# ---- serial_tx_piso ----
**serial_tx_piso: gate-type map**

Drawn at 8 px/um.
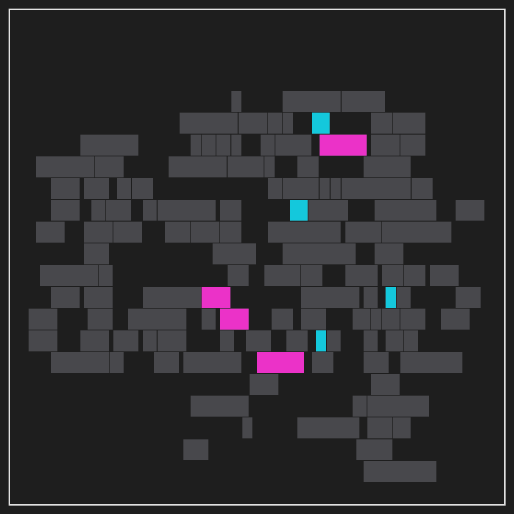

==> src/rtl/serial_pkg.sv <==
// serial_pkg: frame state encoding shared by the serial transmitter and receiver
package serial_pkg;
    typedef enum logic [1:0] {
        IDLE  = 2'd0,
        START = 2'd1,
        DATA  = 2'd2,
        STOP  = 2'd3
    } tx_state_t;
endpackage

==> src/rtl/bit_timer.sv <==
// bit_timer: counts clk cycles within one serial bit and ticks bit_done on the last one
module bit_timer #(
    parameter int CLKS_PER_BIT = 4
) (
    input  logic clk,
    input  logic rst,
    input  logic clear,
    input  logic en,
    output logic bit_done
);
    localparam int CW = CLKS_PER_BIT > 1 ? $clog2(CLKS_PER_BIT) : 1;
    logic [CW-1:0] cnt;
    assign bit_done = en && cnt == CW'(CLKS_PER_BIT - 1);
    always_ff @(posedge clk) begin
        if (rst || clear) cnt <= '0;
        else if (en) cnt <= bit_done ? '0 : cnt + 1'b1;
    end
endmodule

==> src/rtl/serial_tx_piso.sv <==
// serial_tx_piso: parallel-in serial-out transmitter framing each word as start, LSB-first data, stop
module serial_tx_piso
    import serial_pkg::*;
#(
    parameter int WIDTH        = 8,
    parameter int CLKS_PER_BIT = 4
) (
    input  logic             clk,
    input  logic             rst,
    input  logic [WIDTH-1:0] d,
    input  logic             valid,
    output logic             ready,
    output logic             q,
    output logic             busy
);
    localparam int IW = $clog2(WIDTH);
    tx_state_t      state;
    logic [WIDTH-1:0] sr;
    logic [IW-1:0]  idx;
    logic           transfer;
    logic           bit_done;
    logic           last;
    assign transfer = valid && ready;
    assign last     = idx == IW'(WIDTH - 1);
    bit_timer #(.CLKS_PER_BIT(CLKS_PER_BIT)) u_timer (
        .clk(clk),
        .rst(rst),
        .clear(transfer),
        .en(busy),
        .bit_done(bit_done)
    );
    // q is loaded one state ahead so it always reflects the bit of the state being entered
    always_ff @(posedge clk) begin
        if (rst) begin
            state <= IDLE;
            q     <= 1'b1;
            ready <= 1'b1;
            busy  <= 1'b0;
            sr    <= '0;
            idx   <= '0;
        end else begin
            case (state)
                IDLE: if (transfer) begin
                    state <= START;
                    sr    <= d;
                    q     <= 1'b0;
                    ready <= 1'b0;
                    busy  <= 1'b1;
                end
                START: if (bit_done) begin
                    state <= DATA;
                    q     <= sr[0];
                end
                DATA: if (bit_done) begin
                    state <= last ? STOP : DATA;
                    sr    <= sr >> 1;
                    idx   <= last ? '0 : idx + 1'b1;
                    q     <= last ? 1'b1 : sr[1];
                end
                STOP: if (bit_done) begin
                    state <= IDLE;
                    ready <= 1'b1;
                    busy  <= 1'b0;
                end
                default: state <= IDLE;
            endcase
        end
    end
endmodule

==> config.mk <==
export PLATFORM = sky130hd
export DESIGN_NAME = serial_tx_piso
export DESIGN_NICKNAME = d
export VERILOG_FILES = /design/src/rtl/serial_pkg.sv /design/src/rtl/bit_timer.sv /design/src/rtl/serial_tx_piso.sv
export SDC_FILE = /design/constraint.sdc
export NUM_CORES = 1
export LEC_CHECK = 0
export CORE_MARGIN = 2
export CORE_UTILIZATION = 30
export CTS_BUF_LIST = sky130_fd_sc_hd__clkbuf_4 sky130_fd_sc_hd__clkbuf_8 sky130_fd_sc_hd__clkbuf_16
export DETAILED_ROUTE_END_ITERATION = 10
export GPL_ROUTABILITY_DRIVEN = 0
export SETUP_SLACK_MARGIN = 0.1
export SLEW_MARGIN = 20
export SYNTH_ARGS = -nofsm -noshare
export SYNTH_HDL_FRONTEND = slang
export SYNTH_HIERARCHICAL = 1
export SYNTH_SLANG_ARGS = --single-unit
==> constraint.sdc <==
create_clock -name clk -period 1.63 [get_ports clk]
set_input_delay 0.326 -clock clk [delete_from_list [all_inputs] [get_ports clk]]
set_output_delay 0.326 -clock clk [all_outputs]
set_load 0.02 [all_outputs]
# ---- branch_resolve_ctrl ----
<file path="config.mk">
export PLATFORM = sky130hd
export DESIGN_NAME = branch_resolve_ctrl
export DESIGN_NICKNAME = d
export VERILOG_FILES = /design/src/rtl/branch_resolve_ctrl.sv
export SDC_FILE = /design/constraint.sdc
export NUM_CORES = 1
export LEC_CHECK = 0
export ABC_AREA = 1
export ABC_CLOCK_PERIOD_IN_PS = 4100
export CORE_MARGIN = 2
export CORE_UTILIZATION = 40
export CTS_CLUSTER_DIAMETER = 200
export DETAILED_ROUTE_END_ITERATION = 12
export PLACE_DENSITY = 0.66
export SLEW_MARGIN = 15
export SYNTH_ARGS = -nofsm -noshare
export SYNTH_HDL_FRONTEND = slang
export SYNTH_SLANG_ARGS = --single-unit
</file>
<file path="constraint.sdc">
create_clock -name clk_i -period 4.1 [get_ports clk_i]
set_input_delay 0.41 -clock clk_i [delete_from_list [all_inputs] [get_ports clk_i]]
set_output_delay 0.41 -clock clk_i [all_outputs]
set_load 0.01 [all_outputs]
</file>
<file path="src/rtl/branch_resolve_ctrl.sv">
// Execute-stage branch/jump resolver: drives the shared comparator, computes the
// real next PC, issues a one-cycle resolve/redirect pulse, and counts branches.
module branch_resolve_ctrl (
  input  logic        clk_i,
  input  logic        rst_i,
  input  logic        req_valid_i,
  output logic        req_ready_o,
  input  logic [31:0] req_pc_i,
  input  logic [31:0] req_imm_i,
  input  logic [31:0] req_rs1_i,
  input  logic [31:0] req_rs2_i,
  input  logic [2:0]  req_funct3_i,
  input  logic        req_is_jal_i,
  input  logic        req_is_jalr_i,
  input  logic [31:0] req_pred_pc_i,
  input  logic        kill_i,
  output logic [31:0] cmp_in1_o,
  output logic [31:0] cmp_in2_o,
  output logic [2:0]  cmp_op_o,
  input  logic        cmp_taken_i,
  output logic        resolve_valid_o,
  output logic        redirect_valid_o,
  output logic [31:0] redirect_pc_o,
  output logic        flush_o,
  output logic        link_valid_o,
  output logic [31:0] link_data_o,
  output logic        misalign_exc_o,
  output logic [31:0] br_count_o,
  output logic [31:0] mispred_count_o
);

  typedef enum logic [1:0] {IDLE, EVAL, RESOLVE} state_t;

  state_t      state_q, state_d;
  logic [31:0] pc_q, pc_d, imm_q, imm_d, pred_q, pred_d;
  logic        jal_q, jal_d, jalr_q, jalr_d;
  logic [31:0] cmp_in1_q, cmp_in1_d, cmp_in2_q, cmp_in2_d;
  logic [2:0]  cmp_op_q, cmp_op_d;
  logic        resolve_q, resolve_d, redirect_q, redirect_d;
  logic        link_valid_q, link_valid_d, misalign_q, misalign_d;
  logic [31:0] redirect_pc_q, redirect_pc_d, link_data_q, link_data_d;
  logic [31:0] br_q, br_d, mispred_q, mispred_d;

  logic        taken, misalign, mispredict;
  logic [31:0] sum_base, sum, target, seq_pc, actual;

  // The captured rs1/rs2/funct3 live directly in the comparator operand
  // registers, so they are stable through EVAL and hold afterwards.
  assign taken      = jal_q | jalr_q | cmp_taken_i;
  assign sum_base   = jalr_q ? cmp_in1_q : pc_q;
  assign sum        = sum_base + imm_q;
  assign target     = jalr_q ? {sum[31:1], 1'b0} : sum;
  assign seq_pc     = pc_q + 32'd4;
  assign actual     = taken ? target : seq_pc;
  assign misalign   = taken & target[1];
  assign mispredict = ~misalign & (actual != pred_q);

  always_comb begin
    state_d       = state_q;
    req_ready_o   = 1'b0;
    pc_d          = pc_q;
    imm_d         = imm_q;
    pred_d        = pred_q;
    jal_d         = jal_q;
    jalr_d        = jalr_q;
    cmp_in1_d     = cmp_in1_q;
    cmp_in2_d     = cmp_in2_q;
    cmp_op_d      = cmp_op_q;
    resolve_d     = 1'b0;
    redirect_d    = 1'b0;
    link_valid_d  = 1'b0;
    misalign_d    = 1'b0;
    redirect_pc_d = redirect_pc_q;
    link_data_d   = link_data_q;
    br_d          = br_q;
    mispred_d     = mispred_q;
    case (state_q)
      IDLE: begin
        req_ready_o = ~kill_i;
        if (req_valid_i && !kill_i) begin
          pc_d      = req_pc_i;
          imm_d     = req_imm_i;
          pred_d    = req_pred_pc_i;
          jal_d     = req_is_jal_i;
          jalr_d    = req_is_jalr_i;
          cmp_in1_d = req_rs1_i;
          cmp_in2_d = req_rs2_i;
          cmp_op_d  = req_funct3_i;
          state_d   = EVAL;
        end
      end
      EVAL: begin
        if (kill_i) begin
          state_d = IDLE;
        end else begin
          state_d       = RESOLVE;
          resolve_d     = 1'b1;
          redirect_d    = mispredict;
          redirect_pc_d = actual;
          link_valid_d  = jal_q | jalr_q;
          link_data_d   = seq_pc;
          misalign_d    = misalign;
          br_d          = (br_q == 32'hFFFF_FFFF) ? br_q : br_q + 32'd1;
          if (mispredict && mispred_q != 32'hFFFF_FFFF) begin
            mispred_d = mispred_q + 32'd1;
          end
        end
      end
      RESOLVE: state_d = IDLE;
      default: state_d = IDLE;
    endcase
  end

  always_ff @(posedge clk_i) begin
    if (rst_i) begin
      state_q       <= IDLE;
      pc_q          <= '0;
      imm_q         <= '0;
      pred_q        <= '0;
      jal_q         <= 1'b0;
      jalr_q        <= 1'b0;
      cmp_in1_q     <= '0;
      cmp_in2_q     <= '0;
      cmp_op_q      <= '0;
      resolve_q     <= 1'b0;
      redirect_q    <= 1'b0;
      link_valid_q  <= 1'b0;
      misalign_q    <= 1'b0;
      redirect_pc_q <= '0;
      link_data_q   <= '0;
      br_q          <= '0;
      mispred_q     <= '0;
    end else begin
      state_q       <= state_d;
      pc_q          <= pc_d;
      imm_q         <= imm_d;
      pred_q        <= pred_d;
      jal_q         <= jal_d;
      jalr_q        <= jalr_d;
      cmp_in1_q     <= cmp_in1_d;
      cmp_in2_q     <= cmp_in2_d;
      cmp_op_q      <= cmp_op_d;
      resolve_q     <= resolve_d;
      redirect_q    <= redirect_d;
      link_valid_q  <= link_valid_d;
      misalign_q    <= misalign_d;
      redirect_pc_q <= redirect_pc_d;
      link_data_q   <= link_data_d;
      br_q          <= br_d;
      mispred_q     <= mispred_d;
    end
  end

  assign cmp_in1_o        = cmp_in1_q;
  assign cmp_in2_o        = cmp_in2_q;
  assign cmp_op_o         = cmp_op_q;
  assign resolve_valid_o  = resolve_q;
  assign redirect_valid_o = redirect_q;
  assign flush_o          = redirect_q;
  assign redirect_pc_o    = redirect_pc_q;
  assign link_valid_o     = link_valid_q;
  assign link_data_o      = link_data_q;
  assign misalign_exc_o   = misalign_q;
  assign br_count_o       = br_q;
  assign mispred_count_o  = mispred_q;

endmodule
</file>
**branch_resolve_ctrl: signal wires on met2**

Drawn at 1.5 px/um.
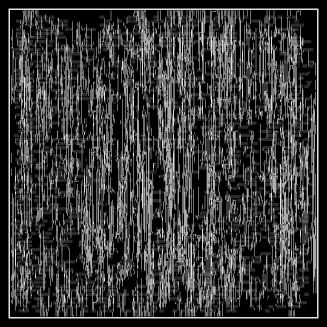
nets with wire on the layer: 2,438
share of all routed wire: 45%
wire length on this layer: 27.4 mm
main direction: vertical
grt met2 use: 45.38%
final WL: 60.40 mm
Vias: 17,480

==> CHANGELOG.md, branch_resolve_ctrl <==
### Changed

* DR iter-0 viols at 1,179
* Dominant flop cell: dfxtp_1
* Flops at 299
* Setup TNS at 0 ps
* Cts hold-fix bufs at 0
* Fmax at 263.9 MHz
* Root buffer cell: clkbuf_16
* First-pass GRT wire length at 91.54 mm
* Clock sink count at 299
* I/O pin count at 371
* Min cycle time layout at 3789 ps
* Largest power group: clock
* Post-Layout Inst Area at 21,490 sq um
* Horiz. Die Dim at 204.6 um
* Vias per std cell at 5.163
* CP Cell Sequence: buf_12, o21ai_0, ha_1, fa_1, nand2_1, nand2_1, nand3_1, nand2_1, nand2_1, nand2_1, nand2_1, nand3_1, nand3_1, nand2_1, nor2_1, nor2_1, nand3_1, nor2_2, nand2_4, buf_6, nand4_1, a21oi_1
* Inverters at 299
* And+or+nand+nor area frac at 32.65%
* Reg2reg setup slack at 310 ps
* Buffers excl. clock at 392
* Adders+Majority by Area at 2.767%
* Top Layout Cells: 561 x nand2_1, 369 x clkdlybuf4s50_1, 360 x nor2_1, 298 x dfxtp_1, 290 x inv_1
* Max Slew Vio Count at 0
* Synth Warn # at 0
* Status: finished, final reports clean
* Distinct lib cells used at 36
* Critical Path AT at 4280 ps
* Sequential share of cell area at 27.87%
* Largest fanout on the critical path at 33
* GRT busiest layer: met2
* Largest net degree at the start of global routing at 154
* CTS buffer count at 36
* # diodes at 1
* DRC viols at 0
* Placement-stage cell area at 20,230 sq um
* P_seq at 0.00315 W
* Syn_area_per_cell at 6.414 sq um
* Clk slew on worst S/H paths at 60 ps
* Synth Net Count at 2,715
* Clock buffer count at 53
* XORs/XNORs by Area at 2.938%
* #MultiIn Comb at 1,805
* CP endpoint kind: register
**serial_tx_piso: sizing map**

Drawn at 8 px/um.
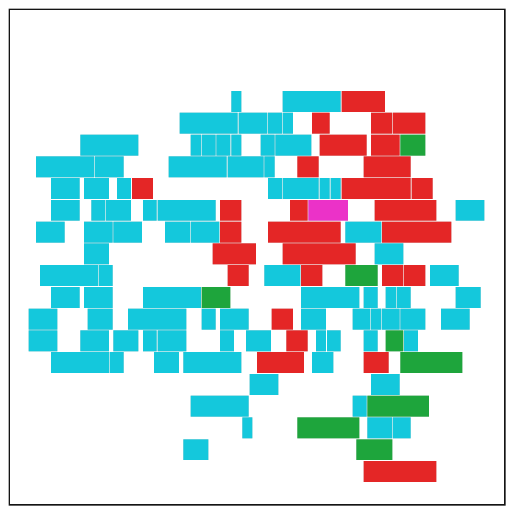
legend:
  magenta:
    size: x6 and larger
    cells: 1
  cyan:
    size: x1 and smaller
    cells: 86
  red:
    size: x3 and x4
    cells: 28
  green:
    size: x2
    cells: 8
Buffers excl. clock: 22
Area Overhead vs Synth: 34.50%
Post-Layout Inst Area: 1346 sq um
final setup margin: 60.18 ps

Notes on 'gate-type map' of serial_tx_piso above:
legend:
  cyan:
    family: inv cells
    cells: 4
  magenta:
    family: non-inverting ao/oa cells
    cells: 4
combinational share of cell area: 49.72%
Finished Layout Cells: 167

==> CHANGELOG.md, serial_tx_piso <==
### Changed

* Switching Fraction at 37.96%
* Critical Path AT at 1790 ps
* Antenna viol nets, final at 0
* Crit Path Class: register to register
* CP Cell Sequence: inv_4, ha_4, or2b_2, or4_4, o31ai_4
* Top Layout Cells: 14 x a21oi_1, 13 x dfxtp_1, 10 x mux2i_1, 10 x clkdlybuf4s50_1, 9 x buf_4
* PD cells at 1559 nW/um^2
* TritonCTS clock tree: yes
* Crit path to: state[1]
* Die height at 61.76 um
* Status: finished, final reports clean
* Worst setup SP type: register
* Init Core Util at 32.26%
* And+or+nand+nor area frac at 12.75%
* NonClk Buf Share at 14.41%
* Worst-Skew Late Latency at 290 ps
* P_clk at 0.000280 W
* # fillers at 321
* Cell taking the most area after synthesis: dfxtp_1
* Most flops, register: sr
* Top cell excl fill/tap: a21oi_1
* Largest fanout on the critical path at 3
* Reg2reg path depth at 5
* Root buffer cell: clkbuf_4
* Placement-stage cell area at 1216 sq um
* Post-synthesis compound-gate area fraction at 23.00%
* Post-synthesis sequential area ratio at 36.00%
* Final Hold Fails at 0
* Top cell area share at 36.00%
* Post-Syn Instances at 103
* Reg2reg start: state[1]
* Rows at 20
* Setup WS pre-CTS at -19.52 ps
* Worst path top cell family by delay: simple AND/OR/NAND/NOR gates
* Cts hold-fix bufs at 0
* Distinct lib cells used at 32
* Leakage power at 0.5239 nW
* Comb. cell area at 669.4 sq um
* Maximum root-to-sink buffer count at 2
* PortBufs at 13
* Part of the power in registers at 33.5%
* Clock Power Share at 13.3%
* Flop area at 371.6 sq um
* GRT Residual Overflow at 0
* Min-delay src: idx[2]
* DRC viols at 0
* Asr flop ratio synth at 0%
* Post-CTS sizing at 13
* Synth Warn # at 6
* Yosys Instances at 103
* CP peak stage delay at 430 ps

==> notes/layouts.md <==
Pictures saved along the way, in no particular order.

M3 wires.
shot_01.png
Drawn at 1.5 px/um.
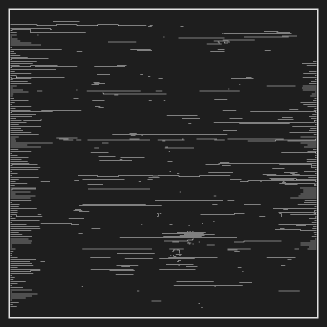
shot_02.png
Drawn at 4 px/um.
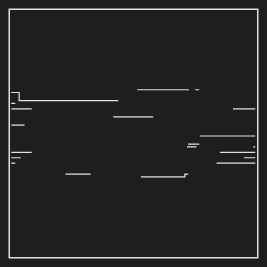
- largest die: shot_01.png
branch_resolve_ctrl -> shot_01.png
serial_tx_piso -> shot_02.png


# ---- fetch_unit ----
**fetch_unit: M3 wires**

Drawn at 1.5 px/um.
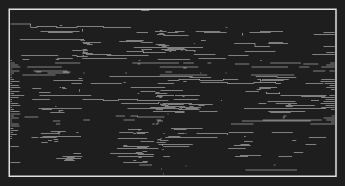

$ cat src/rtl/fetch_unit.sv
// -----------------------------------------------------------------------------
// fetch_unit
//
// Instruction fetch front end. Holds the PC, issues word reads to a
// synchronous, always-ready instruction memory, buffers each returned word
// together with its PC in a small FIFO, and presents the FIFO head to the
// decoder over a valid/ready handshake. A redirect loads a new PC and squashes
// everything buffered or still in flight.
//
// Ports:
//   clk             system clock, all state on posedge
//   rst_n           asynchronous active-low reset
//   fetch_en        allows new memory requests while high
//   imem_req        read request this cycle
//   imem_addr       word-aligned byte address of the request (always = pc)
//   imem_rdata      read data, valid the cycle after imem_req
//   redirect_valid  load redirect_pc and flush the pipeline
//   redirect_pc     redirect target; bits [1:0] are ignored
//   inst_valid      FIFO head valid
//   inst_ready      decoder accepts the head
//   inst_data       instruction word at the head (0 when empty)
//   inst_pc         PC of the head instruction (0 when empty)
// -----------------------------------------------------------------------------
module fetch_unit #(
    parameter logic [31:0] RESET_PC = 32'h0000_0000,
    parameter int          DEPTH    = 4
) (
    input  logic        clk,
    input  logic        rst_n,
    input  logic        fetch_en,
    output logic        imem_req,
    output logic [31:0] imem_addr,
    input  logic [31:0] imem_rdata,
    input  logic        redirect_valid,
    input  logic [31:0] redirect_pc,
    output logic        inst_valid,
    input  logic        inst_ready,
    output logic [31:0] inst_data,
    output logic [31:0] inst_pc
);

    localparam int PW = $clog2(DEPTH);
    localparam int CW = PW + 1;

    typedef enum logic {
        IDLE = 1'b0,
        RUN  = 1'b1
    } state_t;

    state_t          state;
    logic [31:0]     pc;
    logic [CW-1:0]   count;
    logic [PW-1:0]   rd_ptr;
    logic [PW-1:0]   wr_ptr;
    logic            inflight;
    logic            squash;
    logic [31:0]     tag;

    logic [31:0]     fifo_data [DEPTH];
    logic [31:0]     fifo_pc   [DEPTH];

    logic            pop;
    logic            push;
    logic [CW:0]     occupancy;

    // Only the low two bits of the redirect target are discarded.
    logic            unused_redirect_lsbs;
    assign unused_redirect_lsbs = ^redirect_pc[1:0];

    assign inst_valid = (count != '0);
    assign pop        = inst_valid & inst_ready;

    // A response is kept only if no redirect is squashing it: either in the
    // cycle it arrives, or (squash) because a redirect happened the cycle
    // before and the slot belongs to the old stream.
    assign push = inflight & ~squash & ~redirect_valid;

    // Slots the FIFO will need once the in-flight word lands, crediting the
    // entry leaving this cycle so a full FIFO still streams 1 word/cycle.
    // pop implies count >= 1, so this never underflows.
    assign occupancy = {1'b0, count} + {{CW{1'b0}}, inflight} - {{CW{1'b0}}, pop};

    assign imem_req  = (state == RUN) && !redirect_valid && (occupancy < (CW+1)'(DEPTH));
    assign imem_addr = pc;

    assign inst_data = inst_valid ? fifo_data[rd_ptr] : '0;
    assign inst_pc   = inst_valid ? fifo_pc[rd_ptr]   : '0;

    // NOTE: sequential state uses non-blocking assignments only, so every
    // register samples the values from before this edge.
    always_ff @(posedge clk or negedge rst_n) begin
        if (!rst_n) begin
            state    <= IDLE;
            pc       <= {RESET_PC[31:2], 2'b00};
            count    <= '0;
            rd_ptr   <= '0;
            wr_ptr   <= '0;
            inflight <= 1'b0;
            squash   <= 1'b0;
            tag      <= '0;
        end else begin
            state    <= fetch_en ? RUN : IDLE;
            inflight <= imem_req;
            squash   <= redirect_valid;
            if (imem_req) begin
                tag <= pc;
            end

            if (redirect_valid) begin
                pc     <= {redirect_pc[31:2], 2'b00};
                count  <= '0;
                rd_ptr <= '0;
                wr_ptr <= '0;
            end else begin
                if (imem_req) begin
                    pc <= pc + 32'd4;
                end
                if (push) begin
                    wr_ptr <= wr_ptr + 1'b1;
                end
                if (pop) begin
                    rd_ptr <= rd_ptr + 1'b1;
                end
                count <= count + CW'(push) - CW'(pop);
            end
        end
    end

    // NOTE: the FIFO storage is deliberately not reset; an entry is only
    // read once count says it was written, and the outputs are zeroed when
    // the FIFO is empty.
    always_ff @(posedge clk) begin
        if (push) begin
            fifo_data[wr_ptr] <= imem_rdata;
            fifo_pc[wr_ptr]   <= tag;
        end
    end

endmodule

$ cat config.mk
export PLATFORM = sky130hd
export DESIGN_NAME = fetch_unit
export DESIGN_NICKNAME = d
export VERILOG_FILES = /design/src/rtl/fetch_unit.sv
export SDC_FILE = /design/constraint.sdc
export NUM_CORES = 1
export LEC_CHECK = 0
export ABC_AREA = 1
export CORE_ASPECT_RATIO = 0.5
export CORE_MARGIN = 2
export CORE_UTILIZATION = 60
export DETAILED_ROUTE_END_ITERATION = 12
export GPL_TIMING_DRIVEN = 0
export HOLD_SLACK_MARGIN = 0.12
export PLACE_DENSITY_LB_ADDON = 0.25
export SYNTH_ARGS = -nofsm -noshare
export SYNTH_HDL_FRONTEND = slang
export SYNTH_SLANG_ARGS = --single-unit
$ cat constraint.sdc
create_clock -name clk -period 10.6 [get_ports clk]
set_clock_uncertainty 0.15 [all_clocks]
set_input_delay 2.65 -clock clk [delete_from_list [all_inputs] [get_ports clk]]
set_output_delay 2.65 -clock clk [all_outputs]
set_load 0.01 [all_outputs]
# ---- fetch_pc_unit ----
`config.mk`:
```
export PLATFORM = sky130hd
export DESIGN_NAME = fetch_pc_unit
export DESIGN_NICKNAME = d
export VERILOG_FILES = /design/src/rtl/xidoo_pkg.sv /design/src/rtl/MuxN_2_1.sv /design/src/rtl/fetch_pc_unit.sv
export SDC_FILE = /design/constraint.sdc
export NUM_CORES = 1
export LEC_CHECK = 0
export CELL_PAD_IN_SITES_DETAIL_PLACEMENT = 0
export CELL_PAD_IN_SITES_GLOBAL_PLACEMENT = 2
export CORE_MARGIN = 10
export CORE_UTILIZATION = 30
export CTS_BUF_LIST = sky130_fd_sc_hd__clkbuf_8
export CTS_CLUSTER_DIAMETER = 30
export CTS_CLUSTER_SIZE = 12
export DETAILED_ROUTE_END_ITERATION = 10
export GPL_TIMING_DRIVEN = 0
export HOLD_SLACK_MARGIN = 0.03
export PLACE_DENSITY = 0.86
export SKIP_LAST_GASP = 1
export SYNTH_ARGS = -nofsm -noshare
export SYNTH_HDL_FRONTEND = slang
export SYNTH_SLANG_ARGS = --single-unit
```
`constraint.sdc`:
```
create_clock -name clk -period 4.32 [get_ports clk]
set_input_delay 0.864 -clock clk [delete_from_list [all_inputs] [get_ports clk]]
set_output_delay 0.864 -clock clk [all_outputs]
set_load 0.02 [all_outputs]
```
`src/rtl/xidoo_pkg.sv`:
```
// Shared definitions for the fetch front end.
package xidoo_pkg;

  typedef enum logic [1:0] {
    S_BOOT  = 2'd0,
    S_FETCH = 2'd1,
    S_FLUSH = 2'd2
  } fetch_state_t;

endpackage

```
`src/rtl/MuxN_2_1.sv`:
```
// Generic N-bit 2:1 multiplexer: out = sel ? in_1 : in_0.
module MuxN_2_1 #(
  parameter int unsigned N = 8
) (
  input  logic         sel,
  input  logic [N-1:0] in_0,
  input  logic [N-1:0] in_1,
  output logic [N-1:0] out
);

  always_comb begin
    out = in_0;
    if (sel) out = in_1;
  end

endmodule

```
`src/rtl/fetch_pc_unit.sv`:
```
// PC register and fetch-request stage: sequential stepping, redirects from
// execute, valid/ready fetch handshake and a saturating accepted-fetch counter.
module fetch_pc_unit
  import xidoo_pkg::*;
#(
  parameter int unsigned   N        = 8,
  parameter int unsigned   STEP     = 1,
  parameter logic [N-1:0]  RESET_PC = '0,
  parameter int unsigned   CNT_W    = 16
) (
  input  logic             clk,
  input  logic             rst_n,
  input  logic             redirect_valid,
  input  logic [N-1:0]     redirect_pc,
  input  logic             fetch_ready,
  output logic             fetch_valid,
  output logic [N-1:0]     fetch_pc,
  output logic [N-1:0]     seq_pc,
  output logic             seq_wrap,
  output logic [CNT_W-1:0] fetch_count
);

  fetch_state_t state, state_next;
  logic [N-1:0] pc;
  logic [N-1:0] pc_next;
  logic [N:0]   sum;
  logic         accept;

  assign accept   = fetch_valid & fetch_ready;
  assign fetch_pc = pc;

  always_comb begin
    sum      = {1'b0, pc} + (N+1)'(STEP);
    seq_pc   = sum[N-1:0];
    seq_wrap = sum[N];
  end

  // With sel low the mux never looks at redirect_pc, so X there stays contained.
  MuxN_2_1 #(.N(N)) u_next_pc_mux (
    .sel  (redirect_valid),
    .in_0 (seq_pc),
    .in_1 (redirect_pc),
    .out  (pc_next)
  );

  always_ff @(posedge clk or negedge rst_n) begin
    if (!rst_n) begin
      pc <= RESET_PC;
    end else if (accept || redirect_valid) begin
      pc <= pc_next;
    end
  end

  always_ff @(posedge clk or negedge rst_n) begin
    if (!rst_n) begin
      state <= S_BOOT;
    end else begin
      state <= state_next;
    end
  end

  always_comb begin
    state_next  = state;
    fetch_valid = 1'b0;
    unique case (state)
      S_BOOT: begin
        state_next = redirect_valid ? S_FLUSH : S_FETCH;
      end
      S_FETCH: begin
        fetch_valid = 1'b1;
        if (redirect_valid) state_next = S_FLUSH;
      end
      S_FLUSH: begin
        state_next = redirect_valid ? S_FLUSH : S_FETCH;
      end
      default: begin
        state_next = S_BOOT;
      end
    endcase
  end

  always_ff @(posedge clk or negedge rst_n) begin
    if (!rst_n) begin
      fetch_count <= '0;
    end else if (accept && (fetch_count != '1)) begin
      fetch_count <= fetch_count + 1'b1;
    end
  end

endmodule

```
**fetch_pc_unit: signal wires on met2**

Drawn at 3 px/um.
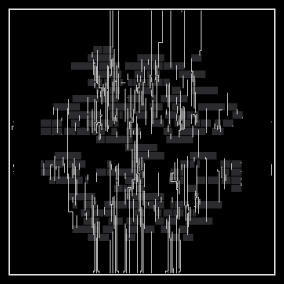
nets with wire on the layer: 166
share of all routed wire: 47%
final WL: 3.577 mm
grt met2 use: 15.01%
Vias: 1,157

**fetch_pc_unit: gate-type map**

Drawn at 6 px/um.
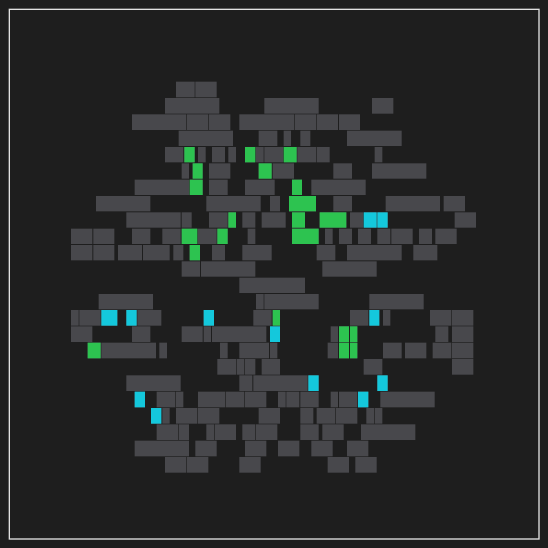
legend:
  cyan:
    family: aoi and oai cells
    cells: 12
    most_used: o21ai_0
  green:
    family: nor cells
    cells: 21
    most_used: nor3_1
Finished Layout Cells: 239
Top cell excl fill/tap: clkdlybuf4s50_1

==> CHANGELOG.md, fetch_pc_unit <==
### Changed

* Status: finished, final reports clean
* Clock Power Share at 28.1%
* Reg2reg setup slack at 2340 ps
* Max reg flops at 16
* Largest power group: sequential cells
* XORs/XNORs by Area at 16.40%
* Reg2reg start: fetch_count[0]
* Antenna violations before repair at 0
* P_clk at 0.000205 W
* Max Slew Vio Count at 0
* Tap cells at 52
* Worst hold stages at 1
* Post-synthesis compound-gate area fraction at 4.595%
* Synth Net Count at 153
* Highest routed layer: met4
* Most flops, register: fetch_count
* Internal power at 0.0004993 W
* Comb area leader: simple AND/OR/NAND/NOR gates
* Share of cells above drive strength 1 at 8.021%
* Critical path depth at 5
* Reg2reg path depth at 6
* TritonCTS clock tree: yes
* Init Core Util at 31.46%
* # fillers at 434
* Area Overhead vs Synth at 41.17%
* Clock sink count at 26
* Hold WS at 522.2 ps
**fetch_unit: gate-type map**

Drawn at 3 px/um.
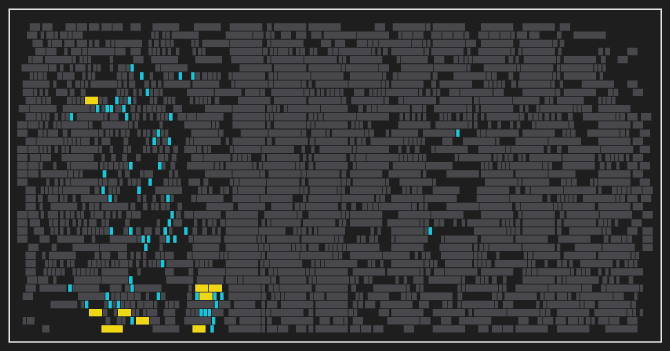
legend:
  yellow:
    family: fa/ha/maj cells
    cells: 9
    most_used: ha_1
    where: south-west
  cyan:
    family: inv cells
    cells: 57
    most_used: inv_1
    where: a column on the left
Finished Layout Cells: 1,832
combinational share of cell area: 23.30%
Top cell excl fill/tap: nor2_1

Notes on 'M3 wires' of fetch_unit above:
longest straight run: 55.2 um
main direction: horizontal
Vias: 10,530
M3 GR Usage: 4.966%

==> CHANGELOG.md, fetch_unit <==
### Changed

* Reg2reg start: count[1]
* Grt met2 use at 48.15%
* Critical path depth at 15
* Vias in the first global route at 10,160
* Maximum root-to-sink buffer count at 3
* Synth top cell by count: nor2_1
* Largest power group: sequential cells
* Horiz. Die Dim at 216.8 um
* GRT Residual Overflow at 0
* Status: finished, final reports clean
* Reg2reg end: imem_addr[3]
* Syn_area_per_cell at 10.35 sq um
* Length of routed met3 wiring at 3.307 mm
* Inverters at 57
* Clock sink count at 318
* Comb power at 0.00142 W
* CP Data Required Time at 7800 ps
* # fillers at 1,476
* Cell taking the most area after synthesis: edfxtp_1
* Synth Warn # at 0
* Yosys Instances at 1,312
* Measured slew at the worst slew-check pin at 881.3 ps
* NetSw at 0.001432 W
* Clock Power Share at 24.0%
* Post-Layout Inst Area at 16,630 sq um
* Antenna viol nets, final at 0
* Asr flop ratio synth at 22.01%
* Worst path top cell family by delay: buffers and inverters
* Critical Path AT at 5330 ps
* CP Cell Sequence: clkdlybuf4s50_1, nand2_4, inv_1, nand2_1, ha_1, nand2_1, inv_1, nand4_1, nand3_1, nand2_1, nor2_2, nand2_4, buf_6, inv_2, clkdlybuf4s50_1
* DR WL met2 at 16.71 mm
* Root buffer cell: clkbuf_16
* Wirelength per Cell at 19.42 um
* GR Layer Usage met1 at 42.92%
* Setup TNS at 0 ps
* Mux frac, synth at 0%
* Overall Global Routing Usage at 29.81%
* H-tree depth at 1
* Slew headroom at 41.25%
* DRC viols at 0
* Flops at 318
* Distinct lib cells used at 29
* First-pass DRT Iterations at 6
* Inst Count DP at 1,783
* P_clk at 0.000987 W

# ---- comp_driver_flat ----
**comp_driver_flat: sizing map**

Drawn at 6 px/um.
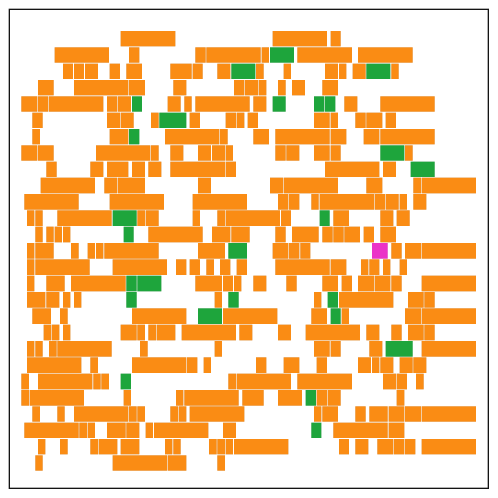

$ cat config.mk
export PLATFORM = sky130hd
export DESIGN_NAME = comp_driver_flat
export DESIGN_NICKNAME = d
export VERILOG_FILES = /design/src/rtl/comp_driver_if.sv /design/src/rtl/comp_driver.sv /design/src/flat_wrapper.sv
export SDC_FILE = /design/constraint.sdc
export NUM_CORES = 1
export LEC_CHECK = 0
export CAP_MARGIN = 5
export CELL_PAD_IN_SITES_DETAIL_PLACEMENT = 0
export CELL_PAD_IN_SITES_GLOBAL_PLACEMENT = 1
export CORE_MARGIN = 1.5
export CORE_UTILIZATION = 50
export CTS_BUF_LIST = sky130_fd_sc_hd__clkbuf_2
export DETAILED_ROUTE_END_ITERATION = 10
export DONT_BUFFER_PORTS = 1
export PLACE_DENSITY = 0.83
export SLEW_MARGIN = 20
export SYNTH_ARGS = -nofsm -noshare
export SYNTH_HDL_FRONTEND = slang
export SYNTH_SLANG_ARGS = --single-unit
$ cat constraint.sdc
create_clock -name clock -period 4.85 [get_ports clock]
set_input_delay 0.97 -clock clock [delete_from_list [all_inputs] [get_ports clock]]
set_output_delay 0.97 -clock clock [all_outputs]
set_load 0.02 [all_outputs]
$ cat src/rtl/comp_driver_if.sv
// Bundle of request, comparator and response signals between comp_driver and its environment.
// The slave modport is the driver's view; master is the requester/comparator side.
interface comp_driver_if #(
   parameter int BW     = 8,
   parameter int CNT_BW = 16
);
   logic              req_valid_i;
   logic              req_ready_o;
   logic [BW-1:0]     req_opA_i;
   logic [BW-1:0]     req_opB_i;
   logic [BW-1:0]     opA_o;
   logic [BW-1:0]     opB_o;
   logic              match_i;
   logic              rsp_valid_o;
   logic              rsp_ready_i;
   logic              rsp_match_o;
   logic              rsp_error_o;
   logic              clr_cnt_i;
   logic [CNT_BW-1:0] pass_cnt_o;
   logic [CNT_BW-1:0] fail_cnt_o;

   modport slave (
      input  req_valid_i, req_opA_i, req_opB_i, match_i, rsp_ready_i, clr_cnt_i,
      output req_ready_o, opA_o, opB_o, rsp_valid_o, rsp_match_o, rsp_error_o,
             pass_cnt_o, fail_cnt_o
   );

   modport master (
      output req_valid_i, req_opA_i, req_opB_i, match_i, rsp_ready_i, clr_cnt_i,
      input  req_ready_o, opA_o, opB_o, rsp_valid_o, rsp_match_o, rsp_error_o,
             pass_cnt_o, fail_cnt_o
   );
endinterface

$ cat src/rtl/comp_driver.sv
// Comparator driver: presents one operand pair, samples match_i LAT cycles later,
// reports it over a valid/ready handshake and keeps saturating pass/fail tallies.
module comp_driver #(
   parameter int BW     = 8,
   parameter int LAT    = 1,
   parameter int CNT_BW = 16
) (
   input  logic         clock,
   input  logic         resetn,
   comp_driver_if.slave bus
);

   typedef enum logic [1:0] {
      IDLE,
      WAIT,
      REPORT
   } state_t;

   localparam logic [3:0]        LAT_INIT = 4'(LAT);
   localparam logic [CNT_BW-1:0] CNT_MAX  = '1;
   localparam logic [CNT_BW-1:0] CNT_ONE  = CNT_BW'(1);

   state_t            state_q;
   state_t            state_d;
   logic [3:0]        wait_q;
   logic [BW-1:0]     op_a_q;
   logic [BW-1:0]     op_b_q;
   logic              expected_q;
   logic              rsp_match_q;
   logic              rsp_error_q;
   logic [CNT_BW-1:0] pass_q;
   logic [CNT_BW-1:0] fail_q;

   logic accept;
   logic sample;
   logic deliver;

   // NOTE: every signal driven here gets its default first, so no path leaves a latch.
   always_comb begin
      state_d = state_q;
      accept  = 1'b0;
      sample  = 1'b0;
      deliver = 1'b0;
      unique case (state_q)
         IDLE: begin
            if (bus.req_valid_i) begin
               accept  = 1'b1;
               state_d = WAIT;
            end
         end
         WAIT: begin
            if (wait_q == 4'd0) begin
               sample  = 1'b1;
               state_d = REPORT;
            end
         end
         REPORT: begin
            if (bus.rsp_ready_i) begin
               deliver = 1'b1;
               state_d = IDLE;
            end
         end
         default: state_d = IDLE;
      endcase
   end

   // NOTE: sequential state uses non-blocking assignments so all registers see pre-edge values.
   always_ff @(posedge clock or negedge resetn) begin
      if (!resetn) begin
         state_q <= IDLE;
         wait_q  <= 4'd0;
      end else begin
         state_q <= state_d;
         if (accept) begin
            wait_q <= LAT_INIT;
         end else if (state_q == WAIT && wait_q != 4'd0) begin
            wait_q <= wait_q - 4'd1;
         end
      end
   end

   // Operands persist after the response so the comparator input never glitches back to zero.
   always_ff @(posedge clock or negedge resetn) begin
      if (!resetn) begin
         op_a_q      <= '0;
         op_b_q      <= '0;
         expected_q  <= 1'b0;
         rsp_match_q <= 1'b0;
         rsp_error_q <= 1'b0;
      end else begin
         if (accept) begin
            op_a_q     <= bus.req_opA_i;
            op_b_q     <= bus.req_opB_i;
            expected_q <= (bus.req_opA_i == bus.req_opB_i);
         end
         if (sample) begin
            rsp_match_q <= bus.match_i;
            rsp_error_q <= (bus.match_i != expected_q);
         end
      end
   end

   // A clear coinciding with a handshake wins; the delivered response goes uncounted.
   always_ff @(posedge clock or negedge resetn) begin
      if (!resetn) begin
         pass_q <= '0;
         fail_q <= '0;
      end else if (bus.clr_cnt_i) begin
         pass_q <= '0;
         fail_q <= '0;
      end else if (deliver) begin
         if (rsp_error_q) begin
            if (fail_q != CNT_MAX) fail_q <= fail_q + CNT_ONE;
         end else begin
            if (pass_q != CNT_MAX) pass_q <= pass_q + CNT_ONE;
         end
      end
   end

   assign bus.req_ready_o = (state_q == IDLE);
   assign bus.rsp_valid_o = (state_q == REPORT);
   assign bus.opA_o       = op_a_q;
   assign bus.opB_o       = op_b_q;
   assign bus.rsp_match_o = rsp_match_q;
   assign bus.rsp_error_o = rsp_error_q;
   assign bus.pass_cnt_o  = pass_q;
   assign bus.fail_cnt_o  = fail_q;

endmodule

$ cat src/flat_wrapper.sv
// flat-port wrapper written by rule: the top's interface ports become plain ports
module comp_driver_flat 
#(
   parameter int BW     = 8,
   parameter int LAT    = 1,
   parameter int CNT_BW = 16
)
  (clock, resetn, bus_req_valid_i, bus_req_opA_i, bus_req_opB_i, bus_match_i, bus_rsp_ready_i, bus_clr_cnt_i, bus_req_ready_o, bus_opA_o, bus_opB_o, bus_rsp_valid_o, bus_rsp_match_o, bus_rsp_error_o, bus_pass_cnt_o, bus_fail_cnt_o);
  comp_driver_if #(.BW(BW), .CNT_BW(CNT_BW)) bus_i ();
  input  logic clock;
  input  logic resetn;
  input wire logic [$bits(bus_i.req_valid_i)-1:0] bus_req_valid_i;
  input wire logic [$bits(bus_i.req_opA_i)-1:0] bus_req_opA_i;
  input wire logic [$bits(bus_i.req_opB_i)-1:0] bus_req_opB_i;
  input wire logic [$bits(bus_i.match_i)-1:0] bus_match_i;
  input wire logic [$bits(bus_i.rsp_ready_i)-1:0] bus_rsp_ready_i;
  input wire logic [$bits(bus_i.clr_cnt_i)-1:0] bus_clr_cnt_i;
  output wire logic [$bits(bus_i.req_ready_o)-1:0] bus_req_ready_o;
  output wire logic [$bits(bus_i.opA_o)-1:0] bus_opA_o;
  output wire logic [$bits(bus_i.opB_o)-1:0] bus_opB_o;
  output wire logic [$bits(bus_i.rsp_valid_o)-1:0] bus_rsp_valid_o;
  output wire logic [$bits(bus_i.rsp_match_o)-1:0] bus_rsp_match_o;
  output wire logic [$bits(bus_i.rsp_error_o)-1:0] bus_rsp_error_o;
  output wire logic [$bits(bus_i.pass_cnt_o)-1:0] bus_pass_cnt_o;
  output wire logic [$bits(bus_i.fail_cnt_o)-1:0] bus_fail_cnt_o;
  assign bus_i.req_valid_i = bus_req_valid_i;
  assign bus_i.req_opA_i = bus_req_opA_i;
  assign bus_i.req_opB_i = bus_req_opB_i;
  assign bus_i.match_i = bus_match_i;
  assign bus_i.rsp_ready_i = bus_rsp_ready_i;
  assign bus_i.clr_cnt_i = bus_clr_cnt_i;
  assign bus_req_ready_o = bus_i.req_ready_o;
  assign bus_opA_o = bus_i.opA_o;
  assign bus_opB_o = bus_i.opB_o;
  assign bus_rsp_valid_o = bus_i.rsp_valid_o;
  assign bus_rsp_match_o = bus_i.rsp_match_o;
  assign bus_rsp_error_o = bus_i.rsp_error_o;
  assign bus_pass_cnt_o = bus_i.pass_cnt_o;
  assign bus_fail_cnt_o = bus_i.fail_cnt_o;
  comp_driver #(.BW(BW), .LAT(LAT), .CNT_BW(CNT_BW)) u_core (.clock(clock), .resetn(resetn), .bus(bus_i));
endmodule
# ---- i2d_if ----
### config.mk
export PLATFORM = sky130hd
export DESIGN_NAME = i2d_if
export DESIGN_NICKNAME = d
export VERILOG_FILES = /design/src/rtl/i2d_if_pkg.sv /design/src/rtl/i2d_if_fifo.sv /design/src/rtl/i2d_if.sv
export SDC_FILE = /design/constraint.sdc
export NUM_CORES = 1
export LEC_CHECK = 0
export CAP_MARGIN = 20
export CORE_UTILIZATION = 50
export CTS_BUF_LIST = sky130_fd_sc_hd__clkbuf_8 sky130_fd_sc_hd__clkbuf_16
export DETAILED_ROUTE_END_ITERATION = 6
export PLACE_DENSITY_LB_ADDON = 0.1
export SYNTH_ARGS = -nofsm -noshare
export SYNTH_HDL_FRONTEND = slang
export SYNTH_HIERARCHICAL = 1
export SYNTH_SLANG_ARGS = --single-unit
### constraint.sdc
create_clock -name clk -period 4.02 [get_ports clk]
set_input_delay 0.804 -clock clk [delete_from_list [all_inputs] [get_ports clk]]
set_output_delay 0.804 -clock clk [all_outputs]
set_load 0.03 [all_outputs]
### src/rtl/i2d_if_pkg.sv
// Shared constants and types for the i2d instruction fetch stage.
package i2d_if_pkg;

    localparam int unsigned INS_W        = 32;
    localparam logic [31:0] I2D_RESET_PC = 32'h0000_0000;
    localparam logic [31:0] PC_STEP      = 32'h0000_0004;

    typedef enum logic [1:0] {
        ST_IDLE = 2'b00,
        ST_BUSY = 2'b01,
        ST_DROP = 2'b10
    } fetch_st_e;

    typedef struct packed {
        logic [31:0]      pc;
        logic [INS_W-1:0] ins;
    } fetch_ent_t;

    localparam fetch_ent_t ENT_ZERO = '{pc: 32'h0000_0000, ins: 32'h0000_0000};

    function automatic logic [31:0] word_align(input logic [31:0] a);
        return a & 32'hFFFF_FFFC;
    endfunction

endpackage

### src/rtl/i2d_if_fifo.sv
// Prefetch FIFO holding {pc, ins} entries between instruction memory and decode.
module i2d_if_fifo
    import i2d_if_pkg::*;
#(
    parameter int unsigned DEPTH = 2
) (
    input  logic                    clk,
    input  logic                    rst_n,
    input  logic                    push,
    input  logic                    pop,
    input  logic                    flush,
    input  fetch_ent_t              wdata,
    output fetch_ent_t              rdata,
    output logic [$clog2(DEPTH):0]  count,
    output logic                    empty
);

    localparam int unsigned AW = $clog2(DEPTH);
    localparam int unsigned CW = AW + 1;

    fetch_ent_t         mem_q [DEPTH];
    fetch_ent_t         mem_d [DEPTH];
    logic [AW-1:0]      wptr_q, wptr_d;
    logic [AW-1:0]      rptr_q, rptr_d;
    logic [CW-1:0]      cnt_q, cnt_d;

    // Next-state for storage, pointers and occupancy; flush wins over push/pop.
    always_comb begin
        mem_d  = mem_q;
        wptr_d = wptr_q;
        rptr_d = rptr_q;
        cnt_d  = cnt_q;
        if (flush) begin
            wptr_d = {AW{1'b0}};
            rptr_d = {AW{1'b0}};
            cnt_d  = {CW{1'b0}};
        end else begin
            if (push) begin
                mem_d[wptr_q] = wdata;
                wptr_d        = wptr_q + AW'(1'b1);
            end else begin
                wptr_d = wptr_q;
            end
            if (pop) begin
                rptr_d = rptr_q + AW'(1'b1);
            end else begin
                rptr_d = rptr_q;
            end
            cnt_d = cnt_q + CW'(push) - CW'(pop);
        end
    end

    // State registers.
    always_ff @(posedge clk or negedge rst_n) begin
        if (!rst_n) begin
            for (int i = 0; i < DEPTH; i++) begin
                mem_q[i] <= ENT_ZERO;
            end
            wptr_q <= {AW{1'b0}};
            rptr_q <= {AW{1'b0}};
            cnt_q  <= {CW{1'b0}};
        end else begin
            mem_q  <= mem_d;
            wptr_q <= wptr_d;
            rptr_q <= rptr_d;
            cnt_q  <= cnt_d;
        end
    end

    assign rdata = mem_q[rptr_q];
    assign count = cnt_q;
    assign empty = (cnt_q == {CW{1'b0}});

endmodule

### src/rtl/i2d_if.sv
// i2d fetch stage: fetch FSM, fetch PC and registered {ins, pc, bubble} output to decode.
module i2d_if
    import i2d_if_pkg::*;
#(
    parameter logic [31:0] RESET_PC   = I2D_RESET_PC,
    parameter int unsigned FIFO_DEPTH = 2
) (
    input  logic             clk,
    input  logic             rst,
    output logic             im_req,
    output logic [31:0]      im_addr,
    input  logic             im_ack,
    input  logic [31:0]      im_rdata,
    input  logic             stall,
    input  logic             redirect,
    input  logic [31:0]      redirect_pc,
    output logic [INS_W-1:0] if_ins,
    output logic [31:0]      if_pc,
    output logic             if_dis
);

    localparam int unsigned CW = $clog2(FIFO_DEPTH) + 1;
    localparam logic [CW-1:0] FULL_CNT = CW'(FIFO_DEPTH);

    fetch_st_e        st_q, st_d;
    logic [31:0]      fpc_q, fpc_d;
    logic [31:0]      addr_q, addr_d;
    logic             req_q, req_d;
    logic [INS_W-1:0] ins_q, ins_d;
    logic [31:0]      pc_q, pc_d;
    logic             dis_q, dis_d;

    logic             busy_ack_s;
    logic             fifo_push_s;
    logic             fifo_pop_s;
    logic             fifo_empty_s;
    logic [CW-1:0]    fifo_cnt_s;
    logic [CW-1:0]    cnt_nxt_s;
    logic             slot_free_s;
    logic [31:0]      tgt_s;
    fetch_ent_t       fifo_head_s;
    fetch_ent_t       fifo_wdata_s;

    i2d_if_fifo #(.DEPTH(FIFO_DEPTH)) u_fifo (
        .clk   (clk),
        .rst_n (rst),
        .push  (fifo_push_s),
        .pop   (fifo_pop_s),
        .flush (redirect),
        .wdata (fifo_wdata_s),
        .rdata (fifo_head_s),
        .count (fifo_cnt_s),
        .empty (fifo_empty_s)
    );

    // A request may only be (re)issued if the FIFO will still have room next cycle,
    // so an ack taken under stall always has a slot to land in.
    always_comb begin
        tgt_s        = word_align(redirect_pc);
        busy_ack_s   = (st_q == ST_BUSY) && im_ack;
        fifo_push_s  = busy_ack_s && !redirect && (stall || !fifo_empty_s);
        fifo_pop_s   = !redirect && !stall && !fifo_empty_s;
        fifo_wdata_s = '{pc: fpc_q, ins: im_rdata};
        if (redirect) begin
            cnt_nxt_s = {CW{1'b0}};
        end else begin
            cnt_nxt_s = fifo_cnt_s + CW'(fifo_push_s) - CW'(fifo_pop_s);
        end
        slot_free_s = (cnt_nxt_s < FULL_CNT);
    end

    // Fetch FSM, fetch PC and output register next-state.
    always_comb begin
        st_d   = st_q;
        fpc_d  = fpc_q;
        ins_d  = ins_q;
        pc_d   = pc_q;
        dis_d  = dis_q;

        case (st_q)
            ST_IDLE: begin
                if (redirect) begin
                    fpc_d = tgt_s;
                    st_d  = ST_BUSY;
                end else if (slot_free_s) begin
                    st_d = ST_BUSY;
                end else begin
                    st_d = ST_IDLE;
                end
            end
            ST_BUSY: begin
                if (redirect) begin
                    fpc_d = tgt_s;
                    st_d  = im_ack ? ST_BUSY : ST_DROP;
                end else if (im_ack) begin
                    fpc_d = fpc_q + PC_STEP;
                    st_d  = slot_free_s ? ST_BUSY : ST_IDLE;
                end else begin
                    st_d = ST_BUSY;
                end
            end
            ST_DROP: begin
                if (redirect) begin
                    fpc_d = tgt_s;
                end else begin
                    fpc_d = fpc_q;
                end
                st_d = im_ack ? ST_BUSY : ST_DROP;
            end
            default: begin
                st_d = ST_IDLE;
            end
        endcase

        // DROP keeps presenting the abandoned address until its ack arrives.
        addr_d = (st_d == ST_BUSY) ? fpc_d : addr_q;
        req_d  = (st_d != ST_IDLE);

        if (redirect) begin
            dis_d = 1'b1;
        end else if (stall) begin
            dis_d = dis_q;
        end else if (!fifo_empty_s) begin
            ins_d = fifo_head_s.ins;
            pc_d  = fifo_head_s.pc;
            dis_d = 1'b0;
        end else if (busy_ack_s) begin
            ins_d = im_rdata;
            pc_d  = fpc_q;
            dis_d = 1'b0;
        end else begin
            dis_d = 1'b1;
        end
    end

    // All fetch-stage state.
    always_ff @(posedge clk or negedge rst) begin
        if (!rst) begin
            st_q   <= ST_IDLE;
            fpc_q  <= RESET_PC;
            addr_q <= RESET_PC;
            req_q  <= 1'b0;
            ins_q  <= {INS_W{1'b0}};
            pc_q   <= 32'h0000_0000;
            dis_q  <= 1'b1;
        end else begin
            st_q   <= st_d;
            fpc_q  <= fpc_d;
            addr_q <= addr_d;
            req_q  <= req_d;
            ins_q  <= ins_d;
            pc_q   <= pc_d;
            dis_q  <= dis_d;
        end
    end

    assign im_req  = req_q;
    assign im_addr = addr_q;
    assign if_ins  = ins_q;
    assign if_pc   = pc_q;
    assign if_dis  = dis_q;

endmodule


==> notes/layouts.md <==
Pictures saved along the way, in no particular order.

Track usage over the die.
picture 1
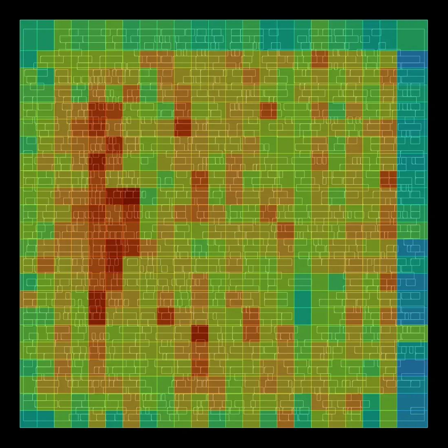
picture 2
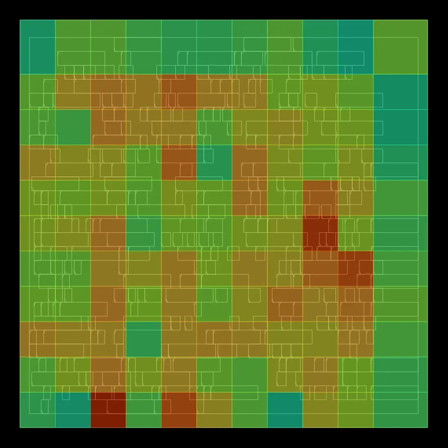
- picture 2 = comp_driver_flat
- picture 1 = i2d_if
- most wire per cell: picture 1

**i2d_if: sizing map**

Drawn at 3 px/um.
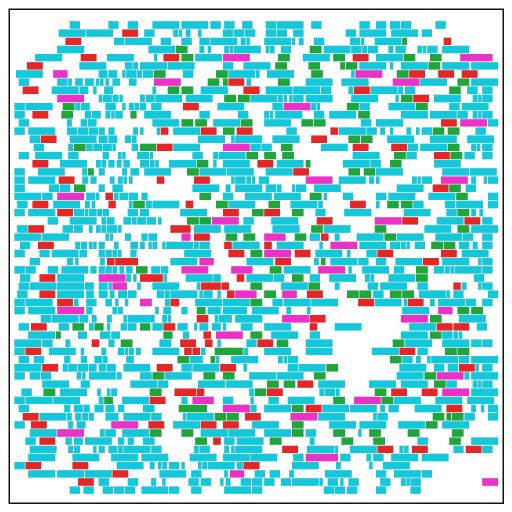
legend:
  magenta:
    size: x6 and larger
    cells: 44
  green:
    size: x2
    cells: 155
  cyan:
    size: x1 and smaller
    cells: 889
  red:
    size: x3 and x4
    cells: 120
Buffers excl. clock: 191
Post-Layout Inst Area: 15,870 sq um
Area Overhead vs Synth: 20.72%
final setup margin: 1132 ps

==> CHANGELOG.md, i2d_if <==
### Changed

* Status: finished, final reports clean
* Nets at 1,260
* Critical Path AT at 3310 ps
* Part of the power in registers at 38.7%
* Largest cells by area: dfrtp_1 50%, mux2_2 12%, mux2_4 10%
* Init Core Util at 51.60%
* Reg2reg path depth at 8
* RSZ-0062 raised after global routing: no
* Comb area leader: multiplexers
* Crit path to: im_addr[5]
* DRC viols at 0
* Flops at 264
* Comb power at 0.00416 W
* I/O pin count at 167
* Critical path depth at 8
* PortBufs at 164
* Max-Cap Viols at 0
* Rows at 58
* Die height at 164.1 um
* Final WL at 29.65 mm
* Antenna viol nets, final at 0
* Finished Layout Cells at 1,538
* Tap cells at 330
* PD cells at 694.7 nW/um^2
* Fmax at 346.3 MHz
* Combinational share of cell area at 37.53%
* Asr flop ratio synth at 100.0%
* Slew headroom at 43.36%
* CP endpoint kind: register
* Yosys chip area at 13,140 sq um
* Vias in the first global route at 8,850
* Worst-Skew Late Latency at 540 ps
* Logic pwr share at 37.7%
* # fillers at 2,020
* P_clk at 0.00260 W
* Cts hold-fix bufs at 0
* Flops after synth at 264
* NetSw at 0.003824 W
* DR iter-0 viols at 503
* Highest routed layer: met4
* Root buffer cell: clkbuf_16
* Most common library cells after synthesis: 263 x dfrtp_1, 137 x mux2_2, 90 x a21oi_1
* Wire length on met1 at 13.95 mm
* Clock Power Share at 23.6%
* Distinct lib cells used at 75
* Top cell area share at 50.08%
**comp_driver_flat: signal wires on met2**

Drawn at 3 px/um.
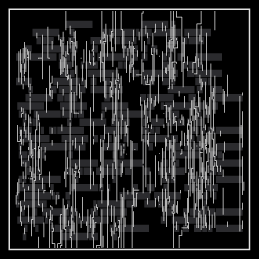
main direction: vertical
nets with wire on the layer: 285
grt met2 use: 33.81%
Vias: 2,372

Notes on 'sizing map' of comp_driver_flat above:
legend:
  orange:
    size: x1 and smaller
    cells: 297
  magenta:
    size: x3 and x4
    cells: 1
  green:
    size: x2
    cells: 26
Area Overhead vs Synth: 4.309%
Post-Layout Inst Area: 3059 sq um
final setup margin: 2252 ps
Buffers excl. clock: 1

==> CHANGELOG.md, comp_driver_flat <==
### Changed

* Reg2reg path depth at 4
* # diodes at 0
* Share of cells above drive strength 1 at 8.333%
* #MultiIn Comb at 242
* CP peak stage delay at 800 ps
* Largest cells by area: dfrtp_1 49%, nand2_1 8.2%, o31ai_1 4.6%
* Crit Path Class: register to register
* Combinational share of cell area at 46.67%
* Mux frac, synth at 3.413%
* Logic pwr share at 19.8%
* Synth top cell by count: nand2_1
* Clk slew on worst S/H paths at 160 ps
* PortBufs at 0
* DR WL met2 at 2.895 mm
* Tool Warnings at 27
* Top Layout Cells: 64 x nand2_1, 57 x dfrtp_1, 23 x a21oi_1, 18 x o31ai_1
* Synth Net Count at 347
* Cell area after synthesis at 2933 sq um
* Post-synthesis compound-gate area fraction at 10.28%
* DR iter-0 viols at 94
* Measured slew at the worst slew-check pin at 700.8 ps
* Vias per std cell at 5.990
* Vias in the first global route at 2,281
* P_clk at 0.000237 W
* Status: finished, final reports clean
* Inverters at 9
* Final Cycle Share at 53.57%
* Wire length on met1 at 2.965 mm
* ClkCell Share at 2.413%
* Top cell category: logic gates
* Placer Congestion at 0.7419
* Length of routed met3 wiring at 505 um
* Top cell area share at 48.63%
* PD cells at 398.1 nW/um^2
* Slew headroom at 52.89%
* Adders+Majority by Area at 1.706%
* Max Slew Vio Count at 0
* Finished Layout Cells at 396
* P_seq at 0.000739 W
* Syn_area_per_cell at 9.136 sq um
* Flops at 57
* Critical path depth at 4
* Max-Cap Viols at 0
* Nets at 346
* Worst-Skew Late Latency at 450 ps
* Switching Fraction at 39.18%
* Reg2reg start: u_core.bus.rsp_error_o
* Dominant flop cell: dfrtp_1
* CTS buffer count at 9
* Worst path top cell family by delay: simple AND/OR/NAND/NOR gates
* Most common library cells after synthesis: 64 x nand2_1, 57 x dfrtp_1, 23 x a21oi_1
* Inst Count DP at 381
* GR Layer Usage met1 at 28.99%
* First-pass DRT Iterations at 4
* EDFF count, synth at 0

# ---- status_flag_unit_flat ----
**status_flag_unit_flat: gate-type map**

Drawn at 10 px/um.
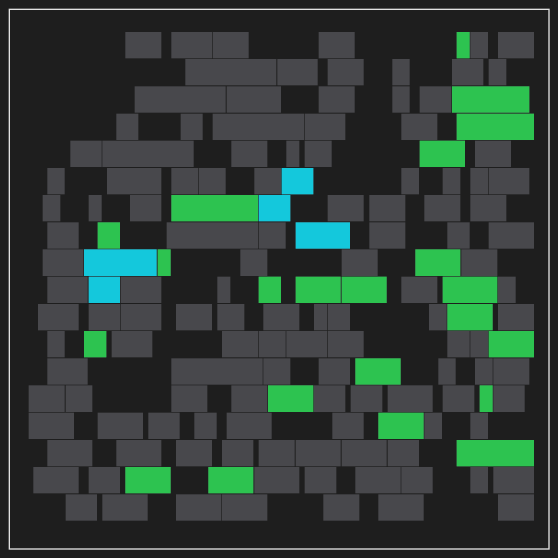

`src/rtl/status_flag_unit_pkg.sv`:
```
// Shared definitions for the NZCV status flag unit: flag bit positions,
// EXE operation class codes, the "always" condition code and the FSM states.
package status_flag_unit_pkg;

  // Bit positions inside the 4-bit {N,Z,C,V} status word.
  localparam int FLAG_N = 3;
  localparam int FLAG_Z = 2;
  localparam int FLAG_C = 1;
  localparam int FLAG_V = 0;

  // EXE operation classes.
  localparam logic [1:0] OP_LOGIC = 2'b00;
  localparam logic [1:0] OP_ADD   = 2'b01;
  localparam logic [1:0] OP_SUB   = 2'b10;
  localparam logic [1:0] OP_MUL   = 2'b11;

  // Condition field meaning "always execute".
  localparam logic [3:0] COND_AL = 4'b1110;

  typedef enum logic {
    IDLE     = 1'b0,
    MUL_WAIT = 1'b1
  } state_t;

endpackage

```
`src/rtl/status_flag_unit_if.sv`:
```
// Bus between the EXE/ID pipeline stages and the status flag unit.
//   slave  : flag unit side (consumes EXE/multiplier/ID info, drives flags/stall)
//   master : pipeline side (drives EXE/multiplier/ID info, consumes flags/stall)
interface status_flag_unit_if #(
  parameter int DATA_W = 32
);
  logic              exe_valid;
  logic              exe_cond_pass;
  logic              exe_s;
  logic [1:0]        exe_op_class;
  logic [DATA_W-1:0] exe_result;
  logic              exe_carry;
  logic              exe_overflow;
  logic              mul_res_valid;
  logic [DATA_W-1:0] mul_result;
  logic              flush;
  logic [3:0]        id_cond;
  logic              id_s;
  logic [3:0]        status_reg;
  logic [3:0]        status_fwd;
  logic              flag_stall;

  modport slave (
    input  exe_valid, exe_cond_pass, exe_s, exe_op_class, exe_result,
           exe_carry, exe_overflow, mul_res_valid, mul_result, flush,
           id_cond, id_s,
    output status_reg, status_fwd, flag_stall
  );

  modport master (
    output exe_valid, exe_cond_pass, exe_s, exe_op_class, exe_result,
           exe_carry, exe_overflow, mul_res_valid, mul_result, flush,
           id_cond, id_s,
    input  status_reg, status_fwd, flag_stall
  );
endinterface

```
`src/rtl/status_flag_unit_flag_gen.sv`:
```
// Combinational NZCV generator.
//   result    : ALU or multiplier result selected by the caller
//   carry     : ALU carry-out / shifter carry
//   overflow  : ALU signed overflow
//   op_class  : operation class (logical/add/sub/mul)
//   flags_in  : current {N,Z,C,V}, source of the unchanged bits
//   flags_out : new {N,Z,C,V}
module flag_gen
  import status_flag_unit_pkg::*;
#(
  parameter int DATA_W = 32
) (
  input  logic [DATA_W-1:0] result,
  input  logic              carry,
  input  logic              overflow,
  input  logic [1:0]        op_class,
  input  logic [3:0]        flags_in,
  output logic [3:0]        flags_out
);

  always_comb begin
    flags_out         = flags_in;
    flags_out[FLAG_N] = result[DATA_W-1];
    flags_out[FLAG_Z] = ~|result;
    case (op_class)
      OP_LOGIC: flags_out[FLAG_C] = carry;
      OP_ADD, OP_SUB: begin
        flags_out[FLAG_C] = carry;
        flags_out[FLAG_V] = overflow;
      end
      default: ; // multiply: C and V keep their previous values
    endcase
  end

endmodule

```
`src/rtl/status_flag_unit.sv`:
```
// Producer side of the NZCV status interface. Holds the status register,
// updates it from EXE ALU results or from the multi-cycle multiplier, offers
// a same-cycle bypass view and stalls ID while a flag-setting multiply is
// outstanding.
//   clk   : clock, rising edge
//   rst_n : asynchronous reset, active low
//   bus   : status_flag_unit_if.slave (EXE/multiplier/ID inputs,
//           status_reg / status_fwd / flag_stall outputs)
module status_flag_unit
  import status_flag_unit_pkg::*;
#(
  parameter int DATA_W = 32
) (
  input  logic                   clk,
  input  logic                   rst_n,
  status_flag_unit_if.slave      bus
);

  state_t            state;
  logic              upd;
  logic              flag_upd;
  logic              go_mul;
  logic [DATA_W-1:0] sel_result;
  logic [1:0]        sel_class;
  logic [3:0]        gen_flags;

  // While waiting on the multiplier the single generator is fed the
  // multiplier result and told it is a multiply, so C/V are preserved.
  always_comb begin
    if (state == MUL_WAIT) begin
      sel_result = bus.mul_result;
      sel_class  = OP_MUL;
    end else begin
      sel_result = bus.exe_result;
      sel_class  = bus.exe_op_class;
    end
  end

  flag_gen #(.DATA_W(DATA_W)) u_flag_gen (
    .result    (sel_result),
    .carry     (bus.exe_carry),
    .overflow  (bus.exe_overflow),
    .op_class  (sel_class),
    .flags_in  (bus.status_reg),
    .flags_out (gen_flags)
  );

  always_comb begin
    upd      = bus.exe_valid & bus.exe_cond_pass & bus.exe_s & ~bus.flush;
    flag_upd = 1'b0;
    go_mul   = 1'b0;
    case (state)
      IDLE: begin
        flag_upd = upd & (bus.exe_op_class != OP_MUL);
        go_mul   = upd & (bus.exe_op_class == OP_MUL);
      end
      MUL_WAIT: flag_upd = bus.mul_res_valid & ~bus.flush;
      default: ;
    endcase
  end

  always_comb begin
    bus.status_fwd = flag_upd ? gen_flags : bus.status_reg;
    // Released as soon as the result arrives: status_fwd already carries it.
    bus.flag_stall = (state == MUL_WAIT) & ~bus.mul_res_valid &
                     ((bus.id_cond != COND_AL) | bus.id_s);
  end

  always_ff @(posedge clk or negedge rst_n) begin
    if (!rst_n) begin
      state          <= IDLE;
      bus.status_reg <= '0;
    end else begin
      if (flag_upd) bus.status_reg <= gen_flags;
      case (state)
        IDLE:     if (go_mul) state <= MUL_WAIT;
        MUL_WAIT: if (bus.flush || bus.mul_res_valid) state <= IDLE;
        default:  state <= IDLE;
      endcase
    end
  end

endmodule
```
`src/flat_wrapper.sv`:
```
// flat-port wrapper written by rule: the top's interface ports become plain ports
module status_flag_unit_flat import status_flag_unit_pkg::*;
#(
  parameter int DATA_W = 32
)
  (clk, rst_n, bus_exe_valid, bus_exe_cond_pass, bus_exe_s, bus_exe_op_class, bus_exe_result, bus_exe_carry, bus_exe_overflow, bus_mul_res_valid, bus_mul_result, bus_flush, bus_id_cond, bus_id_s, bus_status_reg, bus_status_fwd, bus_flag_stall);
  status_flag_unit_if #(.DATA_W(DATA_W)) bus_i ();
  input  logic clk;
  input  logic rst_n;
  input wire logic [$bits(bus_i.exe_valid)-1:0] bus_exe_valid;
  input wire logic [$bits(bus_i.exe_cond_pass)-1:0] bus_exe_cond_pass;
  input wire logic [$bits(bus_i.exe_s)-1:0] bus_exe_s;
  input wire logic [$bits(bus_i.exe_op_class)-1:0] bus_exe_op_class;
  input wire logic [$bits(bus_i.exe_result)-1:0] bus_exe_result;
  input wire logic [$bits(bus_i.exe_carry)-1:0] bus_exe_carry;
  input wire logic [$bits(bus_i.exe_overflow)-1:0] bus_exe_overflow;
  input wire logic [$bits(bus_i.mul_res_valid)-1:0] bus_mul_res_valid;
  input wire logic [$bits(bus_i.mul_result)-1:0] bus_mul_result;
  input wire logic [$bits(bus_i.flush)-1:0] bus_flush;
  input wire logic [$bits(bus_i.id_cond)-1:0] bus_id_cond;
  input wire logic [$bits(bus_i.id_s)-1:0] bus_id_s;
  output wire logic [$bits(bus_i.status_reg)-1:0] bus_status_reg;
  output wire logic [$bits(bus_i.status_fwd)-1:0] bus_status_fwd;
  output wire logic [$bits(bus_i.flag_stall)-1:0] bus_flag_stall;
  assign bus_i.exe_valid = bus_exe_valid;
  assign bus_i.exe_cond_pass = bus_exe_cond_pass;
  assign bus_i.exe_s = bus_exe_s;
  assign bus_i.exe_op_class = bus_exe_op_class;
  assign bus_i.exe_result = bus_exe_result;
  assign bus_i.exe_carry = bus_exe_carry;
  assign bus_i.exe_overflow = bus_exe_overflow;
  assign bus_i.mul_res_valid = bus_mul_res_valid;
  assign bus_i.mul_result = bus_mul_result;
  assign bus_i.flush = bus_flush;
  assign bus_i.id_cond = bus_id_cond;
  assign bus_i.id_s = bus_id_s;
  assign bus_status_reg = bus_i.status_reg;
  assign bus_status_fwd = bus_i.status_fwd;
  assign bus_flag_stall = bus_i.flag_stall;
  status_flag_unit #(.DATA_W(DATA_W)) u_core (.clk(clk), .rst_n(rst_n), .bus(bus_i));
endmodule
```
`config.mk`:
```
export PLATFORM = sky130hd
export DESIGN_NAME = status_flag_unit_flat
export DESIGN_NICKNAME = d
export VERILOG_FILES = /design/src/rtl/status_flag_unit_pkg.sv /design/src/rtl/status_flag_unit_if.sv /design/src/rtl/status_flag_unit_flag_gen.sv /design/src/rtl/status_flag_unit.sv /design/src/flat_wrapper.sv
export SDC_FILE = /design/constraint.sdc
export NUM_CORES = 1
export LEC_CHECK = 0
export CAP_MARGIN = 20
export CORE_UTILIZATION = 17
export CTS_CLUSTER_SIZE = 16
export DETAILED_ROUTE_END_ITERATION = 8
export GPL_TIMING_DRIVEN = 0
export PLACE_DENSITY_LB_ADDON = 0.05
export SYNTH_ARGS = -nofsm -noshare
export SYNTH_HDL_FRONTEND = slang
export SYNTH_SLANG_ARGS = --single-unit
```
`constraint.sdc`:
```
create_clock -name clk -period 2.2 [get_ports clk]
set_input_delay 0.66 -clock clk [delete_from_list [all_inputs] [get_ports clk]]
set_output_delay 0.66 -clock clk [all_outputs]
set_load 0.02 [all_outputs]
```
# ---- mult_booth_ctrl ----
<file path="src/rtl/mult_booth_ctrl.sv">
// Sequencer for the radix-4 Booth step unit: latches operands, steers the step
// unit's feedback for 16 iterations, then presents result, overflow and ready.
module mult_booth_ctrl #(
    parameter int N_STEPS = 16
) (
    input  logic        clock,
    input  logic        reset,
    input  logic        ctrl_MULT,
    input  logic [31:0] data_operandA,
    input  logic [31:0] data_operandB,
    input  logic [64:0] step_product,
    output logic [64:0] step_prev_product,
    output logic [31:0] step_multiplicand,
    output logic [31:0] data_result,
    output logic        data_exception,
    output logic        data_resultRDY,
    output logic        busy
);

    localparam logic [1:0] IDLE = 2'd0;
    localparam logic [1:0] LOAD = 2'd1;
    localparam logic [1:0] RUN  = 2'd2;
    localparam logic [1:0] DONE = 2'd3;

    logic [1:0]  state;
    logic [4:0]  count;
    logic [31:0] mcand_q;
    logic [31:0] mplier_q;
    logic [31:0] result_q;
    logic        exc_q;
    logic [31:0] fin_result;
    logic        fin_exc;

    // Product bits [64:1] are the 64-bit signed product; overflow means the
    // upper word is not a pure sign extension of the low word.
    assign fin_result = step_product[32:1];
    assign fin_exc    = (step_product[64:33] != {32{step_product[32]}});

    always_ff @(posedge clock) begin
        if (reset) begin
            state    <= IDLE;
            count    <= 5'd0;
            mcand_q  <= 32'd0;
            mplier_q <= 32'd0;
            result_q <= 32'd0;
            exc_q    <= 1'b0;
        end else begin
            // The finishing op always commits its result, even when a new start aborts nothing.
            if (state == DONE) begin
                result_q <= fin_result;
                exc_q    <= fin_exc;
            end
            if (ctrl_MULT) begin
                mcand_q  <= data_operandA;
                mplier_q <= data_operandB;
                count    <= 5'd0;
                state    <= LOAD;
            end else begin
                case (state)
                    LOAD: begin
                        count <= 5'd1;
                        state <= RUN;
                    end
                    RUN: begin
                        count <= count + 5'd1;
                        if (count == 5'(N_STEPS - 1)) state <= DONE;
                    end
                    DONE: begin
                        count <= 5'd0;
                        state <= IDLE;
                    end
                    default: state <= IDLE;
                endcase
            end
        end
    end

    always_comb begin
        step_prev_product = 65'd0;
        case (state)
            LOAD:    step_prev_product = {32'd0, mplier_q, 1'b0};
            RUN:     step_prev_product = step_product;
            default: step_prev_product = 65'd0;
        endcase
    end

    // The final step lands in step_product at the start of DONE, so the result is
    // forwarded combinationally during the ready cycle and held from then on.
    assign data_result       = (state == DONE) ? fin_result : result_q;
    assign data_exception    = (state == DONE) ? fin_exc : exc_q;
    assign data_resultRDY    = (state == DONE);
    assign busy              = (state != IDLE);
    assign step_multiplicand = mcand_q;

endmodule

</file>
<file path="config.mk">
export PLATFORM = sky130hd
export DESIGN_NAME = mult_booth_ctrl
export DESIGN_NICKNAME = d
export VERILOG_FILES = /design/src/rtl/mult_booth_ctrl.sv
export SDC_FILE = /design/constraint.sdc
export NUM_CORES = 1
export LEC_CHECK = 0
export ABC_AREA = 1
export CORE_MARGIN = 1.5
export CORE_UTILIZATION = 43
export DETAILED_ROUTE_END_ITERATION = 8
export PLACE_DENSITY = 0.87
export SYNTH_ARGS = -nofsm -noshare
export SYNTH_HDL_FRONTEND = slang
export SYNTH_SLANG_ARGS = --single-unit
</file>
<file path="constraint.sdc">
create_clock -name clock -period 4.25 [get_ports clock]
set_clock_uncertainty 0.1 [all_clocks]
set_input_delay 0.85 -clock clock [delete_from_list [all_inputs] [get_ports clock]]
set_output_delay 0.85 -clock clock [all_outputs]
set_load 0.01 [all_outputs]
</file>
# ---- sum_frame_n_m ----
File: config.mk
export PLATFORM = sky130hd
export DESIGN_NAME = sum_frame_n_m
export DESIGN_NICKNAME = d
export VERILOG_FILES = /design/src/rtl/sum_frame_n_m.sv
export SDC_FILE = /design/constraint.sdc
export NUM_CORES = 1
export LEC_CHECK = 0
export CORE_UTILIZATION = 35
export DETAILED_ROUTE_END_ITERATION = 8
export SYNTH_ARGS = -nofsm -noshare
export SYNTH_HDL_FRONTEND = slang
export SYNTH_SLANG_ARGS = --single-unit
File: constraint.sdc
create_clock -name clk_i -period 7.9 [get_ports clk_i]
set_input_delay 0.79 -clock clk_i [delete_from_list [all_inputs] [get_ports clk_i]]
set_output_delay 0.79 -clock clk_i [all_outputs]
set_load 0.01 [all_outputs]
File: src/rtl/sum_frame_n_m.sv
// Streaming frame accumulator: sums 1..M_MAX words per frame from a valid/ready stream
// and presents one widened sum per frame with an N-bit range-overflow flag.
module sum_frame_n_m #(
  parameter  int unsigned N     = 32,
  parameter  int unsigned M_MAX = 16,
  localparam int unsigned LW    = $clog2(M_MAX + 1),
  localparam int unsigned W     = N + $clog2(M_MAX)
) (
  input  logic          clk_i,
  input  logic          rst_i,
  input  logic [LW-1:0] len_i,
  input  logic          signed_i,
  input  logic [N-1:0]  data_i,
  input  logic          valid_i,
  output logic          ready_o,
  output logic [W-1:0]  sum_o,
  output logic          c_o,
  output logic          valid_o,
  input  logic          ready_i,
  output logic          fl_end
);

  typedef enum logic [1:0] {
    IDLE = 2'd0,
    ACC  = 2'd1,
    HOLD = 2'd2
  } state_t;

  state_t        state, state_nxt;
  logic [W-1:0]  acc, acc_nxt;
  logic [LW-1:0] cnt, cnt_nxt;
  logic [LW-1:0] len_q, len_nxt;
  logic          sgn_q, sgn_nxt;
  logic [W-1:0]  sum_nxt;
  logic          c_nxt;
  logic          valid_nxt;

  logic          beat_in;
  logic          beat_out;
  logic          start;
  logic [LW-1:0] len_eff;
  logic [LW-1:0] len_use;
  logic          sgn_use;
  logic [W-1:0]  ext_d;
  logic [W-1:0]  total;
  logic [LW-1:0] cnt_inc;
  logic          last;
  logic          ovf;

  // In HOLD the input only moves when the held sum retires in the same cycle.
  assign ready_o  = !rst_i && ((state != HOLD) || ready_i);
  assign fl_end   = valid_o && ready_i;
  assign beat_in  = valid_i && ready_o;
  assign beat_out = valid_o && ready_i;
  assign start    = beat_in && (state != ACC);

  // Frame parameters come from the ports on a first beat, from the latches otherwise.
  assign len_eff = ((len_i == '0) || (len_i > LW'(M_MAX))) ? LW'(M_MAX) : len_i;
  assign len_use = start ? len_eff : len_q;
  assign sgn_use = start ? signed_i : sgn_q;
  assign ext_d   = sgn_use ? {{(W-N){data_i[N-1]}}, data_i} : W'(data_i);
  assign total   = start ? ext_d : acc + ext_d;
  assign cnt_inc = start ? LW'(1) : cnt + LW'(1);
  assign last    = (cnt_inc == len_use);

  // Signed fits N bits when the top W-N+1 bits are all equal; unsigned when the top W-N are zero.
  always_comb begin
    ovf = 1'b0;
    if (sgn_use) begin
      ovf = !((&total[W-1:N-1]) || !(|total[W-1:N-1]));
    end else begin
      ovf = |total[W-1:N];
    end
  end

  always_comb begin
    state_nxt = state;
    acc_nxt   = acc;
    cnt_nxt   = cnt;
    len_nxt   = len_q;
    sgn_nxt   = sgn_q;
    sum_nxt   = sum_o;
    c_nxt     = c_o;
    valid_nxt = valid_o;
    if (beat_in) begin
      acc_nxt = total;
      cnt_nxt = cnt_inc;
      len_nxt = len_use;
      sgn_nxt = sgn_use;
      if (last) begin
        state_nxt = HOLD;
        sum_nxt   = total;
        c_nxt     = ovf;
        valid_nxt = 1'b1;
      end else begin
        state_nxt = ACC;
        valid_nxt = 1'b0;
      end
    end else if (beat_out) begin
      state_nxt = IDLE;
      valid_nxt = 1'b0;
    end
  end

  always_ff @(posedge clk_i or posedge rst_i) begin
    if (rst_i) begin
      state   <= IDLE;
      acc     <= '0;
      cnt     <= '0;
      len_q   <= '0;
      sgn_q   <= 1'b0;
      sum_o   <= '0;
      c_o     <= 1'b0;
      valid_o <= 1'b0;
    end else begin
      state   <= state_nxt;
      acc     <= acc_nxt;
      cnt     <= cnt_nxt;
      len_q   <= len_nxt;
      sgn_q   <= sgn_nxt;
      sum_o   <= sum_nxt;
      c_o     <= c_nxt;
      valid_o <= valid_nxt;
    end
  end

  a_valid_is_hold : assert property (@(posedge clk_i) disable iff (rst_i)
    valid_o == (state == HOLD));

  a_frozen_under_backpressure : assert property (@(posedge clk_i) disable iff (rst_i)
    (valid_o && !ready_i) |=> (valid_o && $stable(sum_o) && $stable(c_o)));

endmodule

# ---- mmio_csr_bank ----
$ cat src/rtl/mmio_csr_bank.sv
// -----------------------------------------------------------------------------
// mmio_csr_bank
//
// CCI-P MMIO register bank. Decodes MMIO reads and writes from the buffered c0
// RX channel and answers reads on the c2 TX channel after a fixed, parameterised
// latency. Serves the DFH, the AFU ID, a scratch register, a free-running cycle
// counter, a sticky event register and NUM_USER_CSRS writable user registers.
// Both 4B and 8B accesses are supported.
//
// Ports:
//   clk, rst_n       clock; asynchronous active-low reset
//   mmio_rd_valid    read request strobe (one request per cycle, never stalled)
//   mmio_wr_valid    write request strobe
//   mmio_addr        dword address
//   mmio_len         0 = 4B, any other value = 8B
//   mmio_tid         read transaction ID, echoed on the response
//   mmio_wr_data     write data (4B writes use [31:0])
//   evt_in           event set pulses for the sticky event register
//   rd_rsp_valid     read response strobe
//   rd_rsp_tid       echoed TID
//   rd_rsp_data      response data
//   user_csr         user registers, flat; register i at [64i+63:64i]
//   user_csr_wr      one-cycle pulse per written user register
//
// Handshake: valid-only, no back-pressure. A request is taken on every rising
// edge where its strobe is high. rd_rsp_valid rises exactly RD_LATENCY cycles
// after the request, in request order; rd_rsp_tid/rd_rsp_data hold their last
// value while rd_rsp_valid is low.
// -----------------------------------------------------------------------------
module mmio_csr_bank #(
   parameter logic [127:0] AFU_ID          = 128'h0,
   parameter logic [23:0]  DFH_NEXT_OFFSET = 24'h0,
   parameter bit           DFH_EOL         = 1'b1,
   parameter int           NUM_USER_CSRS   = 8,
   parameter logic [15:0]  USER_BASE       = 16'h0020,
   parameter int           NUM_EVT         = 16,
   parameter int           RD_LATENCY      = 1
) (
   input  logic                         clk,
   input  logic                         rst_n,
   input  logic                         mmio_rd_valid,
   input  logic                         mmio_wr_valid,
   input  logic [15:0]                  mmio_addr,
   input  logic [1:0]                   mmio_len,
   input  logic [8:0]                   mmio_tid,
   input  logic [63:0]                  mmio_wr_data,
   input  logic [NUM_EVT-1:0]           evt_in,
   output logic                         rd_rsp_valid,
   output logic [8:0]                   rd_rsp_tid,
   output logic [63:0]                  rd_rsp_data,
   output logic [64*NUM_USER_CSRS-1:0]  user_csr,
   output logic [NUM_USER_CSRS-1:0]     user_csr_wr
);

   localparam int IDX_W = (NUM_USER_CSRS > 1) ? $clog2(NUM_USER_CSRS) : 1;

   localparam logic [63:0] DFH_VALUE = {4'b0001, 8'b0, 4'b0, 7'b0, DFH_EOL,
                                        DFH_NEXT_OFFSET, 4'b0, 12'b0};

   // Architectural state
   logic [63:0]              scratch_q, scratch_d;
   logic [63:0]              cycle_q;
   logic [NUM_EVT-1:0]       evt_q, evt_d, evt_clr;
   logic [63:0]              user_q [NUM_USER_CSRS];
   logic [63:0]              user_d [NUM_USER_CSRS];
   logic [NUM_USER_CSRS-1:0] user_wr_q, user_wr_d;

   // Read pipeline; stage RD_LATENCY-1 drives the response port
   logic                     pipe_vld_q  [RD_LATENCY];
   logic [8:0]               pipe_tid_q  [RD_LATENCY];
   logic [63:0]              pipe_data_q [RD_LATENCY];

   // Decode
   logic                     len_8b;
   logic [15:0]              reg_addr;
   logic [14:0]              user_slot;
   logic                     user_hit;
   logic [IDX_W-1:0]         user_idx;
   logic [63:0]              reg_rd_full;
   logic [63:0]              rd_word;
   logic                     wr_ok;
   logic [63:0]              wr_mask;
   logic [63:0]              wr_word;

   assign len_8b    = (mmio_len != 2'd0);
   // An odd address selects the upper half of the 64-bit register below it.
   assign reg_addr  = {mmio_addr[15:1], 1'b0};
   // User registers are decoded in 64-bit slot units (dword address / 2).
   assign user_slot = mmio_addr[15:1] - USER_BASE[15:1];
   assign user_hit  = (mmio_addr[15:1] >= USER_BASE[15:1]) &&
                      (user_slot < 15'(NUM_USER_CSRS));
   assign user_idx  = user_slot[IDX_W-1:0];

   // Full 64-bit value of the addressed register, pre-write state.
   always_comb begin
      reg_rd_full = '0;
      case (reg_addr)
         16'h0000: reg_rd_full = DFH_VALUE;
         16'h0002: reg_rd_full = AFU_ID[63:0];
         16'h0004: reg_rd_full = AFU_ID[127:64];
         16'h000A: reg_rd_full = scratch_q;
         16'h000C: reg_rd_full = cycle_q;
         16'h000E: reg_rd_full = 64'(evt_q);
         default:  reg_rd_full = '0;
      endcase
      if (user_hit) begin
         reg_rd_full = user_q[user_idx];
      end
   end

   // 8B at an odd address is not a legal alignment and reads as zero.
   assign rd_word = len_8b ? (mmio_addr[0] ? 64'h0 : reg_rd_full)
                           : {32'h0, (mmio_addr[0] ? reg_rd_full[63:32]
                                                   : reg_rd_full[31:0])};

   // Writes: 4B data is replicated to both halves and the lane mask picks one.
   assign wr_ok   = mmio_wr_valid && !(len_8b && mmio_addr[0]);
   assign wr_mask = len_8b ? {64{1'b1}}
                           : (mmio_addr[0] ? {{32{1'b1}}, 32'h0}
                                           : {32'h0, {32{1'b1}}});
   assign wr_word = len_8b ? mmio_wr_data : {2{mmio_wr_data[31:0]}};

   always_comb begin
      scratch_d = scratch_q;
      evt_clr   = '0;
      user_d    = user_q;
      user_wr_d = '0;
      if (wr_ok) begin
         if (reg_addr == 16'h000A) begin
            scratch_d = (scratch_q & ~wr_mask) | (wr_word & wr_mask);
         end
         if (reg_addr == 16'h000E) begin
            evt_clr = NUM_EVT'(wr_word & wr_mask);
         end
         if (user_hit) begin
            user_d[user_idx]    = (user_q[user_idx] & ~wr_mask) | (wr_word & wr_mask);
            user_wr_d[user_idx] = 1'b1;
         end
      end
      // Set is applied after clear so a same-cycle event wins over W1C.
      evt_d = (evt_q & ~evt_clr) | evt_in;
   end

   always_ff @(posedge clk or negedge rst_n) begin
      if (!rst_n) begin
         scratch_q <= '0;
         cycle_q   <= '0;
         evt_q     <= '0;
         user_wr_q <= '0;
         for (int i = 0; i < NUM_USER_CSRS; i++) begin
            user_q[i] <= '0;
         end
         for (int s = 0; s < RD_LATENCY; s++) begin
            pipe_vld_q[s]  <= 1'b0;
            pipe_tid_q[s]  <= '0;
            pipe_data_q[s] <= '0;
         end
      end else begin
         scratch_q <= scratch_d;
         cycle_q   <= cycle_q + 64'd1;
         evt_q     <= evt_d;
         user_wr_q <= user_wr_d;
         for (int i = 0; i < NUM_USER_CSRS; i++) begin
            user_q[i] <= user_d[i];
         end
         // Data/TID only advance with a valid entry so the port holds its last value.
         pipe_vld_q[0] <= mmio_rd_valid;
         if (mmio_rd_valid) begin
            pipe_tid_q[0]  <= mmio_tid;
            pipe_data_q[0] <= rd_word;
         end
         for (int s = 1; s < RD_LATENCY; s++) begin
            pipe_vld_q[s] <= pipe_vld_q[s-1];
            if (pipe_vld_q[s-1]) begin
               pipe_tid_q[s]  <= pipe_tid_q[s-1];
               pipe_data_q[s] <= pipe_data_q[s-1];
            end
         end
      end
   end

   assign rd_rsp_valid = pipe_vld_q[RD_LATENCY-1];
   assign rd_rsp_tid   = pipe_tid_q[RD_LATENCY-1];
   assign rd_rsp_data  = pipe_data_q[RD_LATENCY-1];
   assign user_csr_wr  = user_wr_q;

   always_comb begin
      user_csr = '0;
      for (int i = 0; i < NUM_USER_CSRS; i++) begin
         user_csr[64*i +: 64] = user_q[i];
      end
   end

endmodule

$ cat config.mk
export PLATFORM = sky130hd
export DESIGN_NAME = mmio_csr_bank
export DESIGN_NICKNAME = d
export VERILOG_FILES = /design/src/rtl/mmio_csr_bank.sv
export SDC_FILE = /design/constraint.sdc
export NUM_CORES = 2
export LEC_CHECK = 0
export CAP_MARGIN = 30
export CELL_PAD_IN_SITES_DETAIL_PLACEMENT = 1
export CELL_PAD_IN_SITES_GLOBAL_PLACEMENT = 1
export CORE_AREA = 3 3 437 223
export CTS_CLUSTER_SIZE = 16
export DETAILED_ROUTE_END_ITERATION = 6
export DIE_AREA = 0 0 440 226
export GPL_TIMING_DRIVEN = 1
export PLACE_DENSITY_LB_ADDON = 0.1
export SETUP_SLACK_MARGIN = 0.02
export SLEW_MARGIN = 20
export SYNTH_ARGS = -nofsm -noshare
export SYNTH_HDL_FRONTEND = slang
export SYNTH_SLANG_ARGS = --single-unit
$ cat constraint.sdc
create_clock -name clk -period 2.2 [get_ports clk]
set_input_delay 0.44 -clock clk [delete_from_list [all_inputs] [get_ports clk]]
set_output_delay 0.44 -clock clk [all_outputs]
set_load 0.02 [all_outputs]

==> layout pictures side by side <==
Signal wires on met2.
panel A
Drawn at 1 px/um.
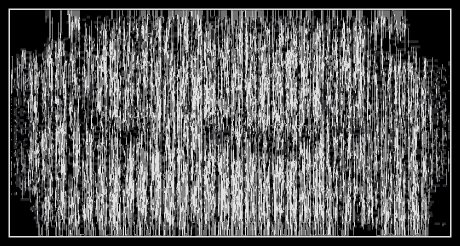
panel B
Drawn at 4 px/um.
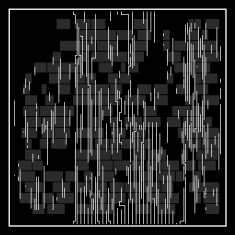
panel C
Drawn at 2 px/um.
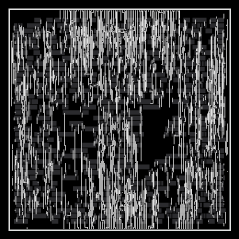
panel D
Drawn at 2 px/um.
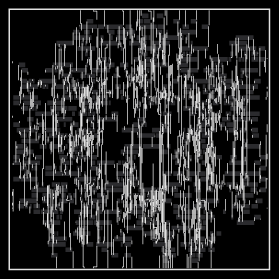
panel D: sum_frame_n_m
panel A: mmio_csr_bank
panel B: status_flag_unit_flat
panel C: mult_booth_ctrl
- smallest die: panel B
- largest die: panel A

**sum_frame_n_m: gate-type map**

Drawn at 4 px/um.
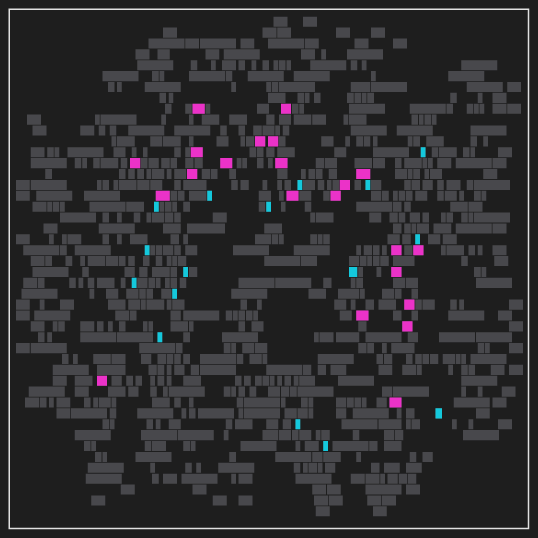
legend:
  magenta:
    family: non-inverting ao/oa cells
    cells: 22
    most_used: a21o_1
  cyan:
    family: inv cells
    cells: 16
    most_used: inv_1
combinational share of cell area: 48.19%
Finished Layout Cells: 961
Top cell excl fill/tap: nand2_1

==> CHANGELOG.md, sum_frame_n_m <==
### Changed

* Status: finished, final reports clean
* Post-synthesis sequential area ratio at 37.88%
* Worst setup SP type: input port
* Reg2reg path depth at 13
* Vias per std cell at 5.159
* Critical Path AT at 4180 ps
* M3 GR Usage at 3.881%
* Top cell category: logic gates
* RSZ-0062 raised after global routing: no
* Placement-stage cell area at 6694 sq um
* Layout Utilization at 43.89%
* DRC viols at 0
* Nets at 818
* Worst path top cell family by delay: AND-OR/OR-AND gates
* Area Overhead vs Synth at 22.70%
* Crit Path Class: input port to register
* Final setup margin at 3937 ps
* Cell taking the most area after synthesis: dfrtp_1
* Share of cells above drive strength 1 at 6.711%
* Top Registers: acc x36, sum_o x36
* CP max stage cell: clkdlybuf4s50_1
* Setup-failing EPs final at 0
* First-pass GRT wire length at 23.97 mm
* Post-CTS Setup Bufs at 0
* Comb. cell area at 3359 sq um
* Part of the power in registers at 28.0%
* Root buffer cell: clkbuf_16
* Wirelength per Cell at 15.20 um
* P_clk at 0.000405 W
* Tool Warnings at 26
* Post-CTS sizing at 0
* Comb area leader: AND-OR/OR-AND gates
* Worst Skew at 9.944 ps
* Logic pwr share at 56.6%
* Final Hold Fails at 0
* TritonCTS clock tree: yes
* Sequential share of cell area at 30.87%
* Post-Syn Instances at 674
* Fmax at 252.3 MHz
* And+or+nand+nor area frac at 19.27%
* Flops at 86
* Flop area at 2152 sq um
* Hold WS at 466.0 ps
* NonClk Buf Share at 12.17%
* CP peak stage delay at 420 ps
* Critical path depth at 14
* Internal power at 0.001505 W
* Antenna viol nets, final at 0
* NetSw at 0.001126 W
* Largest fanout on the critical path at 5
* PD cells at 377.4 nW/um^2
* Dominant flop cell: dfrtp_1
* Wire length on met1 at 7.037 mm
* Min cycle time layout at 3963 ps
* GR Layer Usage met1 at 23.72%
* Yosys Instances at 674
* Tap cells at 216
* GRT Residual Overflow at 0
* Inverters at 16
* Top Layout Cells: 111 x nand2_1, 96 x o21ai_0, 86 x dfrtp_1, 81 x clkdlybuf4s50_1, 59 x a21oi_1
* H-tree depth at 3
* Reg2reg end: c_o
* Clk slew on worst S/H paths at 60 ps
* Largest cells by area: dfrtp_1 38%, o21ai_0 8.5%, ha_1 7.7%
* Bufs and invs on worst path at 1
* ClkCell Share at 3.984%
* Largest net degree at the start of global routing at 61
* Rows at 46
**mmio_csr_bank: track usage over the die**

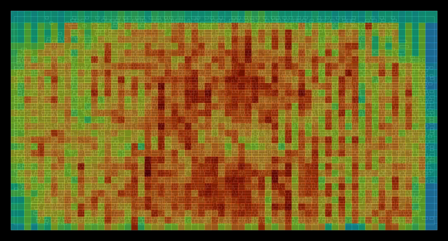
Wirelength per Cell: 31.98 um
Overall Global Routing Usage: 32.96%
GR Layer Usage met1: 43.57%

==> CHANGELOG.md, mmio_csr_bank <==
### Changed

* Measured slew at the worst slew-check pin at 806.1 ps
* Init Core Util at 38.05%
* Inst Count DP at 5,085
* I/O pin count at 705
* Max reg flops at 512
* #MultiIn Comb at 1,882
* Failing checks: negative setup slack
* Dominant flop cell: dfrtp_1
* Final setup margin at -38.02 ps
* Post-DP HPWL at 122.9 mm
* Post-Syn Instances at 2,863
* Yosys chip area at 35,470 sq um
* Vias at 30,620
* Worst hold stages at 2
* Layout Utilization at 55.73%
* Inverters at 30
* RSZ-0062 raised after global routing: yes
* Setup-failing EPs final at 71
* P_clk at 0.0134 W
* Status: finished, violations left
* Die height at 226 um
* Reg2reg start: cycle_q[5]
* Nets at 4,084
* First-pass DRT Iterations at 7
* P_seq at 0.0136 W
* Clock Power Share at 45.5%
* Post-synthesis compound-gate area fraction at 11.26%
* Rows at 79
* Flop area at 18,470 sq um
* M3 GR Usage at 6.126%
* Antenna violations before repair at 30
* Fmax at 446.8 MHz
* Buffers excl. clock at 1,245
* Synth Warn # at 0
* Most common library cells after synthesis: 738 x dfrtp_1, 354 x mux2_2, 212 x nand2_1
* Placer Congestion at 0.9720
* PortBufs at 704
* Min cycle time layout at 2238 ps
* Synth Net Count at 2,977
* Hold Crit Class: input port to register
* Worst hold endpoint: rd_rsp_valid
* Post-CTS sizing at 409
* Vias per std cell at 5.773
* Top cell excl fill/tap: dfrtp_1
* TritonCTS clock tree: yes
* Distinct lib cells used at 61
* Root buffer cell: clkbuf_16
* PD cells at 567.2 nW/um^2
* Cell area after synthesis at 35,470 sq um
**mult_booth_ctrl: gate-type map**

Drawn at 4 px/um.
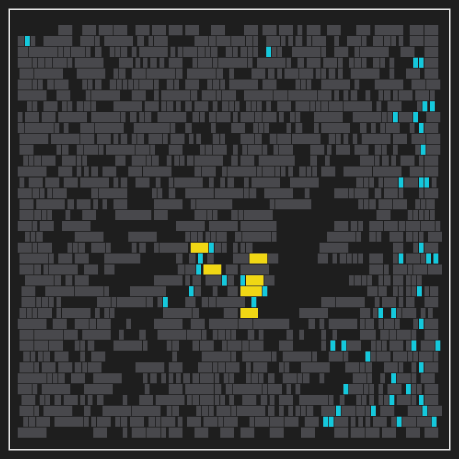
legend:
  cyan:
    family: inv cells
    cells: 48
    most_used: inv_1
  yellow:
    family: fa/ha/maj cells
    cells: 6
    most_used: ha_1
    where: center
Top cell excl fill/tap: clkdlybuf4s50_1
combinational share of cell area: 30.34%
Finished Layout Cells: 1,119

**mult_booth_ctrl: sizing map**

Drawn at 4 px/um.
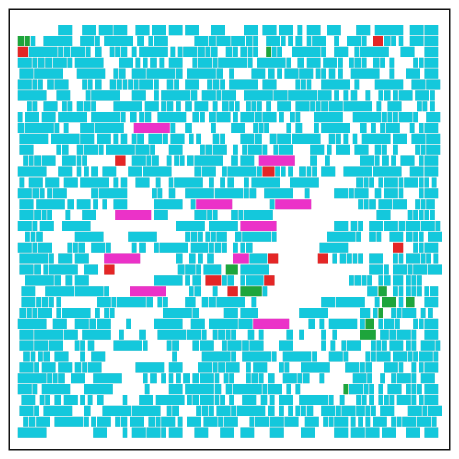
legend:
  cyan:
    size: x1 and smaller
    cells: 946
  red:
    size: x3 and x4
    cells: 11
  magenta:
    size: x6 and larger
    cells: 10
  green:
    size: x2
    cells: 12
Buffers excl. clock: 269
Area Overhead vs Synth: 57.79%
Post-Layout Inst Area: 7731 sq um
final setup margin: 552.2 ps

==> CHANGELOG.md, mult_booth_ctrl <==
### Changed

* Status: finished, final reports clean
* Clock Power Share at 34.8%
* # diodes at 0
* Synth Net Count at 878
* Final WL at 15.76 mm
* Cts hold-fix bufs at 0
* Placement-stage cell area at 7456 sq um
* Worst hold endpoint: count[4]
* Horiz. Die Dim at 109.7 um
* Cell area after synthesis at 4900 sq um
* Rows at 38
* DR iter-0 viols at 358
* Reg2reg end: count[2]
* Antenna viol nets, final at 0
* Slew headroom at 25.19%
* Logic pwr share at 18.5%
* Clk slew on worst S/H paths at 70 ps
* Clock sink count at 104
* Adders+Majority by Area at 1.532%
* Wirelength per Cell at 14.09 um
* Fmax at 270.4 MHz
* Distinct lib cells used at 30
* Syn_area_per_cell at 6.621 sq um
* Length of routed met3 wiring at 1.554 mm
* Placer Congestion at 0.8336
* Init Core Util at 44.61%
* CP Cell Sequence: inv_1, ha_2, buf_4, nand2_1, inv_1, clkdlybuf4s50_1
* #MultiIn Comb at 542
* Top Layout Cells: 262 x clkdlybuf4s50_1, 221 x nand2_1, 152 x nor2_1, 104 x dfxtp_1, 68 x a21oi_1
* Post-synthesis sequential area ratio at 42.49%
* Largest cells by area: dfxtp_1 42%, nand2_1 17%, nor2_1 12%
* Hold WS at 360.6 ps
* Worst path top cell family by delay: buffers and inverters
* Worst hold stages at 2
* Leakage power at 3.311 nW
* Nets at 1,112
* PD cells at 288.8 nW/um^2
* Wire length on met1 at 6.503 mm
* CTS buffer count at 9
* Inverters at 48
* Total power at 0.002233 W
* Worst setup SP type: register
* Tool Warnings at 29
* Post-synthesis compound-gate area fraction at 14.73%
* Largest power group: sequential cells
**status_flag_unit_flat: M3 wires**

Drawn at 4 px/um.
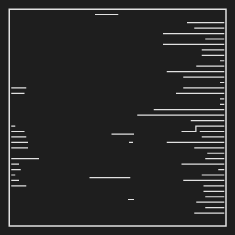
longest straight run: 21.5 um
wire length on this layer: 336 um
share of all routed wire: 13%
M3 GR Usage: 5.367%
Vias: 859
final WL: 2.626 mm

Notes on 'gate-type map' of status_flag_unit_flat above:
legend:
  cyan:
    family: aoi and oai cells
    cells: 5
    where: center
  green:
    family: nor cells
    cells: 22
    most_used: nor4_2
Top cell excl fill/tap: clkdlybuf4s50_1
combinational share of cell area: 31.35%
Finished Layout Cells: 181

==> CHANGELOG.md, status_flag_unit_flat <==
### Changed

* Yosys Instances at 52
* Sequential share of cell area at 7.918%
* Failing checks: negative setup slack
* DRC viols at 0
* Synth Warn # at 0
* RSZ-0062 raised after global routing: yes
* Final Hold Fails at 0
* Setup-failing EPs final at 4
* Min-delay src: u_core.bus.status_reg[1]
* Inst Count DP at 170
* Slew headroom at 80.28%
* Final setup margin at -257.2 ps
* Critical Path AT at 1800 ps
* Inverters at 1
* Status: finished, violations left
* Buffers excl. clock at 96
* Antenna viol nets, final at 0
* Post-CTS Setup Bufs at 5

# ---- gpio_uart_tx ----
**gpio_uart_tx: signal wires on met2**

Drawn at 2 px/um.
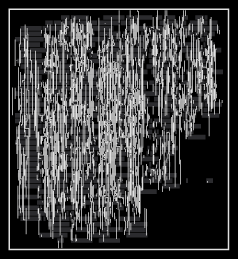

==> config.mk <==
export PLATFORM = sky130hd
export DESIGN_NAME = gpio_uart_tx
export DESIGN_NICKNAME = d
export VERILOG_FILES = /design/src/rtl/gpio_uart_tx.sv
export SDC_FILE = /design/constraint.sdc
export NUM_CORES = 1
export LEC_CHECK = 0
export ABC_AREA = 1
export CORE_ASPECT_RATIO = 1.1
export CORE_MARGIN = 2
export CORE_UTILIZATION = 60
export CTS_BUF_LIST = sky130_fd_sc_hd__clkbuf_4
export DETAILED_ROUTE_END_ITERATION = 6
export GPL_ROUTABILITY_DRIVEN = 0
export GPL_TIMING_DRIVEN = 0
export PLACE_DENSITY = 0.85
export RECOVER_POWER = 50
export SLEW_MARGIN = 20
export SYNTH_ARGS = -nofsm -noshare
export SYNTH_HDL_FRONTEND = slang
export SYNTH_SLANG_ARGS = --single-unit
==> constraint.sdc <==
create_clock -name clk -period 2.79 [get_ports clk]
set_clock_uncertainty 0.05 [all_clocks]
set_input_delay 0.4185 -clock clk [delete_from_list [all_inputs] [get_ports clk]]
set_output_delay 0.4185 -clock clk [all_outputs]
set_load 0.03 [all_outputs]
==> src/rtl/gpio_uart_tx.sv <==
// gpio_uart_tx: captures bytes strobed out of the processor GPIO port on the
// falling edge of gpio_en, queues them in a small FIFO and streams them out
// as 8N1 UART frames on tx. Consecutive queued bytes are sent back-to-back.
module gpio_uart_tx #(
  parameter int CLKS_PER_BIT = 434,
  parameter int DEPTH        = 16
) (
  input  logic                     clk,
  input  logic                     rst,
  input  logic [7:0]               gpio,
  input  logic                     gpio_en,
  output logic                     tx,
  output logic                     busy,
  output logic                     overflow,
  output logic [$clog2(DEPTH):0]   level
);

  localparam int PTR_W = $clog2(DEPTH);
  localparam int LVL_W = PTR_W + 1;
  localparam int CNT_W = (CLKS_PER_BIT > 1) ? $clog2(CLKS_PER_BIT) : 1;
  localparam logic [CNT_W-1:0] CNT_MAX = CNT_W'(CLKS_PER_BIT - 1);
  localparam logic [LVL_W-1:0] LVL_FULL = LVL_W'(DEPTH);

  typedef enum logic [1:0] {IDLE, START, DATA, STOP} state_t;

  state_t             state;
  logic               en_q;
  logic               capture;
  logic               push;
  logic               pop;
  logic               bit_done;
  logic [7:0]         mem [DEPTH];
  logic [PTR_W-1:0]   wr_ptr;
  logic [PTR_W-1:0]   rd_ptr;
  logic [CNT_W-1:0]   cnt;
  logic [2:0]         idx;
  logic [7:0]         shift;

  // A byte is presented on the high-to-low transition of the strobe.
  assign capture  = en_q && !gpio_en;
  assign bit_done = (cnt == CNT_MAX);

  // The head leaves the FIFO when an idle transmitter starts, or when a stop
  // bit ends with more data waiting (back-to-back frames).
  assign pop  = (level != '0) && ((state == IDLE) || (state == STOP && bit_done));
  // A full FIFO still takes a byte if the head is leaving in the same cycle.
  assign push = capture && ((level != LVL_FULL) || pop);

  assign busy = (state != IDLE);

  // Strobe edge detector, FIFO pointers, occupancy and sticky overflow flag.
  always_ff @(posedge clk or negedge rst) begin
    // NOTE: sequential state uses non-blocking assignments so every register
    // samples the pre-edge values of the others, matching the hardware.
    if (!rst) begin
      en_q     <= 1'b0;
      wr_ptr   <= '0;
      rd_ptr   <= '0;
      level    <= '0;
      overflow <= 1'b0;
    end else begin
      en_q <= gpio_en;
      if (push) wr_ptr <= wr_ptr + 1'b1;
      if (pop)  rd_ptr <= rd_ptr + 1'b1;
      if (capture && !push) overflow <= 1'b1;
      unique case ({push, pop})
        2'b10:   level <= level + 1'b1;
        2'b01:   level <= level - 1'b1;
        default: level <= level;
      endcase
    end
  end

  // FIFO storage write port.
  always_ff @(posedge clk) begin
    // NOTE: the storage array has no reset; the pointers and level define
    // which entries are valid, so stale contents are never observed.
    if (push) mem[wr_ptr] <= gpio;
  end

  // Transmit FSM: start bit, eight data bits LSB first, stop bit; tx is a
  // register so the line never glitches.
  always_ff @(posedge clk or negedge rst) begin
    if (!rst) begin
      state <= IDLE;
      cnt   <= '0;
      idx   <= '0;
      shift <= '0;
      tx    <= 1'b1;
    end else begin
      unique case (state)
        IDLE: begin
          tx <= 1'b1;
          if (pop) begin
            shift <= mem[rd_ptr];
            cnt   <= '0;
            tx    <= 1'b0;
            state <= START;
          end
        end
        START: begin
          if (bit_done) begin
            cnt   <= '0;
            idx   <= '0;
            tx    <= shift[0];
            state <= DATA;
          end else begin
            cnt <= cnt + 1'b1;
          end
        end
        DATA: begin
          if (bit_done) begin
            cnt   <= '0;
            shift <= {1'b0, shift[7:1]};
            if (idx == 3'd7) begin
              tx    <= 1'b1;
              state <= STOP;
            end else begin
              idx <= idx + 1'b1;
              tx  <= shift[1];
            end
          end else begin
            cnt <= cnt + 1'b1;
          end
        end
        STOP: begin
          if (bit_done) begin
            cnt <= '0;
            if (pop) begin
              shift <= mem[rd_ptr];
              tx    <= 1'b0;
              state <= START;
            end else begin
              state <= IDLE;
            end
          end else begin
            cnt <= cnt + 1'b1;
          end
        end
        default: state <= IDLE;
      endcase
    end
  end

endmodule

# ---- pipe_hazard_ctrl ----
==> src/rtl/pipe_ctrl_pkg.sv <==
// Shared types and constants for the pipeline hazard controller.
// State encoding, forwarding encodings and the stage-enable bundle.
package pipe_ctrl_pkg;

   typedef enum logic [1:0] {
      RUN      = 2'd0,
      MEM_WAIT = 2'd1,
      FLUSH    = 2'd2
   } state_t;

   localparam logic [1:0] FWD_REG   = 2'b00;
   localparam logic [1:0] FWD_EXMEM = 2'b10;
   localparam logic [1:0] FWD_MEMWB = 2'b01;

   localparam logic [4:0] REG_ZERO = 5'd0;

   typedef struct packed {
      logic pc;
      logic if_id;
      logic id_ex;
      logic ex_mem;
      logic mem_wb;
   } stage_en_t;

   localparam stage_en_t EN_ALL  = stage_en_t'(5'b11111);
   localparam stage_en_t EN_NONE = stage_en_t'(5'b00000);
   localparam stage_en_t EN_LU   = stage_en_t'(5'b00111);

   // EX/MEM result is younger than MEM/WB, so it wins.
   function automatic logic [1:0] fwd_sel(
      input logic [4:0] src,
      input logic       mem_we,
      input logic [4:0] mem_wa,
      input logic       wb_we,
      input logic [4:0] wb_wa
   );
      logic mem_hit;
      logic wb_hit;
      mem_hit = mem_we && (mem_wa != REG_ZERO)
                && (mem_wa == src);
      wb_hit  = wb_we && (wb_wa != REG_ZERO)
                && (wb_wa == src);
      if (mem_hit)
         return FWD_EXMEM;
      else if (wb_hit)
         return FWD_MEMWB;
      else
         return FWD_REG;
   endfunction

endpackage

==> src/rtl/pipe_fwd_unit.sv <==
// EX-stage operand forwarding select generation.
// Purely combinational; independent of the hazard FSM.
module pipe_fwd_unit
   import pipe_ctrl_pkg::*;
(
   input  logic [4:0] ex_rs,
   input  logic [4:0] ex_rt,
   input  logic       mem_regwrite,
   input  logic [4:0] mem_waddr,
   input  logic       wb_regwrite,
   input  logic [4:0] wb_waddr,
   output logic [1:0] fwd_a,
   output logic [1:0] fwd_b
);

   logic [1:0] w_fwd_a;
   logic [1:0] w_fwd_b;

   always_comb begin
      w_fwd_a = fwd_sel(ex_rs, mem_regwrite, mem_waddr,
                        wb_regwrite, wb_waddr);
      w_fwd_b = fwd_sel(ex_rt, mem_regwrite, mem_waddr,
                        wb_regwrite, wb_waddr);
   end

   assign fwd_a = w_fwd_a;
   assign fwd_b = w_fwd_b;

endmodule

==> src/rtl/pipe_hazard_ctrl.sv <==
// Pipeline hazard controller: stage enables, flushes, forwarding.
// HAZARD_PERF_CNT_EN adds saturating stall/flush cycle counters.
module pipe_hazard_ctrl
   import pipe_ctrl_pkg::*;
#(
   parameter int FLUSH_CYCLES = 2,
   parameter int CNT_W        = 32
) (
   input  logic             clk,
   input  logic             reset_n,
   input  logic [4:0]       id_rs,
   input  logic [4:0]       id_rt,
   input  logic             id_uses_rt,
   input  logic [4:0]       ex_rs,
   input  logic [4:0]       ex_rt,
   input  logic             ex_memread,
   input  logic             ex_regwrite,
   input  logic [4:0]       ex_waddr,
   input  logic             mem_regwrite,
   input  logic [4:0]       mem_waddr,
   input  logic             wb_regwrite,
   input  logic [4:0]       wb_waddr,
   input  logic             redirect,
   input  logic             mem_busy,
   output logic             pc_en,
   output logic             if_id_en,
   output logic             if_id_flush,
   output logic             id_ex_en,
   output logic             id_ex_flush,
   output logic             ex_mem_en,
   output logic             mem_wb_en,
   output logic [1:0]       fwd_a,
   output logic [1:0]       fwd_b,
   output logic [CNT_W-1:0] stall_cycles,
   output logic [CNT_W-1:0] flush_cycles
);

   localparam logic [3:0] FC_M1 = 4'(FLUSH_CYCLES - 1);
   localparam bit         MULTI = (FLUSH_CYCLES > 1);

   state_t     r_state;
   state_t     w_state_n;
   logic [3:0] r_flush_cnt;
   logic [3:0] w_flush_cnt_n;
   logic       r_redir_pend;
   logic       w_redir_pend_n;

   stage_en_t  w_en;
   logic       w_if_id_fl;
   logic       w_id_ex_fl;
   logic       w_lu;
   logic [1:0] w_fwd_a;
   logic [1:0] w_fwd_b;
   logic       w_unused;

   // Destination is not consulted: only loads create a
   // hazard that forwarding cannot cover.
   assign w_unused = ^{ex_regwrite, ex_waddr};

   assign w_lu = ex_memread && (ex_rt != REG_ZERO)
                 && ((ex_rt == id_rs)
                     || (id_uses_rt && (ex_rt == id_rt)));

   always_ff @(posedge clk or negedge reset_n) begin
      if (!reset_n) begin
         r_state      <= RUN;
         r_flush_cnt  <= 4'd0;
         r_redir_pend <= 1'b0;
      end else begin
         r_state      <= w_state_n;
         r_flush_cnt  <= w_flush_cnt_n;
         r_redir_pend <= w_redir_pend_n;
      end
   end

   always_comb begin
      w_en           = EN_ALL;
      w_if_id_fl     = 1'b0;
      w_id_ex_fl     = 1'b0;
      w_state_n      = r_state;
      w_flush_cnt_n  = r_flush_cnt;
      w_redir_pend_n = r_redir_pend;
      unique case (r_state)
         RUN: begin
            if (mem_busy) begin
               w_en      = EN_NONE;
               w_state_n = MEM_WAIT;
               if (redirect)
                  w_redir_pend_n = 1'b1;
            end else if (redirect) begin
               w_if_id_fl    = 1'b1;
               w_id_ex_fl    = 1'b1;
               w_flush_cnt_n = FC_M1;
               w_state_n     = MULTI ? FLUSH : RUN;
            end else if (w_lu) begin
               w_en       = EN_LU;
               w_id_ex_fl = 1'b1;
            end
         end
         MEM_WAIT: begin
            if (mem_busy) begin
               w_en = EN_NONE;
               if (redirect)
                  w_redir_pend_n = 1'b1;
            end else if (r_redir_pend || redirect) begin
               w_if_id_fl     = 1'b1;
               w_id_ex_fl     = 1'b1;
               w_flush_cnt_n  = FC_M1;
               w_redir_pend_n = 1'b0;
               w_state_n      = MULTI ? FLUSH : RUN;
            end else begin
               w_state_n = RUN;
               if (w_lu) begin
                  w_en       = EN_LU;
                  w_id_ex_fl = 1'b1;
               end
            end
         end
         FLUSH: begin
            if (mem_busy) begin
               // Remaining flush is replayed in full after the wait.
               w_en           = EN_NONE;
               w_redir_pend_n = 1'b1;
               w_state_n      = MEM_WAIT;
            end else if (redirect) begin
               w_if_id_fl    = 1'b1;
               w_id_ex_fl    = 1'b1;
               w_flush_cnt_n = FC_M1;
               w_state_n     = MULTI ? FLUSH : RUN;
            end else begin
               w_if_id_fl = 1'b1;
               w_id_ex_fl = 1'b1;
               if (r_flush_cnt <= 4'd1) begin
                  w_flush_cnt_n = 4'd0;
                  w_state_n     = RUN;
               end else begin
                  w_flush_cnt_n = r_flush_cnt - 4'd1;
               end
            end
         end
         default: begin
            w_state_n = RUN;
         end
      endcase
   end

   pipe_fwd_unit u_fwd (
      .ex_rs        (ex_rs),
      .ex_rt        (ex_rt),
      .mem_regwrite (mem_regwrite),
      .mem_waddr    (mem_waddr),
      .wb_regwrite  (wb_regwrite),
      .wb_waddr     (wb_waddr),
      .fwd_a        (w_fwd_a),
      .fwd_b        (w_fwd_b)
   );

   // Pipeline runs freely while reset is held.
   assign pc_en       = w_en.pc     | ~reset_n;
   assign if_id_en    = w_en.if_id  | ~reset_n;
   assign id_ex_en    = w_en.id_ex  | ~reset_n;
   assign ex_mem_en   = w_en.ex_mem | ~reset_n;
   assign mem_wb_en   = w_en.mem_wb | ~reset_n;
   assign if_id_flush = w_if_id_fl  & reset_n;
   assign id_ex_flush = w_id_ex_fl  & reset_n;
   assign fwd_a       = reset_n ? w_fwd_a : FWD_REG;
   assign fwd_b       = reset_n ? w_fwd_b : FWD_REG;

`ifdef HAZARD_PERF_CNT_EN
   logic [CNT_W-1:0] r_stall_cycles;
   logic [CNT_W-1:0] r_flush_cycles;

   always_ff @(posedge clk or negedge reset_n) begin
      if (!reset_n) begin
         r_stall_cycles <= '0;
         r_flush_cycles <= '0;
      end else begin
         if (!pc_en && (r_stall_cycles != '1))
            r_stall_cycles <= r_stall_cycles + CNT_W'(1);
         if (id_ex_flush && (r_flush_cycles != '1))
            r_flush_cycles <= r_flush_cycles + CNT_W'(1);
      end
   end

   assign stall_cycles = r_stall_cycles;
   assign flush_cycles = r_flush_cycles;
`else
   assign stall_cycles = '0;
   assign flush_cycles = '0;
`endif

endmodule

==> config.mk <==
export PLATFORM = sky130hd
export DESIGN_NAME = pipe_hazard_ctrl
export DESIGN_NICKNAME = d
export VERILOG_FILES = /design/src/rtl/pipe_ctrl_pkg.sv /design/src/rtl/pipe_fwd_unit.sv /design/src/rtl/pipe_hazard_ctrl.sv
export SDC_FILE = /design/constraint.sdc
export NUM_CORES = 1
export LEC_CHECK = 0
export ABC_AREA = 1
export ABC_CLOCK_PERIOD_IN_PS = 2290
export CORE_MARGIN = 2
export CORE_UTILIZATION = 39
export CTS_BUF_LIST = sky130_fd_sc_hd__clkbuf_4
export DETAILED_ROUTE_END_ITERATION = 12
export PLACE_DENSITY = 0.88
export SLEW_MARGIN = 30
export SYNTH_ARGS = -nofsm -noshare
export SYNTH_HDL_FRONTEND = slang
export SYNTH_HIERARCHICAL = 1
export SYNTH_SLANG_ARGS = --single-unit
==> constraint.sdc <==
create_clock -name clk -period 2.29 [get_ports clk]
set_input_delay 0.3435 -clock clk [delete_from_list [all_inputs] [get_ports clk]]
set_output_delay 0.3435 -clock clk [all_outputs]
set_load 0.05 [all_outputs]
**gpio_uart_tx: sizing map**

Drawn at 4 px/um.
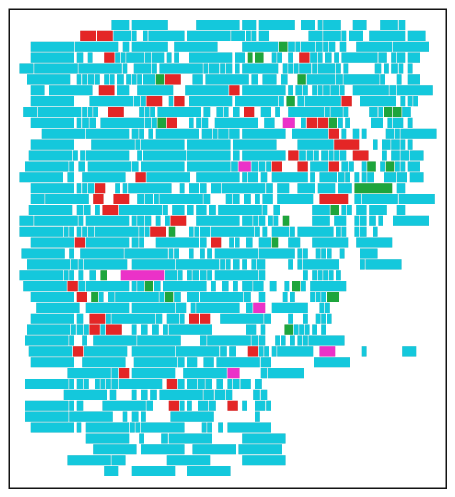
legend:
  cyan:
    size: x1 and smaller
    cells: 627
  red:
    size: x3 and x4
    cells: 45
  magenta:
    size: x6 and larger
    cells: 6
  green:
    size: x2
    cells: 24
Buffers excl. clock: 51
Post-Layout Inst Area: 8034 sq um

**gpio_uart_tx: M3 wires**

Drawn at 2 px/um.
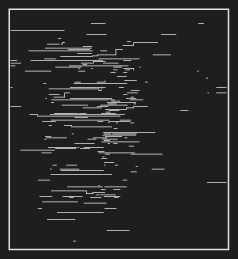
wire length on this layer: 1,400 um
nets with wire on the layer: 104
main direction: horizontal
final WL: 16.80 mm
M3 GR Usage: 5.747%
Vias: 5,212

Notes on 'signal wires on met2' of gpio_uart_tx above:
main direction: vertical
nets with wire on the layer: 603
wire length on this layer: 8,480 um
grt met2 use: 44.02%

==> CHANGELOG.md, gpio_uart_tx <==
### Changed

* Largest net degree at the start of global routing at 32
* First-pass GRT wire length at 26.04 mm
* P_seq at 0.00291 W
* CP dominant cell by count: inv_1
* NonClk Buf Share at 4.143%
* Core Box Area at 11,930 sq um
* Peak VDD IR at 0.4517 mV
* Horiz. Die Dim at 108.9 um
* DRC viols at 2
* Die height at 119.3 um
* Failing checks: design-rule violations, max-capacitance violations, max-slew violations
* Asr flop ratio synth at 22.89%
* Critical path depth at 4
* Slew headroom at -15.18%
* #MultiIn Comb at 408
* Comb. cell area at 2280 sq um
* Init Core Util at 60.83%
* Final setup margin at 89.05 ps
* Switching Fraction at 28.83%
* Reg2reg path depth at 19
* Max Slew Vio Count at 32
* Comb power at 0.000737 W
* Clock buffer count at 21
* Largest power group: sequential cells
* Vias in the first global route at 5,056
* Layout Utilization at 67.35%
* Inst Count DP at 819
* Setup WS pre-CTS at -64.96 ps
* Area Overhead vs Synth at 10.71%
* CP peak stage delay at 700 ps
* Reg2reg start: cnt[1]
* And+or+nand+nor area frac at 14.16%
* Max-Cap Viols at 1
* Share of cells above drive strength 1 at 10.68%
* Post-Syn Instances at 646
* CP Cell Sequence: inv_1, ha_1, inv_1, clkdlybuf4s50_1
* Sequential share of cell area at 59.69%
* Cts hold-fix bufs at 1
* Status: finished, violations left
* # fillers at 830
**pipe_hazard_ctrl: M3 wires**

Drawn at 4 px/um.
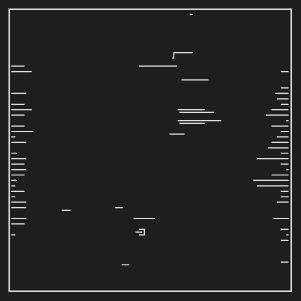
nets with wire on the layer: 64
wire length on this layer: 222 um
longest straight run: 10.6 um
main direction: horizontal
share of all routed wire: 6.2%
M3 GR Usage: 1.876%
Vias: 1,680

==> CHANGELOG.md, pipe_hazard_ctrl <==
### Changed

* Leakage power at 1.277 nW
* Final Hold Fails at 0
* Crit path to: id_ex_flush
* TritonCTS clock tree: yes
* DR iter-0 viols at 109
* Placer Congestion at 0.8538
* Post-DP HPWL at 3.147 mm
* Yosys chip area at 1707 sq um
* Vias in the first global route at 1,553
* CP endpoint kind: primary output
* Length of routed met3 wiring at 221 um
* Root buffer cell: clkbuf_4
* Synth Warn # at 6
* GRT Residual Overflow at 0
* Min cycle time layout at 2144 ps
* Post-synthesis sequential area ratio at 10.26%
* CP max stage cell: dfrtp_1
* Wire length on met1 at 1.426 mm
* Switching Fraction at 57.26%
* Max-Cap Viols at 0
* # fillers at 437
* Top cell area share at 29.47%
* Mux frac, synth at 0%
* CP Launch Point: r_state[0]
* Synth top cell by count: nand2_1
* Most flops, register: r_flush_cnt
* Largest fanout on the critical path at 4
* Reg2reg setup slack at 770 ps
* Status: finished, final reports clean
* Comb. cell area at 1105 sq um
* XORs/XNORs by Area at 5.645%
* Flop area at 175.2 sq um
* PortBufs at 48
* Post-CTS sizing at 0
* P_clk at 0.000132 W
* Critical path depth at 9
* Cell area after synthesis at 1707 sq um
* DR WL met2 at 1.868 mm
* Worst Skew at 7.533 ps
* Die area at 4921 sq um
* Core Box Area at 4294 sq um
* Max reg flops at 4
* Inverters at 44
* Reg2reg start: r_state[0]
* CTS buffer count at 3
* # diodes at 0
* Top Layout Cells: 91 x nand2_1, 64 x conb_1, 42 x inv_1, 32 x clkdlybuf4s50_1, 24 x nor2_1
* First-pass GRT wire length at 6.065 mm
* Final Cycle Share at 93.61%
* Buffers excl. clock at 49
* Combinational share of cell area at 51.37%

# ---- imem_loader ----
**imem_loader: track usage over the die**

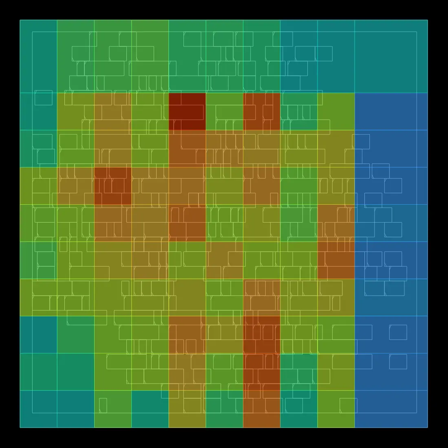

`src/rtl/imem_loader_pkg.sv`:
```
// -----------------------------------------------------------------------------
// imem_loader_pkg
// Definitions shared by the instruction-memory loader and its byte assembler:
// the loader FSM state encoding, the default end-of-program marker and the
// number of UART bytes that make up one instruction word.
// -----------------------------------------------------------------------------
package imem_loader_pkg;

    typedef enum logic [1:0] {
        IDLE = 2'd0,
        LOAD = 2'd1,
        DONE = 2'd2
    } state_t;

    localparam logic [31:0] HALT_WORD_DEF  = 32'hFFFF_FFFF;
    localparam int          BYTES_PER_WORD = 4;

endpackage

```
`src/rtl/imem_loader_byte_assembler.sv`:
```
// -----------------------------------------------------------------------------
// byte_assembler
// Packs a UART byte stream into little-endian words. The first byte of a word
// lands in the least significant byte. When the last byte of a word arrives,
// o_word_valid pulses for one cycle on the following cycle, with o_word
// holding the complete word.
//
// Ports:
//   clk          in   clock
//   i_rst        in   synchronous active-high reset
//   i_clear      in   discard any partial word and restart at byte 0
//   i_enable     in   bytes are accepted only while high
//   i_rx_valid   in   i_rx_data carries a new byte
//   i_rx_data    in   received byte
//   o_word_valid out  one-cycle pulse: o_word is a complete word
//   o_word       out  assembly register
// -----------------------------------------------------------------------------
module byte_assembler
    import imem_loader_pkg::*;
#(
    parameter int NB_DATA = 32,
    parameter int NB_BYTE = 8
) (
    input  logic               clk,
    input  logic               i_rst,
    input  logic               i_clear,
    input  logic               i_enable,
    input  logic               i_rx_valid,
    input  logic [NB_BYTE-1:0] i_rx_data,
    output logic               o_word_valid,
    output logic [NB_DATA-1:0] o_word
);

    localparam int NB_CNT = $clog2(BYTES_PER_WORD);

    logic [NB_CNT-1:0]  cnt_q, cnt_d;
    logic [NB_DATA-1:0] word_q, word_d;
    logic               word_valid_q, word_valid_d;

    always_comb begin
        cnt_d        = cnt_q;
        word_d       = word_q;
        word_valid_d = 1'b0;
        // A clear also swallows a byte arriving in the same cycle.
        if (i_clear) begin
            cnt_d  = '0;
            word_d = '0;
        end else if (i_enable && i_rx_valid) begin
            for (int k = 0; k < BYTES_PER_WORD; k++) begin
                if (cnt_q == NB_CNT'(k)) begin
                    word_d[k*NB_BYTE +: NB_BYTE] = i_rx_data;
                end
            end
            if (cnt_q == NB_CNT'(BYTES_PER_WORD - 1)) begin
                cnt_d        = '0;
                word_valid_d = 1'b1;
            end else begin
                cnt_d = cnt_q + NB_CNT'(1);
            end
        end
    end

    always_ff @(posedge clk) begin
        if (i_rst) begin
            cnt_q        <= '0;
            word_q       <= '0;
            word_valid_q <= 1'b0;
        end else begin
            cnt_q        <= cnt_d;
            word_q       <= word_d;
            word_valid_q <= word_valid_d;
        end
    end

    // The register still holds the finished word during the valid cycle; a
    // byte accepted in that cycle only overwrites byte 0 at the next edge.
    assign o_word_valid = word_valid_q;
    assign o_word       = word_q;

endmodule

```
`src/rtl/imem_loader.sv`:
```
// -----------------------------------------------------------------------------
// imem_loader
// Writer side of the instruction memory. Assembles little-endian 32-bit words
// from the debug UART byte stream and writes them to consecutive word
// addresses from 0, stopping after the halt word or when memory is full.
//
// Ports:
//   clk          in   clock
//   i_rst        in   synchronous active-high reset
//   i_start      in   one-cycle pulse, begins or restarts a load
//   i_rx_valid   in   i_rx_data carries a new byte
//   i_rx_data    in   received byte
//   o_mem_we     out  one-cycle instruction-memory write strobe
//   o_mem_addr   out  word-aligned byte address of the write
//   o_mem_data   out  word to write
//   o_busy       out  loading
//   o_done       out  load finished
//   o_full       out  load ended on capacity rather than the halt word
//   o_word_count out  words written in the current/last load
// -----------------------------------------------------------------------------
module imem_loader
    import imem_loader_pkg::*;
#(
    parameter int                 NB_DATA   = 32,
    parameter int                 NB_BYTE   = 8,
    parameter int                 NB_ADDR   = 10,
    parameter int                 MEM_WORDS = 256,
    parameter logic [NB_DATA-1:0] HALT_WORD = HALT_WORD_DEF
) (
    input  logic               clk,
    input  logic               i_rst,
    input  logic               i_start,
    input  logic               i_rx_valid,
    input  logic [NB_BYTE-1:0] i_rx_data,
    output logic               o_mem_we,
    output logic [NB_ADDR-1:0] o_mem_addr,
    output logic [NB_DATA-1:0] o_mem_data,
    output logic               o_busy,
    output logic               o_done,
    output logic               o_full,
    output logic [NB_ADDR-2:0] o_word_count
);

    localparam int NB_CNT = NB_ADDR - 1;

    state_t            state_q, state_d;
    logic [NB_CNT-1:0] count_q, count_d;
    logic              full_q, full_d;
    logic              load_en;
    logic              word_valid;
    logic [NB_DATA-1:0] word;

    assign load_en = (state_q == LOAD);

    byte_assembler #(
        .NB_DATA (NB_DATA),
        .NB_BYTE (NB_BYTE)
    ) u_byte_assembler (
        .clk          (clk),
        .i_rst        (i_rst),
        .i_clear      (i_start),
        .i_enable     (load_en),
        .i_rx_valid   (i_rx_valid),
        .i_rx_data    (i_rx_data),
        .o_word_valid (word_valid),
        .o_word       (word)
    );

    always_comb begin
        state_d = state_q;
        count_d = count_q;
        full_d  = full_q;
        // Restart beats everything, including termination on a write that
        // is completing in this very cycle.
        if (i_start) begin
            state_d = LOAD;
            count_d = '0;
            full_d  = 1'b0;
        end else if (load_en && word_valid) begin
            count_d = count_q + NB_CNT'(1);
            if (word == HALT_WORD) begin
                state_d = DONE;
            end else if (count_q == NB_CNT'(MEM_WORDS - 1)) begin
                state_d = DONE;
                full_d  = 1'b1;
            end
        end
    end

    always_ff @(posedge clk) begin
        if (i_rst) begin
            state_q <= IDLE;
            count_q <= '0;
            full_q  <= 1'b0;
        end else begin
            state_q <= state_d;
            count_q <= count_d;
            full_q  <= full_d;
        end
    end

    // The write address is the count before this write bumps it.
    assign o_mem_we     = word_valid;
    assign o_mem_addr   = {count_q[NB_ADDR-3:0], 2'b00};
    assign o_mem_data   = word;
    assign o_busy       = (state_q == LOAD);
    assign o_done       = (state_q == DONE);
    assign o_full       = full_q;
    assign o_word_count = count_q;

endmodule

```
`config.mk`:
```
export PLATFORM = sky130hd
export DESIGN_NAME = imem_loader
export DESIGN_NICKNAME = d
export VERILOG_FILES = /design/src/rtl/imem_loader_pkg.sv /design/src/rtl/imem_loader_byte_assembler.sv /design/src/rtl/imem_loader.sv
export SDC_FILE = /design/constraint.sdc
export NUM_CORES = 1
export LEC_CHECK = 0
export CAP_MARGIN = 5
export CORE_MARGIN = 2
export CORE_UTILIZATION = 40
export DETAILED_ROUTE_END_ITERATION = 16
export MAX_ROUTING_LAYER = met4
export PLACE_DENSITY = 0.71
export RECOVER_POWER = 25
export SLEW_MARGIN = 20
export SYNTH_ARGS = -nofsm -noshare
export SYNTH_HDL_FRONTEND = slang
export SYNTH_SLANG_ARGS = --single-unit
```
`constraint.sdc`:
```
create_clock -name clk -period 1.67 [get_ports clk]
set_input_delay 0.4175 -clock clk [delete_from_list [all_inputs] [get_ports clk]]
set_output_delay 0.4175 -clock clk [all_outputs]
set_load 0.02 [all_outputs]
```
# ---- vga_dither_output ----
==> src/rtl/video_pkg.sv <==
// Shared video constants: colour widths, pipeline latency and the 4x4 Bayer table.
package video_pkg;

  localparam int unsigned ColorInW    = 8;
  localparam int unsigned ColorOutW   = 3;
  localparam int unsigned ThreshW     = 5;
  localparam int unsigned PipeLatency = 2;
  localparam int unsigned CoordW      = 10;

  // Threshold used for every pixel when dithering is disabled (half of one output step).
  localparam logic [ThreshW-1:0] MidThreshold = 5'd16;

  // Rows indexed by vpos[1:0], columns by hpos[1:0] ^ frame[1:0].
  localparam logic [3:0] BayerTable [4][4] = '{
    '{4'd0,  4'd8,  4'd2,  4'd10},
    '{4'd12, 4'd4,  4'd14, 4'd6},
    '{4'd3,  4'd11, 4'd1,  4'd9},
    '{4'd15, 4'd7,  4'd13, 4'd5}
  };

  function automatic logic [3:0] bayer_value(input logic [1:0] row, input logic [1:0] col);
    return BayerTable[row][col];
  endfunction

endpackage

==> src/rtl/dither_quantizer.sv <==
// Combinational per-channel quantiser: q = sat7((c + t) >> 5).
module dither_quantizer
  import video_pkg::*;
(
  input  logic [ColorInW-1:0]  c,
  input  logic [ThreshW-1:0]   t,
  output logic [ColorOutW-1:0] q
);

  logic [ColorInW:0] sum;

  // Widen before adding so the carry is kept; a carry means the result would be 8, clamp to 7.
  always_comb begin
    sum = {1'b0, c} + {{(ColorInW + 1 - ThreshW){1'b0}}, t};
    if (sum[ColorInW]) begin
      q = '1;
    end else begin
      q = sum[ColorInW-1 -: ColorOutW];
    end
  end

endmodule

==> src/rtl/vga_dither_output.sv <==
// Two-stage VGA output stage: ordered dither / rounding of 8-bit colour to 3-bit DAC,
// with syncs, blanking and a frame-start pulse kept aligned through the pipeline.
module vga_dither_output
  import video_pkg::*;
#(
  parameter bit DITHER_EN   = 1'b1,
  parameter bit INVERT_SYNC = 1'b0
) (
  input  logic                 i_clk,
  input  logic                 i_rst,
  input  logic                 i_hsync,
  input  logic                 i_vsync,
  input  logic                 i_visible,
  input  logic [CoordW-1:0]    i_hpos,
  input  logic [CoordW-1:0]    i_vpos,
  input  logic [ColorInW-1:0]  i_r,
  input  logic [ColorInW-1:0]  i_g,
  input  logic [ColorInW-1:0]  i_b,
  output logic                 o_vga_hsync,
  output logic                 o_vga_vsync,
  output logic [ColorOutW-1:0] o_vga_r,
  output logic [ColorOutW-1:0] o_vga_g,
  output logic [ColorOutW-1:0] o_vga_b,
  output logic                 o_frame_start
);

  // Stage 1 registers
  logic                s1_hsync_q;
  logic                s1_vsync_q;
  logic                s1_visible_q;
  logic                s1_frame_start_q;
  logic [ColorInW-1:0] s1_r_q, s1_g_q, s1_b_q;
  logic [ThreshW-1:0]  s1_thresh_q;
  logic [1:0]          frame_q;

  logic [ThreshW-1:0]   thresh_d;
  logic [1:0]           bayer_col;
  logic                 vsync_rise;
  logic [ColorOutW-1:0] q_r, q_g, q_b;

  // Only the low two coordinate bits select the Bayer cell.
  logic unused_pos;
  assign unused_pos = ^{i_hpos[CoordW-1:2], i_vpos[CoordW-1:2]};

  // s1_vsync_q doubles as the prior-vsync of the edge detector; it resets to 0.
  assign vsync_rise = i_vsync & ~s1_vsync_q;

  // Per-pixel threshold from the frame-shifted Bayer cell, or a fixed rounding point.
  always_comb begin
    bayer_col = i_hpos[1:0] ^ frame_q;
    if (DITHER_EN) begin
      thresh_d = {bayer_value(i_vpos[1:0], bayer_col), 1'b0};
    end else begin
      thresh_d = MidThreshold;
    end
  end

  // Stage 1: register inputs, threshold, and advance frame on a vsync rising edge.
  // The threshold latched on the edge cycle still uses the old frame value.
  always_ff @(posedge i_clk or posedge i_rst) begin
    if (i_rst) begin
      s1_hsync_q       <= 1'b0;
      s1_vsync_q       <= 1'b0;
      s1_visible_q     <= 1'b0;
      s1_frame_start_q <= 1'b0;
      s1_r_q           <= '0;
      s1_g_q           <= '0;
      s1_b_q           <= '0;
      s1_thresh_q      <= '0;
      frame_q          <= 2'd0;
    end else begin
      s1_hsync_q       <= i_hsync;
      s1_vsync_q       <= i_vsync;
      s1_visible_q     <= i_visible;
      s1_frame_start_q <= vsync_rise;
      s1_r_q           <= i_r;
      s1_g_q           <= i_g;
      s1_b_q           <= i_b;
      s1_thresh_q      <= thresh_d;
      if (vsync_rise) begin
        frame_q <= frame_q + 2'd1;
      end
    end
  end

  dither_quantizer u_quant_r (
    .c (s1_r_q),
    .t (s1_thresh_q),
    .q (q_r)
  );

  dither_quantizer u_quant_g (
    .c (s1_g_q),
    .t (s1_thresh_q),
    .q (q_g)
  );

  dither_quantizer u_quant_b (
    .c (s1_b_q),
    .t (s1_thresh_q),
    .q (q_b)
  );

  // Stage 2: register blanked colour, board-polarity syncs and the frame-start pulse.
  always_ff @(posedge i_clk or posedge i_rst) begin
    if (i_rst) begin
      o_vga_hsync   <= INVERT_SYNC;
      o_vga_vsync   <= INVERT_SYNC;
      o_vga_r       <= '0;
      o_vga_g       <= '0;
      o_vga_b       <= '0;
      o_frame_start <= 1'b0;
    end else begin
      o_vga_hsync   <= s1_hsync_q ^ INVERT_SYNC;
      o_vga_vsync   <= s1_vsync_q ^ INVERT_SYNC;
      o_vga_r       <= s1_visible_q ? q_r : '0;
      o_vga_g       <= s1_visible_q ? q_g : '0;
      o_vga_b       <= s1_visible_q ? q_b : '0;
      o_frame_start <= s1_frame_start_q;
    end
  end

endmodule

==> config.mk <==
export PLATFORM = sky130hd
export DESIGN_NAME = vga_dither_output
export DESIGN_NICKNAME = d
export VERILOG_FILES = /design/src/rtl/video_pkg.sv /design/src/rtl/dither_quantizer.sv /design/src/rtl/vga_dither_output.sv
export SDC_FILE = /design/constraint.sdc
export NUM_CORES = 1
export LEC_CHECK = 0
export CAP_MARGIN = 30
export CORE_MARGIN = 4
export CORE_UTILIZATION = 40
export CTS_BUF_LIST = sky130_fd_sc_hd__clkbuf_4 sky130_fd_sc_hd__clkbuf_8
export DETAILED_ROUTE_END_ITERATION = 12
export GPL_TIMING_DRIVEN = 0
export MAX_ROUTING_LAYER = met4
export PLACE_DENSITY = 0.86
export SLEW_MARGIN = 10
export SYNTH_ARGS = -nofsm -noshare
export SYNTH_HDL_FRONTEND = slang
export SYNTH_SLANG_ARGS = --single-unit
export TNS_END_PERCENT = 30
==> constraint.sdc <==
create_clock -name i_clk -period 1.3 [get_ports i_clk]
set_input_delay 0.26 -clock i_clk [delete_from_list [all_inputs] [get_ports i_clk]]
set_output_delay 0.26 -clock i_clk [all_outputs]
set_load 0.05 [all_outputs]
**vga_dither_output: track usage over the die**

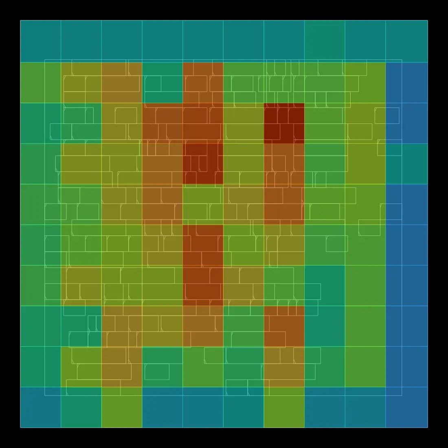
Layout Utilization: 62.37%
Wirelength per Cell: 15.00 um
Overall Global Routing Usage: 13.94%
M3 GR Usage: 5.507%
grt met2 use: 24.89%

==> CHANGELOG.md, vga_dither_output <==
### Changed

* Antenna violations before repair at 0
* Placer Congestion at 0.7349
* Largest fanout on the critical path at 5
* Cell area after synthesis at 1500 sq um
* Comb. cell area at 465.4 sq um
* Max Slew Vio Count at 0
* Placement-stage cell area at 1968 sq um
* Flop area at 1077 sq um
* NonClk Buf Share at 19.38%
* Worst-Skew Late Latency at 290 ps
* Status: finished, violations left
* EDFF count, synth at 0
* Crit Path Class: register to register
* Crit path to: o_vga_b[1]
* Distinct lib cells used at 23
* GRT busiest layer: met2
* P_clk at 0.00106 W
* Hold Crit Class: register to register
* Failing checks: negative setup slack
* RSZ-0062 raised after global routing: yes
* Post-synthesis sequential area ratio at 71.73%
* Setup-failing EPs final at 9
* Dominant flop cell: dfrtp_1
* Antenna viol nets, final at 0
* Final Hold Fails at 0
* Final Cycle Share at 115.0%
* Final setup margin at -194.7 ps
* CP Cell Sequence: ha_4, nand3_2, a22oi_2, and4b_1, nor3_1
* Reg2reg setup slack at -190 ps
* Largest power group: sequential cells
* Top cell excl fill/tap: dfrtp_1
**imem_loader: sizing map**

Drawn at 6 px/um.
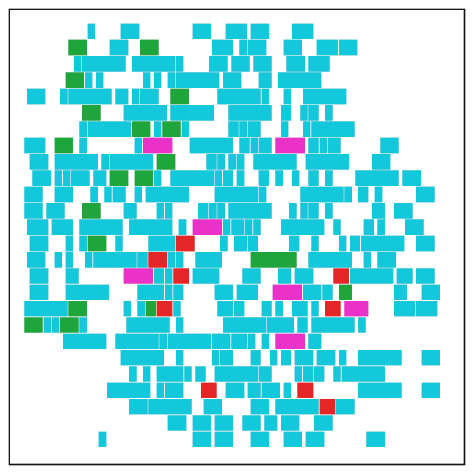
legend:
  cyan:
    size: x1 and smaller
    cells: 272
  green:
    size: x2
    cells: 19
  magenta:
    size: x6 and larger
    cells: 7
  red:
    size: x3 and x4
    cells: 9
Area Overhead vs Synth: 32.93%
final setup margin: 112.0 ps
Post-Layout Inst Area: 2728 sq um

Notes on 'track usage over the die' of imem_loader above:
grt met2 use: 28.70%
GR Layer Usage met1: 26.90%
Layout Utilization: 54.09%

==> CHANGELOG.md, imem_loader <==
### Changed

* GRT Residual Overflow at 0
* Share of cells above drive strength 1 at 11.40%
* XORs/XNORs by Area at 2.561%
* EDFF count, synth at 0
* Critical Path AT at 1140 ps
* Top cell area share at 45.85%
* Max reg flops at 32
* Largest cells by area: dfxtp_1 46%, nand2_1 13%, a21oi_2 6.8%
* #MultiIn Comb at 177
* Synth top cell by count: nand2_1
* PortBufs at 64
* Flop area at 942.2 sq um
* CP peak stage delay at 360 ps
* First-pass GRT wire length at 7.976 mm
* # fillers at 524
* Comb area leader: simple AND/OR/NAND/NOR gates
* CP Data Required Time at 1250 ps
* Min cycle time layout at 1558 ps
* Inst Count DP at 370
* Tool Warnings at 29
* PD cells at 726.0 nW/um^2
* Worst hold stages at 2
* DRC viols at 0
* Placement-stage cell area at 2730 sq um
* Status: finished, final reports clean
* CP Launch Point: state_q[0]
* Top cell category: logic gates
* Die height at 75.63 um
* RSZ-0062 raised after global routing: no

==> layout pictures side by side <==
M3 wires.
Drawn at 4 px/um.
image #1
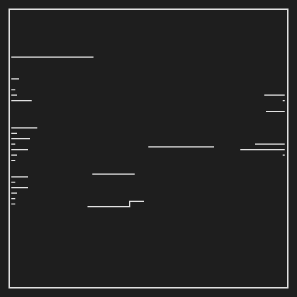
image #2
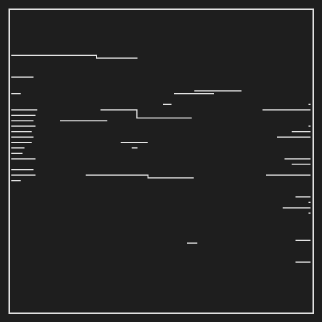
- largest die: image #2
vga_dither_output: image #1
imem_loader: image #2


# ---- uart16550_tx_fifo_ctrl_flat ----
File: src/rtl/uart16550_tx_fifo_ctrl_if.sv
// UART 16550 TX holding path: THR write side and transmitter pop side.
// master = register file / transmitter, slave = TX FIFO controller.
interface uart16550_tx_fifo_ctrl_if;
  logic       wr;
  logic [7:0] wd;
  logic       pop;
  logic [7:0] d;

  modport master (
    output wr,
    output wd,
    output pop,
    input  d
  );

  modport slave (
    input  wr,
    input  wd,
    input  pop,
    output d
  );
endinterface

File: src/rtl/uart16550_tx_fifo_ctrl.sv
// UART 16550 transmit holding controller: FIFO / 16450 holding reg, THRE/TEMT, THRE irq.
// Optional macro UART16550_TX_LEVEL_EN adds the level_o fill-level port.
module uart16550_tx_fifo_ctrl #(
  parameter  int DEPTH = 16,
  localparam int AW    = $clog2(DEPTH)
) (
  input  logic clk_i,
  input  logic rst_ni,
  input  logic fifo_en_i,
  input  logic fifo_rst_i,
  uart16550_tx_fifo_ctrl_if.slave bus,
  input  logic sr_empty_i,
  output logic thre_o,
  output logic temt_o,
  input  logic ier_ethrei_i,
  input  logic iir_rd_i,
  output logic thre_irq_o,
  output logic overflow_o
`ifdef UART16550_TX_LEVEL_EN
  ,
  output logic [AW:0] level_o
`endif
);

  localparam logic [AW:0] CAP_FIFO = (AW+1)'(DEPTH);
  localparam logic [AW:0] CAP_HOLD = (AW+1)'(1);
  localparam logic [AW:0] ONE      = (AW+1)'(1);
  localparam logic [AW-1:0] PONE   = AW'(1);

  logic [7:0]    mem [DEPTH];
  logic [AW-1:0] wr_ptr, wr_ptr_n;
  logic [AW-1:0] rd_ptr, rd_ptr_n;
  logic [AW:0]   count, count_n;
  logic [AW:0]   cap;
  logic          thre_q;
  logic          pend, pend_n;
  logic          ovf_q, ovf_n;
  logic          en_q;
  logic          ethrei_q;
  logic          clr;
  logic          full, empty;
  logic          wr_ok, pop_ok;
  logic          set_pend;

  assign cap   = fifo_en_i ? CAP_FIFO : CAP_HOLD;
  assign full  = (count >= cap);
  assign empty = (count == '0);
  assign clr   = fifo_rst_i | (fifo_en_i != en_q);

  // Next pointers/count; clear beats any write or pop in the same cycle
  always_comb begin
    wr_ptr_n = wr_ptr;
    rd_ptr_n = rd_ptr;
    count_n  = count;
    wr_ok    = 1'b0;
    pop_ok   = 1'b0;
    ovf_n    = 1'b0;
    if (!rst_ni || clr) begin
      wr_ptr_n = '0;
      rd_ptr_n = '0;
      count_n  = '0;
    end else begin
      pop_ok = bus.pop & ~empty;
      wr_ok  = bus.wr & (~full | pop_ok);
      ovf_n  = bus.wr & ~wr_ok;
      if (wr_ok)
        wr_ptr_n = wr_ptr + PONE;
      if (pop_ok)
        rd_ptr_n = rd_ptr + PONE;
      unique case ({wr_ok, pop_ok})
        2'b10:   count_n = count + ONE;
        2'b01:   count_n = count - ONE;
        default: count_n = count;
      endcase
    end
  end

  // THRE pending: iir read loses to a set, an accepted write wins over both
  always_comb begin
    set_pend = ((count != '0) && (count_n == '0))
             | (ier_ethrei_i & ~ethrei_q & thre_q);
    pend_n = pend;
    if (iir_rd_i)
      pend_n = 1'b0;
    if (set_pend)
      pend_n = 1'b1;
    if (wr_ok)
      pend_n = 1'b0;
  end

  // Control state register
  always_ff @(posedge clk_i) begin
    if (!rst_ni) begin
      wr_ptr   <= '0;
      rd_ptr   <= '0;
      count    <= '0;
      thre_q   <= 1'b1;
      pend     <= 1'b0;
      ovf_q    <= 1'b0;
      en_q     <= fifo_en_i;
      ethrei_q <= ier_ethrei_i;
    end else begin
      wr_ptr   <= wr_ptr_n;
      rd_ptr   <= rd_ptr_n;
      count    <= count_n;
      thre_q   <= (count_n == '0);
      pend     <= pend_n;
      ovf_q    <= ovf_n;
      en_q     <= fifo_en_i;
      ethrei_q <= ier_ethrei_i;
    end
  end

  // Data storage, not reset
  always_ff @(posedge clk_i) begin
    if (wr_ok)
      mem[wr_ptr] <= bus.wd;
  end

  assign bus.d      = mem[rd_ptr];
  assign thre_o     = thre_q;
  assign temt_o     = thre_q & sr_empty_i;
  assign thre_irq_o = pend & ier_ethrei_i;
  assign overflow_o = ovf_q;

`ifdef UART16550_TX_LEVEL_EN
  assign level_o = count;
`endif

endmodule

File: src/flat_wrapper.sv
// flat-port wrapper written by rule: the top's interface ports become plain ports
module uart16550_tx_fifo_ctrl_flat 
#(
  parameter  int DEPTH = 16,
  localparam int AW    = $clog2(DEPTH)
)
  (clk_i, rst_ni, fifo_en_i, fifo_rst_i, sr_empty_i, thre_o, temt_o, ier_ethrei_i, iir_rd_i, thre_irq_o, overflow_o, bus_wr, bus_wd, bus_pop, bus_d);
  uart16550_tx_fifo_ctrl_if bus_i ();
  input  logic clk_i;
  input  logic rst_ni;
  input  logic fifo_en_i;
  input  logic fifo_rst_i;
  input  logic sr_empty_i;
  output logic thre_o;
  output logic temt_o;
  input  logic ier_ethrei_i;
  input  logic iir_rd_i;
  output logic thre_irq_o;
  output logic overflow_o;
  input wire logic [$bits(bus_i.wr)-1:0] bus_wr;
  input wire logic [$bits(bus_i.wd)-1:0] bus_wd;
  input wire logic [$bits(bus_i.pop)-1:0] bus_pop;
  output wire logic [$bits(bus_i.d)-1:0] bus_d;
  assign bus_i.wr = bus_wr;
  assign bus_i.wd = bus_wd;
  assign bus_i.pop = bus_pop;
  assign bus_d = bus_i.d;
  uart16550_tx_fifo_ctrl #(.DEPTH(DEPTH)) u_core (.clk_i(clk_i), .rst_ni(rst_ni), .fifo_en_i(fifo_en_i), .fifo_rst_i(fifo_rst_i), .bus(bus_i), .sr_empty_i(sr_empty_i), .thre_o(thre_o), .temt_o(temt_o), .ier_ethrei_i(ier_ethrei_i), .iir_rd_i(iir_rd_i), .thre_irq_o(thre_irq_o), .overflow_o(overflow_o));
endmodule
File: config.mk
export PLATFORM = sky130hd
export DESIGN_NAME = uart16550_tx_fifo_ctrl_flat
export DESIGN_NICKNAME = d
export VERILOG_FILES = /design/src/rtl/uart16550_tx_fifo_ctrl_if.sv /design/src/rtl/uart16550_tx_fifo_ctrl.sv /design/src/flat_wrapper.sv
export SDC_FILE = /design/constraint.sdc
export NUM_CORES = 1
export LEC_CHECK = 0
export CELL_PAD_IN_SITES_DETAIL_PLACEMENT = 1
export CELL_PAD_IN_SITES_GLOBAL_PLACEMENT = 1
export CORE_ASPECT_RATIO = 1.2
export CORE_UTILIZATION = 52
export DETAILED_ROUTE_END_ITERATION = 8
export GPL_TIMING_DRIVEN = 0
export PLACE_DENSITY = 0.82
export SETUP_SLACK_MARGIN = 0.05
export SYNTH_ARGS = -nofsm -noshare
export SYNTH_HDL_FRONTEND = slang
export SYNTH_SLANG_ARGS = --single-unit
File: constraint.sdc
create_clock -name clk_i -period 3.4 [get_ports clk_i]
set_input_delay 0.68 -clock clk_i [delete_from_list [all_inputs] [get_ports clk_i]]
set_output_delay 0.68 -clock clk_i [all_outputs]
set_load 0.05 [all_outputs]
# ---- uart_transmitter_flat ----
==> config.mk <==
export PLATFORM = sky130hd
export DESIGN_NAME = uart_transmitter_flat
export DESIGN_NICKNAME = d
export VERILOG_FILES = /design/src/rtl/uart_transmitter_if.sv /design/src/rtl/uart_transmitter.sv /design/src/flat_wrapper.sv
export SDC_FILE = /design/constraint.sdc
export NUM_CORES = 1
export LEC_CHECK = 0
export ABC_AREA = 1
export CORE_MARGIN = 10
export CORE_UTILIZATION = 55
export CTS_BUF_LIST = sky130_fd_sc_hd__clkbuf_4 sky130_fd_sc_hd__clkbuf_8
export DETAILED_ROUTE_END_ITERATION = 6
export PLACE_DENSITY = 0.77
export REMOVE_ABC_BUFFERS = 1
export SLEW_MARGIN = 5
export SYNTH_ARGS = -nofsm -noshare
export SYNTH_HDL_FRONTEND = slang
export SYNTH_SLANG_ARGS = --single-unit
==> constraint.sdc <==
create_clock -name clk -period 2.7 [get_ports clk]
set_input_delay 0.27 -clock clk [delete_from_list [all_inputs] [get_ports clk]]
set_output_delay 0.27 -clock clk [all_outputs]
set_load 0.02 [all_outputs]
==> src/rtl/uart_transmitter_if.sv <==
// Transmit-side handshake bundle between a UART user and the uart_transmitter block.
// The master drives requests and sees the line and busy; the slave is the transmitter.
interface uart_transmitter_if #(
  parameter int unsigned PAYLOAD_BITS = 8
);
  logic                    uart_txd;
  logic                    uart_tx_en;
  logic [PAYLOAD_BITS-1:0] uart_tx_data;
  logic                    uart_tx_busy;

  modport master (
    output uart_tx_en,
    output uart_tx_data,
    input  uart_txd,
    input  uart_tx_busy
  );

  modport slave (
    input  uart_tx_en,
    input  uart_tx_data,
    output uart_txd,
    output uart_tx_busy
  );
endinterface

==> src/rtl/uart_transmitter.sv <==
// UART transmitter: start bit, PAYLOAD_BITS data bits LSB first, STOP_BITS stop bits, no parity.
// The line is driven from a flop so it is glitch-free; busy is high whenever a frame is in flight.
module uart_transmitter #(
  parameter int unsigned BIT_RATE     = 9600,
  parameter int unsigned CLK_HZ       = 50_000_000,
  parameter int unsigned PAYLOAD_BITS = 8,
  parameter int unsigned STOP_BITS    = 1
) (
  input logic               clk,
  input logic               resetn,
  uart_transmitter_if.slave tx_if
);

  localparam int unsigned CyclesPerBit = CLK_HZ / BIT_RATE;
  localparam int unsigned CntW         = $clog2(CyclesPerBit + 1);
  localparam int unsigned BitCntW      = $clog2(PAYLOAD_BITS + STOP_BITS + 1);

  typedef enum logic [1:0] {
    StIdle,
    StStart,
    StData,
    StStop
  } state_e;

  state_e                  state_q, state_d;
  logic [CntW-1:0]         cycle_cnt_q, cycle_cnt_d;
  logic [BitCntW-1:0]      bit_cnt_q, bit_cnt_d;
  logic [PAYLOAD_BITS-1:0] shreg_q, shreg_d;
  logic [PAYLOAD_BITS-1:0] shreg_shifted;
  logic                    txd_q, txd_d;
  logic                    busy;

  logic                    tx_en;
  logic [PAYLOAD_BITS-1:0] tx_data;
  logic                    bit_end;
  logic                    last_data;
  logic                    last_stop;
  logic                    frame_end;
  logic                    load;

  assign tx_en         = tx_if.uart_tx_en;
  assign tx_data       = tx_if.uart_tx_data;
  assign shreg_shifted = shreg_q >> 1;

  assign bit_end   = (cycle_cnt_q == CntW'(CyclesPerBit - 1));
  assign last_data = (bit_cnt_q == BitCntW'(PAYLOAD_BITS - 1));
  assign last_stop = (bit_cnt_q == BitCntW'(STOP_BITS - 1));
  assign frame_end = (state_q == StStop) && bit_end && last_stop;

  // A request seen on the final stop-bit cycle is taken directly, so back-to-back
  // frames leave no idle cycle between the last stop bit and the next start bit.
  assign load = tx_en && ((state_q == StIdle) || frame_end);

  // State register.
  always_ff @(posedge clk or negedge resetn) begin
    if (!resetn) begin
      state_q <= StIdle;
    end else begin
      state_q <= state_d;
    end
  end

  // Next-state logic.
  always_comb begin
    state_d = state_q;
    unique case (state_q)
      StIdle: begin
        if (tx_en) state_d = StStart;
      end
      StStart: begin
        if (bit_end) state_d = StData;
      end
      StData: begin
        if (bit_end && last_data) state_d = StStop;
      end
      StStop: begin
        if (frame_end) state_d = tx_en ? StStart : StIdle;
      end
      default: state_d = StIdle;
    endcase
  end

  // Output logic.
  always_comb begin
    busy = (state_q != StIdle);
  end

  // Datapath next-state: bit timing, bit counting, shifting and the registered line value.
  always_comb begin
    cycle_cnt_d = cycle_cnt_q;
    bit_cnt_d   = bit_cnt_q;
    shreg_d     = shreg_q;
    txd_d       = txd_q;
    if (load) begin
      cycle_cnt_d = '0;
      bit_cnt_d   = '0;
      shreg_d     = tx_data;
      txd_d       = 1'b0;
    end else begin
      unique case (state_q)
        StIdle: begin
          cycle_cnt_d = '0;
          bit_cnt_d   = '0;
          txd_d       = 1'b1;
        end
        StStart: begin
          if (bit_end) begin
            cycle_cnt_d = '0;
            txd_d       = shreg_q[0];
          end else begin
            cycle_cnt_d = cycle_cnt_q + CntW'(1);
            txd_d       = 1'b0;
          end
        end
        StData: begin
          if (bit_end) begin
            cycle_cnt_d = '0;
            if (last_data) begin
              bit_cnt_d = '0;
              txd_d     = 1'b1;
            end else begin
              bit_cnt_d = bit_cnt_q + BitCntW'(1);
              shreg_d   = shreg_shifted;
              txd_d     = shreg_shifted[0];
            end
          end else begin
            cycle_cnt_d = cycle_cnt_q + CntW'(1);
          end
        end
        StStop: begin
          txd_d = 1'b1;
          if (bit_end) begin
            cycle_cnt_d = '0;
            bit_cnt_d   = last_stop ? '0 : bit_cnt_q + BitCntW'(1);
          end else begin
            cycle_cnt_d = cycle_cnt_q + CntW'(1);
          end
        end
        default: begin
          cycle_cnt_d = '0;
          bit_cnt_d   = '0;
          txd_d       = 1'b1;
        end
      endcase
    end
  end

  always_ff @(posedge clk or negedge resetn) begin
    if (!resetn) begin
      cycle_cnt_q <= '0;
      bit_cnt_q   <= '0;
      shreg_q     <= '0;
      txd_q       <= 1'b1;
    end else begin
      cycle_cnt_q <= cycle_cnt_d;
      bit_cnt_q   <= bit_cnt_d;
      shreg_q     <= shreg_d;
      txd_q       <= txd_d;
    end
  end

  assign tx_if.uart_txd     = txd_q;
  assign tx_if.uart_tx_busy = busy;

endmodule

==> src/flat_wrapper.sv <==
// flat-port wrapper written by rule: the top's interface ports become plain ports
module uart_transmitter_flat 
#(
  parameter int unsigned BIT_RATE     = 9600,
  parameter int unsigned CLK_HZ       = 50_000_000,
  parameter int unsigned PAYLOAD_BITS = 8,
  parameter int unsigned STOP_BITS    = 1
)
  (clk, resetn, tx_if_uart_tx_en, tx_if_uart_tx_data, tx_if_uart_txd, tx_if_uart_tx_busy);
  uart_transmitter_if #(.PAYLOAD_BITS(PAYLOAD_BITS)) tx_if_i ();
  input logic clk;
  input logic resetn;
  input wire logic [$bits(tx_if_i.uart_tx_en)-1:0] tx_if_uart_tx_en;
  input wire logic [$bits(tx_if_i.uart_tx_data)-1:0] tx_if_uart_tx_data;
  output wire logic [$bits(tx_if_i.uart_txd)-1:0] tx_if_uart_txd;
  output wire logic [$bits(tx_if_i.uart_tx_busy)-1:0] tx_if_uart_tx_busy;
  assign tx_if_i.uart_tx_en = tx_if_uart_tx_en;
  assign tx_if_i.uart_tx_data = tx_if_uart_tx_data;
  assign tx_if_uart_txd = tx_if_i.uart_txd;
  assign tx_if_uart_tx_busy = tx_if_i.uart_tx_busy;
  uart_transmitter #(.BIT_RATE(BIT_RATE), .CLK_HZ(CLK_HZ), .PAYLOAD_BITS(PAYLOAD_BITS), .STOP_BITS(STOP_BITS)) u_core (.clk(clk), .resetn(resetn), .tx_if(tx_if_i));
endmodule
**uart_transmitter_flat: sizing map**

Drawn at 6 px/um.
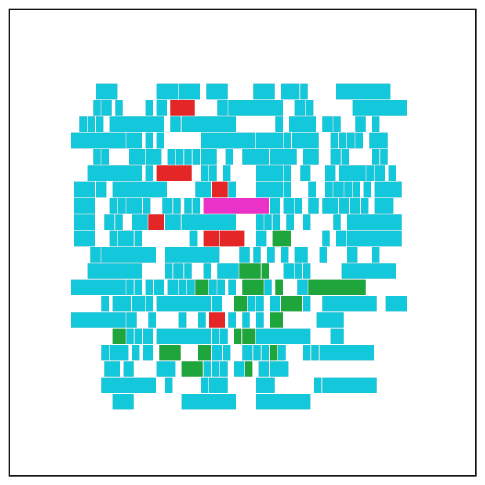
legend:
  cyan:
    size: x1 and smaller
    cells: 222
  red:
    size: x3 and x4
    cells: 7
  magenta:
    size: x6 and larger
    cells: 1
  green:
    size: x2
    cells: 18
Area Overhead vs Synth: 10.66%
final setup margin: 475.4 ps
Post-Layout Inst Area: 2013 sq um
Buffers excl. clock: 13

**uart_transmitter_flat: gate-type map**

Drawn at 6 px/um.
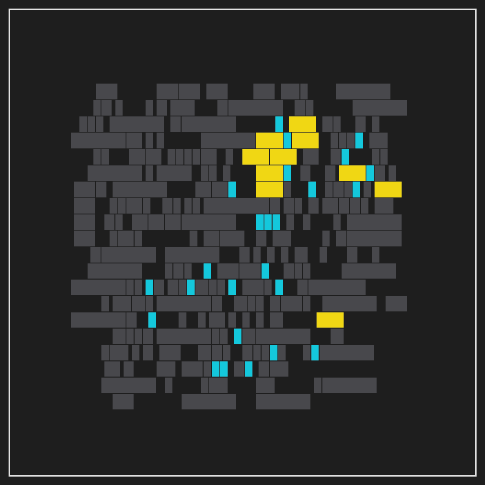
legend:
  cyan:
    family: inv cells
    cells: 25
    most_used: inv_1
  yellow:
    family: fa/ha/maj cells
    cells: 10
    most_used: ha_1
combinational share of cell area: 48.79%
Top cell excl fill/tap: nand2_1
Finished Layout Cells: 292

==> CHANGELOG.md, uart_transmitter_flat <==
### Changed

* DR iter-0 viols at 104
* Wire length on met1 at 1.742 mm
* XORs/XNORs by Area at 3.851%
* Final WL at 3.492 mm
* Max-Cap Viols at 0
* Clk slew on worst S/H paths at 160 ps
* Largest power group: combinational cells
* P_clk at 0.000278 W
* Die area at 6008 sq um
* NetSw at 0.0006829 W
* Adders+Majority by Area at 6.878%
* Comb area leader: simple AND/OR/NAND/NOR gates
* P_seq at 0.000612 W
* # diodes at 0
* Post-CTS sizing at 0
* Max Slew Vio Count at 0
* Final Hold Fails at 0
* Reg2reg setup slack at 790 ps
* Share of cells above drive strength 1 at 10.48%
* Clock buffer count at 3
* Length of routed met3 wiring at 94 um
* Sequential share of cell area at 34.87%
* Most flops, register: u_core.cycle_cnt_q
* Post-DP HPWL at 2.688 mm
* Top Registers: u_core.cycle_cnt_q x13, u_core.shreg_q x8, u_core.bit_cnt_q x4
* Vias in the first global route at 1,427
* DRC viols at 0
* ClkCell Share at 2.610%
* DR WL met2 at 1.634 mm
* Clock sink count at 28
* Max reg flops at 13
* Top cell category: logic gates
* GRT busiest layer: met2
* # fillers at 298
* Comb. cell area at 982.2 sq um
* Setup-failing EPs final at 0
* First-pass GRT wire length at 6.244 mm
* Status: finished, final reports clean
* Highest routed layer: met4
* Cell area after synthesis at 1819 sq um
* Logic pwr share at 45.2%
* Die height at 77.51 um
* Top Layout Cells: 66 x nand2_1, 27 x dfrtp_1, 23 x nor2_1, 22 x nand3_1, 19 x inv_1
* Setup WS pre-CTS at 797.3 ps
* Tool Warnings at 32
* Critical path depth at 4
* CP max stage cell: clkdlybuf4s50_1
* Post-synthesis compound-gate area fraction at 9.835%
* Wirelength per Cell at 11.96 um
* Switching Fraction at 41.99%
* Min cycle time layout at 2225 ps
* Vias at 1,484
* Rows at 20
**uart16550_tx_fifo_ctrl_flat: gate-type map**

Drawn at 4 px/um.
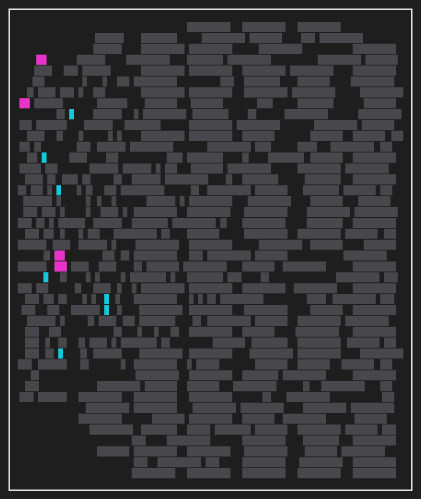
legend:
  magenta:
    family: non-inverting ao/oa cells
    cells: 4
    most_used: a21o_1
  cyan:
    family: inv cells
    cells: 7
    most_used: inv_1
Finished Layout Cells: 533
Top cell excl fill/tap: edfxtp_1

==> CHANGELOG.md, uart16550_tx_fifo_ctrl_flat <==
### Changed

* Status: finished, final reports clean
* CP endpoint kind: register
* Crit Path Class: input port to register
* I/O pin count at 29
* Post-Layout Inst Area at 7207 sq um
* Largest net degree at the start of global routing at 17
* Clk slew on worst S/H paths at 60 ps
* Synth top cell by count: edfxtp_1
* #MultiIn Comb at 151
* Hold WS at 516.1 ps
* Setup WS pre-CTS at -301.6 ps
* Crit path to: u_core.mem[1][7]
* Max-Cap Viols at 0
* Setup-failing EPs final at 0
* Internal power at 0.003317 W
* Buffers excl. clock at 39
* Measured slew at the worst slew-check pin at 1061 ps
* Distinct lib cells used at 43
* Most flops, register: u_core.mem
* Cell taking the most area after synthesis: edfxtp_1
* Critical path depth at 9
* Sequential share of cell area at 59.46%
* PD cells at 572.6 nW/um^2
* M3 GR Usage at 4.193%
* XORs/XNORs by Area at 1.309%
* Layout Utilization at 64.69%
* Area Overhead vs Synth at 19.70%
* Die area at 12,010 sq um
* Top cell area share at 63.84%
* CP dominant cell by count: nor2_1
* Leakage power at 2.333 nW
* Clock Power Share at 48.6%
* Share of cells above drive strength 1 at 26.12%
* Worst path top cell family by delay: simple AND/OR/NAND/NOR gates
* NetSw at 0.0008101 W
* Reg2reg setup slack at 260 ps
* P_seq at 0.00200 W
* CP Data Required Time at 3430 ps
* First-pass GRT wire length at 20.52 mm
* PortBufs at 28
* Grt met2 use at 41.95%
* And+or+nand+nor area frac at 5.299%
* # fillers at 981
* CP Launch Point: fifo_en_i
* Peak VDD IR at 0.3730 mV
* Comb power at 0.000118 W
* Combinational share of cell area at 23.75%
* Top Layout Cells: 128 x edfxtp_1, 40 x mux4_2, 22 x clkbuf_16, 21 x dfxtp_1, 20 x clkdlybuf4s50_1
* Clock sink count at 150

# ---- csd_vector_unit_flat ----
`src/rtl/csd_pkg.sv`:
```
// Shared types, default sizes and lane-slice helpers for the CSD vector unit.
package csd_pkg;

    typedef enum logic [1:0] {
        ST_IDLE,
        ST_RUN,
        ST_DRAIN,
        ST_DONE
    } state_e;

    localparam int DEF_NUM_LANES   = 4;
    localparam int DEF_DATA_WIDTH  = 8;
    localparam int DEF_ACCUM_WIDTH = 48;
    localparam int DEF_LEN_WIDTH   = 16;

    function automatic int lane_lo(input int lane, input int width);
        return lane * width;
    endfunction

endpackage

```
`src/rtl/csd_vector_unit_if.sv`:
```
// Job descriptor, operand beat and result channels of the CSD vector unit.
interface csd_vector_unit_if #(
    parameter int NUM_LANES   = 4,
    parameter int DATA_WIDTH  = 8,
    parameter int ACCUM_WIDTH = 48,
    parameter int LEN_WIDTH   = 16
);
    logic                            cfg_valid;
    logic                            cfg_ready;
    logic [LEN_WIDTH-1:0]            cfg_len;
    logic                            cfg_mode;
    logic [NUM_LANES-1:0]            cfg_break_mask;
    logic                            in_valid;
    logic                            in_ready;
    logic [NUM_LANES*DATA_WIDTH-1:0] in_act;
    logic [NUM_LANES*DATA_WIDTH-1:0] in_wgt;
    logic [NUM_LANES-1:0]            in_nz_mask;
    logic                            out_valid;
    logic                            out_ready;
    logic [NUM_LANES*ACCUM_WIDTH-1:0] out_data;
    logic [NUM_LANES-1:0]            out_seg_mask;
    logic                            busy;

    modport master (
        output cfg_valid, cfg_len, cfg_mode, cfg_break_mask,
        output in_valid, in_act, in_wgt, in_nz_mask, out_ready,
        input  cfg_ready, in_ready, out_valid, out_data,
        input  out_seg_mask, busy
    );

    modport slave (
        input  cfg_valid, cfg_len, cfg_mode, cfg_break_mask,
        input  in_valid, in_act, in_wgt, in_nz_mask, out_ready,
        output cfg_ready, in_ready, out_valid, out_data,
        output out_seg_mask, busy
    );
endinterface

```
`src/rtl/csd_lane_mac.sv`:
```
// One lane: signed multiply, zero-skip gate and wrapping accumulator.
module csd_lane_mac #(
    parameter int DATA_WIDTH  = 8,
    parameter int ACCUM_WIDTH = 48
) (
    input  logic                          clk,
    input  logic                          rst_n,
    input  logic                          clr_i,
    input  logic                          en_i,
    input  logic                          nz_i,
    input  logic signed [DATA_WIDTH-1:0]  act_i,
    input  logic signed [DATA_WIDTH-1:0]  wgt_i,
    output logic [ACCUM_WIDTH-1:0]        acc_o
);
    logic signed [2*DATA_WIDTH-1:0]  prod;
    logic signed [ACCUM_WIDTH-1:0]   acc_q;
    logic signed [ACCUM_WIDTH-1:0]   acc_d;

    assign prod = act_i * wgt_i;

    always_comb begin
        acc_d = acc_q;
        if (clr_i)
            acc_d = '0;
        else if (en_i && nz_i)
            acc_d = acc_q + ACCUM_WIDTH'(prod);
    end

    always_ff @(posedge clk or negedge rst_n) begin
        if (!rst_n)
            acc_q <= '0;
        else
            acc_q <= acc_d;
    end

    assign acc_o = acc_q;
endmodule

```
`src/rtl/csd_vector_unit.sv`:
```
// Lane-parallel MAC job engine with a segmented cascade drained one lane per cycle.
module csd_vector_unit
    import csd_pkg::*;
#(
    parameter int NUM_LANES   = DEF_NUM_LANES,
    parameter int DATA_WIDTH  = DEF_DATA_WIDTH,
    parameter int ACCUM_WIDTH = DEF_ACCUM_WIDTH,
    parameter int LEN_WIDTH   = DEF_LEN_WIDTH
) (
    input logic              clk,
    input logic              rst_n,
    csd_vector_unit_if.slave bus
);
    localparam int KW = $clog2(NUM_LANES);
    localparam logic [KW-1:0]        K1   = KW'(1);
    localparam logic [KW-1:0]        KEND = KW'(NUM_LANES - 1);
    localparam logic [LEN_WIDTH-1:0] L1   = LEN_WIDTH'(1);

    state_e                 st_q, st_d;
    logic [LEN_WIDTH-1:0]   len_q, cnt_q;
    logic                   mode_q;
    logic [NUM_LANES-1:0]   brk_q, eff_brk;
    logic [KW-1:0]          k_q;
    logic [ACCUM_WIDTH-1:0] acc    [NUM_LANES];
    logic [ACCUM_WIDTH-1:0] casc_q [NUM_LANES];
    logic [ACCUM_WIDTH-1:0] casc_in;
    logic                   cfg_hs, beat_hs, last_beat, last_lane;

    assign cfg_hs    = bus.cfg_valid && (st_q == ST_IDLE);
    assign beat_hs   = bus.in_valid && (st_q == ST_RUN);
    assign last_beat = beat_hs && ((cnt_q + L1) == len_q);
    assign last_lane = (k_q == KEND);
    assign eff_brk   = mode_q ? brk_q : '0;

    for (genvar g = 0; g < NUM_LANES; g++) begin : g_lane
        csd_lane_mac #(
            .DATA_WIDTH (DATA_WIDTH),
            .ACCUM_WIDTH(ACCUM_WIDTH)
        ) u_mac (
            .clk  (clk),
            .rst_n(rst_n),
            .clr_i(cfg_hs),
            .en_i (beat_hs),
            .nz_i (bus.in_nz_mask[g]),
            .act_i(bus.in_act[lane_lo(g, DATA_WIDTH) +: DATA_WIDTH]),
            .wgt_i(bus.in_wgt[lane_lo(g, DATA_WIDTH) +: DATA_WIDTH]),
            .acc_o(acc[g])
        );

        assign bus.out_data[lane_lo(g, ACCUM_WIDTH) +: ACCUM_WIDTH] =
            bus.out_seg_mask[g] ? casc_q[g] : '0;
    end

    always_ff @(posedge clk or negedge rst_n) begin
        if (!rst_n)
            st_q <= ST_IDLE;
        else
            st_q <= st_d;
    end

    always_comb begin
        st_d = st_q;
        unique case (st_q)
            ST_IDLE:  if (bus.cfg_valid)
                          st_d = (bus.cfg_len == '0) ? ST_DRAIN : ST_RUN;
            ST_RUN:   if (last_beat) st_d = ST_DRAIN;
            ST_DRAIN: if (last_lane) st_d = ST_DONE;
            ST_DONE:  if (bus.out_ready) st_d = ST_IDLE;
            default:  st_d = ST_IDLE;
        endcase
    end

    always_comb begin
        bus.cfg_ready    = (st_q == ST_IDLE);
        bus.in_ready     = (st_q == ST_RUN);
        bus.out_valid    = (st_q == ST_DONE);
        bus.busy         = (st_q != ST_IDLE);
        bus.out_seg_mask = '0;
        if (st_q == ST_DONE)
            bus.out_seg_mask = {1'b1, eff_brk[NUM_LANES-2:0]};
    end

    // Lane k adds its left neighbour's partial sum unless a break separates them.
    always_comb begin
        casc_in = '0;
        if ((k_q != '0) && !eff_brk[k_q - K1])
            casc_in = casc_q[k_q - K1];
    end

    always_ff @(posedge clk or negedge rst_n) begin
        if (!rst_n) begin
            len_q  <= '0;
            cnt_q  <= '0;
            mode_q <= 1'b0;
            brk_q  <= '0;
            k_q    <= '0;
            for (int i = 0; i < NUM_LANES; i++)
                casc_q[i] <= '0;
        end else begin
            if (cfg_hs) begin
                len_q  <= bus.cfg_len;
                mode_q <= bus.cfg_mode;
                brk_q  <= bus.cfg_break_mask;
                cnt_q  <= '0;
                k_q    <= '0;
            end
            if (beat_hs)
                cnt_q <= cnt_q + L1;
            if (st_q == ST_DRAIN) begin
                casc_q[k_q] <= acc[k_q] + casc_in;
                k_q         <= k_q + K1;
            end
        end
    end
endmodule

```
`src/flat_wrapper.sv`:
```
// flat-port wrapper written by rule: the top's interface ports become plain ports
module csd_vector_unit_flat import csd_pkg::*;
#(
    parameter int NUM_LANES   = DEF_NUM_LANES,
    parameter int DATA_WIDTH  = DEF_DATA_WIDTH,
    parameter int ACCUM_WIDTH = DEF_ACCUM_WIDTH,
    parameter int LEN_WIDTH   = DEF_LEN_WIDTH
)
  (clk, rst_n, bus_cfg_valid, bus_cfg_len, bus_cfg_mode, bus_cfg_break_mask, bus_in_valid, bus_in_act, bus_in_wgt, bus_in_nz_mask, bus_out_ready, bus_cfg_ready, bus_in_ready, bus_out_valid, bus_out_data, bus_out_seg_mask, bus_busy);
  csd_vector_unit_if #(.NUM_LANES(NUM_LANES), .DATA_WIDTH(DATA_WIDTH), .ACCUM_WIDTH(ACCUM_WIDTH), .LEN_WIDTH(LEN_WIDTH)) bus_i ();
  input logic clk;
  input logic rst_n;
  input wire logic [$bits(bus_i.cfg_valid)-1:0] bus_cfg_valid;
  input wire logic [$bits(bus_i.cfg_len)-1:0] bus_cfg_len;
  input wire logic [$bits(bus_i.cfg_mode)-1:0] bus_cfg_mode;
  input wire logic [$bits(bus_i.cfg_break_mask)-1:0] bus_cfg_break_mask;
  input wire logic [$bits(bus_i.in_valid)-1:0] bus_in_valid;
  input wire logic [$bits(bus_i.in_act)-1:0] bus_in_act;
  input wire logic [$bits(bus_i.in_wgt)-1:0] bus_in_wgt;
  input wire logic [$bits(bus_i.in_nz_mask)-1:0] bus_in_nz_mask;
  input wire logic [$bits(bus_i.out_ready)-1:0] bus_out_ready;
  output wire logic [$bits(bus_i.cfg_ready)-1:0] bus_cfg_ready;
  output wire logic [$bits(bus_i.in_ready)-1:0] bus_in_ready;
  output wire logic [$bits(bus_i.out_valid)-1:0] bus_out_valid;
  output wire logic [$bits(bus_i.out_data)-1:0] bus_out_data;
  output wire logic [$bits(bus_i.out_seg_mask)-1:0] bus_out_seg_mask;
  output wire logic [$bits(bus_i.busy)-1:0] bus_busy;
  assign bus_i.cfg_valid = bus_cfg_valid;
  assign bus_i.cfg_len = bus_cfg_len;
  assign bus_i.cfg_mode = bus_cfg_mode;
  assign bus_i.cfg_break_mask = bus_cfg_break_mask;
  assign bus_i.in_valid = bus_in_valid;
  assign bus_i.in_act = bus_in_act;
  assign bus_i.in_wgt = bus_in_wgt;
  assign bus_i.in_nz_mask = bus_in_nz_mask;
  assign bus_i.out_ready = bus_out_ready;
  assign bus_cfg_ready = bus_i.cfg_ready;
  assign bus_in_ready = bus_i.in_ready;
  assign bus_out_valid = bus_i.out_valid;
  assign bus_out_data = bus_i.out_data;
  assign bus_out_seg_mask = bus_i.out_seg_mask;
  assign bus_busy = bus_i.busy;
  csd_vector_unit #(.NUM_LANES(NUM_LANES), .DATA_WIDTH(DATA_WIDTH), .ACCUM_WIDTH(ACCUM_WIDTH), .LEN_WIDTH(LEN_WIDTH)) u_core (.clk(clk), .rst_n(rst_n), .bus(bus_i));
endmodule
```
`config.mk`:
```
export PLATFORM = sky130hd
export DESIGN_NAME = csd_vector_unit_flat
export DESIGN_NICKNAME = d
export VERILOG_FILES = /design/src/rtl/csd_pkg.sv /design/src/rtl/csd_vector_unit_if.sv /design/src/rtl/csd_lane_mac.sv /design/src/rtl/csd_vector_unit.sv /design/src/flat_wrapper.sv
export SDC_FILE = /design/constraint.sdc
export NUM_CORES = 2
export LEC_CHECK = 0
export ABC_AREA = 1
export CORE_ASPECT_RATIO = 0.9
export CORE_MARGIN = 2
export CORE_UTILIZATION = 55
export CTS_BUF_LIST = sky130_fd_sc_hd__clkbuf_2
export DETAILED_ROUTE_END_ITERATION = 7
export PLACE_DENSITY_LB_ADDON = 0.12
export SYNTH_ARGS = -nofsm -noshare
export SYNTH_HDL_FRONTEND = slang
export SYNTH_SLANG_ARGS = --single-unit
```
`constraint.sdc`:
```
create_clock -name clk -period 7.3 [get_ports clk]
set_input_delay 1.46 -clock clk [delete_from_list [all_inputs] [get_ports clk]]
set_output_delay 1.46 -clock clk [all_outputs]
set_load 0.03 [all_outputs]
```
# ---- hilo_muldiv_sequencer ----
`src/rtl/hilo_muldiv_sequencer.sv`:
```
// Multi-cycle multiply/divide unit owning the architectural HI/LO pair.
// Shift-add multiply and restoring divide, one result bit per clock, with signed fix-up.
module hilo_muldiv_sequencer #(
  parameter int WIDTH = 32
) (
  input  logic             clk,
  input  logic             rst_n,
  input  logic             start,
  input  logic [1:0]       op,
  input  logic [WIDTH-1:0] operand_a,
  input  logic [WIDTH-1:0] operand_b,
  input  logic             flush,
  input  logic             hi_we,
  input  logic             lo_we,
  input  logic [WIDTH-1:0] wdata,
  output logic             busy,
  output logic             done,
  output logic             div_by_zero,
  output logic [WIDTH-1:0] hi,
  output logic [WIDTH-1:0] lo
);

  localparam int CW = (WIDTH > 1) ? $clog2(WIDTH) : 1;

  typedef enum logic [1:0] {
    S_IDLE = 2'd0,
    S_PREP = 2'd1,
    S_CALC = 2'd2,
    S_FIX  = 2'd3
  } state_e;

  state_e           state_q, state_d;
  logic [CW-1:0]    cnt_q, cnt_d;
  logic [1:0]       op_q, op_d;
  logic [WIDTH-1:0] a_q, a_d;
  logic [WIDTH-1:0] b_q, b_d;
  logic [WIDTH-1:0] acc_hi_q, acc_hi_d;
  logic [WIDTH-1:0] acc_lo_q, acc_lo_d;
  logic [WIDTH-1:0] opnd_q, opnd_d;
  logic             neg_q_q, neg_q_d;
  logic             neg_r_q, neg_r_d;
  logic [WIDTH-1:0] hi_q, hi_d;
  logic [WIDTH-1:0] lo_q, lo_d;
  logic             done_q, done_d;
  logic             dbz_q, dbz_d;
  logic             dbz_save_q, dbz_save_d;

  logic             is_div, is_signed, a_neg, b_neg;
  logic [WIDTH-1:0] a_mag, b_mag;
  logic [WIDTH:0]   mul_sum, div_shift, div_diff;
  logic [2*WIDTH-1:0] prod;

  assign is_div    = op_q[1];
  assign is_signed = op_q[0];
  assign a_neg     = is_signed & a_q[WIDTH-1];
  assign b_neg     = is_signed & b_q[WIDTH-1];
  assign a_mag     = a_neg ? -a_q : a_q;
  assign b_mag     = b_neg ? -b_q : b_q;

  // Multiply: acc_lo holds the multiplier bits still to consume, acc_hi the running sum.
  assign mul_sum   = {1'b0, acc_hi_q} + (acc_lo_q[0] ? {1'b0, opnd_q} : '0);
  // Divide: acc_hi is the partial remainder, acc_lo shifts dividend out and quotient in.
  assign div_shift = {acc_hi_q, acc_lo_q[WIDTH-1]};
  assign div_diff  = div_shift - {1'b0, opnd_q};
  assign prod      = {acc_hi_q, acc_lo_q};

  always_comb begin
    // NOTE: every next-state variable gets a default first so no path infers a latch.
    state_d    = state_q;
    cnt_d      = cnt_q;
    op_d       = op_q;
    a_d        = a_q;
    b_d        = b_q;
    acc_hi_d   = acc_hi_q;
    acc_lo_d   = acc_lo_q;
    opnd_d     = opnd_q;
    neg_q_d    = neg_q_q;
    neg_r_d    = neg_r_q;
    hi_d       = hi_q;
    lo_d       = lo_q;
    done_d     = 1'b0;
    dbz_d      = dbz_q;
    dbz_save_d = dbz_save_q;

    unique case (state_q)
      S_IDLE: begin
        if (start && !flush) begin
          state_d    = S_PREP;
          op_d       = op;
          a_d        = operand_a;
          b_d        = operand_b;
          cnt_d      = '0;
          dbz_save_d = dbz_q;
          dbz_d      = 1'b0;
        end else begin
          if (hi_we) hi_d = wdata;
          if (lo_we) lo_d = wdata;
        end
      end

      S_PREP: begin
        if (flush) begin
          state_d = S_IDLE;
          dbz_d   = dbz_save_q;
        end else if (is_div && (b_q == '0)) begin
          state_d = S_IDLE;
          hi_d    = a_q;
          lo_d    = '1;
          dbz_d   = 1'b1;
          done_d  = 1'b1;
        end else begin
          state_d  = S_CALC;
          acc_hi_d = '0;
          acc_lo_d = is_div ? a_mag : b_mag;
          opnd_d   = is_div ? b_mag : a_mag;
          neg_q_d  = a_neg ^ b_neg;
          neg_r_d  = a_neg;
          cnt_d    = '0;
        end
      end

      S_CALC: begin
        if (flush) begin
          state_d = S_IDLE;
          dbz_d   = dbz_save_q;
        end else begin
          if (is_div) begin
            if (!div_diff[WIDTH]) begin
              acc_hi_d = div_diff[WIDTH-1:0];
              acc_lo_d = {acc_lo_q[WIDTH-2:0], 1'b1};
            end else begin
              acc_hi_d = div_shift[WIDTH-1:0];
              acc_lo_d = {acc_lo_q[WIDTH-2:0], 1'b0};
            end
          end else begin
            {acc_hi_d, acc_lo_d} = {mul_sum, acc_lo_q[WIDTH-1:1]};
          end
          if (cnt_q == CW'(WIDTH-1)) begin
            state_d = S_FIX;
            cnt_d   = '0;
          end else begin
            cnt_d = cnt_q + 1'b1;
          end
        end
      end

      S_FIX: begin
        if (flush) begin
          state_d = S_IDLE;
          dbz_d   = dbz_save_q;
        end else begin
          state_d = S_IDLE;
          done_d  = 1'b1;
          if (is_div) begin
            lo_d = neg_q_q ? -acc_lo_q : acc_lo_q;
            hi_d = neg_r_q ? -acc_hi_q : acc_hi_q;
          end else begin
            {hi_d, lo_d} = neg_q_q ? -prod : prod;
          end
        end
      end

      default: state_d = S_IDLE;
    endcase
  end

  always_ff @(posedge clk) begin
    // NOTE: sequential state uses non-blocking assignments so every register samples pre-edge values.
    if (!rst_n) begin
      state_q    <= S_IDLE;
      cnt_q      <= '0;
      op_q       <= '0;
      a_q        <= '0;
      b_q        <= '0;
      acc_hi_q   <= '0;
      acc_lo_q   <= '0;
      opnd_q     <= '0;
      neg_q_q    <= 1'b0;
      neg_r_q    <= 1'b0;
      hi_q       <= '0;
      lo_q       <= '0;
      done_q     <= 1'b0;
      dbz_q      <= 1'b0;
      dbz_save_q <= 1'b0;
    end else begin
      state_q    <= state_d;
      cnt_q      <= cnt_d;
      op_q       <= op_d;
      a_q        <= a_d;
      b_q        <= b_d;
      acc_hi_q   <= acc_hi_d;
      acc_lo_q   <= acc_lo_d;
      opnd_q     <= opnd_d;
      neg_q_q    <= neg_q_d;
      neg_r_q    <= neg_r_d;
      hi_q       <= hi_d;
      lo_q       <= lo_d;
      done_q     <= done_d;
      dbz_q      <= dbz_d;
      dbz_save_q <= dbz_save_d;
    end
  end

  assign busy        = (state_q != S_IDLE);
  assign done        = done_q;
  assign div_by_zero = dbz_q;
  assign hi          = hi_q;
  assign lo          = lo_q;

endmodule

```
`config.mk`:
```
export PLATFORM = sky130hd
export DESIGN_NAME = hilo_muldiv_sequencer
export DESIGN_NICKNAME = d
export VERILOG_FILES = /design/src/rtl/hilo_muldiv_sequencer.sv
export SDC_FILE = /design/constraint.sdc
export NUM_CORES = 1
export LEC_CHECK = 0
export CORE_MARGIN = 3
export CORE_UTILIZATION = 63
export DETAILED_ROUTE_END_ITERATION = 8
export PLACE_DENSITY = 0.83
export SLEW_MARGIN = 20
export SYNTH_ARGS = -nofsm -noshare
export SYNTH_HDL_FRONTEND = slang
export SYNTH_SLANG_ARGS = --single-unit
```
`constraint.sdc`:
```
create_clock -name clk -period 9.6 [get_ports clk]
set_clock_uncertainty 0.1 [all_clocks]
set_input_delay 0.96 -clock clk [delete_from_list [all_inputs] [get_ports clk]]
set_output_delay 0.96 -clock clk [all_outputs]
set_load 0.1 [all_outputs]
```
# ---- npc_ras ----
$ cat config.mk
export PLATFORM = sky130hd
export DESIGN_NAME = npc_ras
export DESIGN_NICKNAME = d
export VERILOG_FILES = /design/src/rtl/npc_ras.sv
export SDC_FILE = /design/constraint.sdc
export NUM_CORES = 1
export LEC_CHECK = 0
export ABC_AREA = 1
export CAP_MARGIN = 20
export CORE_UTILIZATION = 54
export DETAILED_ROUTE_END_ITERATION = 10
export PLACE_DENSITY = 0.91
export SYNTH_ARGS = -nofsm -noshare
export SYNTH_HDL_FRONTEND = slang
export SYNTH_SLANG_ARGS = --single-unit
$ cat constraint.sdc
create_clock -name clk -period 5.39 [get_ports clk]
set_input_delay 0.539 -clock clk [delete_from_list [all_inputs] [get_ports clk]]
set_output_delay 0.539 -clock clk [all_outputs]
set_load 0.01 [all_outputs]
$ cat src/rtl/npc_ras.sv
// Registered PC unit with next-PC selection and a circular return-address stack.
// Redirect overrides everything; stall freezes PC and RAS; CALL pushes PC+4, RET pops.
module npc_ras #(
  parameter int               WIDTH     = 32,
  parameter logic [WIDTH-1:0] RESET_PC  = '0,
  parameter int               RAS_DEPTH = 4
) (
  input  logic             clk,
  input  logic             rstn,
  input  logic             stall,
  input  logic             redirect,
  input  logic [WIDTH-1:0] redirect_pc,
  input  logic [2:0]       NPCOp,
  input  logic [25:0]      IMM,
  input  logic [WIDTH-1:0] RS_VAL,
  output logic [WIDTH-1:0] PC,
  output logic [WIDTH-1:0] PCPLUS4,
  output logic [WIDTH-1:0] NPC,
  output logic             ras_empty,
  output logic             ras_full
);

  localparam int PTR_W = $clog2(RAS_DEPTH);
  localparam int CNT_W = PTR_W + 1;

  localparam logic [2:0] OP_PLUS4  = 3'b000;
  localparam logic [2:0] OP_BRANCH = 3'b001;
  localparam logic [2:0] OP_JUMP   = 3'b010;
  localparam logic [2:0] OP_JR     = 3'b011;
  localparam logic [2:0] OP_CALL   = 3'b100;
  localparam logic [2:0] OP_RET    = 3'b101;

  logic [WIDTH-1:0] pc_q, pc_d;
  logic [PTR_W-1:0] ptr_q, ptr_d;
  logic [CNT_W-1:0] cnt_q, cnt_d;
  logic [WIDTH-1:0] ras_q [RAS_DEPTH];
  logic [WIDTH-1:0] ras_d [RAS_DEPTH];

  logic [WIDTH-1:0] branch_off;
  logic [WIDTH-1:0] jump_tgt;
  logic [WIDTH-1:0] op_npc;
  logic [PTR_W-1:0] ptr_inc;

  assign PC         = pc_q;
  assign PCPLUS4    = pc_q + WIDTH'(4);
  assign branch_off = {{(WIDTH-18){IMM[15]}}, IMM[15:0], 2'b00};
  assign ras_empty  = (cnt_q == '0);
  assign ras_full   = (cnt_q == CNT_W'(RAS_DEPTH));
  assign ptr_inc    = ptr_q + PTR_W'(1);

  // Jump keeps the upper PC+4 bits and replaces the low 28 with IMM<<2.
  always_comb begin
    jump_tgt       = PCPLUS4;
    jump_tgt[27:0] = {IMM, 2'b00};
  end

  always_comb begin
    op_npc = PCPLUS4;
    case (NPCOp)
      OP_BRANCH: op_npc = PCPLUS4 + branch_off;
      OP_JUMP:   op_npc = jump_tgt;
      OP_JR:     op_npc = RS_VAL;
      OP_CALL:   op_npc = jump_tgt;
      OP_RET:    op_npc = ras_empty ? RS_VAL : ras_q[ptr_q];
      default:   op_npc = PCPLUS4;
    endcase
  end

  assign NPC = redirect ? redirect_pc : op_npc;

  // A push always advances the pointer; when full it lands on the oldest entry.
  always_comb begin
    pc_d  = pc_q;
    ptr_d = ptr_q;
    cnt_d = cnt_q;
    ras_d = ras_q;
    if (redirect) begin
      pc_d = redirect_pc;
    end else if (!stall) begin
      pc_d = NPC;
      case (NPCOp)
        OP_CALL: begin
          ptr_d          = ptr_inc;
          ras_d[ptr_inc] = PCPLUS4;
          if (!ras_full) cnt_d = cnt_q + CNT_W'(1);
        end
        OP_RET: begin
          if (!ras_empty) begin
            ptr_d = ptr_q - PTR_W'(1);
            cnt_d = cnt_q - CNT_W'(1);
          end
        end
        default: ;
      endcase
    end
  end

  always_ff @(posedge clk or negedge rstn) begin
    if (!rstn) begin
      pc_q  <= RESET_PC;
      ptr_q <= '0;
      cnt_q <= '0;
      for (int i = 0; i < RAS_DEPTH; i++) ras_q[i] <= '0;
    end else begin
      pc_q  <= pc_d;
      ptr_q <= ptr_d;
      cnt_q <= cnt_d;
      ras_q <= ras_d;
    end
  end

endmodule

# ---- svi_member_writer ----
<file path="config.mk">
export PLATFORM = sky130hd
export DESIGN_NAME = svi_member_writer
export DESIGN_NICKNAME = d
export VERILOG_FILES = /design/src/rtl/svi_member_writer.sv
export SDC_FILE = /design/constraint.sdc
export NUM_CORES = 1
export LEC_CHECK = 0
export CELL_PAD_IN_SITES_DETAIL_PLACEMENT = 2
export CELL_PAD_IN_SITES_GLOBAL_PLACEMENT = 2
export CORE_AREA = 2 2 68 119
export CTS_CLUSTER_DIAMETER = 40
export DETAILED_ROUTE_END_ITERATION = 10
export DIE_AREA = 0 0 70 121
export PLACE_DENSITY_LB_ADDON = 0.1
export SYNTH_ARGS = -nofsm -noshare
export SYNTH_HDL_FRONTEND = slang
export SYNTH_SLANG_ARGS = --single-unit
</file>
<file path="constraint.sdc">
create_clock -name i_clk -period 5.3 [get_ports i_clk]
set_clock_uncertainty 0.15 [all_clocks]
set_input_delay 0.53 -clock i_clk [delete_from_list [all_inputs] [get_ports i_clk]]
set_output_delay 0.53 -clock i_clk [all_outputs]
set_load 0.005 [all_outputs]
</file>
<file path="src/rtl/svi_member_writer.sv">
// svi_member_writer: FIFO-queued writer of members z/y/x with a per-command hold time.
// Optional registered parity output o_par when SVI_MEMBER_WRITER_PARITY_EN is defined.
module svi_member_writer #(
   parameter int DEPTH  = 4,
   parameter int HOLD_W = 4
) (
   input  logic                       i_clk,
   input  logic                       i_rst,
   input  logic                       i_valid,
   output logic                       o_ready,
   input  logic [1:0]                 i_sel,
   input  logic                       i_data,
   input  logic [HOLD_W-1:0]          i_hold,
   output logic                       o_z,
   output logic                       o_y,
   output logic                       o_x,
`ifdef SVI_MEMBER_WRITER_PARITY_EN
   output logic                       o_par,
`endif
   output logic                       o_busy,
   output logic [$clog2(DEPTH+1)-1:0] o_count
);
   localparam int AW = $clog2(DEPTH);
   localparam int CW = $clog2(DEPTH+1);
   localparam int EW = 3 + HOLD_W;
   typedef enum logic [1:0] {IDLE, APPLY, HOLD} state_t;
   state_t            state_q, state_d;
   logic [EW-1:0]     mem_q [DEPTH];
   logic [EW-1:0]     cmd_q, cmd_d;
   logic [AW-1:0]     wr_q, wr_d, rd_q, rd_d;
   logic [CW-1:0]     count_q, count_d;
   logic [HOLD_W-1:0] cnt_q, cnt_d;
   logic              z_q, z_d, y_q, y_d, x_q, x_d;
   logic              push, pop, apply;
   logic [1:0]        c_sel;
   logic              c_data;
   logic [HOLD_W-1:0] c_hold;
   assign {c_sel, c_data, c_hold} = cmd_q;
   always_ff @(posedge i_clk) state_q <= i_rst ? IDLE : state_d;
   always_comb begin
      state_d = state_q;
      unique case (state_q)
         IDLE:    state_d = (count_q != '0) ? APPLY : IDLE;
         APPLY:   state_d = (c_hold == '0) ? IDLE : HOLD;
         HOLD:    state_d = (cnt_q == HOLD_W'(1)) ? IDLE : HOLD;
         default: state_d = IDLE;
      endcase
   end
   always_comb begin
      o_busy = state_q != IDLE;
      pop    = state_q == IDLE && count_q != '0;
      apply  = state_q == APPLY;
   end
   assign o_ready = count_q != CW'(DEPTH);
   assign push    = i_valid && o_ready;
   always_comb begin
      wr_d    = push ? wr_q + AW'(1) : wr_q;
      rd_d    = pop ? rd_q + AW'(1) : rd_q;
      count_d = count_q + CW'(push) - CW'(pop);
      cmd_d   = pop ? mem_q[rd_q] : cmd_q;
      cnt_d   = apply ? c_hold : (state_q == HOLD ? cnt_q - HOLD_W'(1) : cnt_q);
      z_d     = (apply && (c_sel == 2'd0 || c_sel == 2'd3)) ? c_data : z_q;
      y_d     = (apply && (c_sel == 2'd1 || c_sel == 2'd3)) ? c_data : y_q;
      x_d     = (apply && (c_sel == 2'd2 || c_sel == 2'd3)) ? c_data : x_q;
   end
   always_ff @(posedge i_clk) if (push) mem_q[wr_q] <= {i_sel, i_data, i_hold};
   always_ff @(posedge i_clk) begin
      if (i_rst) begin
         wr_q    <= '0;
         rd_q    <= '0;
         count_q <= '0;
         cmd_q   <= '0;
         cnt_q   <= '0;
         z_q     <= 1'b0;
         y_q     <= 1'b0;
         x_q     <= 1'b0;
      end else begin
         wr_q    <= wr_d;
         rd_q    <= rd_d;
         count_q <= count_d;
         cmd_q   <= cmd_d;
         cnt_q   <= cnt_d;
         z_q     <= z_d;
         y_q     <= y_d;
         x_q     <= x_d;
      end
   end
`ifdef SVI_MEMBER_WRITER_PARITY_EN
   // Parity is taken from the next-state members so it lands on the same edge.
   logic par_q;
   always_ff @(posedge i_clk) par_q <= i_rst ? 1'b0 : z_d ^ y_d ^ x_d;
   assign o_par = par_q;
`endif
   assign o_z     = z_q;
   assign o_y     = y_q;
   assign o_x     = x_q;
   assign o_count = count_q;
endmodule

</file>
**svi_member_writer: M3 wires**

Drawn at 3 px/um.
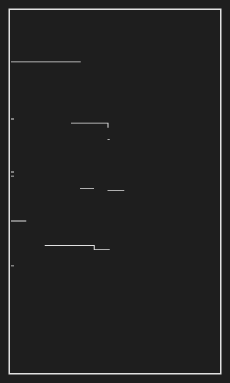
wire length on this layer: 76.3 um
nets with wire on the layer: 7
main direction: horizontal
share of all routed wire: 1.8%
longest straight run: 23.0 um
final WL: 4.355 mm
Vias: 1,327
M3 GR Usage: 2.492%

**svi_member_writer: signal wires on met2**

Drawn at 3 px/um.
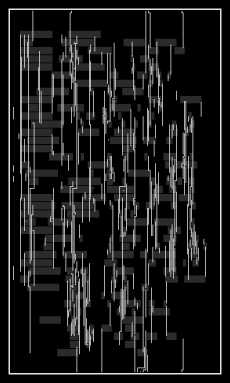
nets with wire on the layer: 185
main direction: vertical
grt met2 use: 22.74%

==> CHANGELOG.md, svi_member_writer <==
### Changed

* Clock sink count at 51
* Worst setup SP type: register
* Vias in the first global route at 1,527
* Asr flop ratio synth at 0%
* Most common library cells after synthesis: 28 x edfxtp_1, 23 x dfxtp_1, 18 x nand2_1
* Flops at 51
* Cell taking the most area after synthesis: edfxtp_1
* Setup TNS at 0 ps
* DR iter-0 viols at 27
* Post-CTS Setup Bufs at 0
* Hold Crit Class: register to register
* Cts hold-fix bufs at 0
* Slew headroom at 35.77%
* Min-delay src: o_z
* Root buffer cell: clkbuf_16
* Worst hold endpoint: o_z
* GRT Residual Overflow at 0
* CP Cell Sequence: inv_1, ha_1, o31ai_1, buf_4, inv_2, ha_1, inv_1, ha_1, fa_1, xnor2_1, nor2_1
* Post-Layout Inst Area at 2611 sq um
* Cell area after synthesis at 2216 sq um
* Critical path depth at 11
* Post-Syn Instances at 177
* Post-synthesis sequential area ratio at 58.72%
* ClkCell Share at 5.798%
* Bufs and invs on worst path at 4
* Status: finished, final reports clean
* #MultiIn Comb at 102
* Nets at 220
* Top cell category: flip-flops and latches
* Placer Congestion at 0.6583
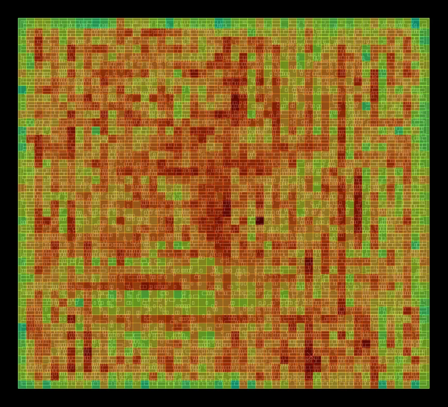
**Above:** csd_vector_unit_flat (track usage over the die).
Layout Utilization: 61.43%
GR Layer Usage met1: 58.43%

**csd_vector_unit_flat: M3 wires**

Drawn at 1 px/um.
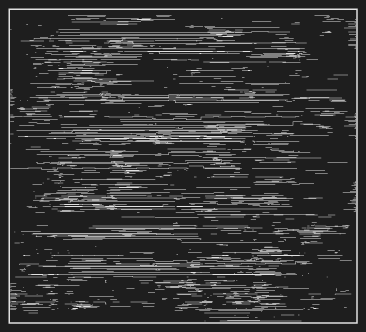
wire length on this layer: 24.1 mm
main direction: horizontal
nets with wire on the layer: 924
M3 GR Usage: 11.42%
final WL: 209.3 mm
Vias: 53,890

==> CHANGELOG.md, csd_vector_unit_flat <==
### Changed

* Status: finished, violations left
* Failing checks: design-rule violations
* Reg2reg start: u_core.k_q[0]
* Core Box Area at 105,100 sq um
* Synth top cell by count: nand2_1
* Crit Path Class: register to primary output
* Flops after synth at 425
* Placement-stage cell area at 63,430 sq um
* Critical Path AT at 4720 ps
* XORs/XNORs by Area at 1.007%
* #MultiIn Comb at 5,585
* DR iter-0 viols at 5,629
* CTS buffer count at 121
* Root buffer cell: clkbuf_2
* First-pass DRT Iterations at 8
* Most common library cells after synthesis: 1,477 x nand2_1, 1,258 x inv_1, 801 x fa_1
* Vias in the first global route at 52,380
* Flop area at 10,640 sq um
* Comb. cell area at 41,760 sq um
* CP dominant cell by count: nor2_1
* Yosys chip area at 58,020 sq um
* CP Data Required Time at 5840 ps
* Cell taking the most area after synthesis: fa_1
* Worst hold endpoint: u_core.casc_q[96]
* DRC viols at 1
* Largest cells by area: fa_1 28%, dfrtp_1 18%, ha_1 10%
* Post-synthesis sequential area ratio at 18.33%
* Cts hold-fix bufs at 1
* CP peak stage delay at 730 ps
* Worst-Skew Late Latency at 1530 ps
* Clk slew on worst S/H paths at 100 ps
* And+or+nand+nor area frac at 18.83%
* Grt met2 use at 54.06%
* Post-Layout Inst Area at 64,530 sq um
* Final setup margin at 1116 ps
* Placer Congestion at 1.043
* Reg2reg path depth at 14
* Tool Warnings at 47
* Inverters at 1,269
* Top cell category: logic gates
* Asr flop ratio synth at 100.0%
* Synth Net Count at 8,868
* Max-Cap Viols at 0
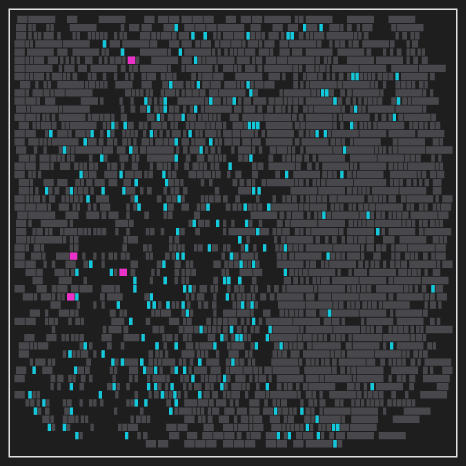
**Above:** npc_ras (gate-type map).
Drawn at 3 px/um.
legend:
  cyan:
    family: inv cells
    cells: 190
    most_used: inv_1
  magenta:
    family: non-inverting ao/oa cells
    cells: 4
    most_used: a21o_1
combinational share of cell area: 44.66%
Top cell excl fill/tap: nand2_1

==> CHANGELOG.md, npc_ras <==
### Changed

* Placer Congestion at 1.054
* # fillers at 1,798
* Critical Path AT at 4590 ps
* Overall Global Routing Usage at 43.74%
* Finished Layout Cells at 2,230
* Inverters at 190
* Yosys Instances at 1,770
* PortBufs at 194
* Worst-Skew Late Latency at 450 ps
* Vias in the first global route at 12,730
* Post-CTS sizing at 0
* Synth Warn # at 0
* Most common library cells after synthesis: 638 x nand2_1, 204 x o21ai_0, 177 x inv_1
* Worst hold endpoint: cnt_q[2]
* Reg2reg end: PC[24]
* Top cell category: logic gates
* Placement-stage cell area at 13,800 sq um
* Asr flop ratio synth at 100.0%
* Final Hold Fails at 0
* Post-synthesis sequential area ratio at 35.55%
* Vias per std cell at 5.991
* Most flops, register: ras_q
* Die area at 22,100 sq um
* Yosys chip area at 11,610 sq um
* Setup-failing EPs final at 0
* CP Data Required Time at 4850 ps
* Layout Utilization at 68.49%
* Nets at 2,080
* Cts hold-fix bufs at 0
* And+or+nand+nor area frac at 33.14%
* Hold WS at 477.5 ps
* Adders+Majority by Area at 4.438%
* Post-Syn Instances at 1,770
* Grt met2 use at 67.52%
* Worst hold stages at 1
* Post-synthesis compound-gate area fraction at 16.30%
* Wire length on met1 at 17.32 mm
* Inst Count DP at 2,197
* Die height at 148.7 um
* Status: finished, final reports clean
* Final setup margin at 256.6 ps
* Buffers excl. clock at 228
* Synth top cell by count: nand2_1
* Clk slew on worst S/H paths at 70 ps
* Post-CTS Setup Bufs at 0
* Dominant flop cell: dfrtp_1
* Sequential share of cell area at 28.60%
* CP Launch Point: PC[2]
* DR iter-0 viols at 1,498
* Reg2reg setup slack at 1520 ps
* Wirelength per Cell at 21.11 um
* Tool Warnings at 35
* XORs/XNORs by Area at 1.347%
* NonClk Buf Share at 15.38%
* Max Slew Vio Count at 0
* Reg2reg path depth at 26
* Comb area leader: simple AND/OR/NAND/NOR gates
* Fmax at 194.8 MHz
* Max-Cap Viols at 0
* CP peak stage delay at 540 ps
* Critical path depth at 24
**hilo_muldiv_sequencer: M3 wires**

Drawn at 1.5 px/um.
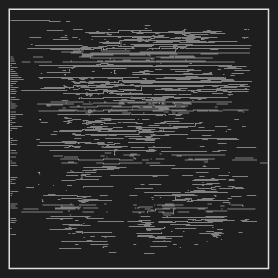
longest straight run: 115 um
share of all routed wire: 12%
Vias: 18,810
M3 GR Usage: 9.722%
final WL: 63.19 mm

==> CHANGELOG.md, hilo_muldiv_sequencer <==
### Changed

* Layout Utilization at 73.90%
* I/O pin count at 171
* Overall Global Routing Usage at 41.26%
* PortBufs at 170
* Min cycle time layout at 4279 ps
* Post-synthesis compound-gate area fraction at 27.48%
* Dominant flop cell: dfxtp_1
* Final setup margin at 5321 ps
* Flop area at 4767 sq um
* CP peak stage delay at 810 ps
* # diodes at 0
* Length of routed met3 wiring at 7.493 mm
* Synth Net Count at 2,515
* GR Layer Usage met1 at 53.02%
* Most common library cells after synthesis: 353 x nand2_1, 273 x a21oi_1, 238 x dfxtp_1
* Flops after synth at 238
* CP dominant cell by count: o21ai_0
* Inst Count DP at 2,707
* Comb area leader: AND-OR/OR-AND gates
* Die height at 171.8 um
* H-tree depth at 1
* And+or+nand+nor area frac at 22.45%
* Top cell excl fill/tap: nand2_1
* # fillers at 2,136
* Init Core Util at 64.23%
* Reg2reg end: acc_hi_q[27]
* Inverters at 66
* CP max stage cell: inv_1
* Distinct lib cells used at 88
* Reg2reg path depth at 11
* Worst hold endpoint: opnd_q[12]
* CP Cell Sequence: inv_1, nor2_1, ha_1, a21o_1, a221oi_1, o21ai_0, o21ai_0, nand2_1, a311o_1, a221o_1, a32o_1
* Die area at 29,500 sq um
* Yosys Instances at 2,339
* Reg2reg start: acc_lo_q[0]
* Worst setup SP type: register
* Setup-failing EPs final at 0
* Cell area after synthesis at 17,310 sq um
* Setup WS pre-CTS at 5287 ps
* Hold Crit Class: register to register
* Synth top cell by count: nand2_1
* NonClk Buf Share at 9.348%
* Combinational share of cell area at 58.64%
* CP Launch Point: acc_lo_q[0]
* Worst hold stages at 2
* Horiz. Die Dim at 171.8 um
* GRT Residual Overflow at 0
* Flops at 238
* Top cell category: logic gates
* Crit Path Class: register to register
* #MultiIn Comb at 1,870
* Clock buffer count at 30
* Largest cells by area: dfxtp_1 28%, a21oi_1 7.9%, nand2_1 7.7%
* Placer Congestion at 1.089
* EDFF count, synth at 0
* Post-Layout Inst Area at 19,920 sq um
* CP Data Required Time at 9950 ps
* Area Overhead vs Synth at 15.06%
* Vias in the first global route at 17,320
* Status: finished, final reports clean
* Post-synthesis sequential area ratio at 27.52%
* Setup TNS at 0 ps
* First-pass GRT wire length at 95.84 mm

==> layout pictures side by side <==
Sizing map.
(a)
Drawn at 3 px/um.
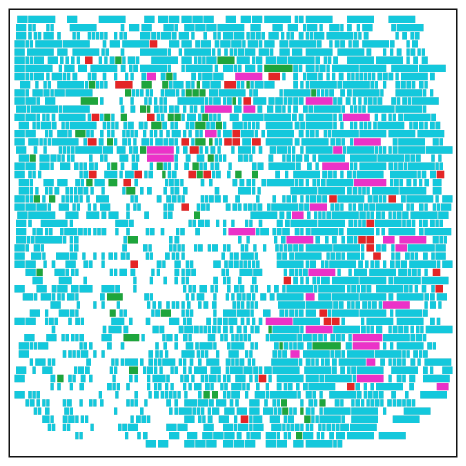
(b)
Drawn at 4 px/um.
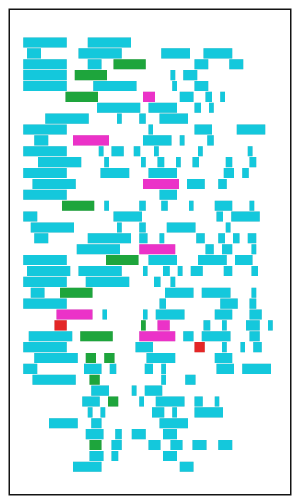
(c)
Drawn at 1.5 px/um.
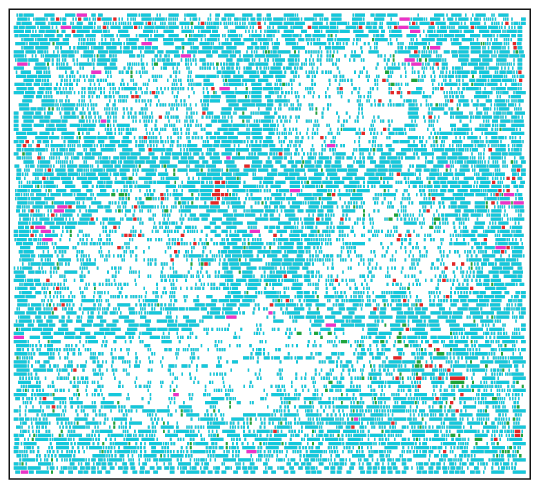
(d)
Drawn at 3 px/um.
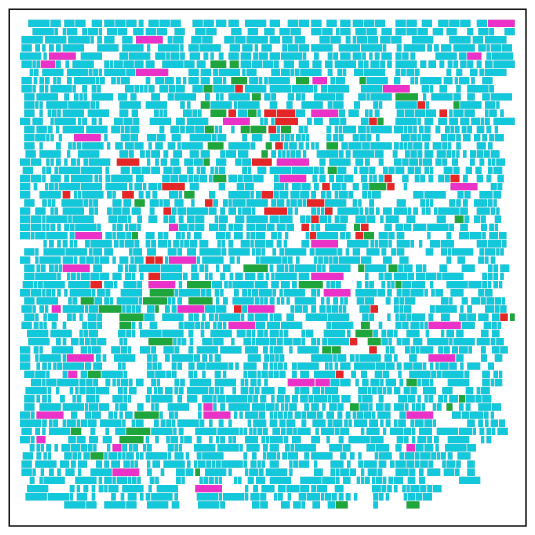
The one with the fewest cells is (b).
The one with the smallest die is (b).
For svi_member_writer, see (b).
For csd_vector_unit_flat, see (c).
For npc_ras, see (a).
For hilo_muldiv_sequencer, see (d).

Key to (d):
legend:
  cyan:
    size: x1 and smaller
    cells: 2,267
  magenta:
    size: x6 and larger
    cells: 41
  green:
    size: x2
    cells: 65
  red:
    size: x3 and x4
    cells: 40



## Gallery

Signal wires on met2.
Plate I
Drawn at 1 px/um.
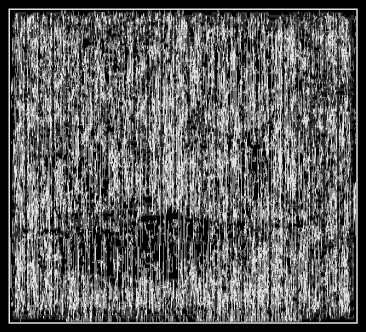
Plate II
Drawn at 4 px/um.
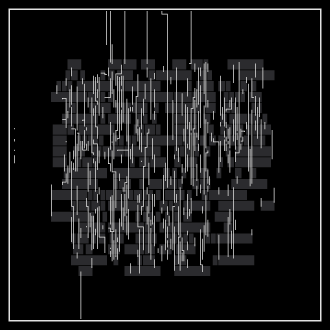
Plate III
Drawn at 4 px/um.
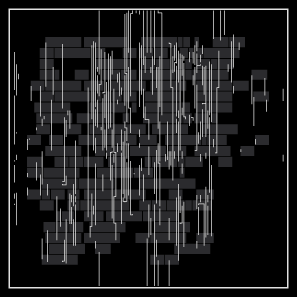
Plate IV
Drawn at 4 px/um.
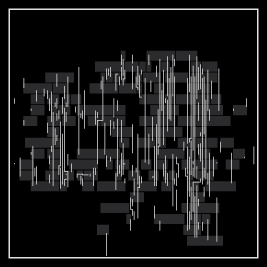
Plate V
Drawn at 4 px/um.
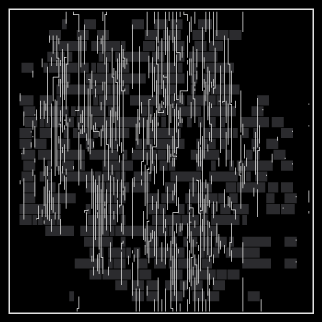
Plate VI
Drawn at 2 px/um.
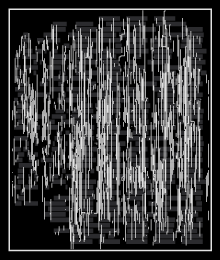
uart_transmitter_flat -> Plate II
uart16550_tx_fifo_ctrl_flat -> Plate VI
vga_dither_output -> Plate III
serial_tx_piso -> Plate IV
csd_vector_unit_flat -> Plate I
imem_loader -> Plate V
- largest die: Plate I
- smallest die: Plate IV

Key to Plate II:
wire length on this layer: 1,630 um
longest straight run: 43.3 um
main direction: vertical


==> layout pictures side by side <==
Gate-type map.
shot_01.png
Drawn at 1.5 px/um.
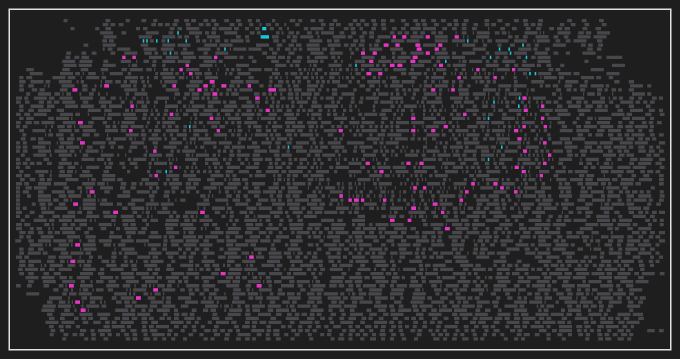
shot_02.png
Drawn at 3 px/um.
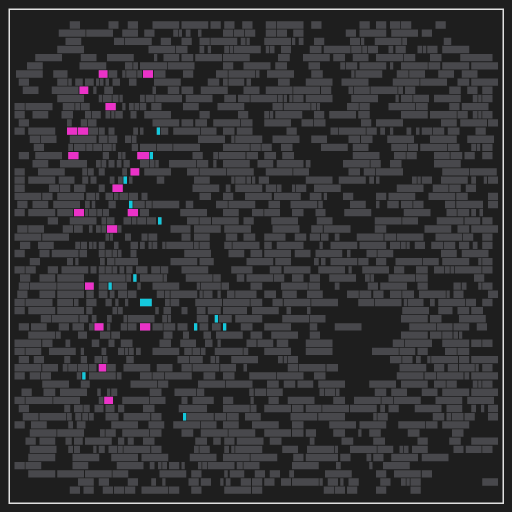
shot_03.png
Drawn at 6 px/um.
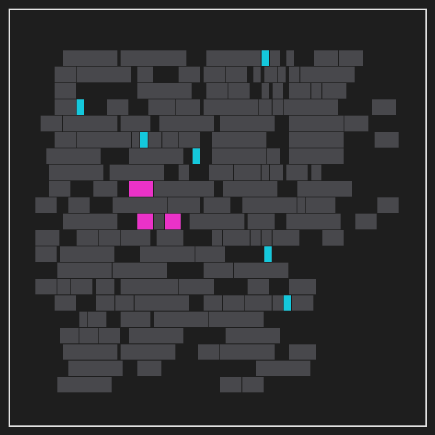
shot_04.png
Drawn at 3 px/um.
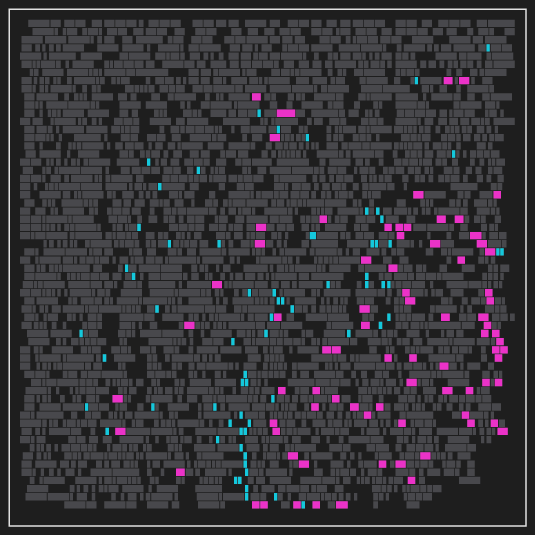
shot_05.png
Drawn at 2 px/um.
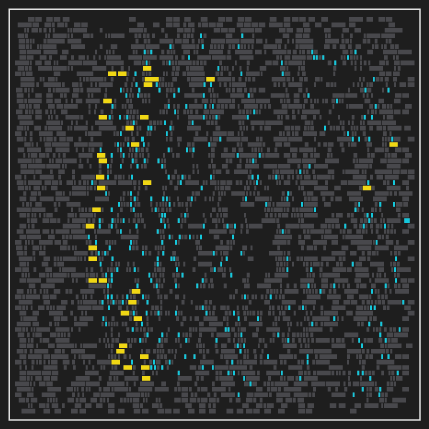
shot_06.png
Drawn at 1.5 px/um.
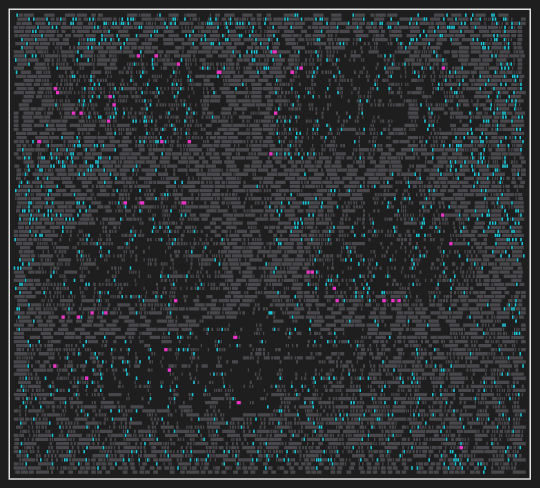
shot_04.png -> hilo_muldiv_sequencer
shot_01.png -> mmio_csr_bank
shot_03.png -> vga_dither_output
shot_05.png -> branch_resolve_ctrl
shot_06.png -> csd_vector_unit_flat
shot_02.png -> i2d_if
- smallest die: shot_03.png
- most cells: shot_06.png

Key to shot_02.png:
legend:
  magenta:
    family: non-inverting ao/oa cells
    cells: 18
    most_used: o32a_1
  cyan:
    family: inv cells
    cells: 13
    most_used: inv_1

No activity file was given, so power comes from the tool's default toggle rates.
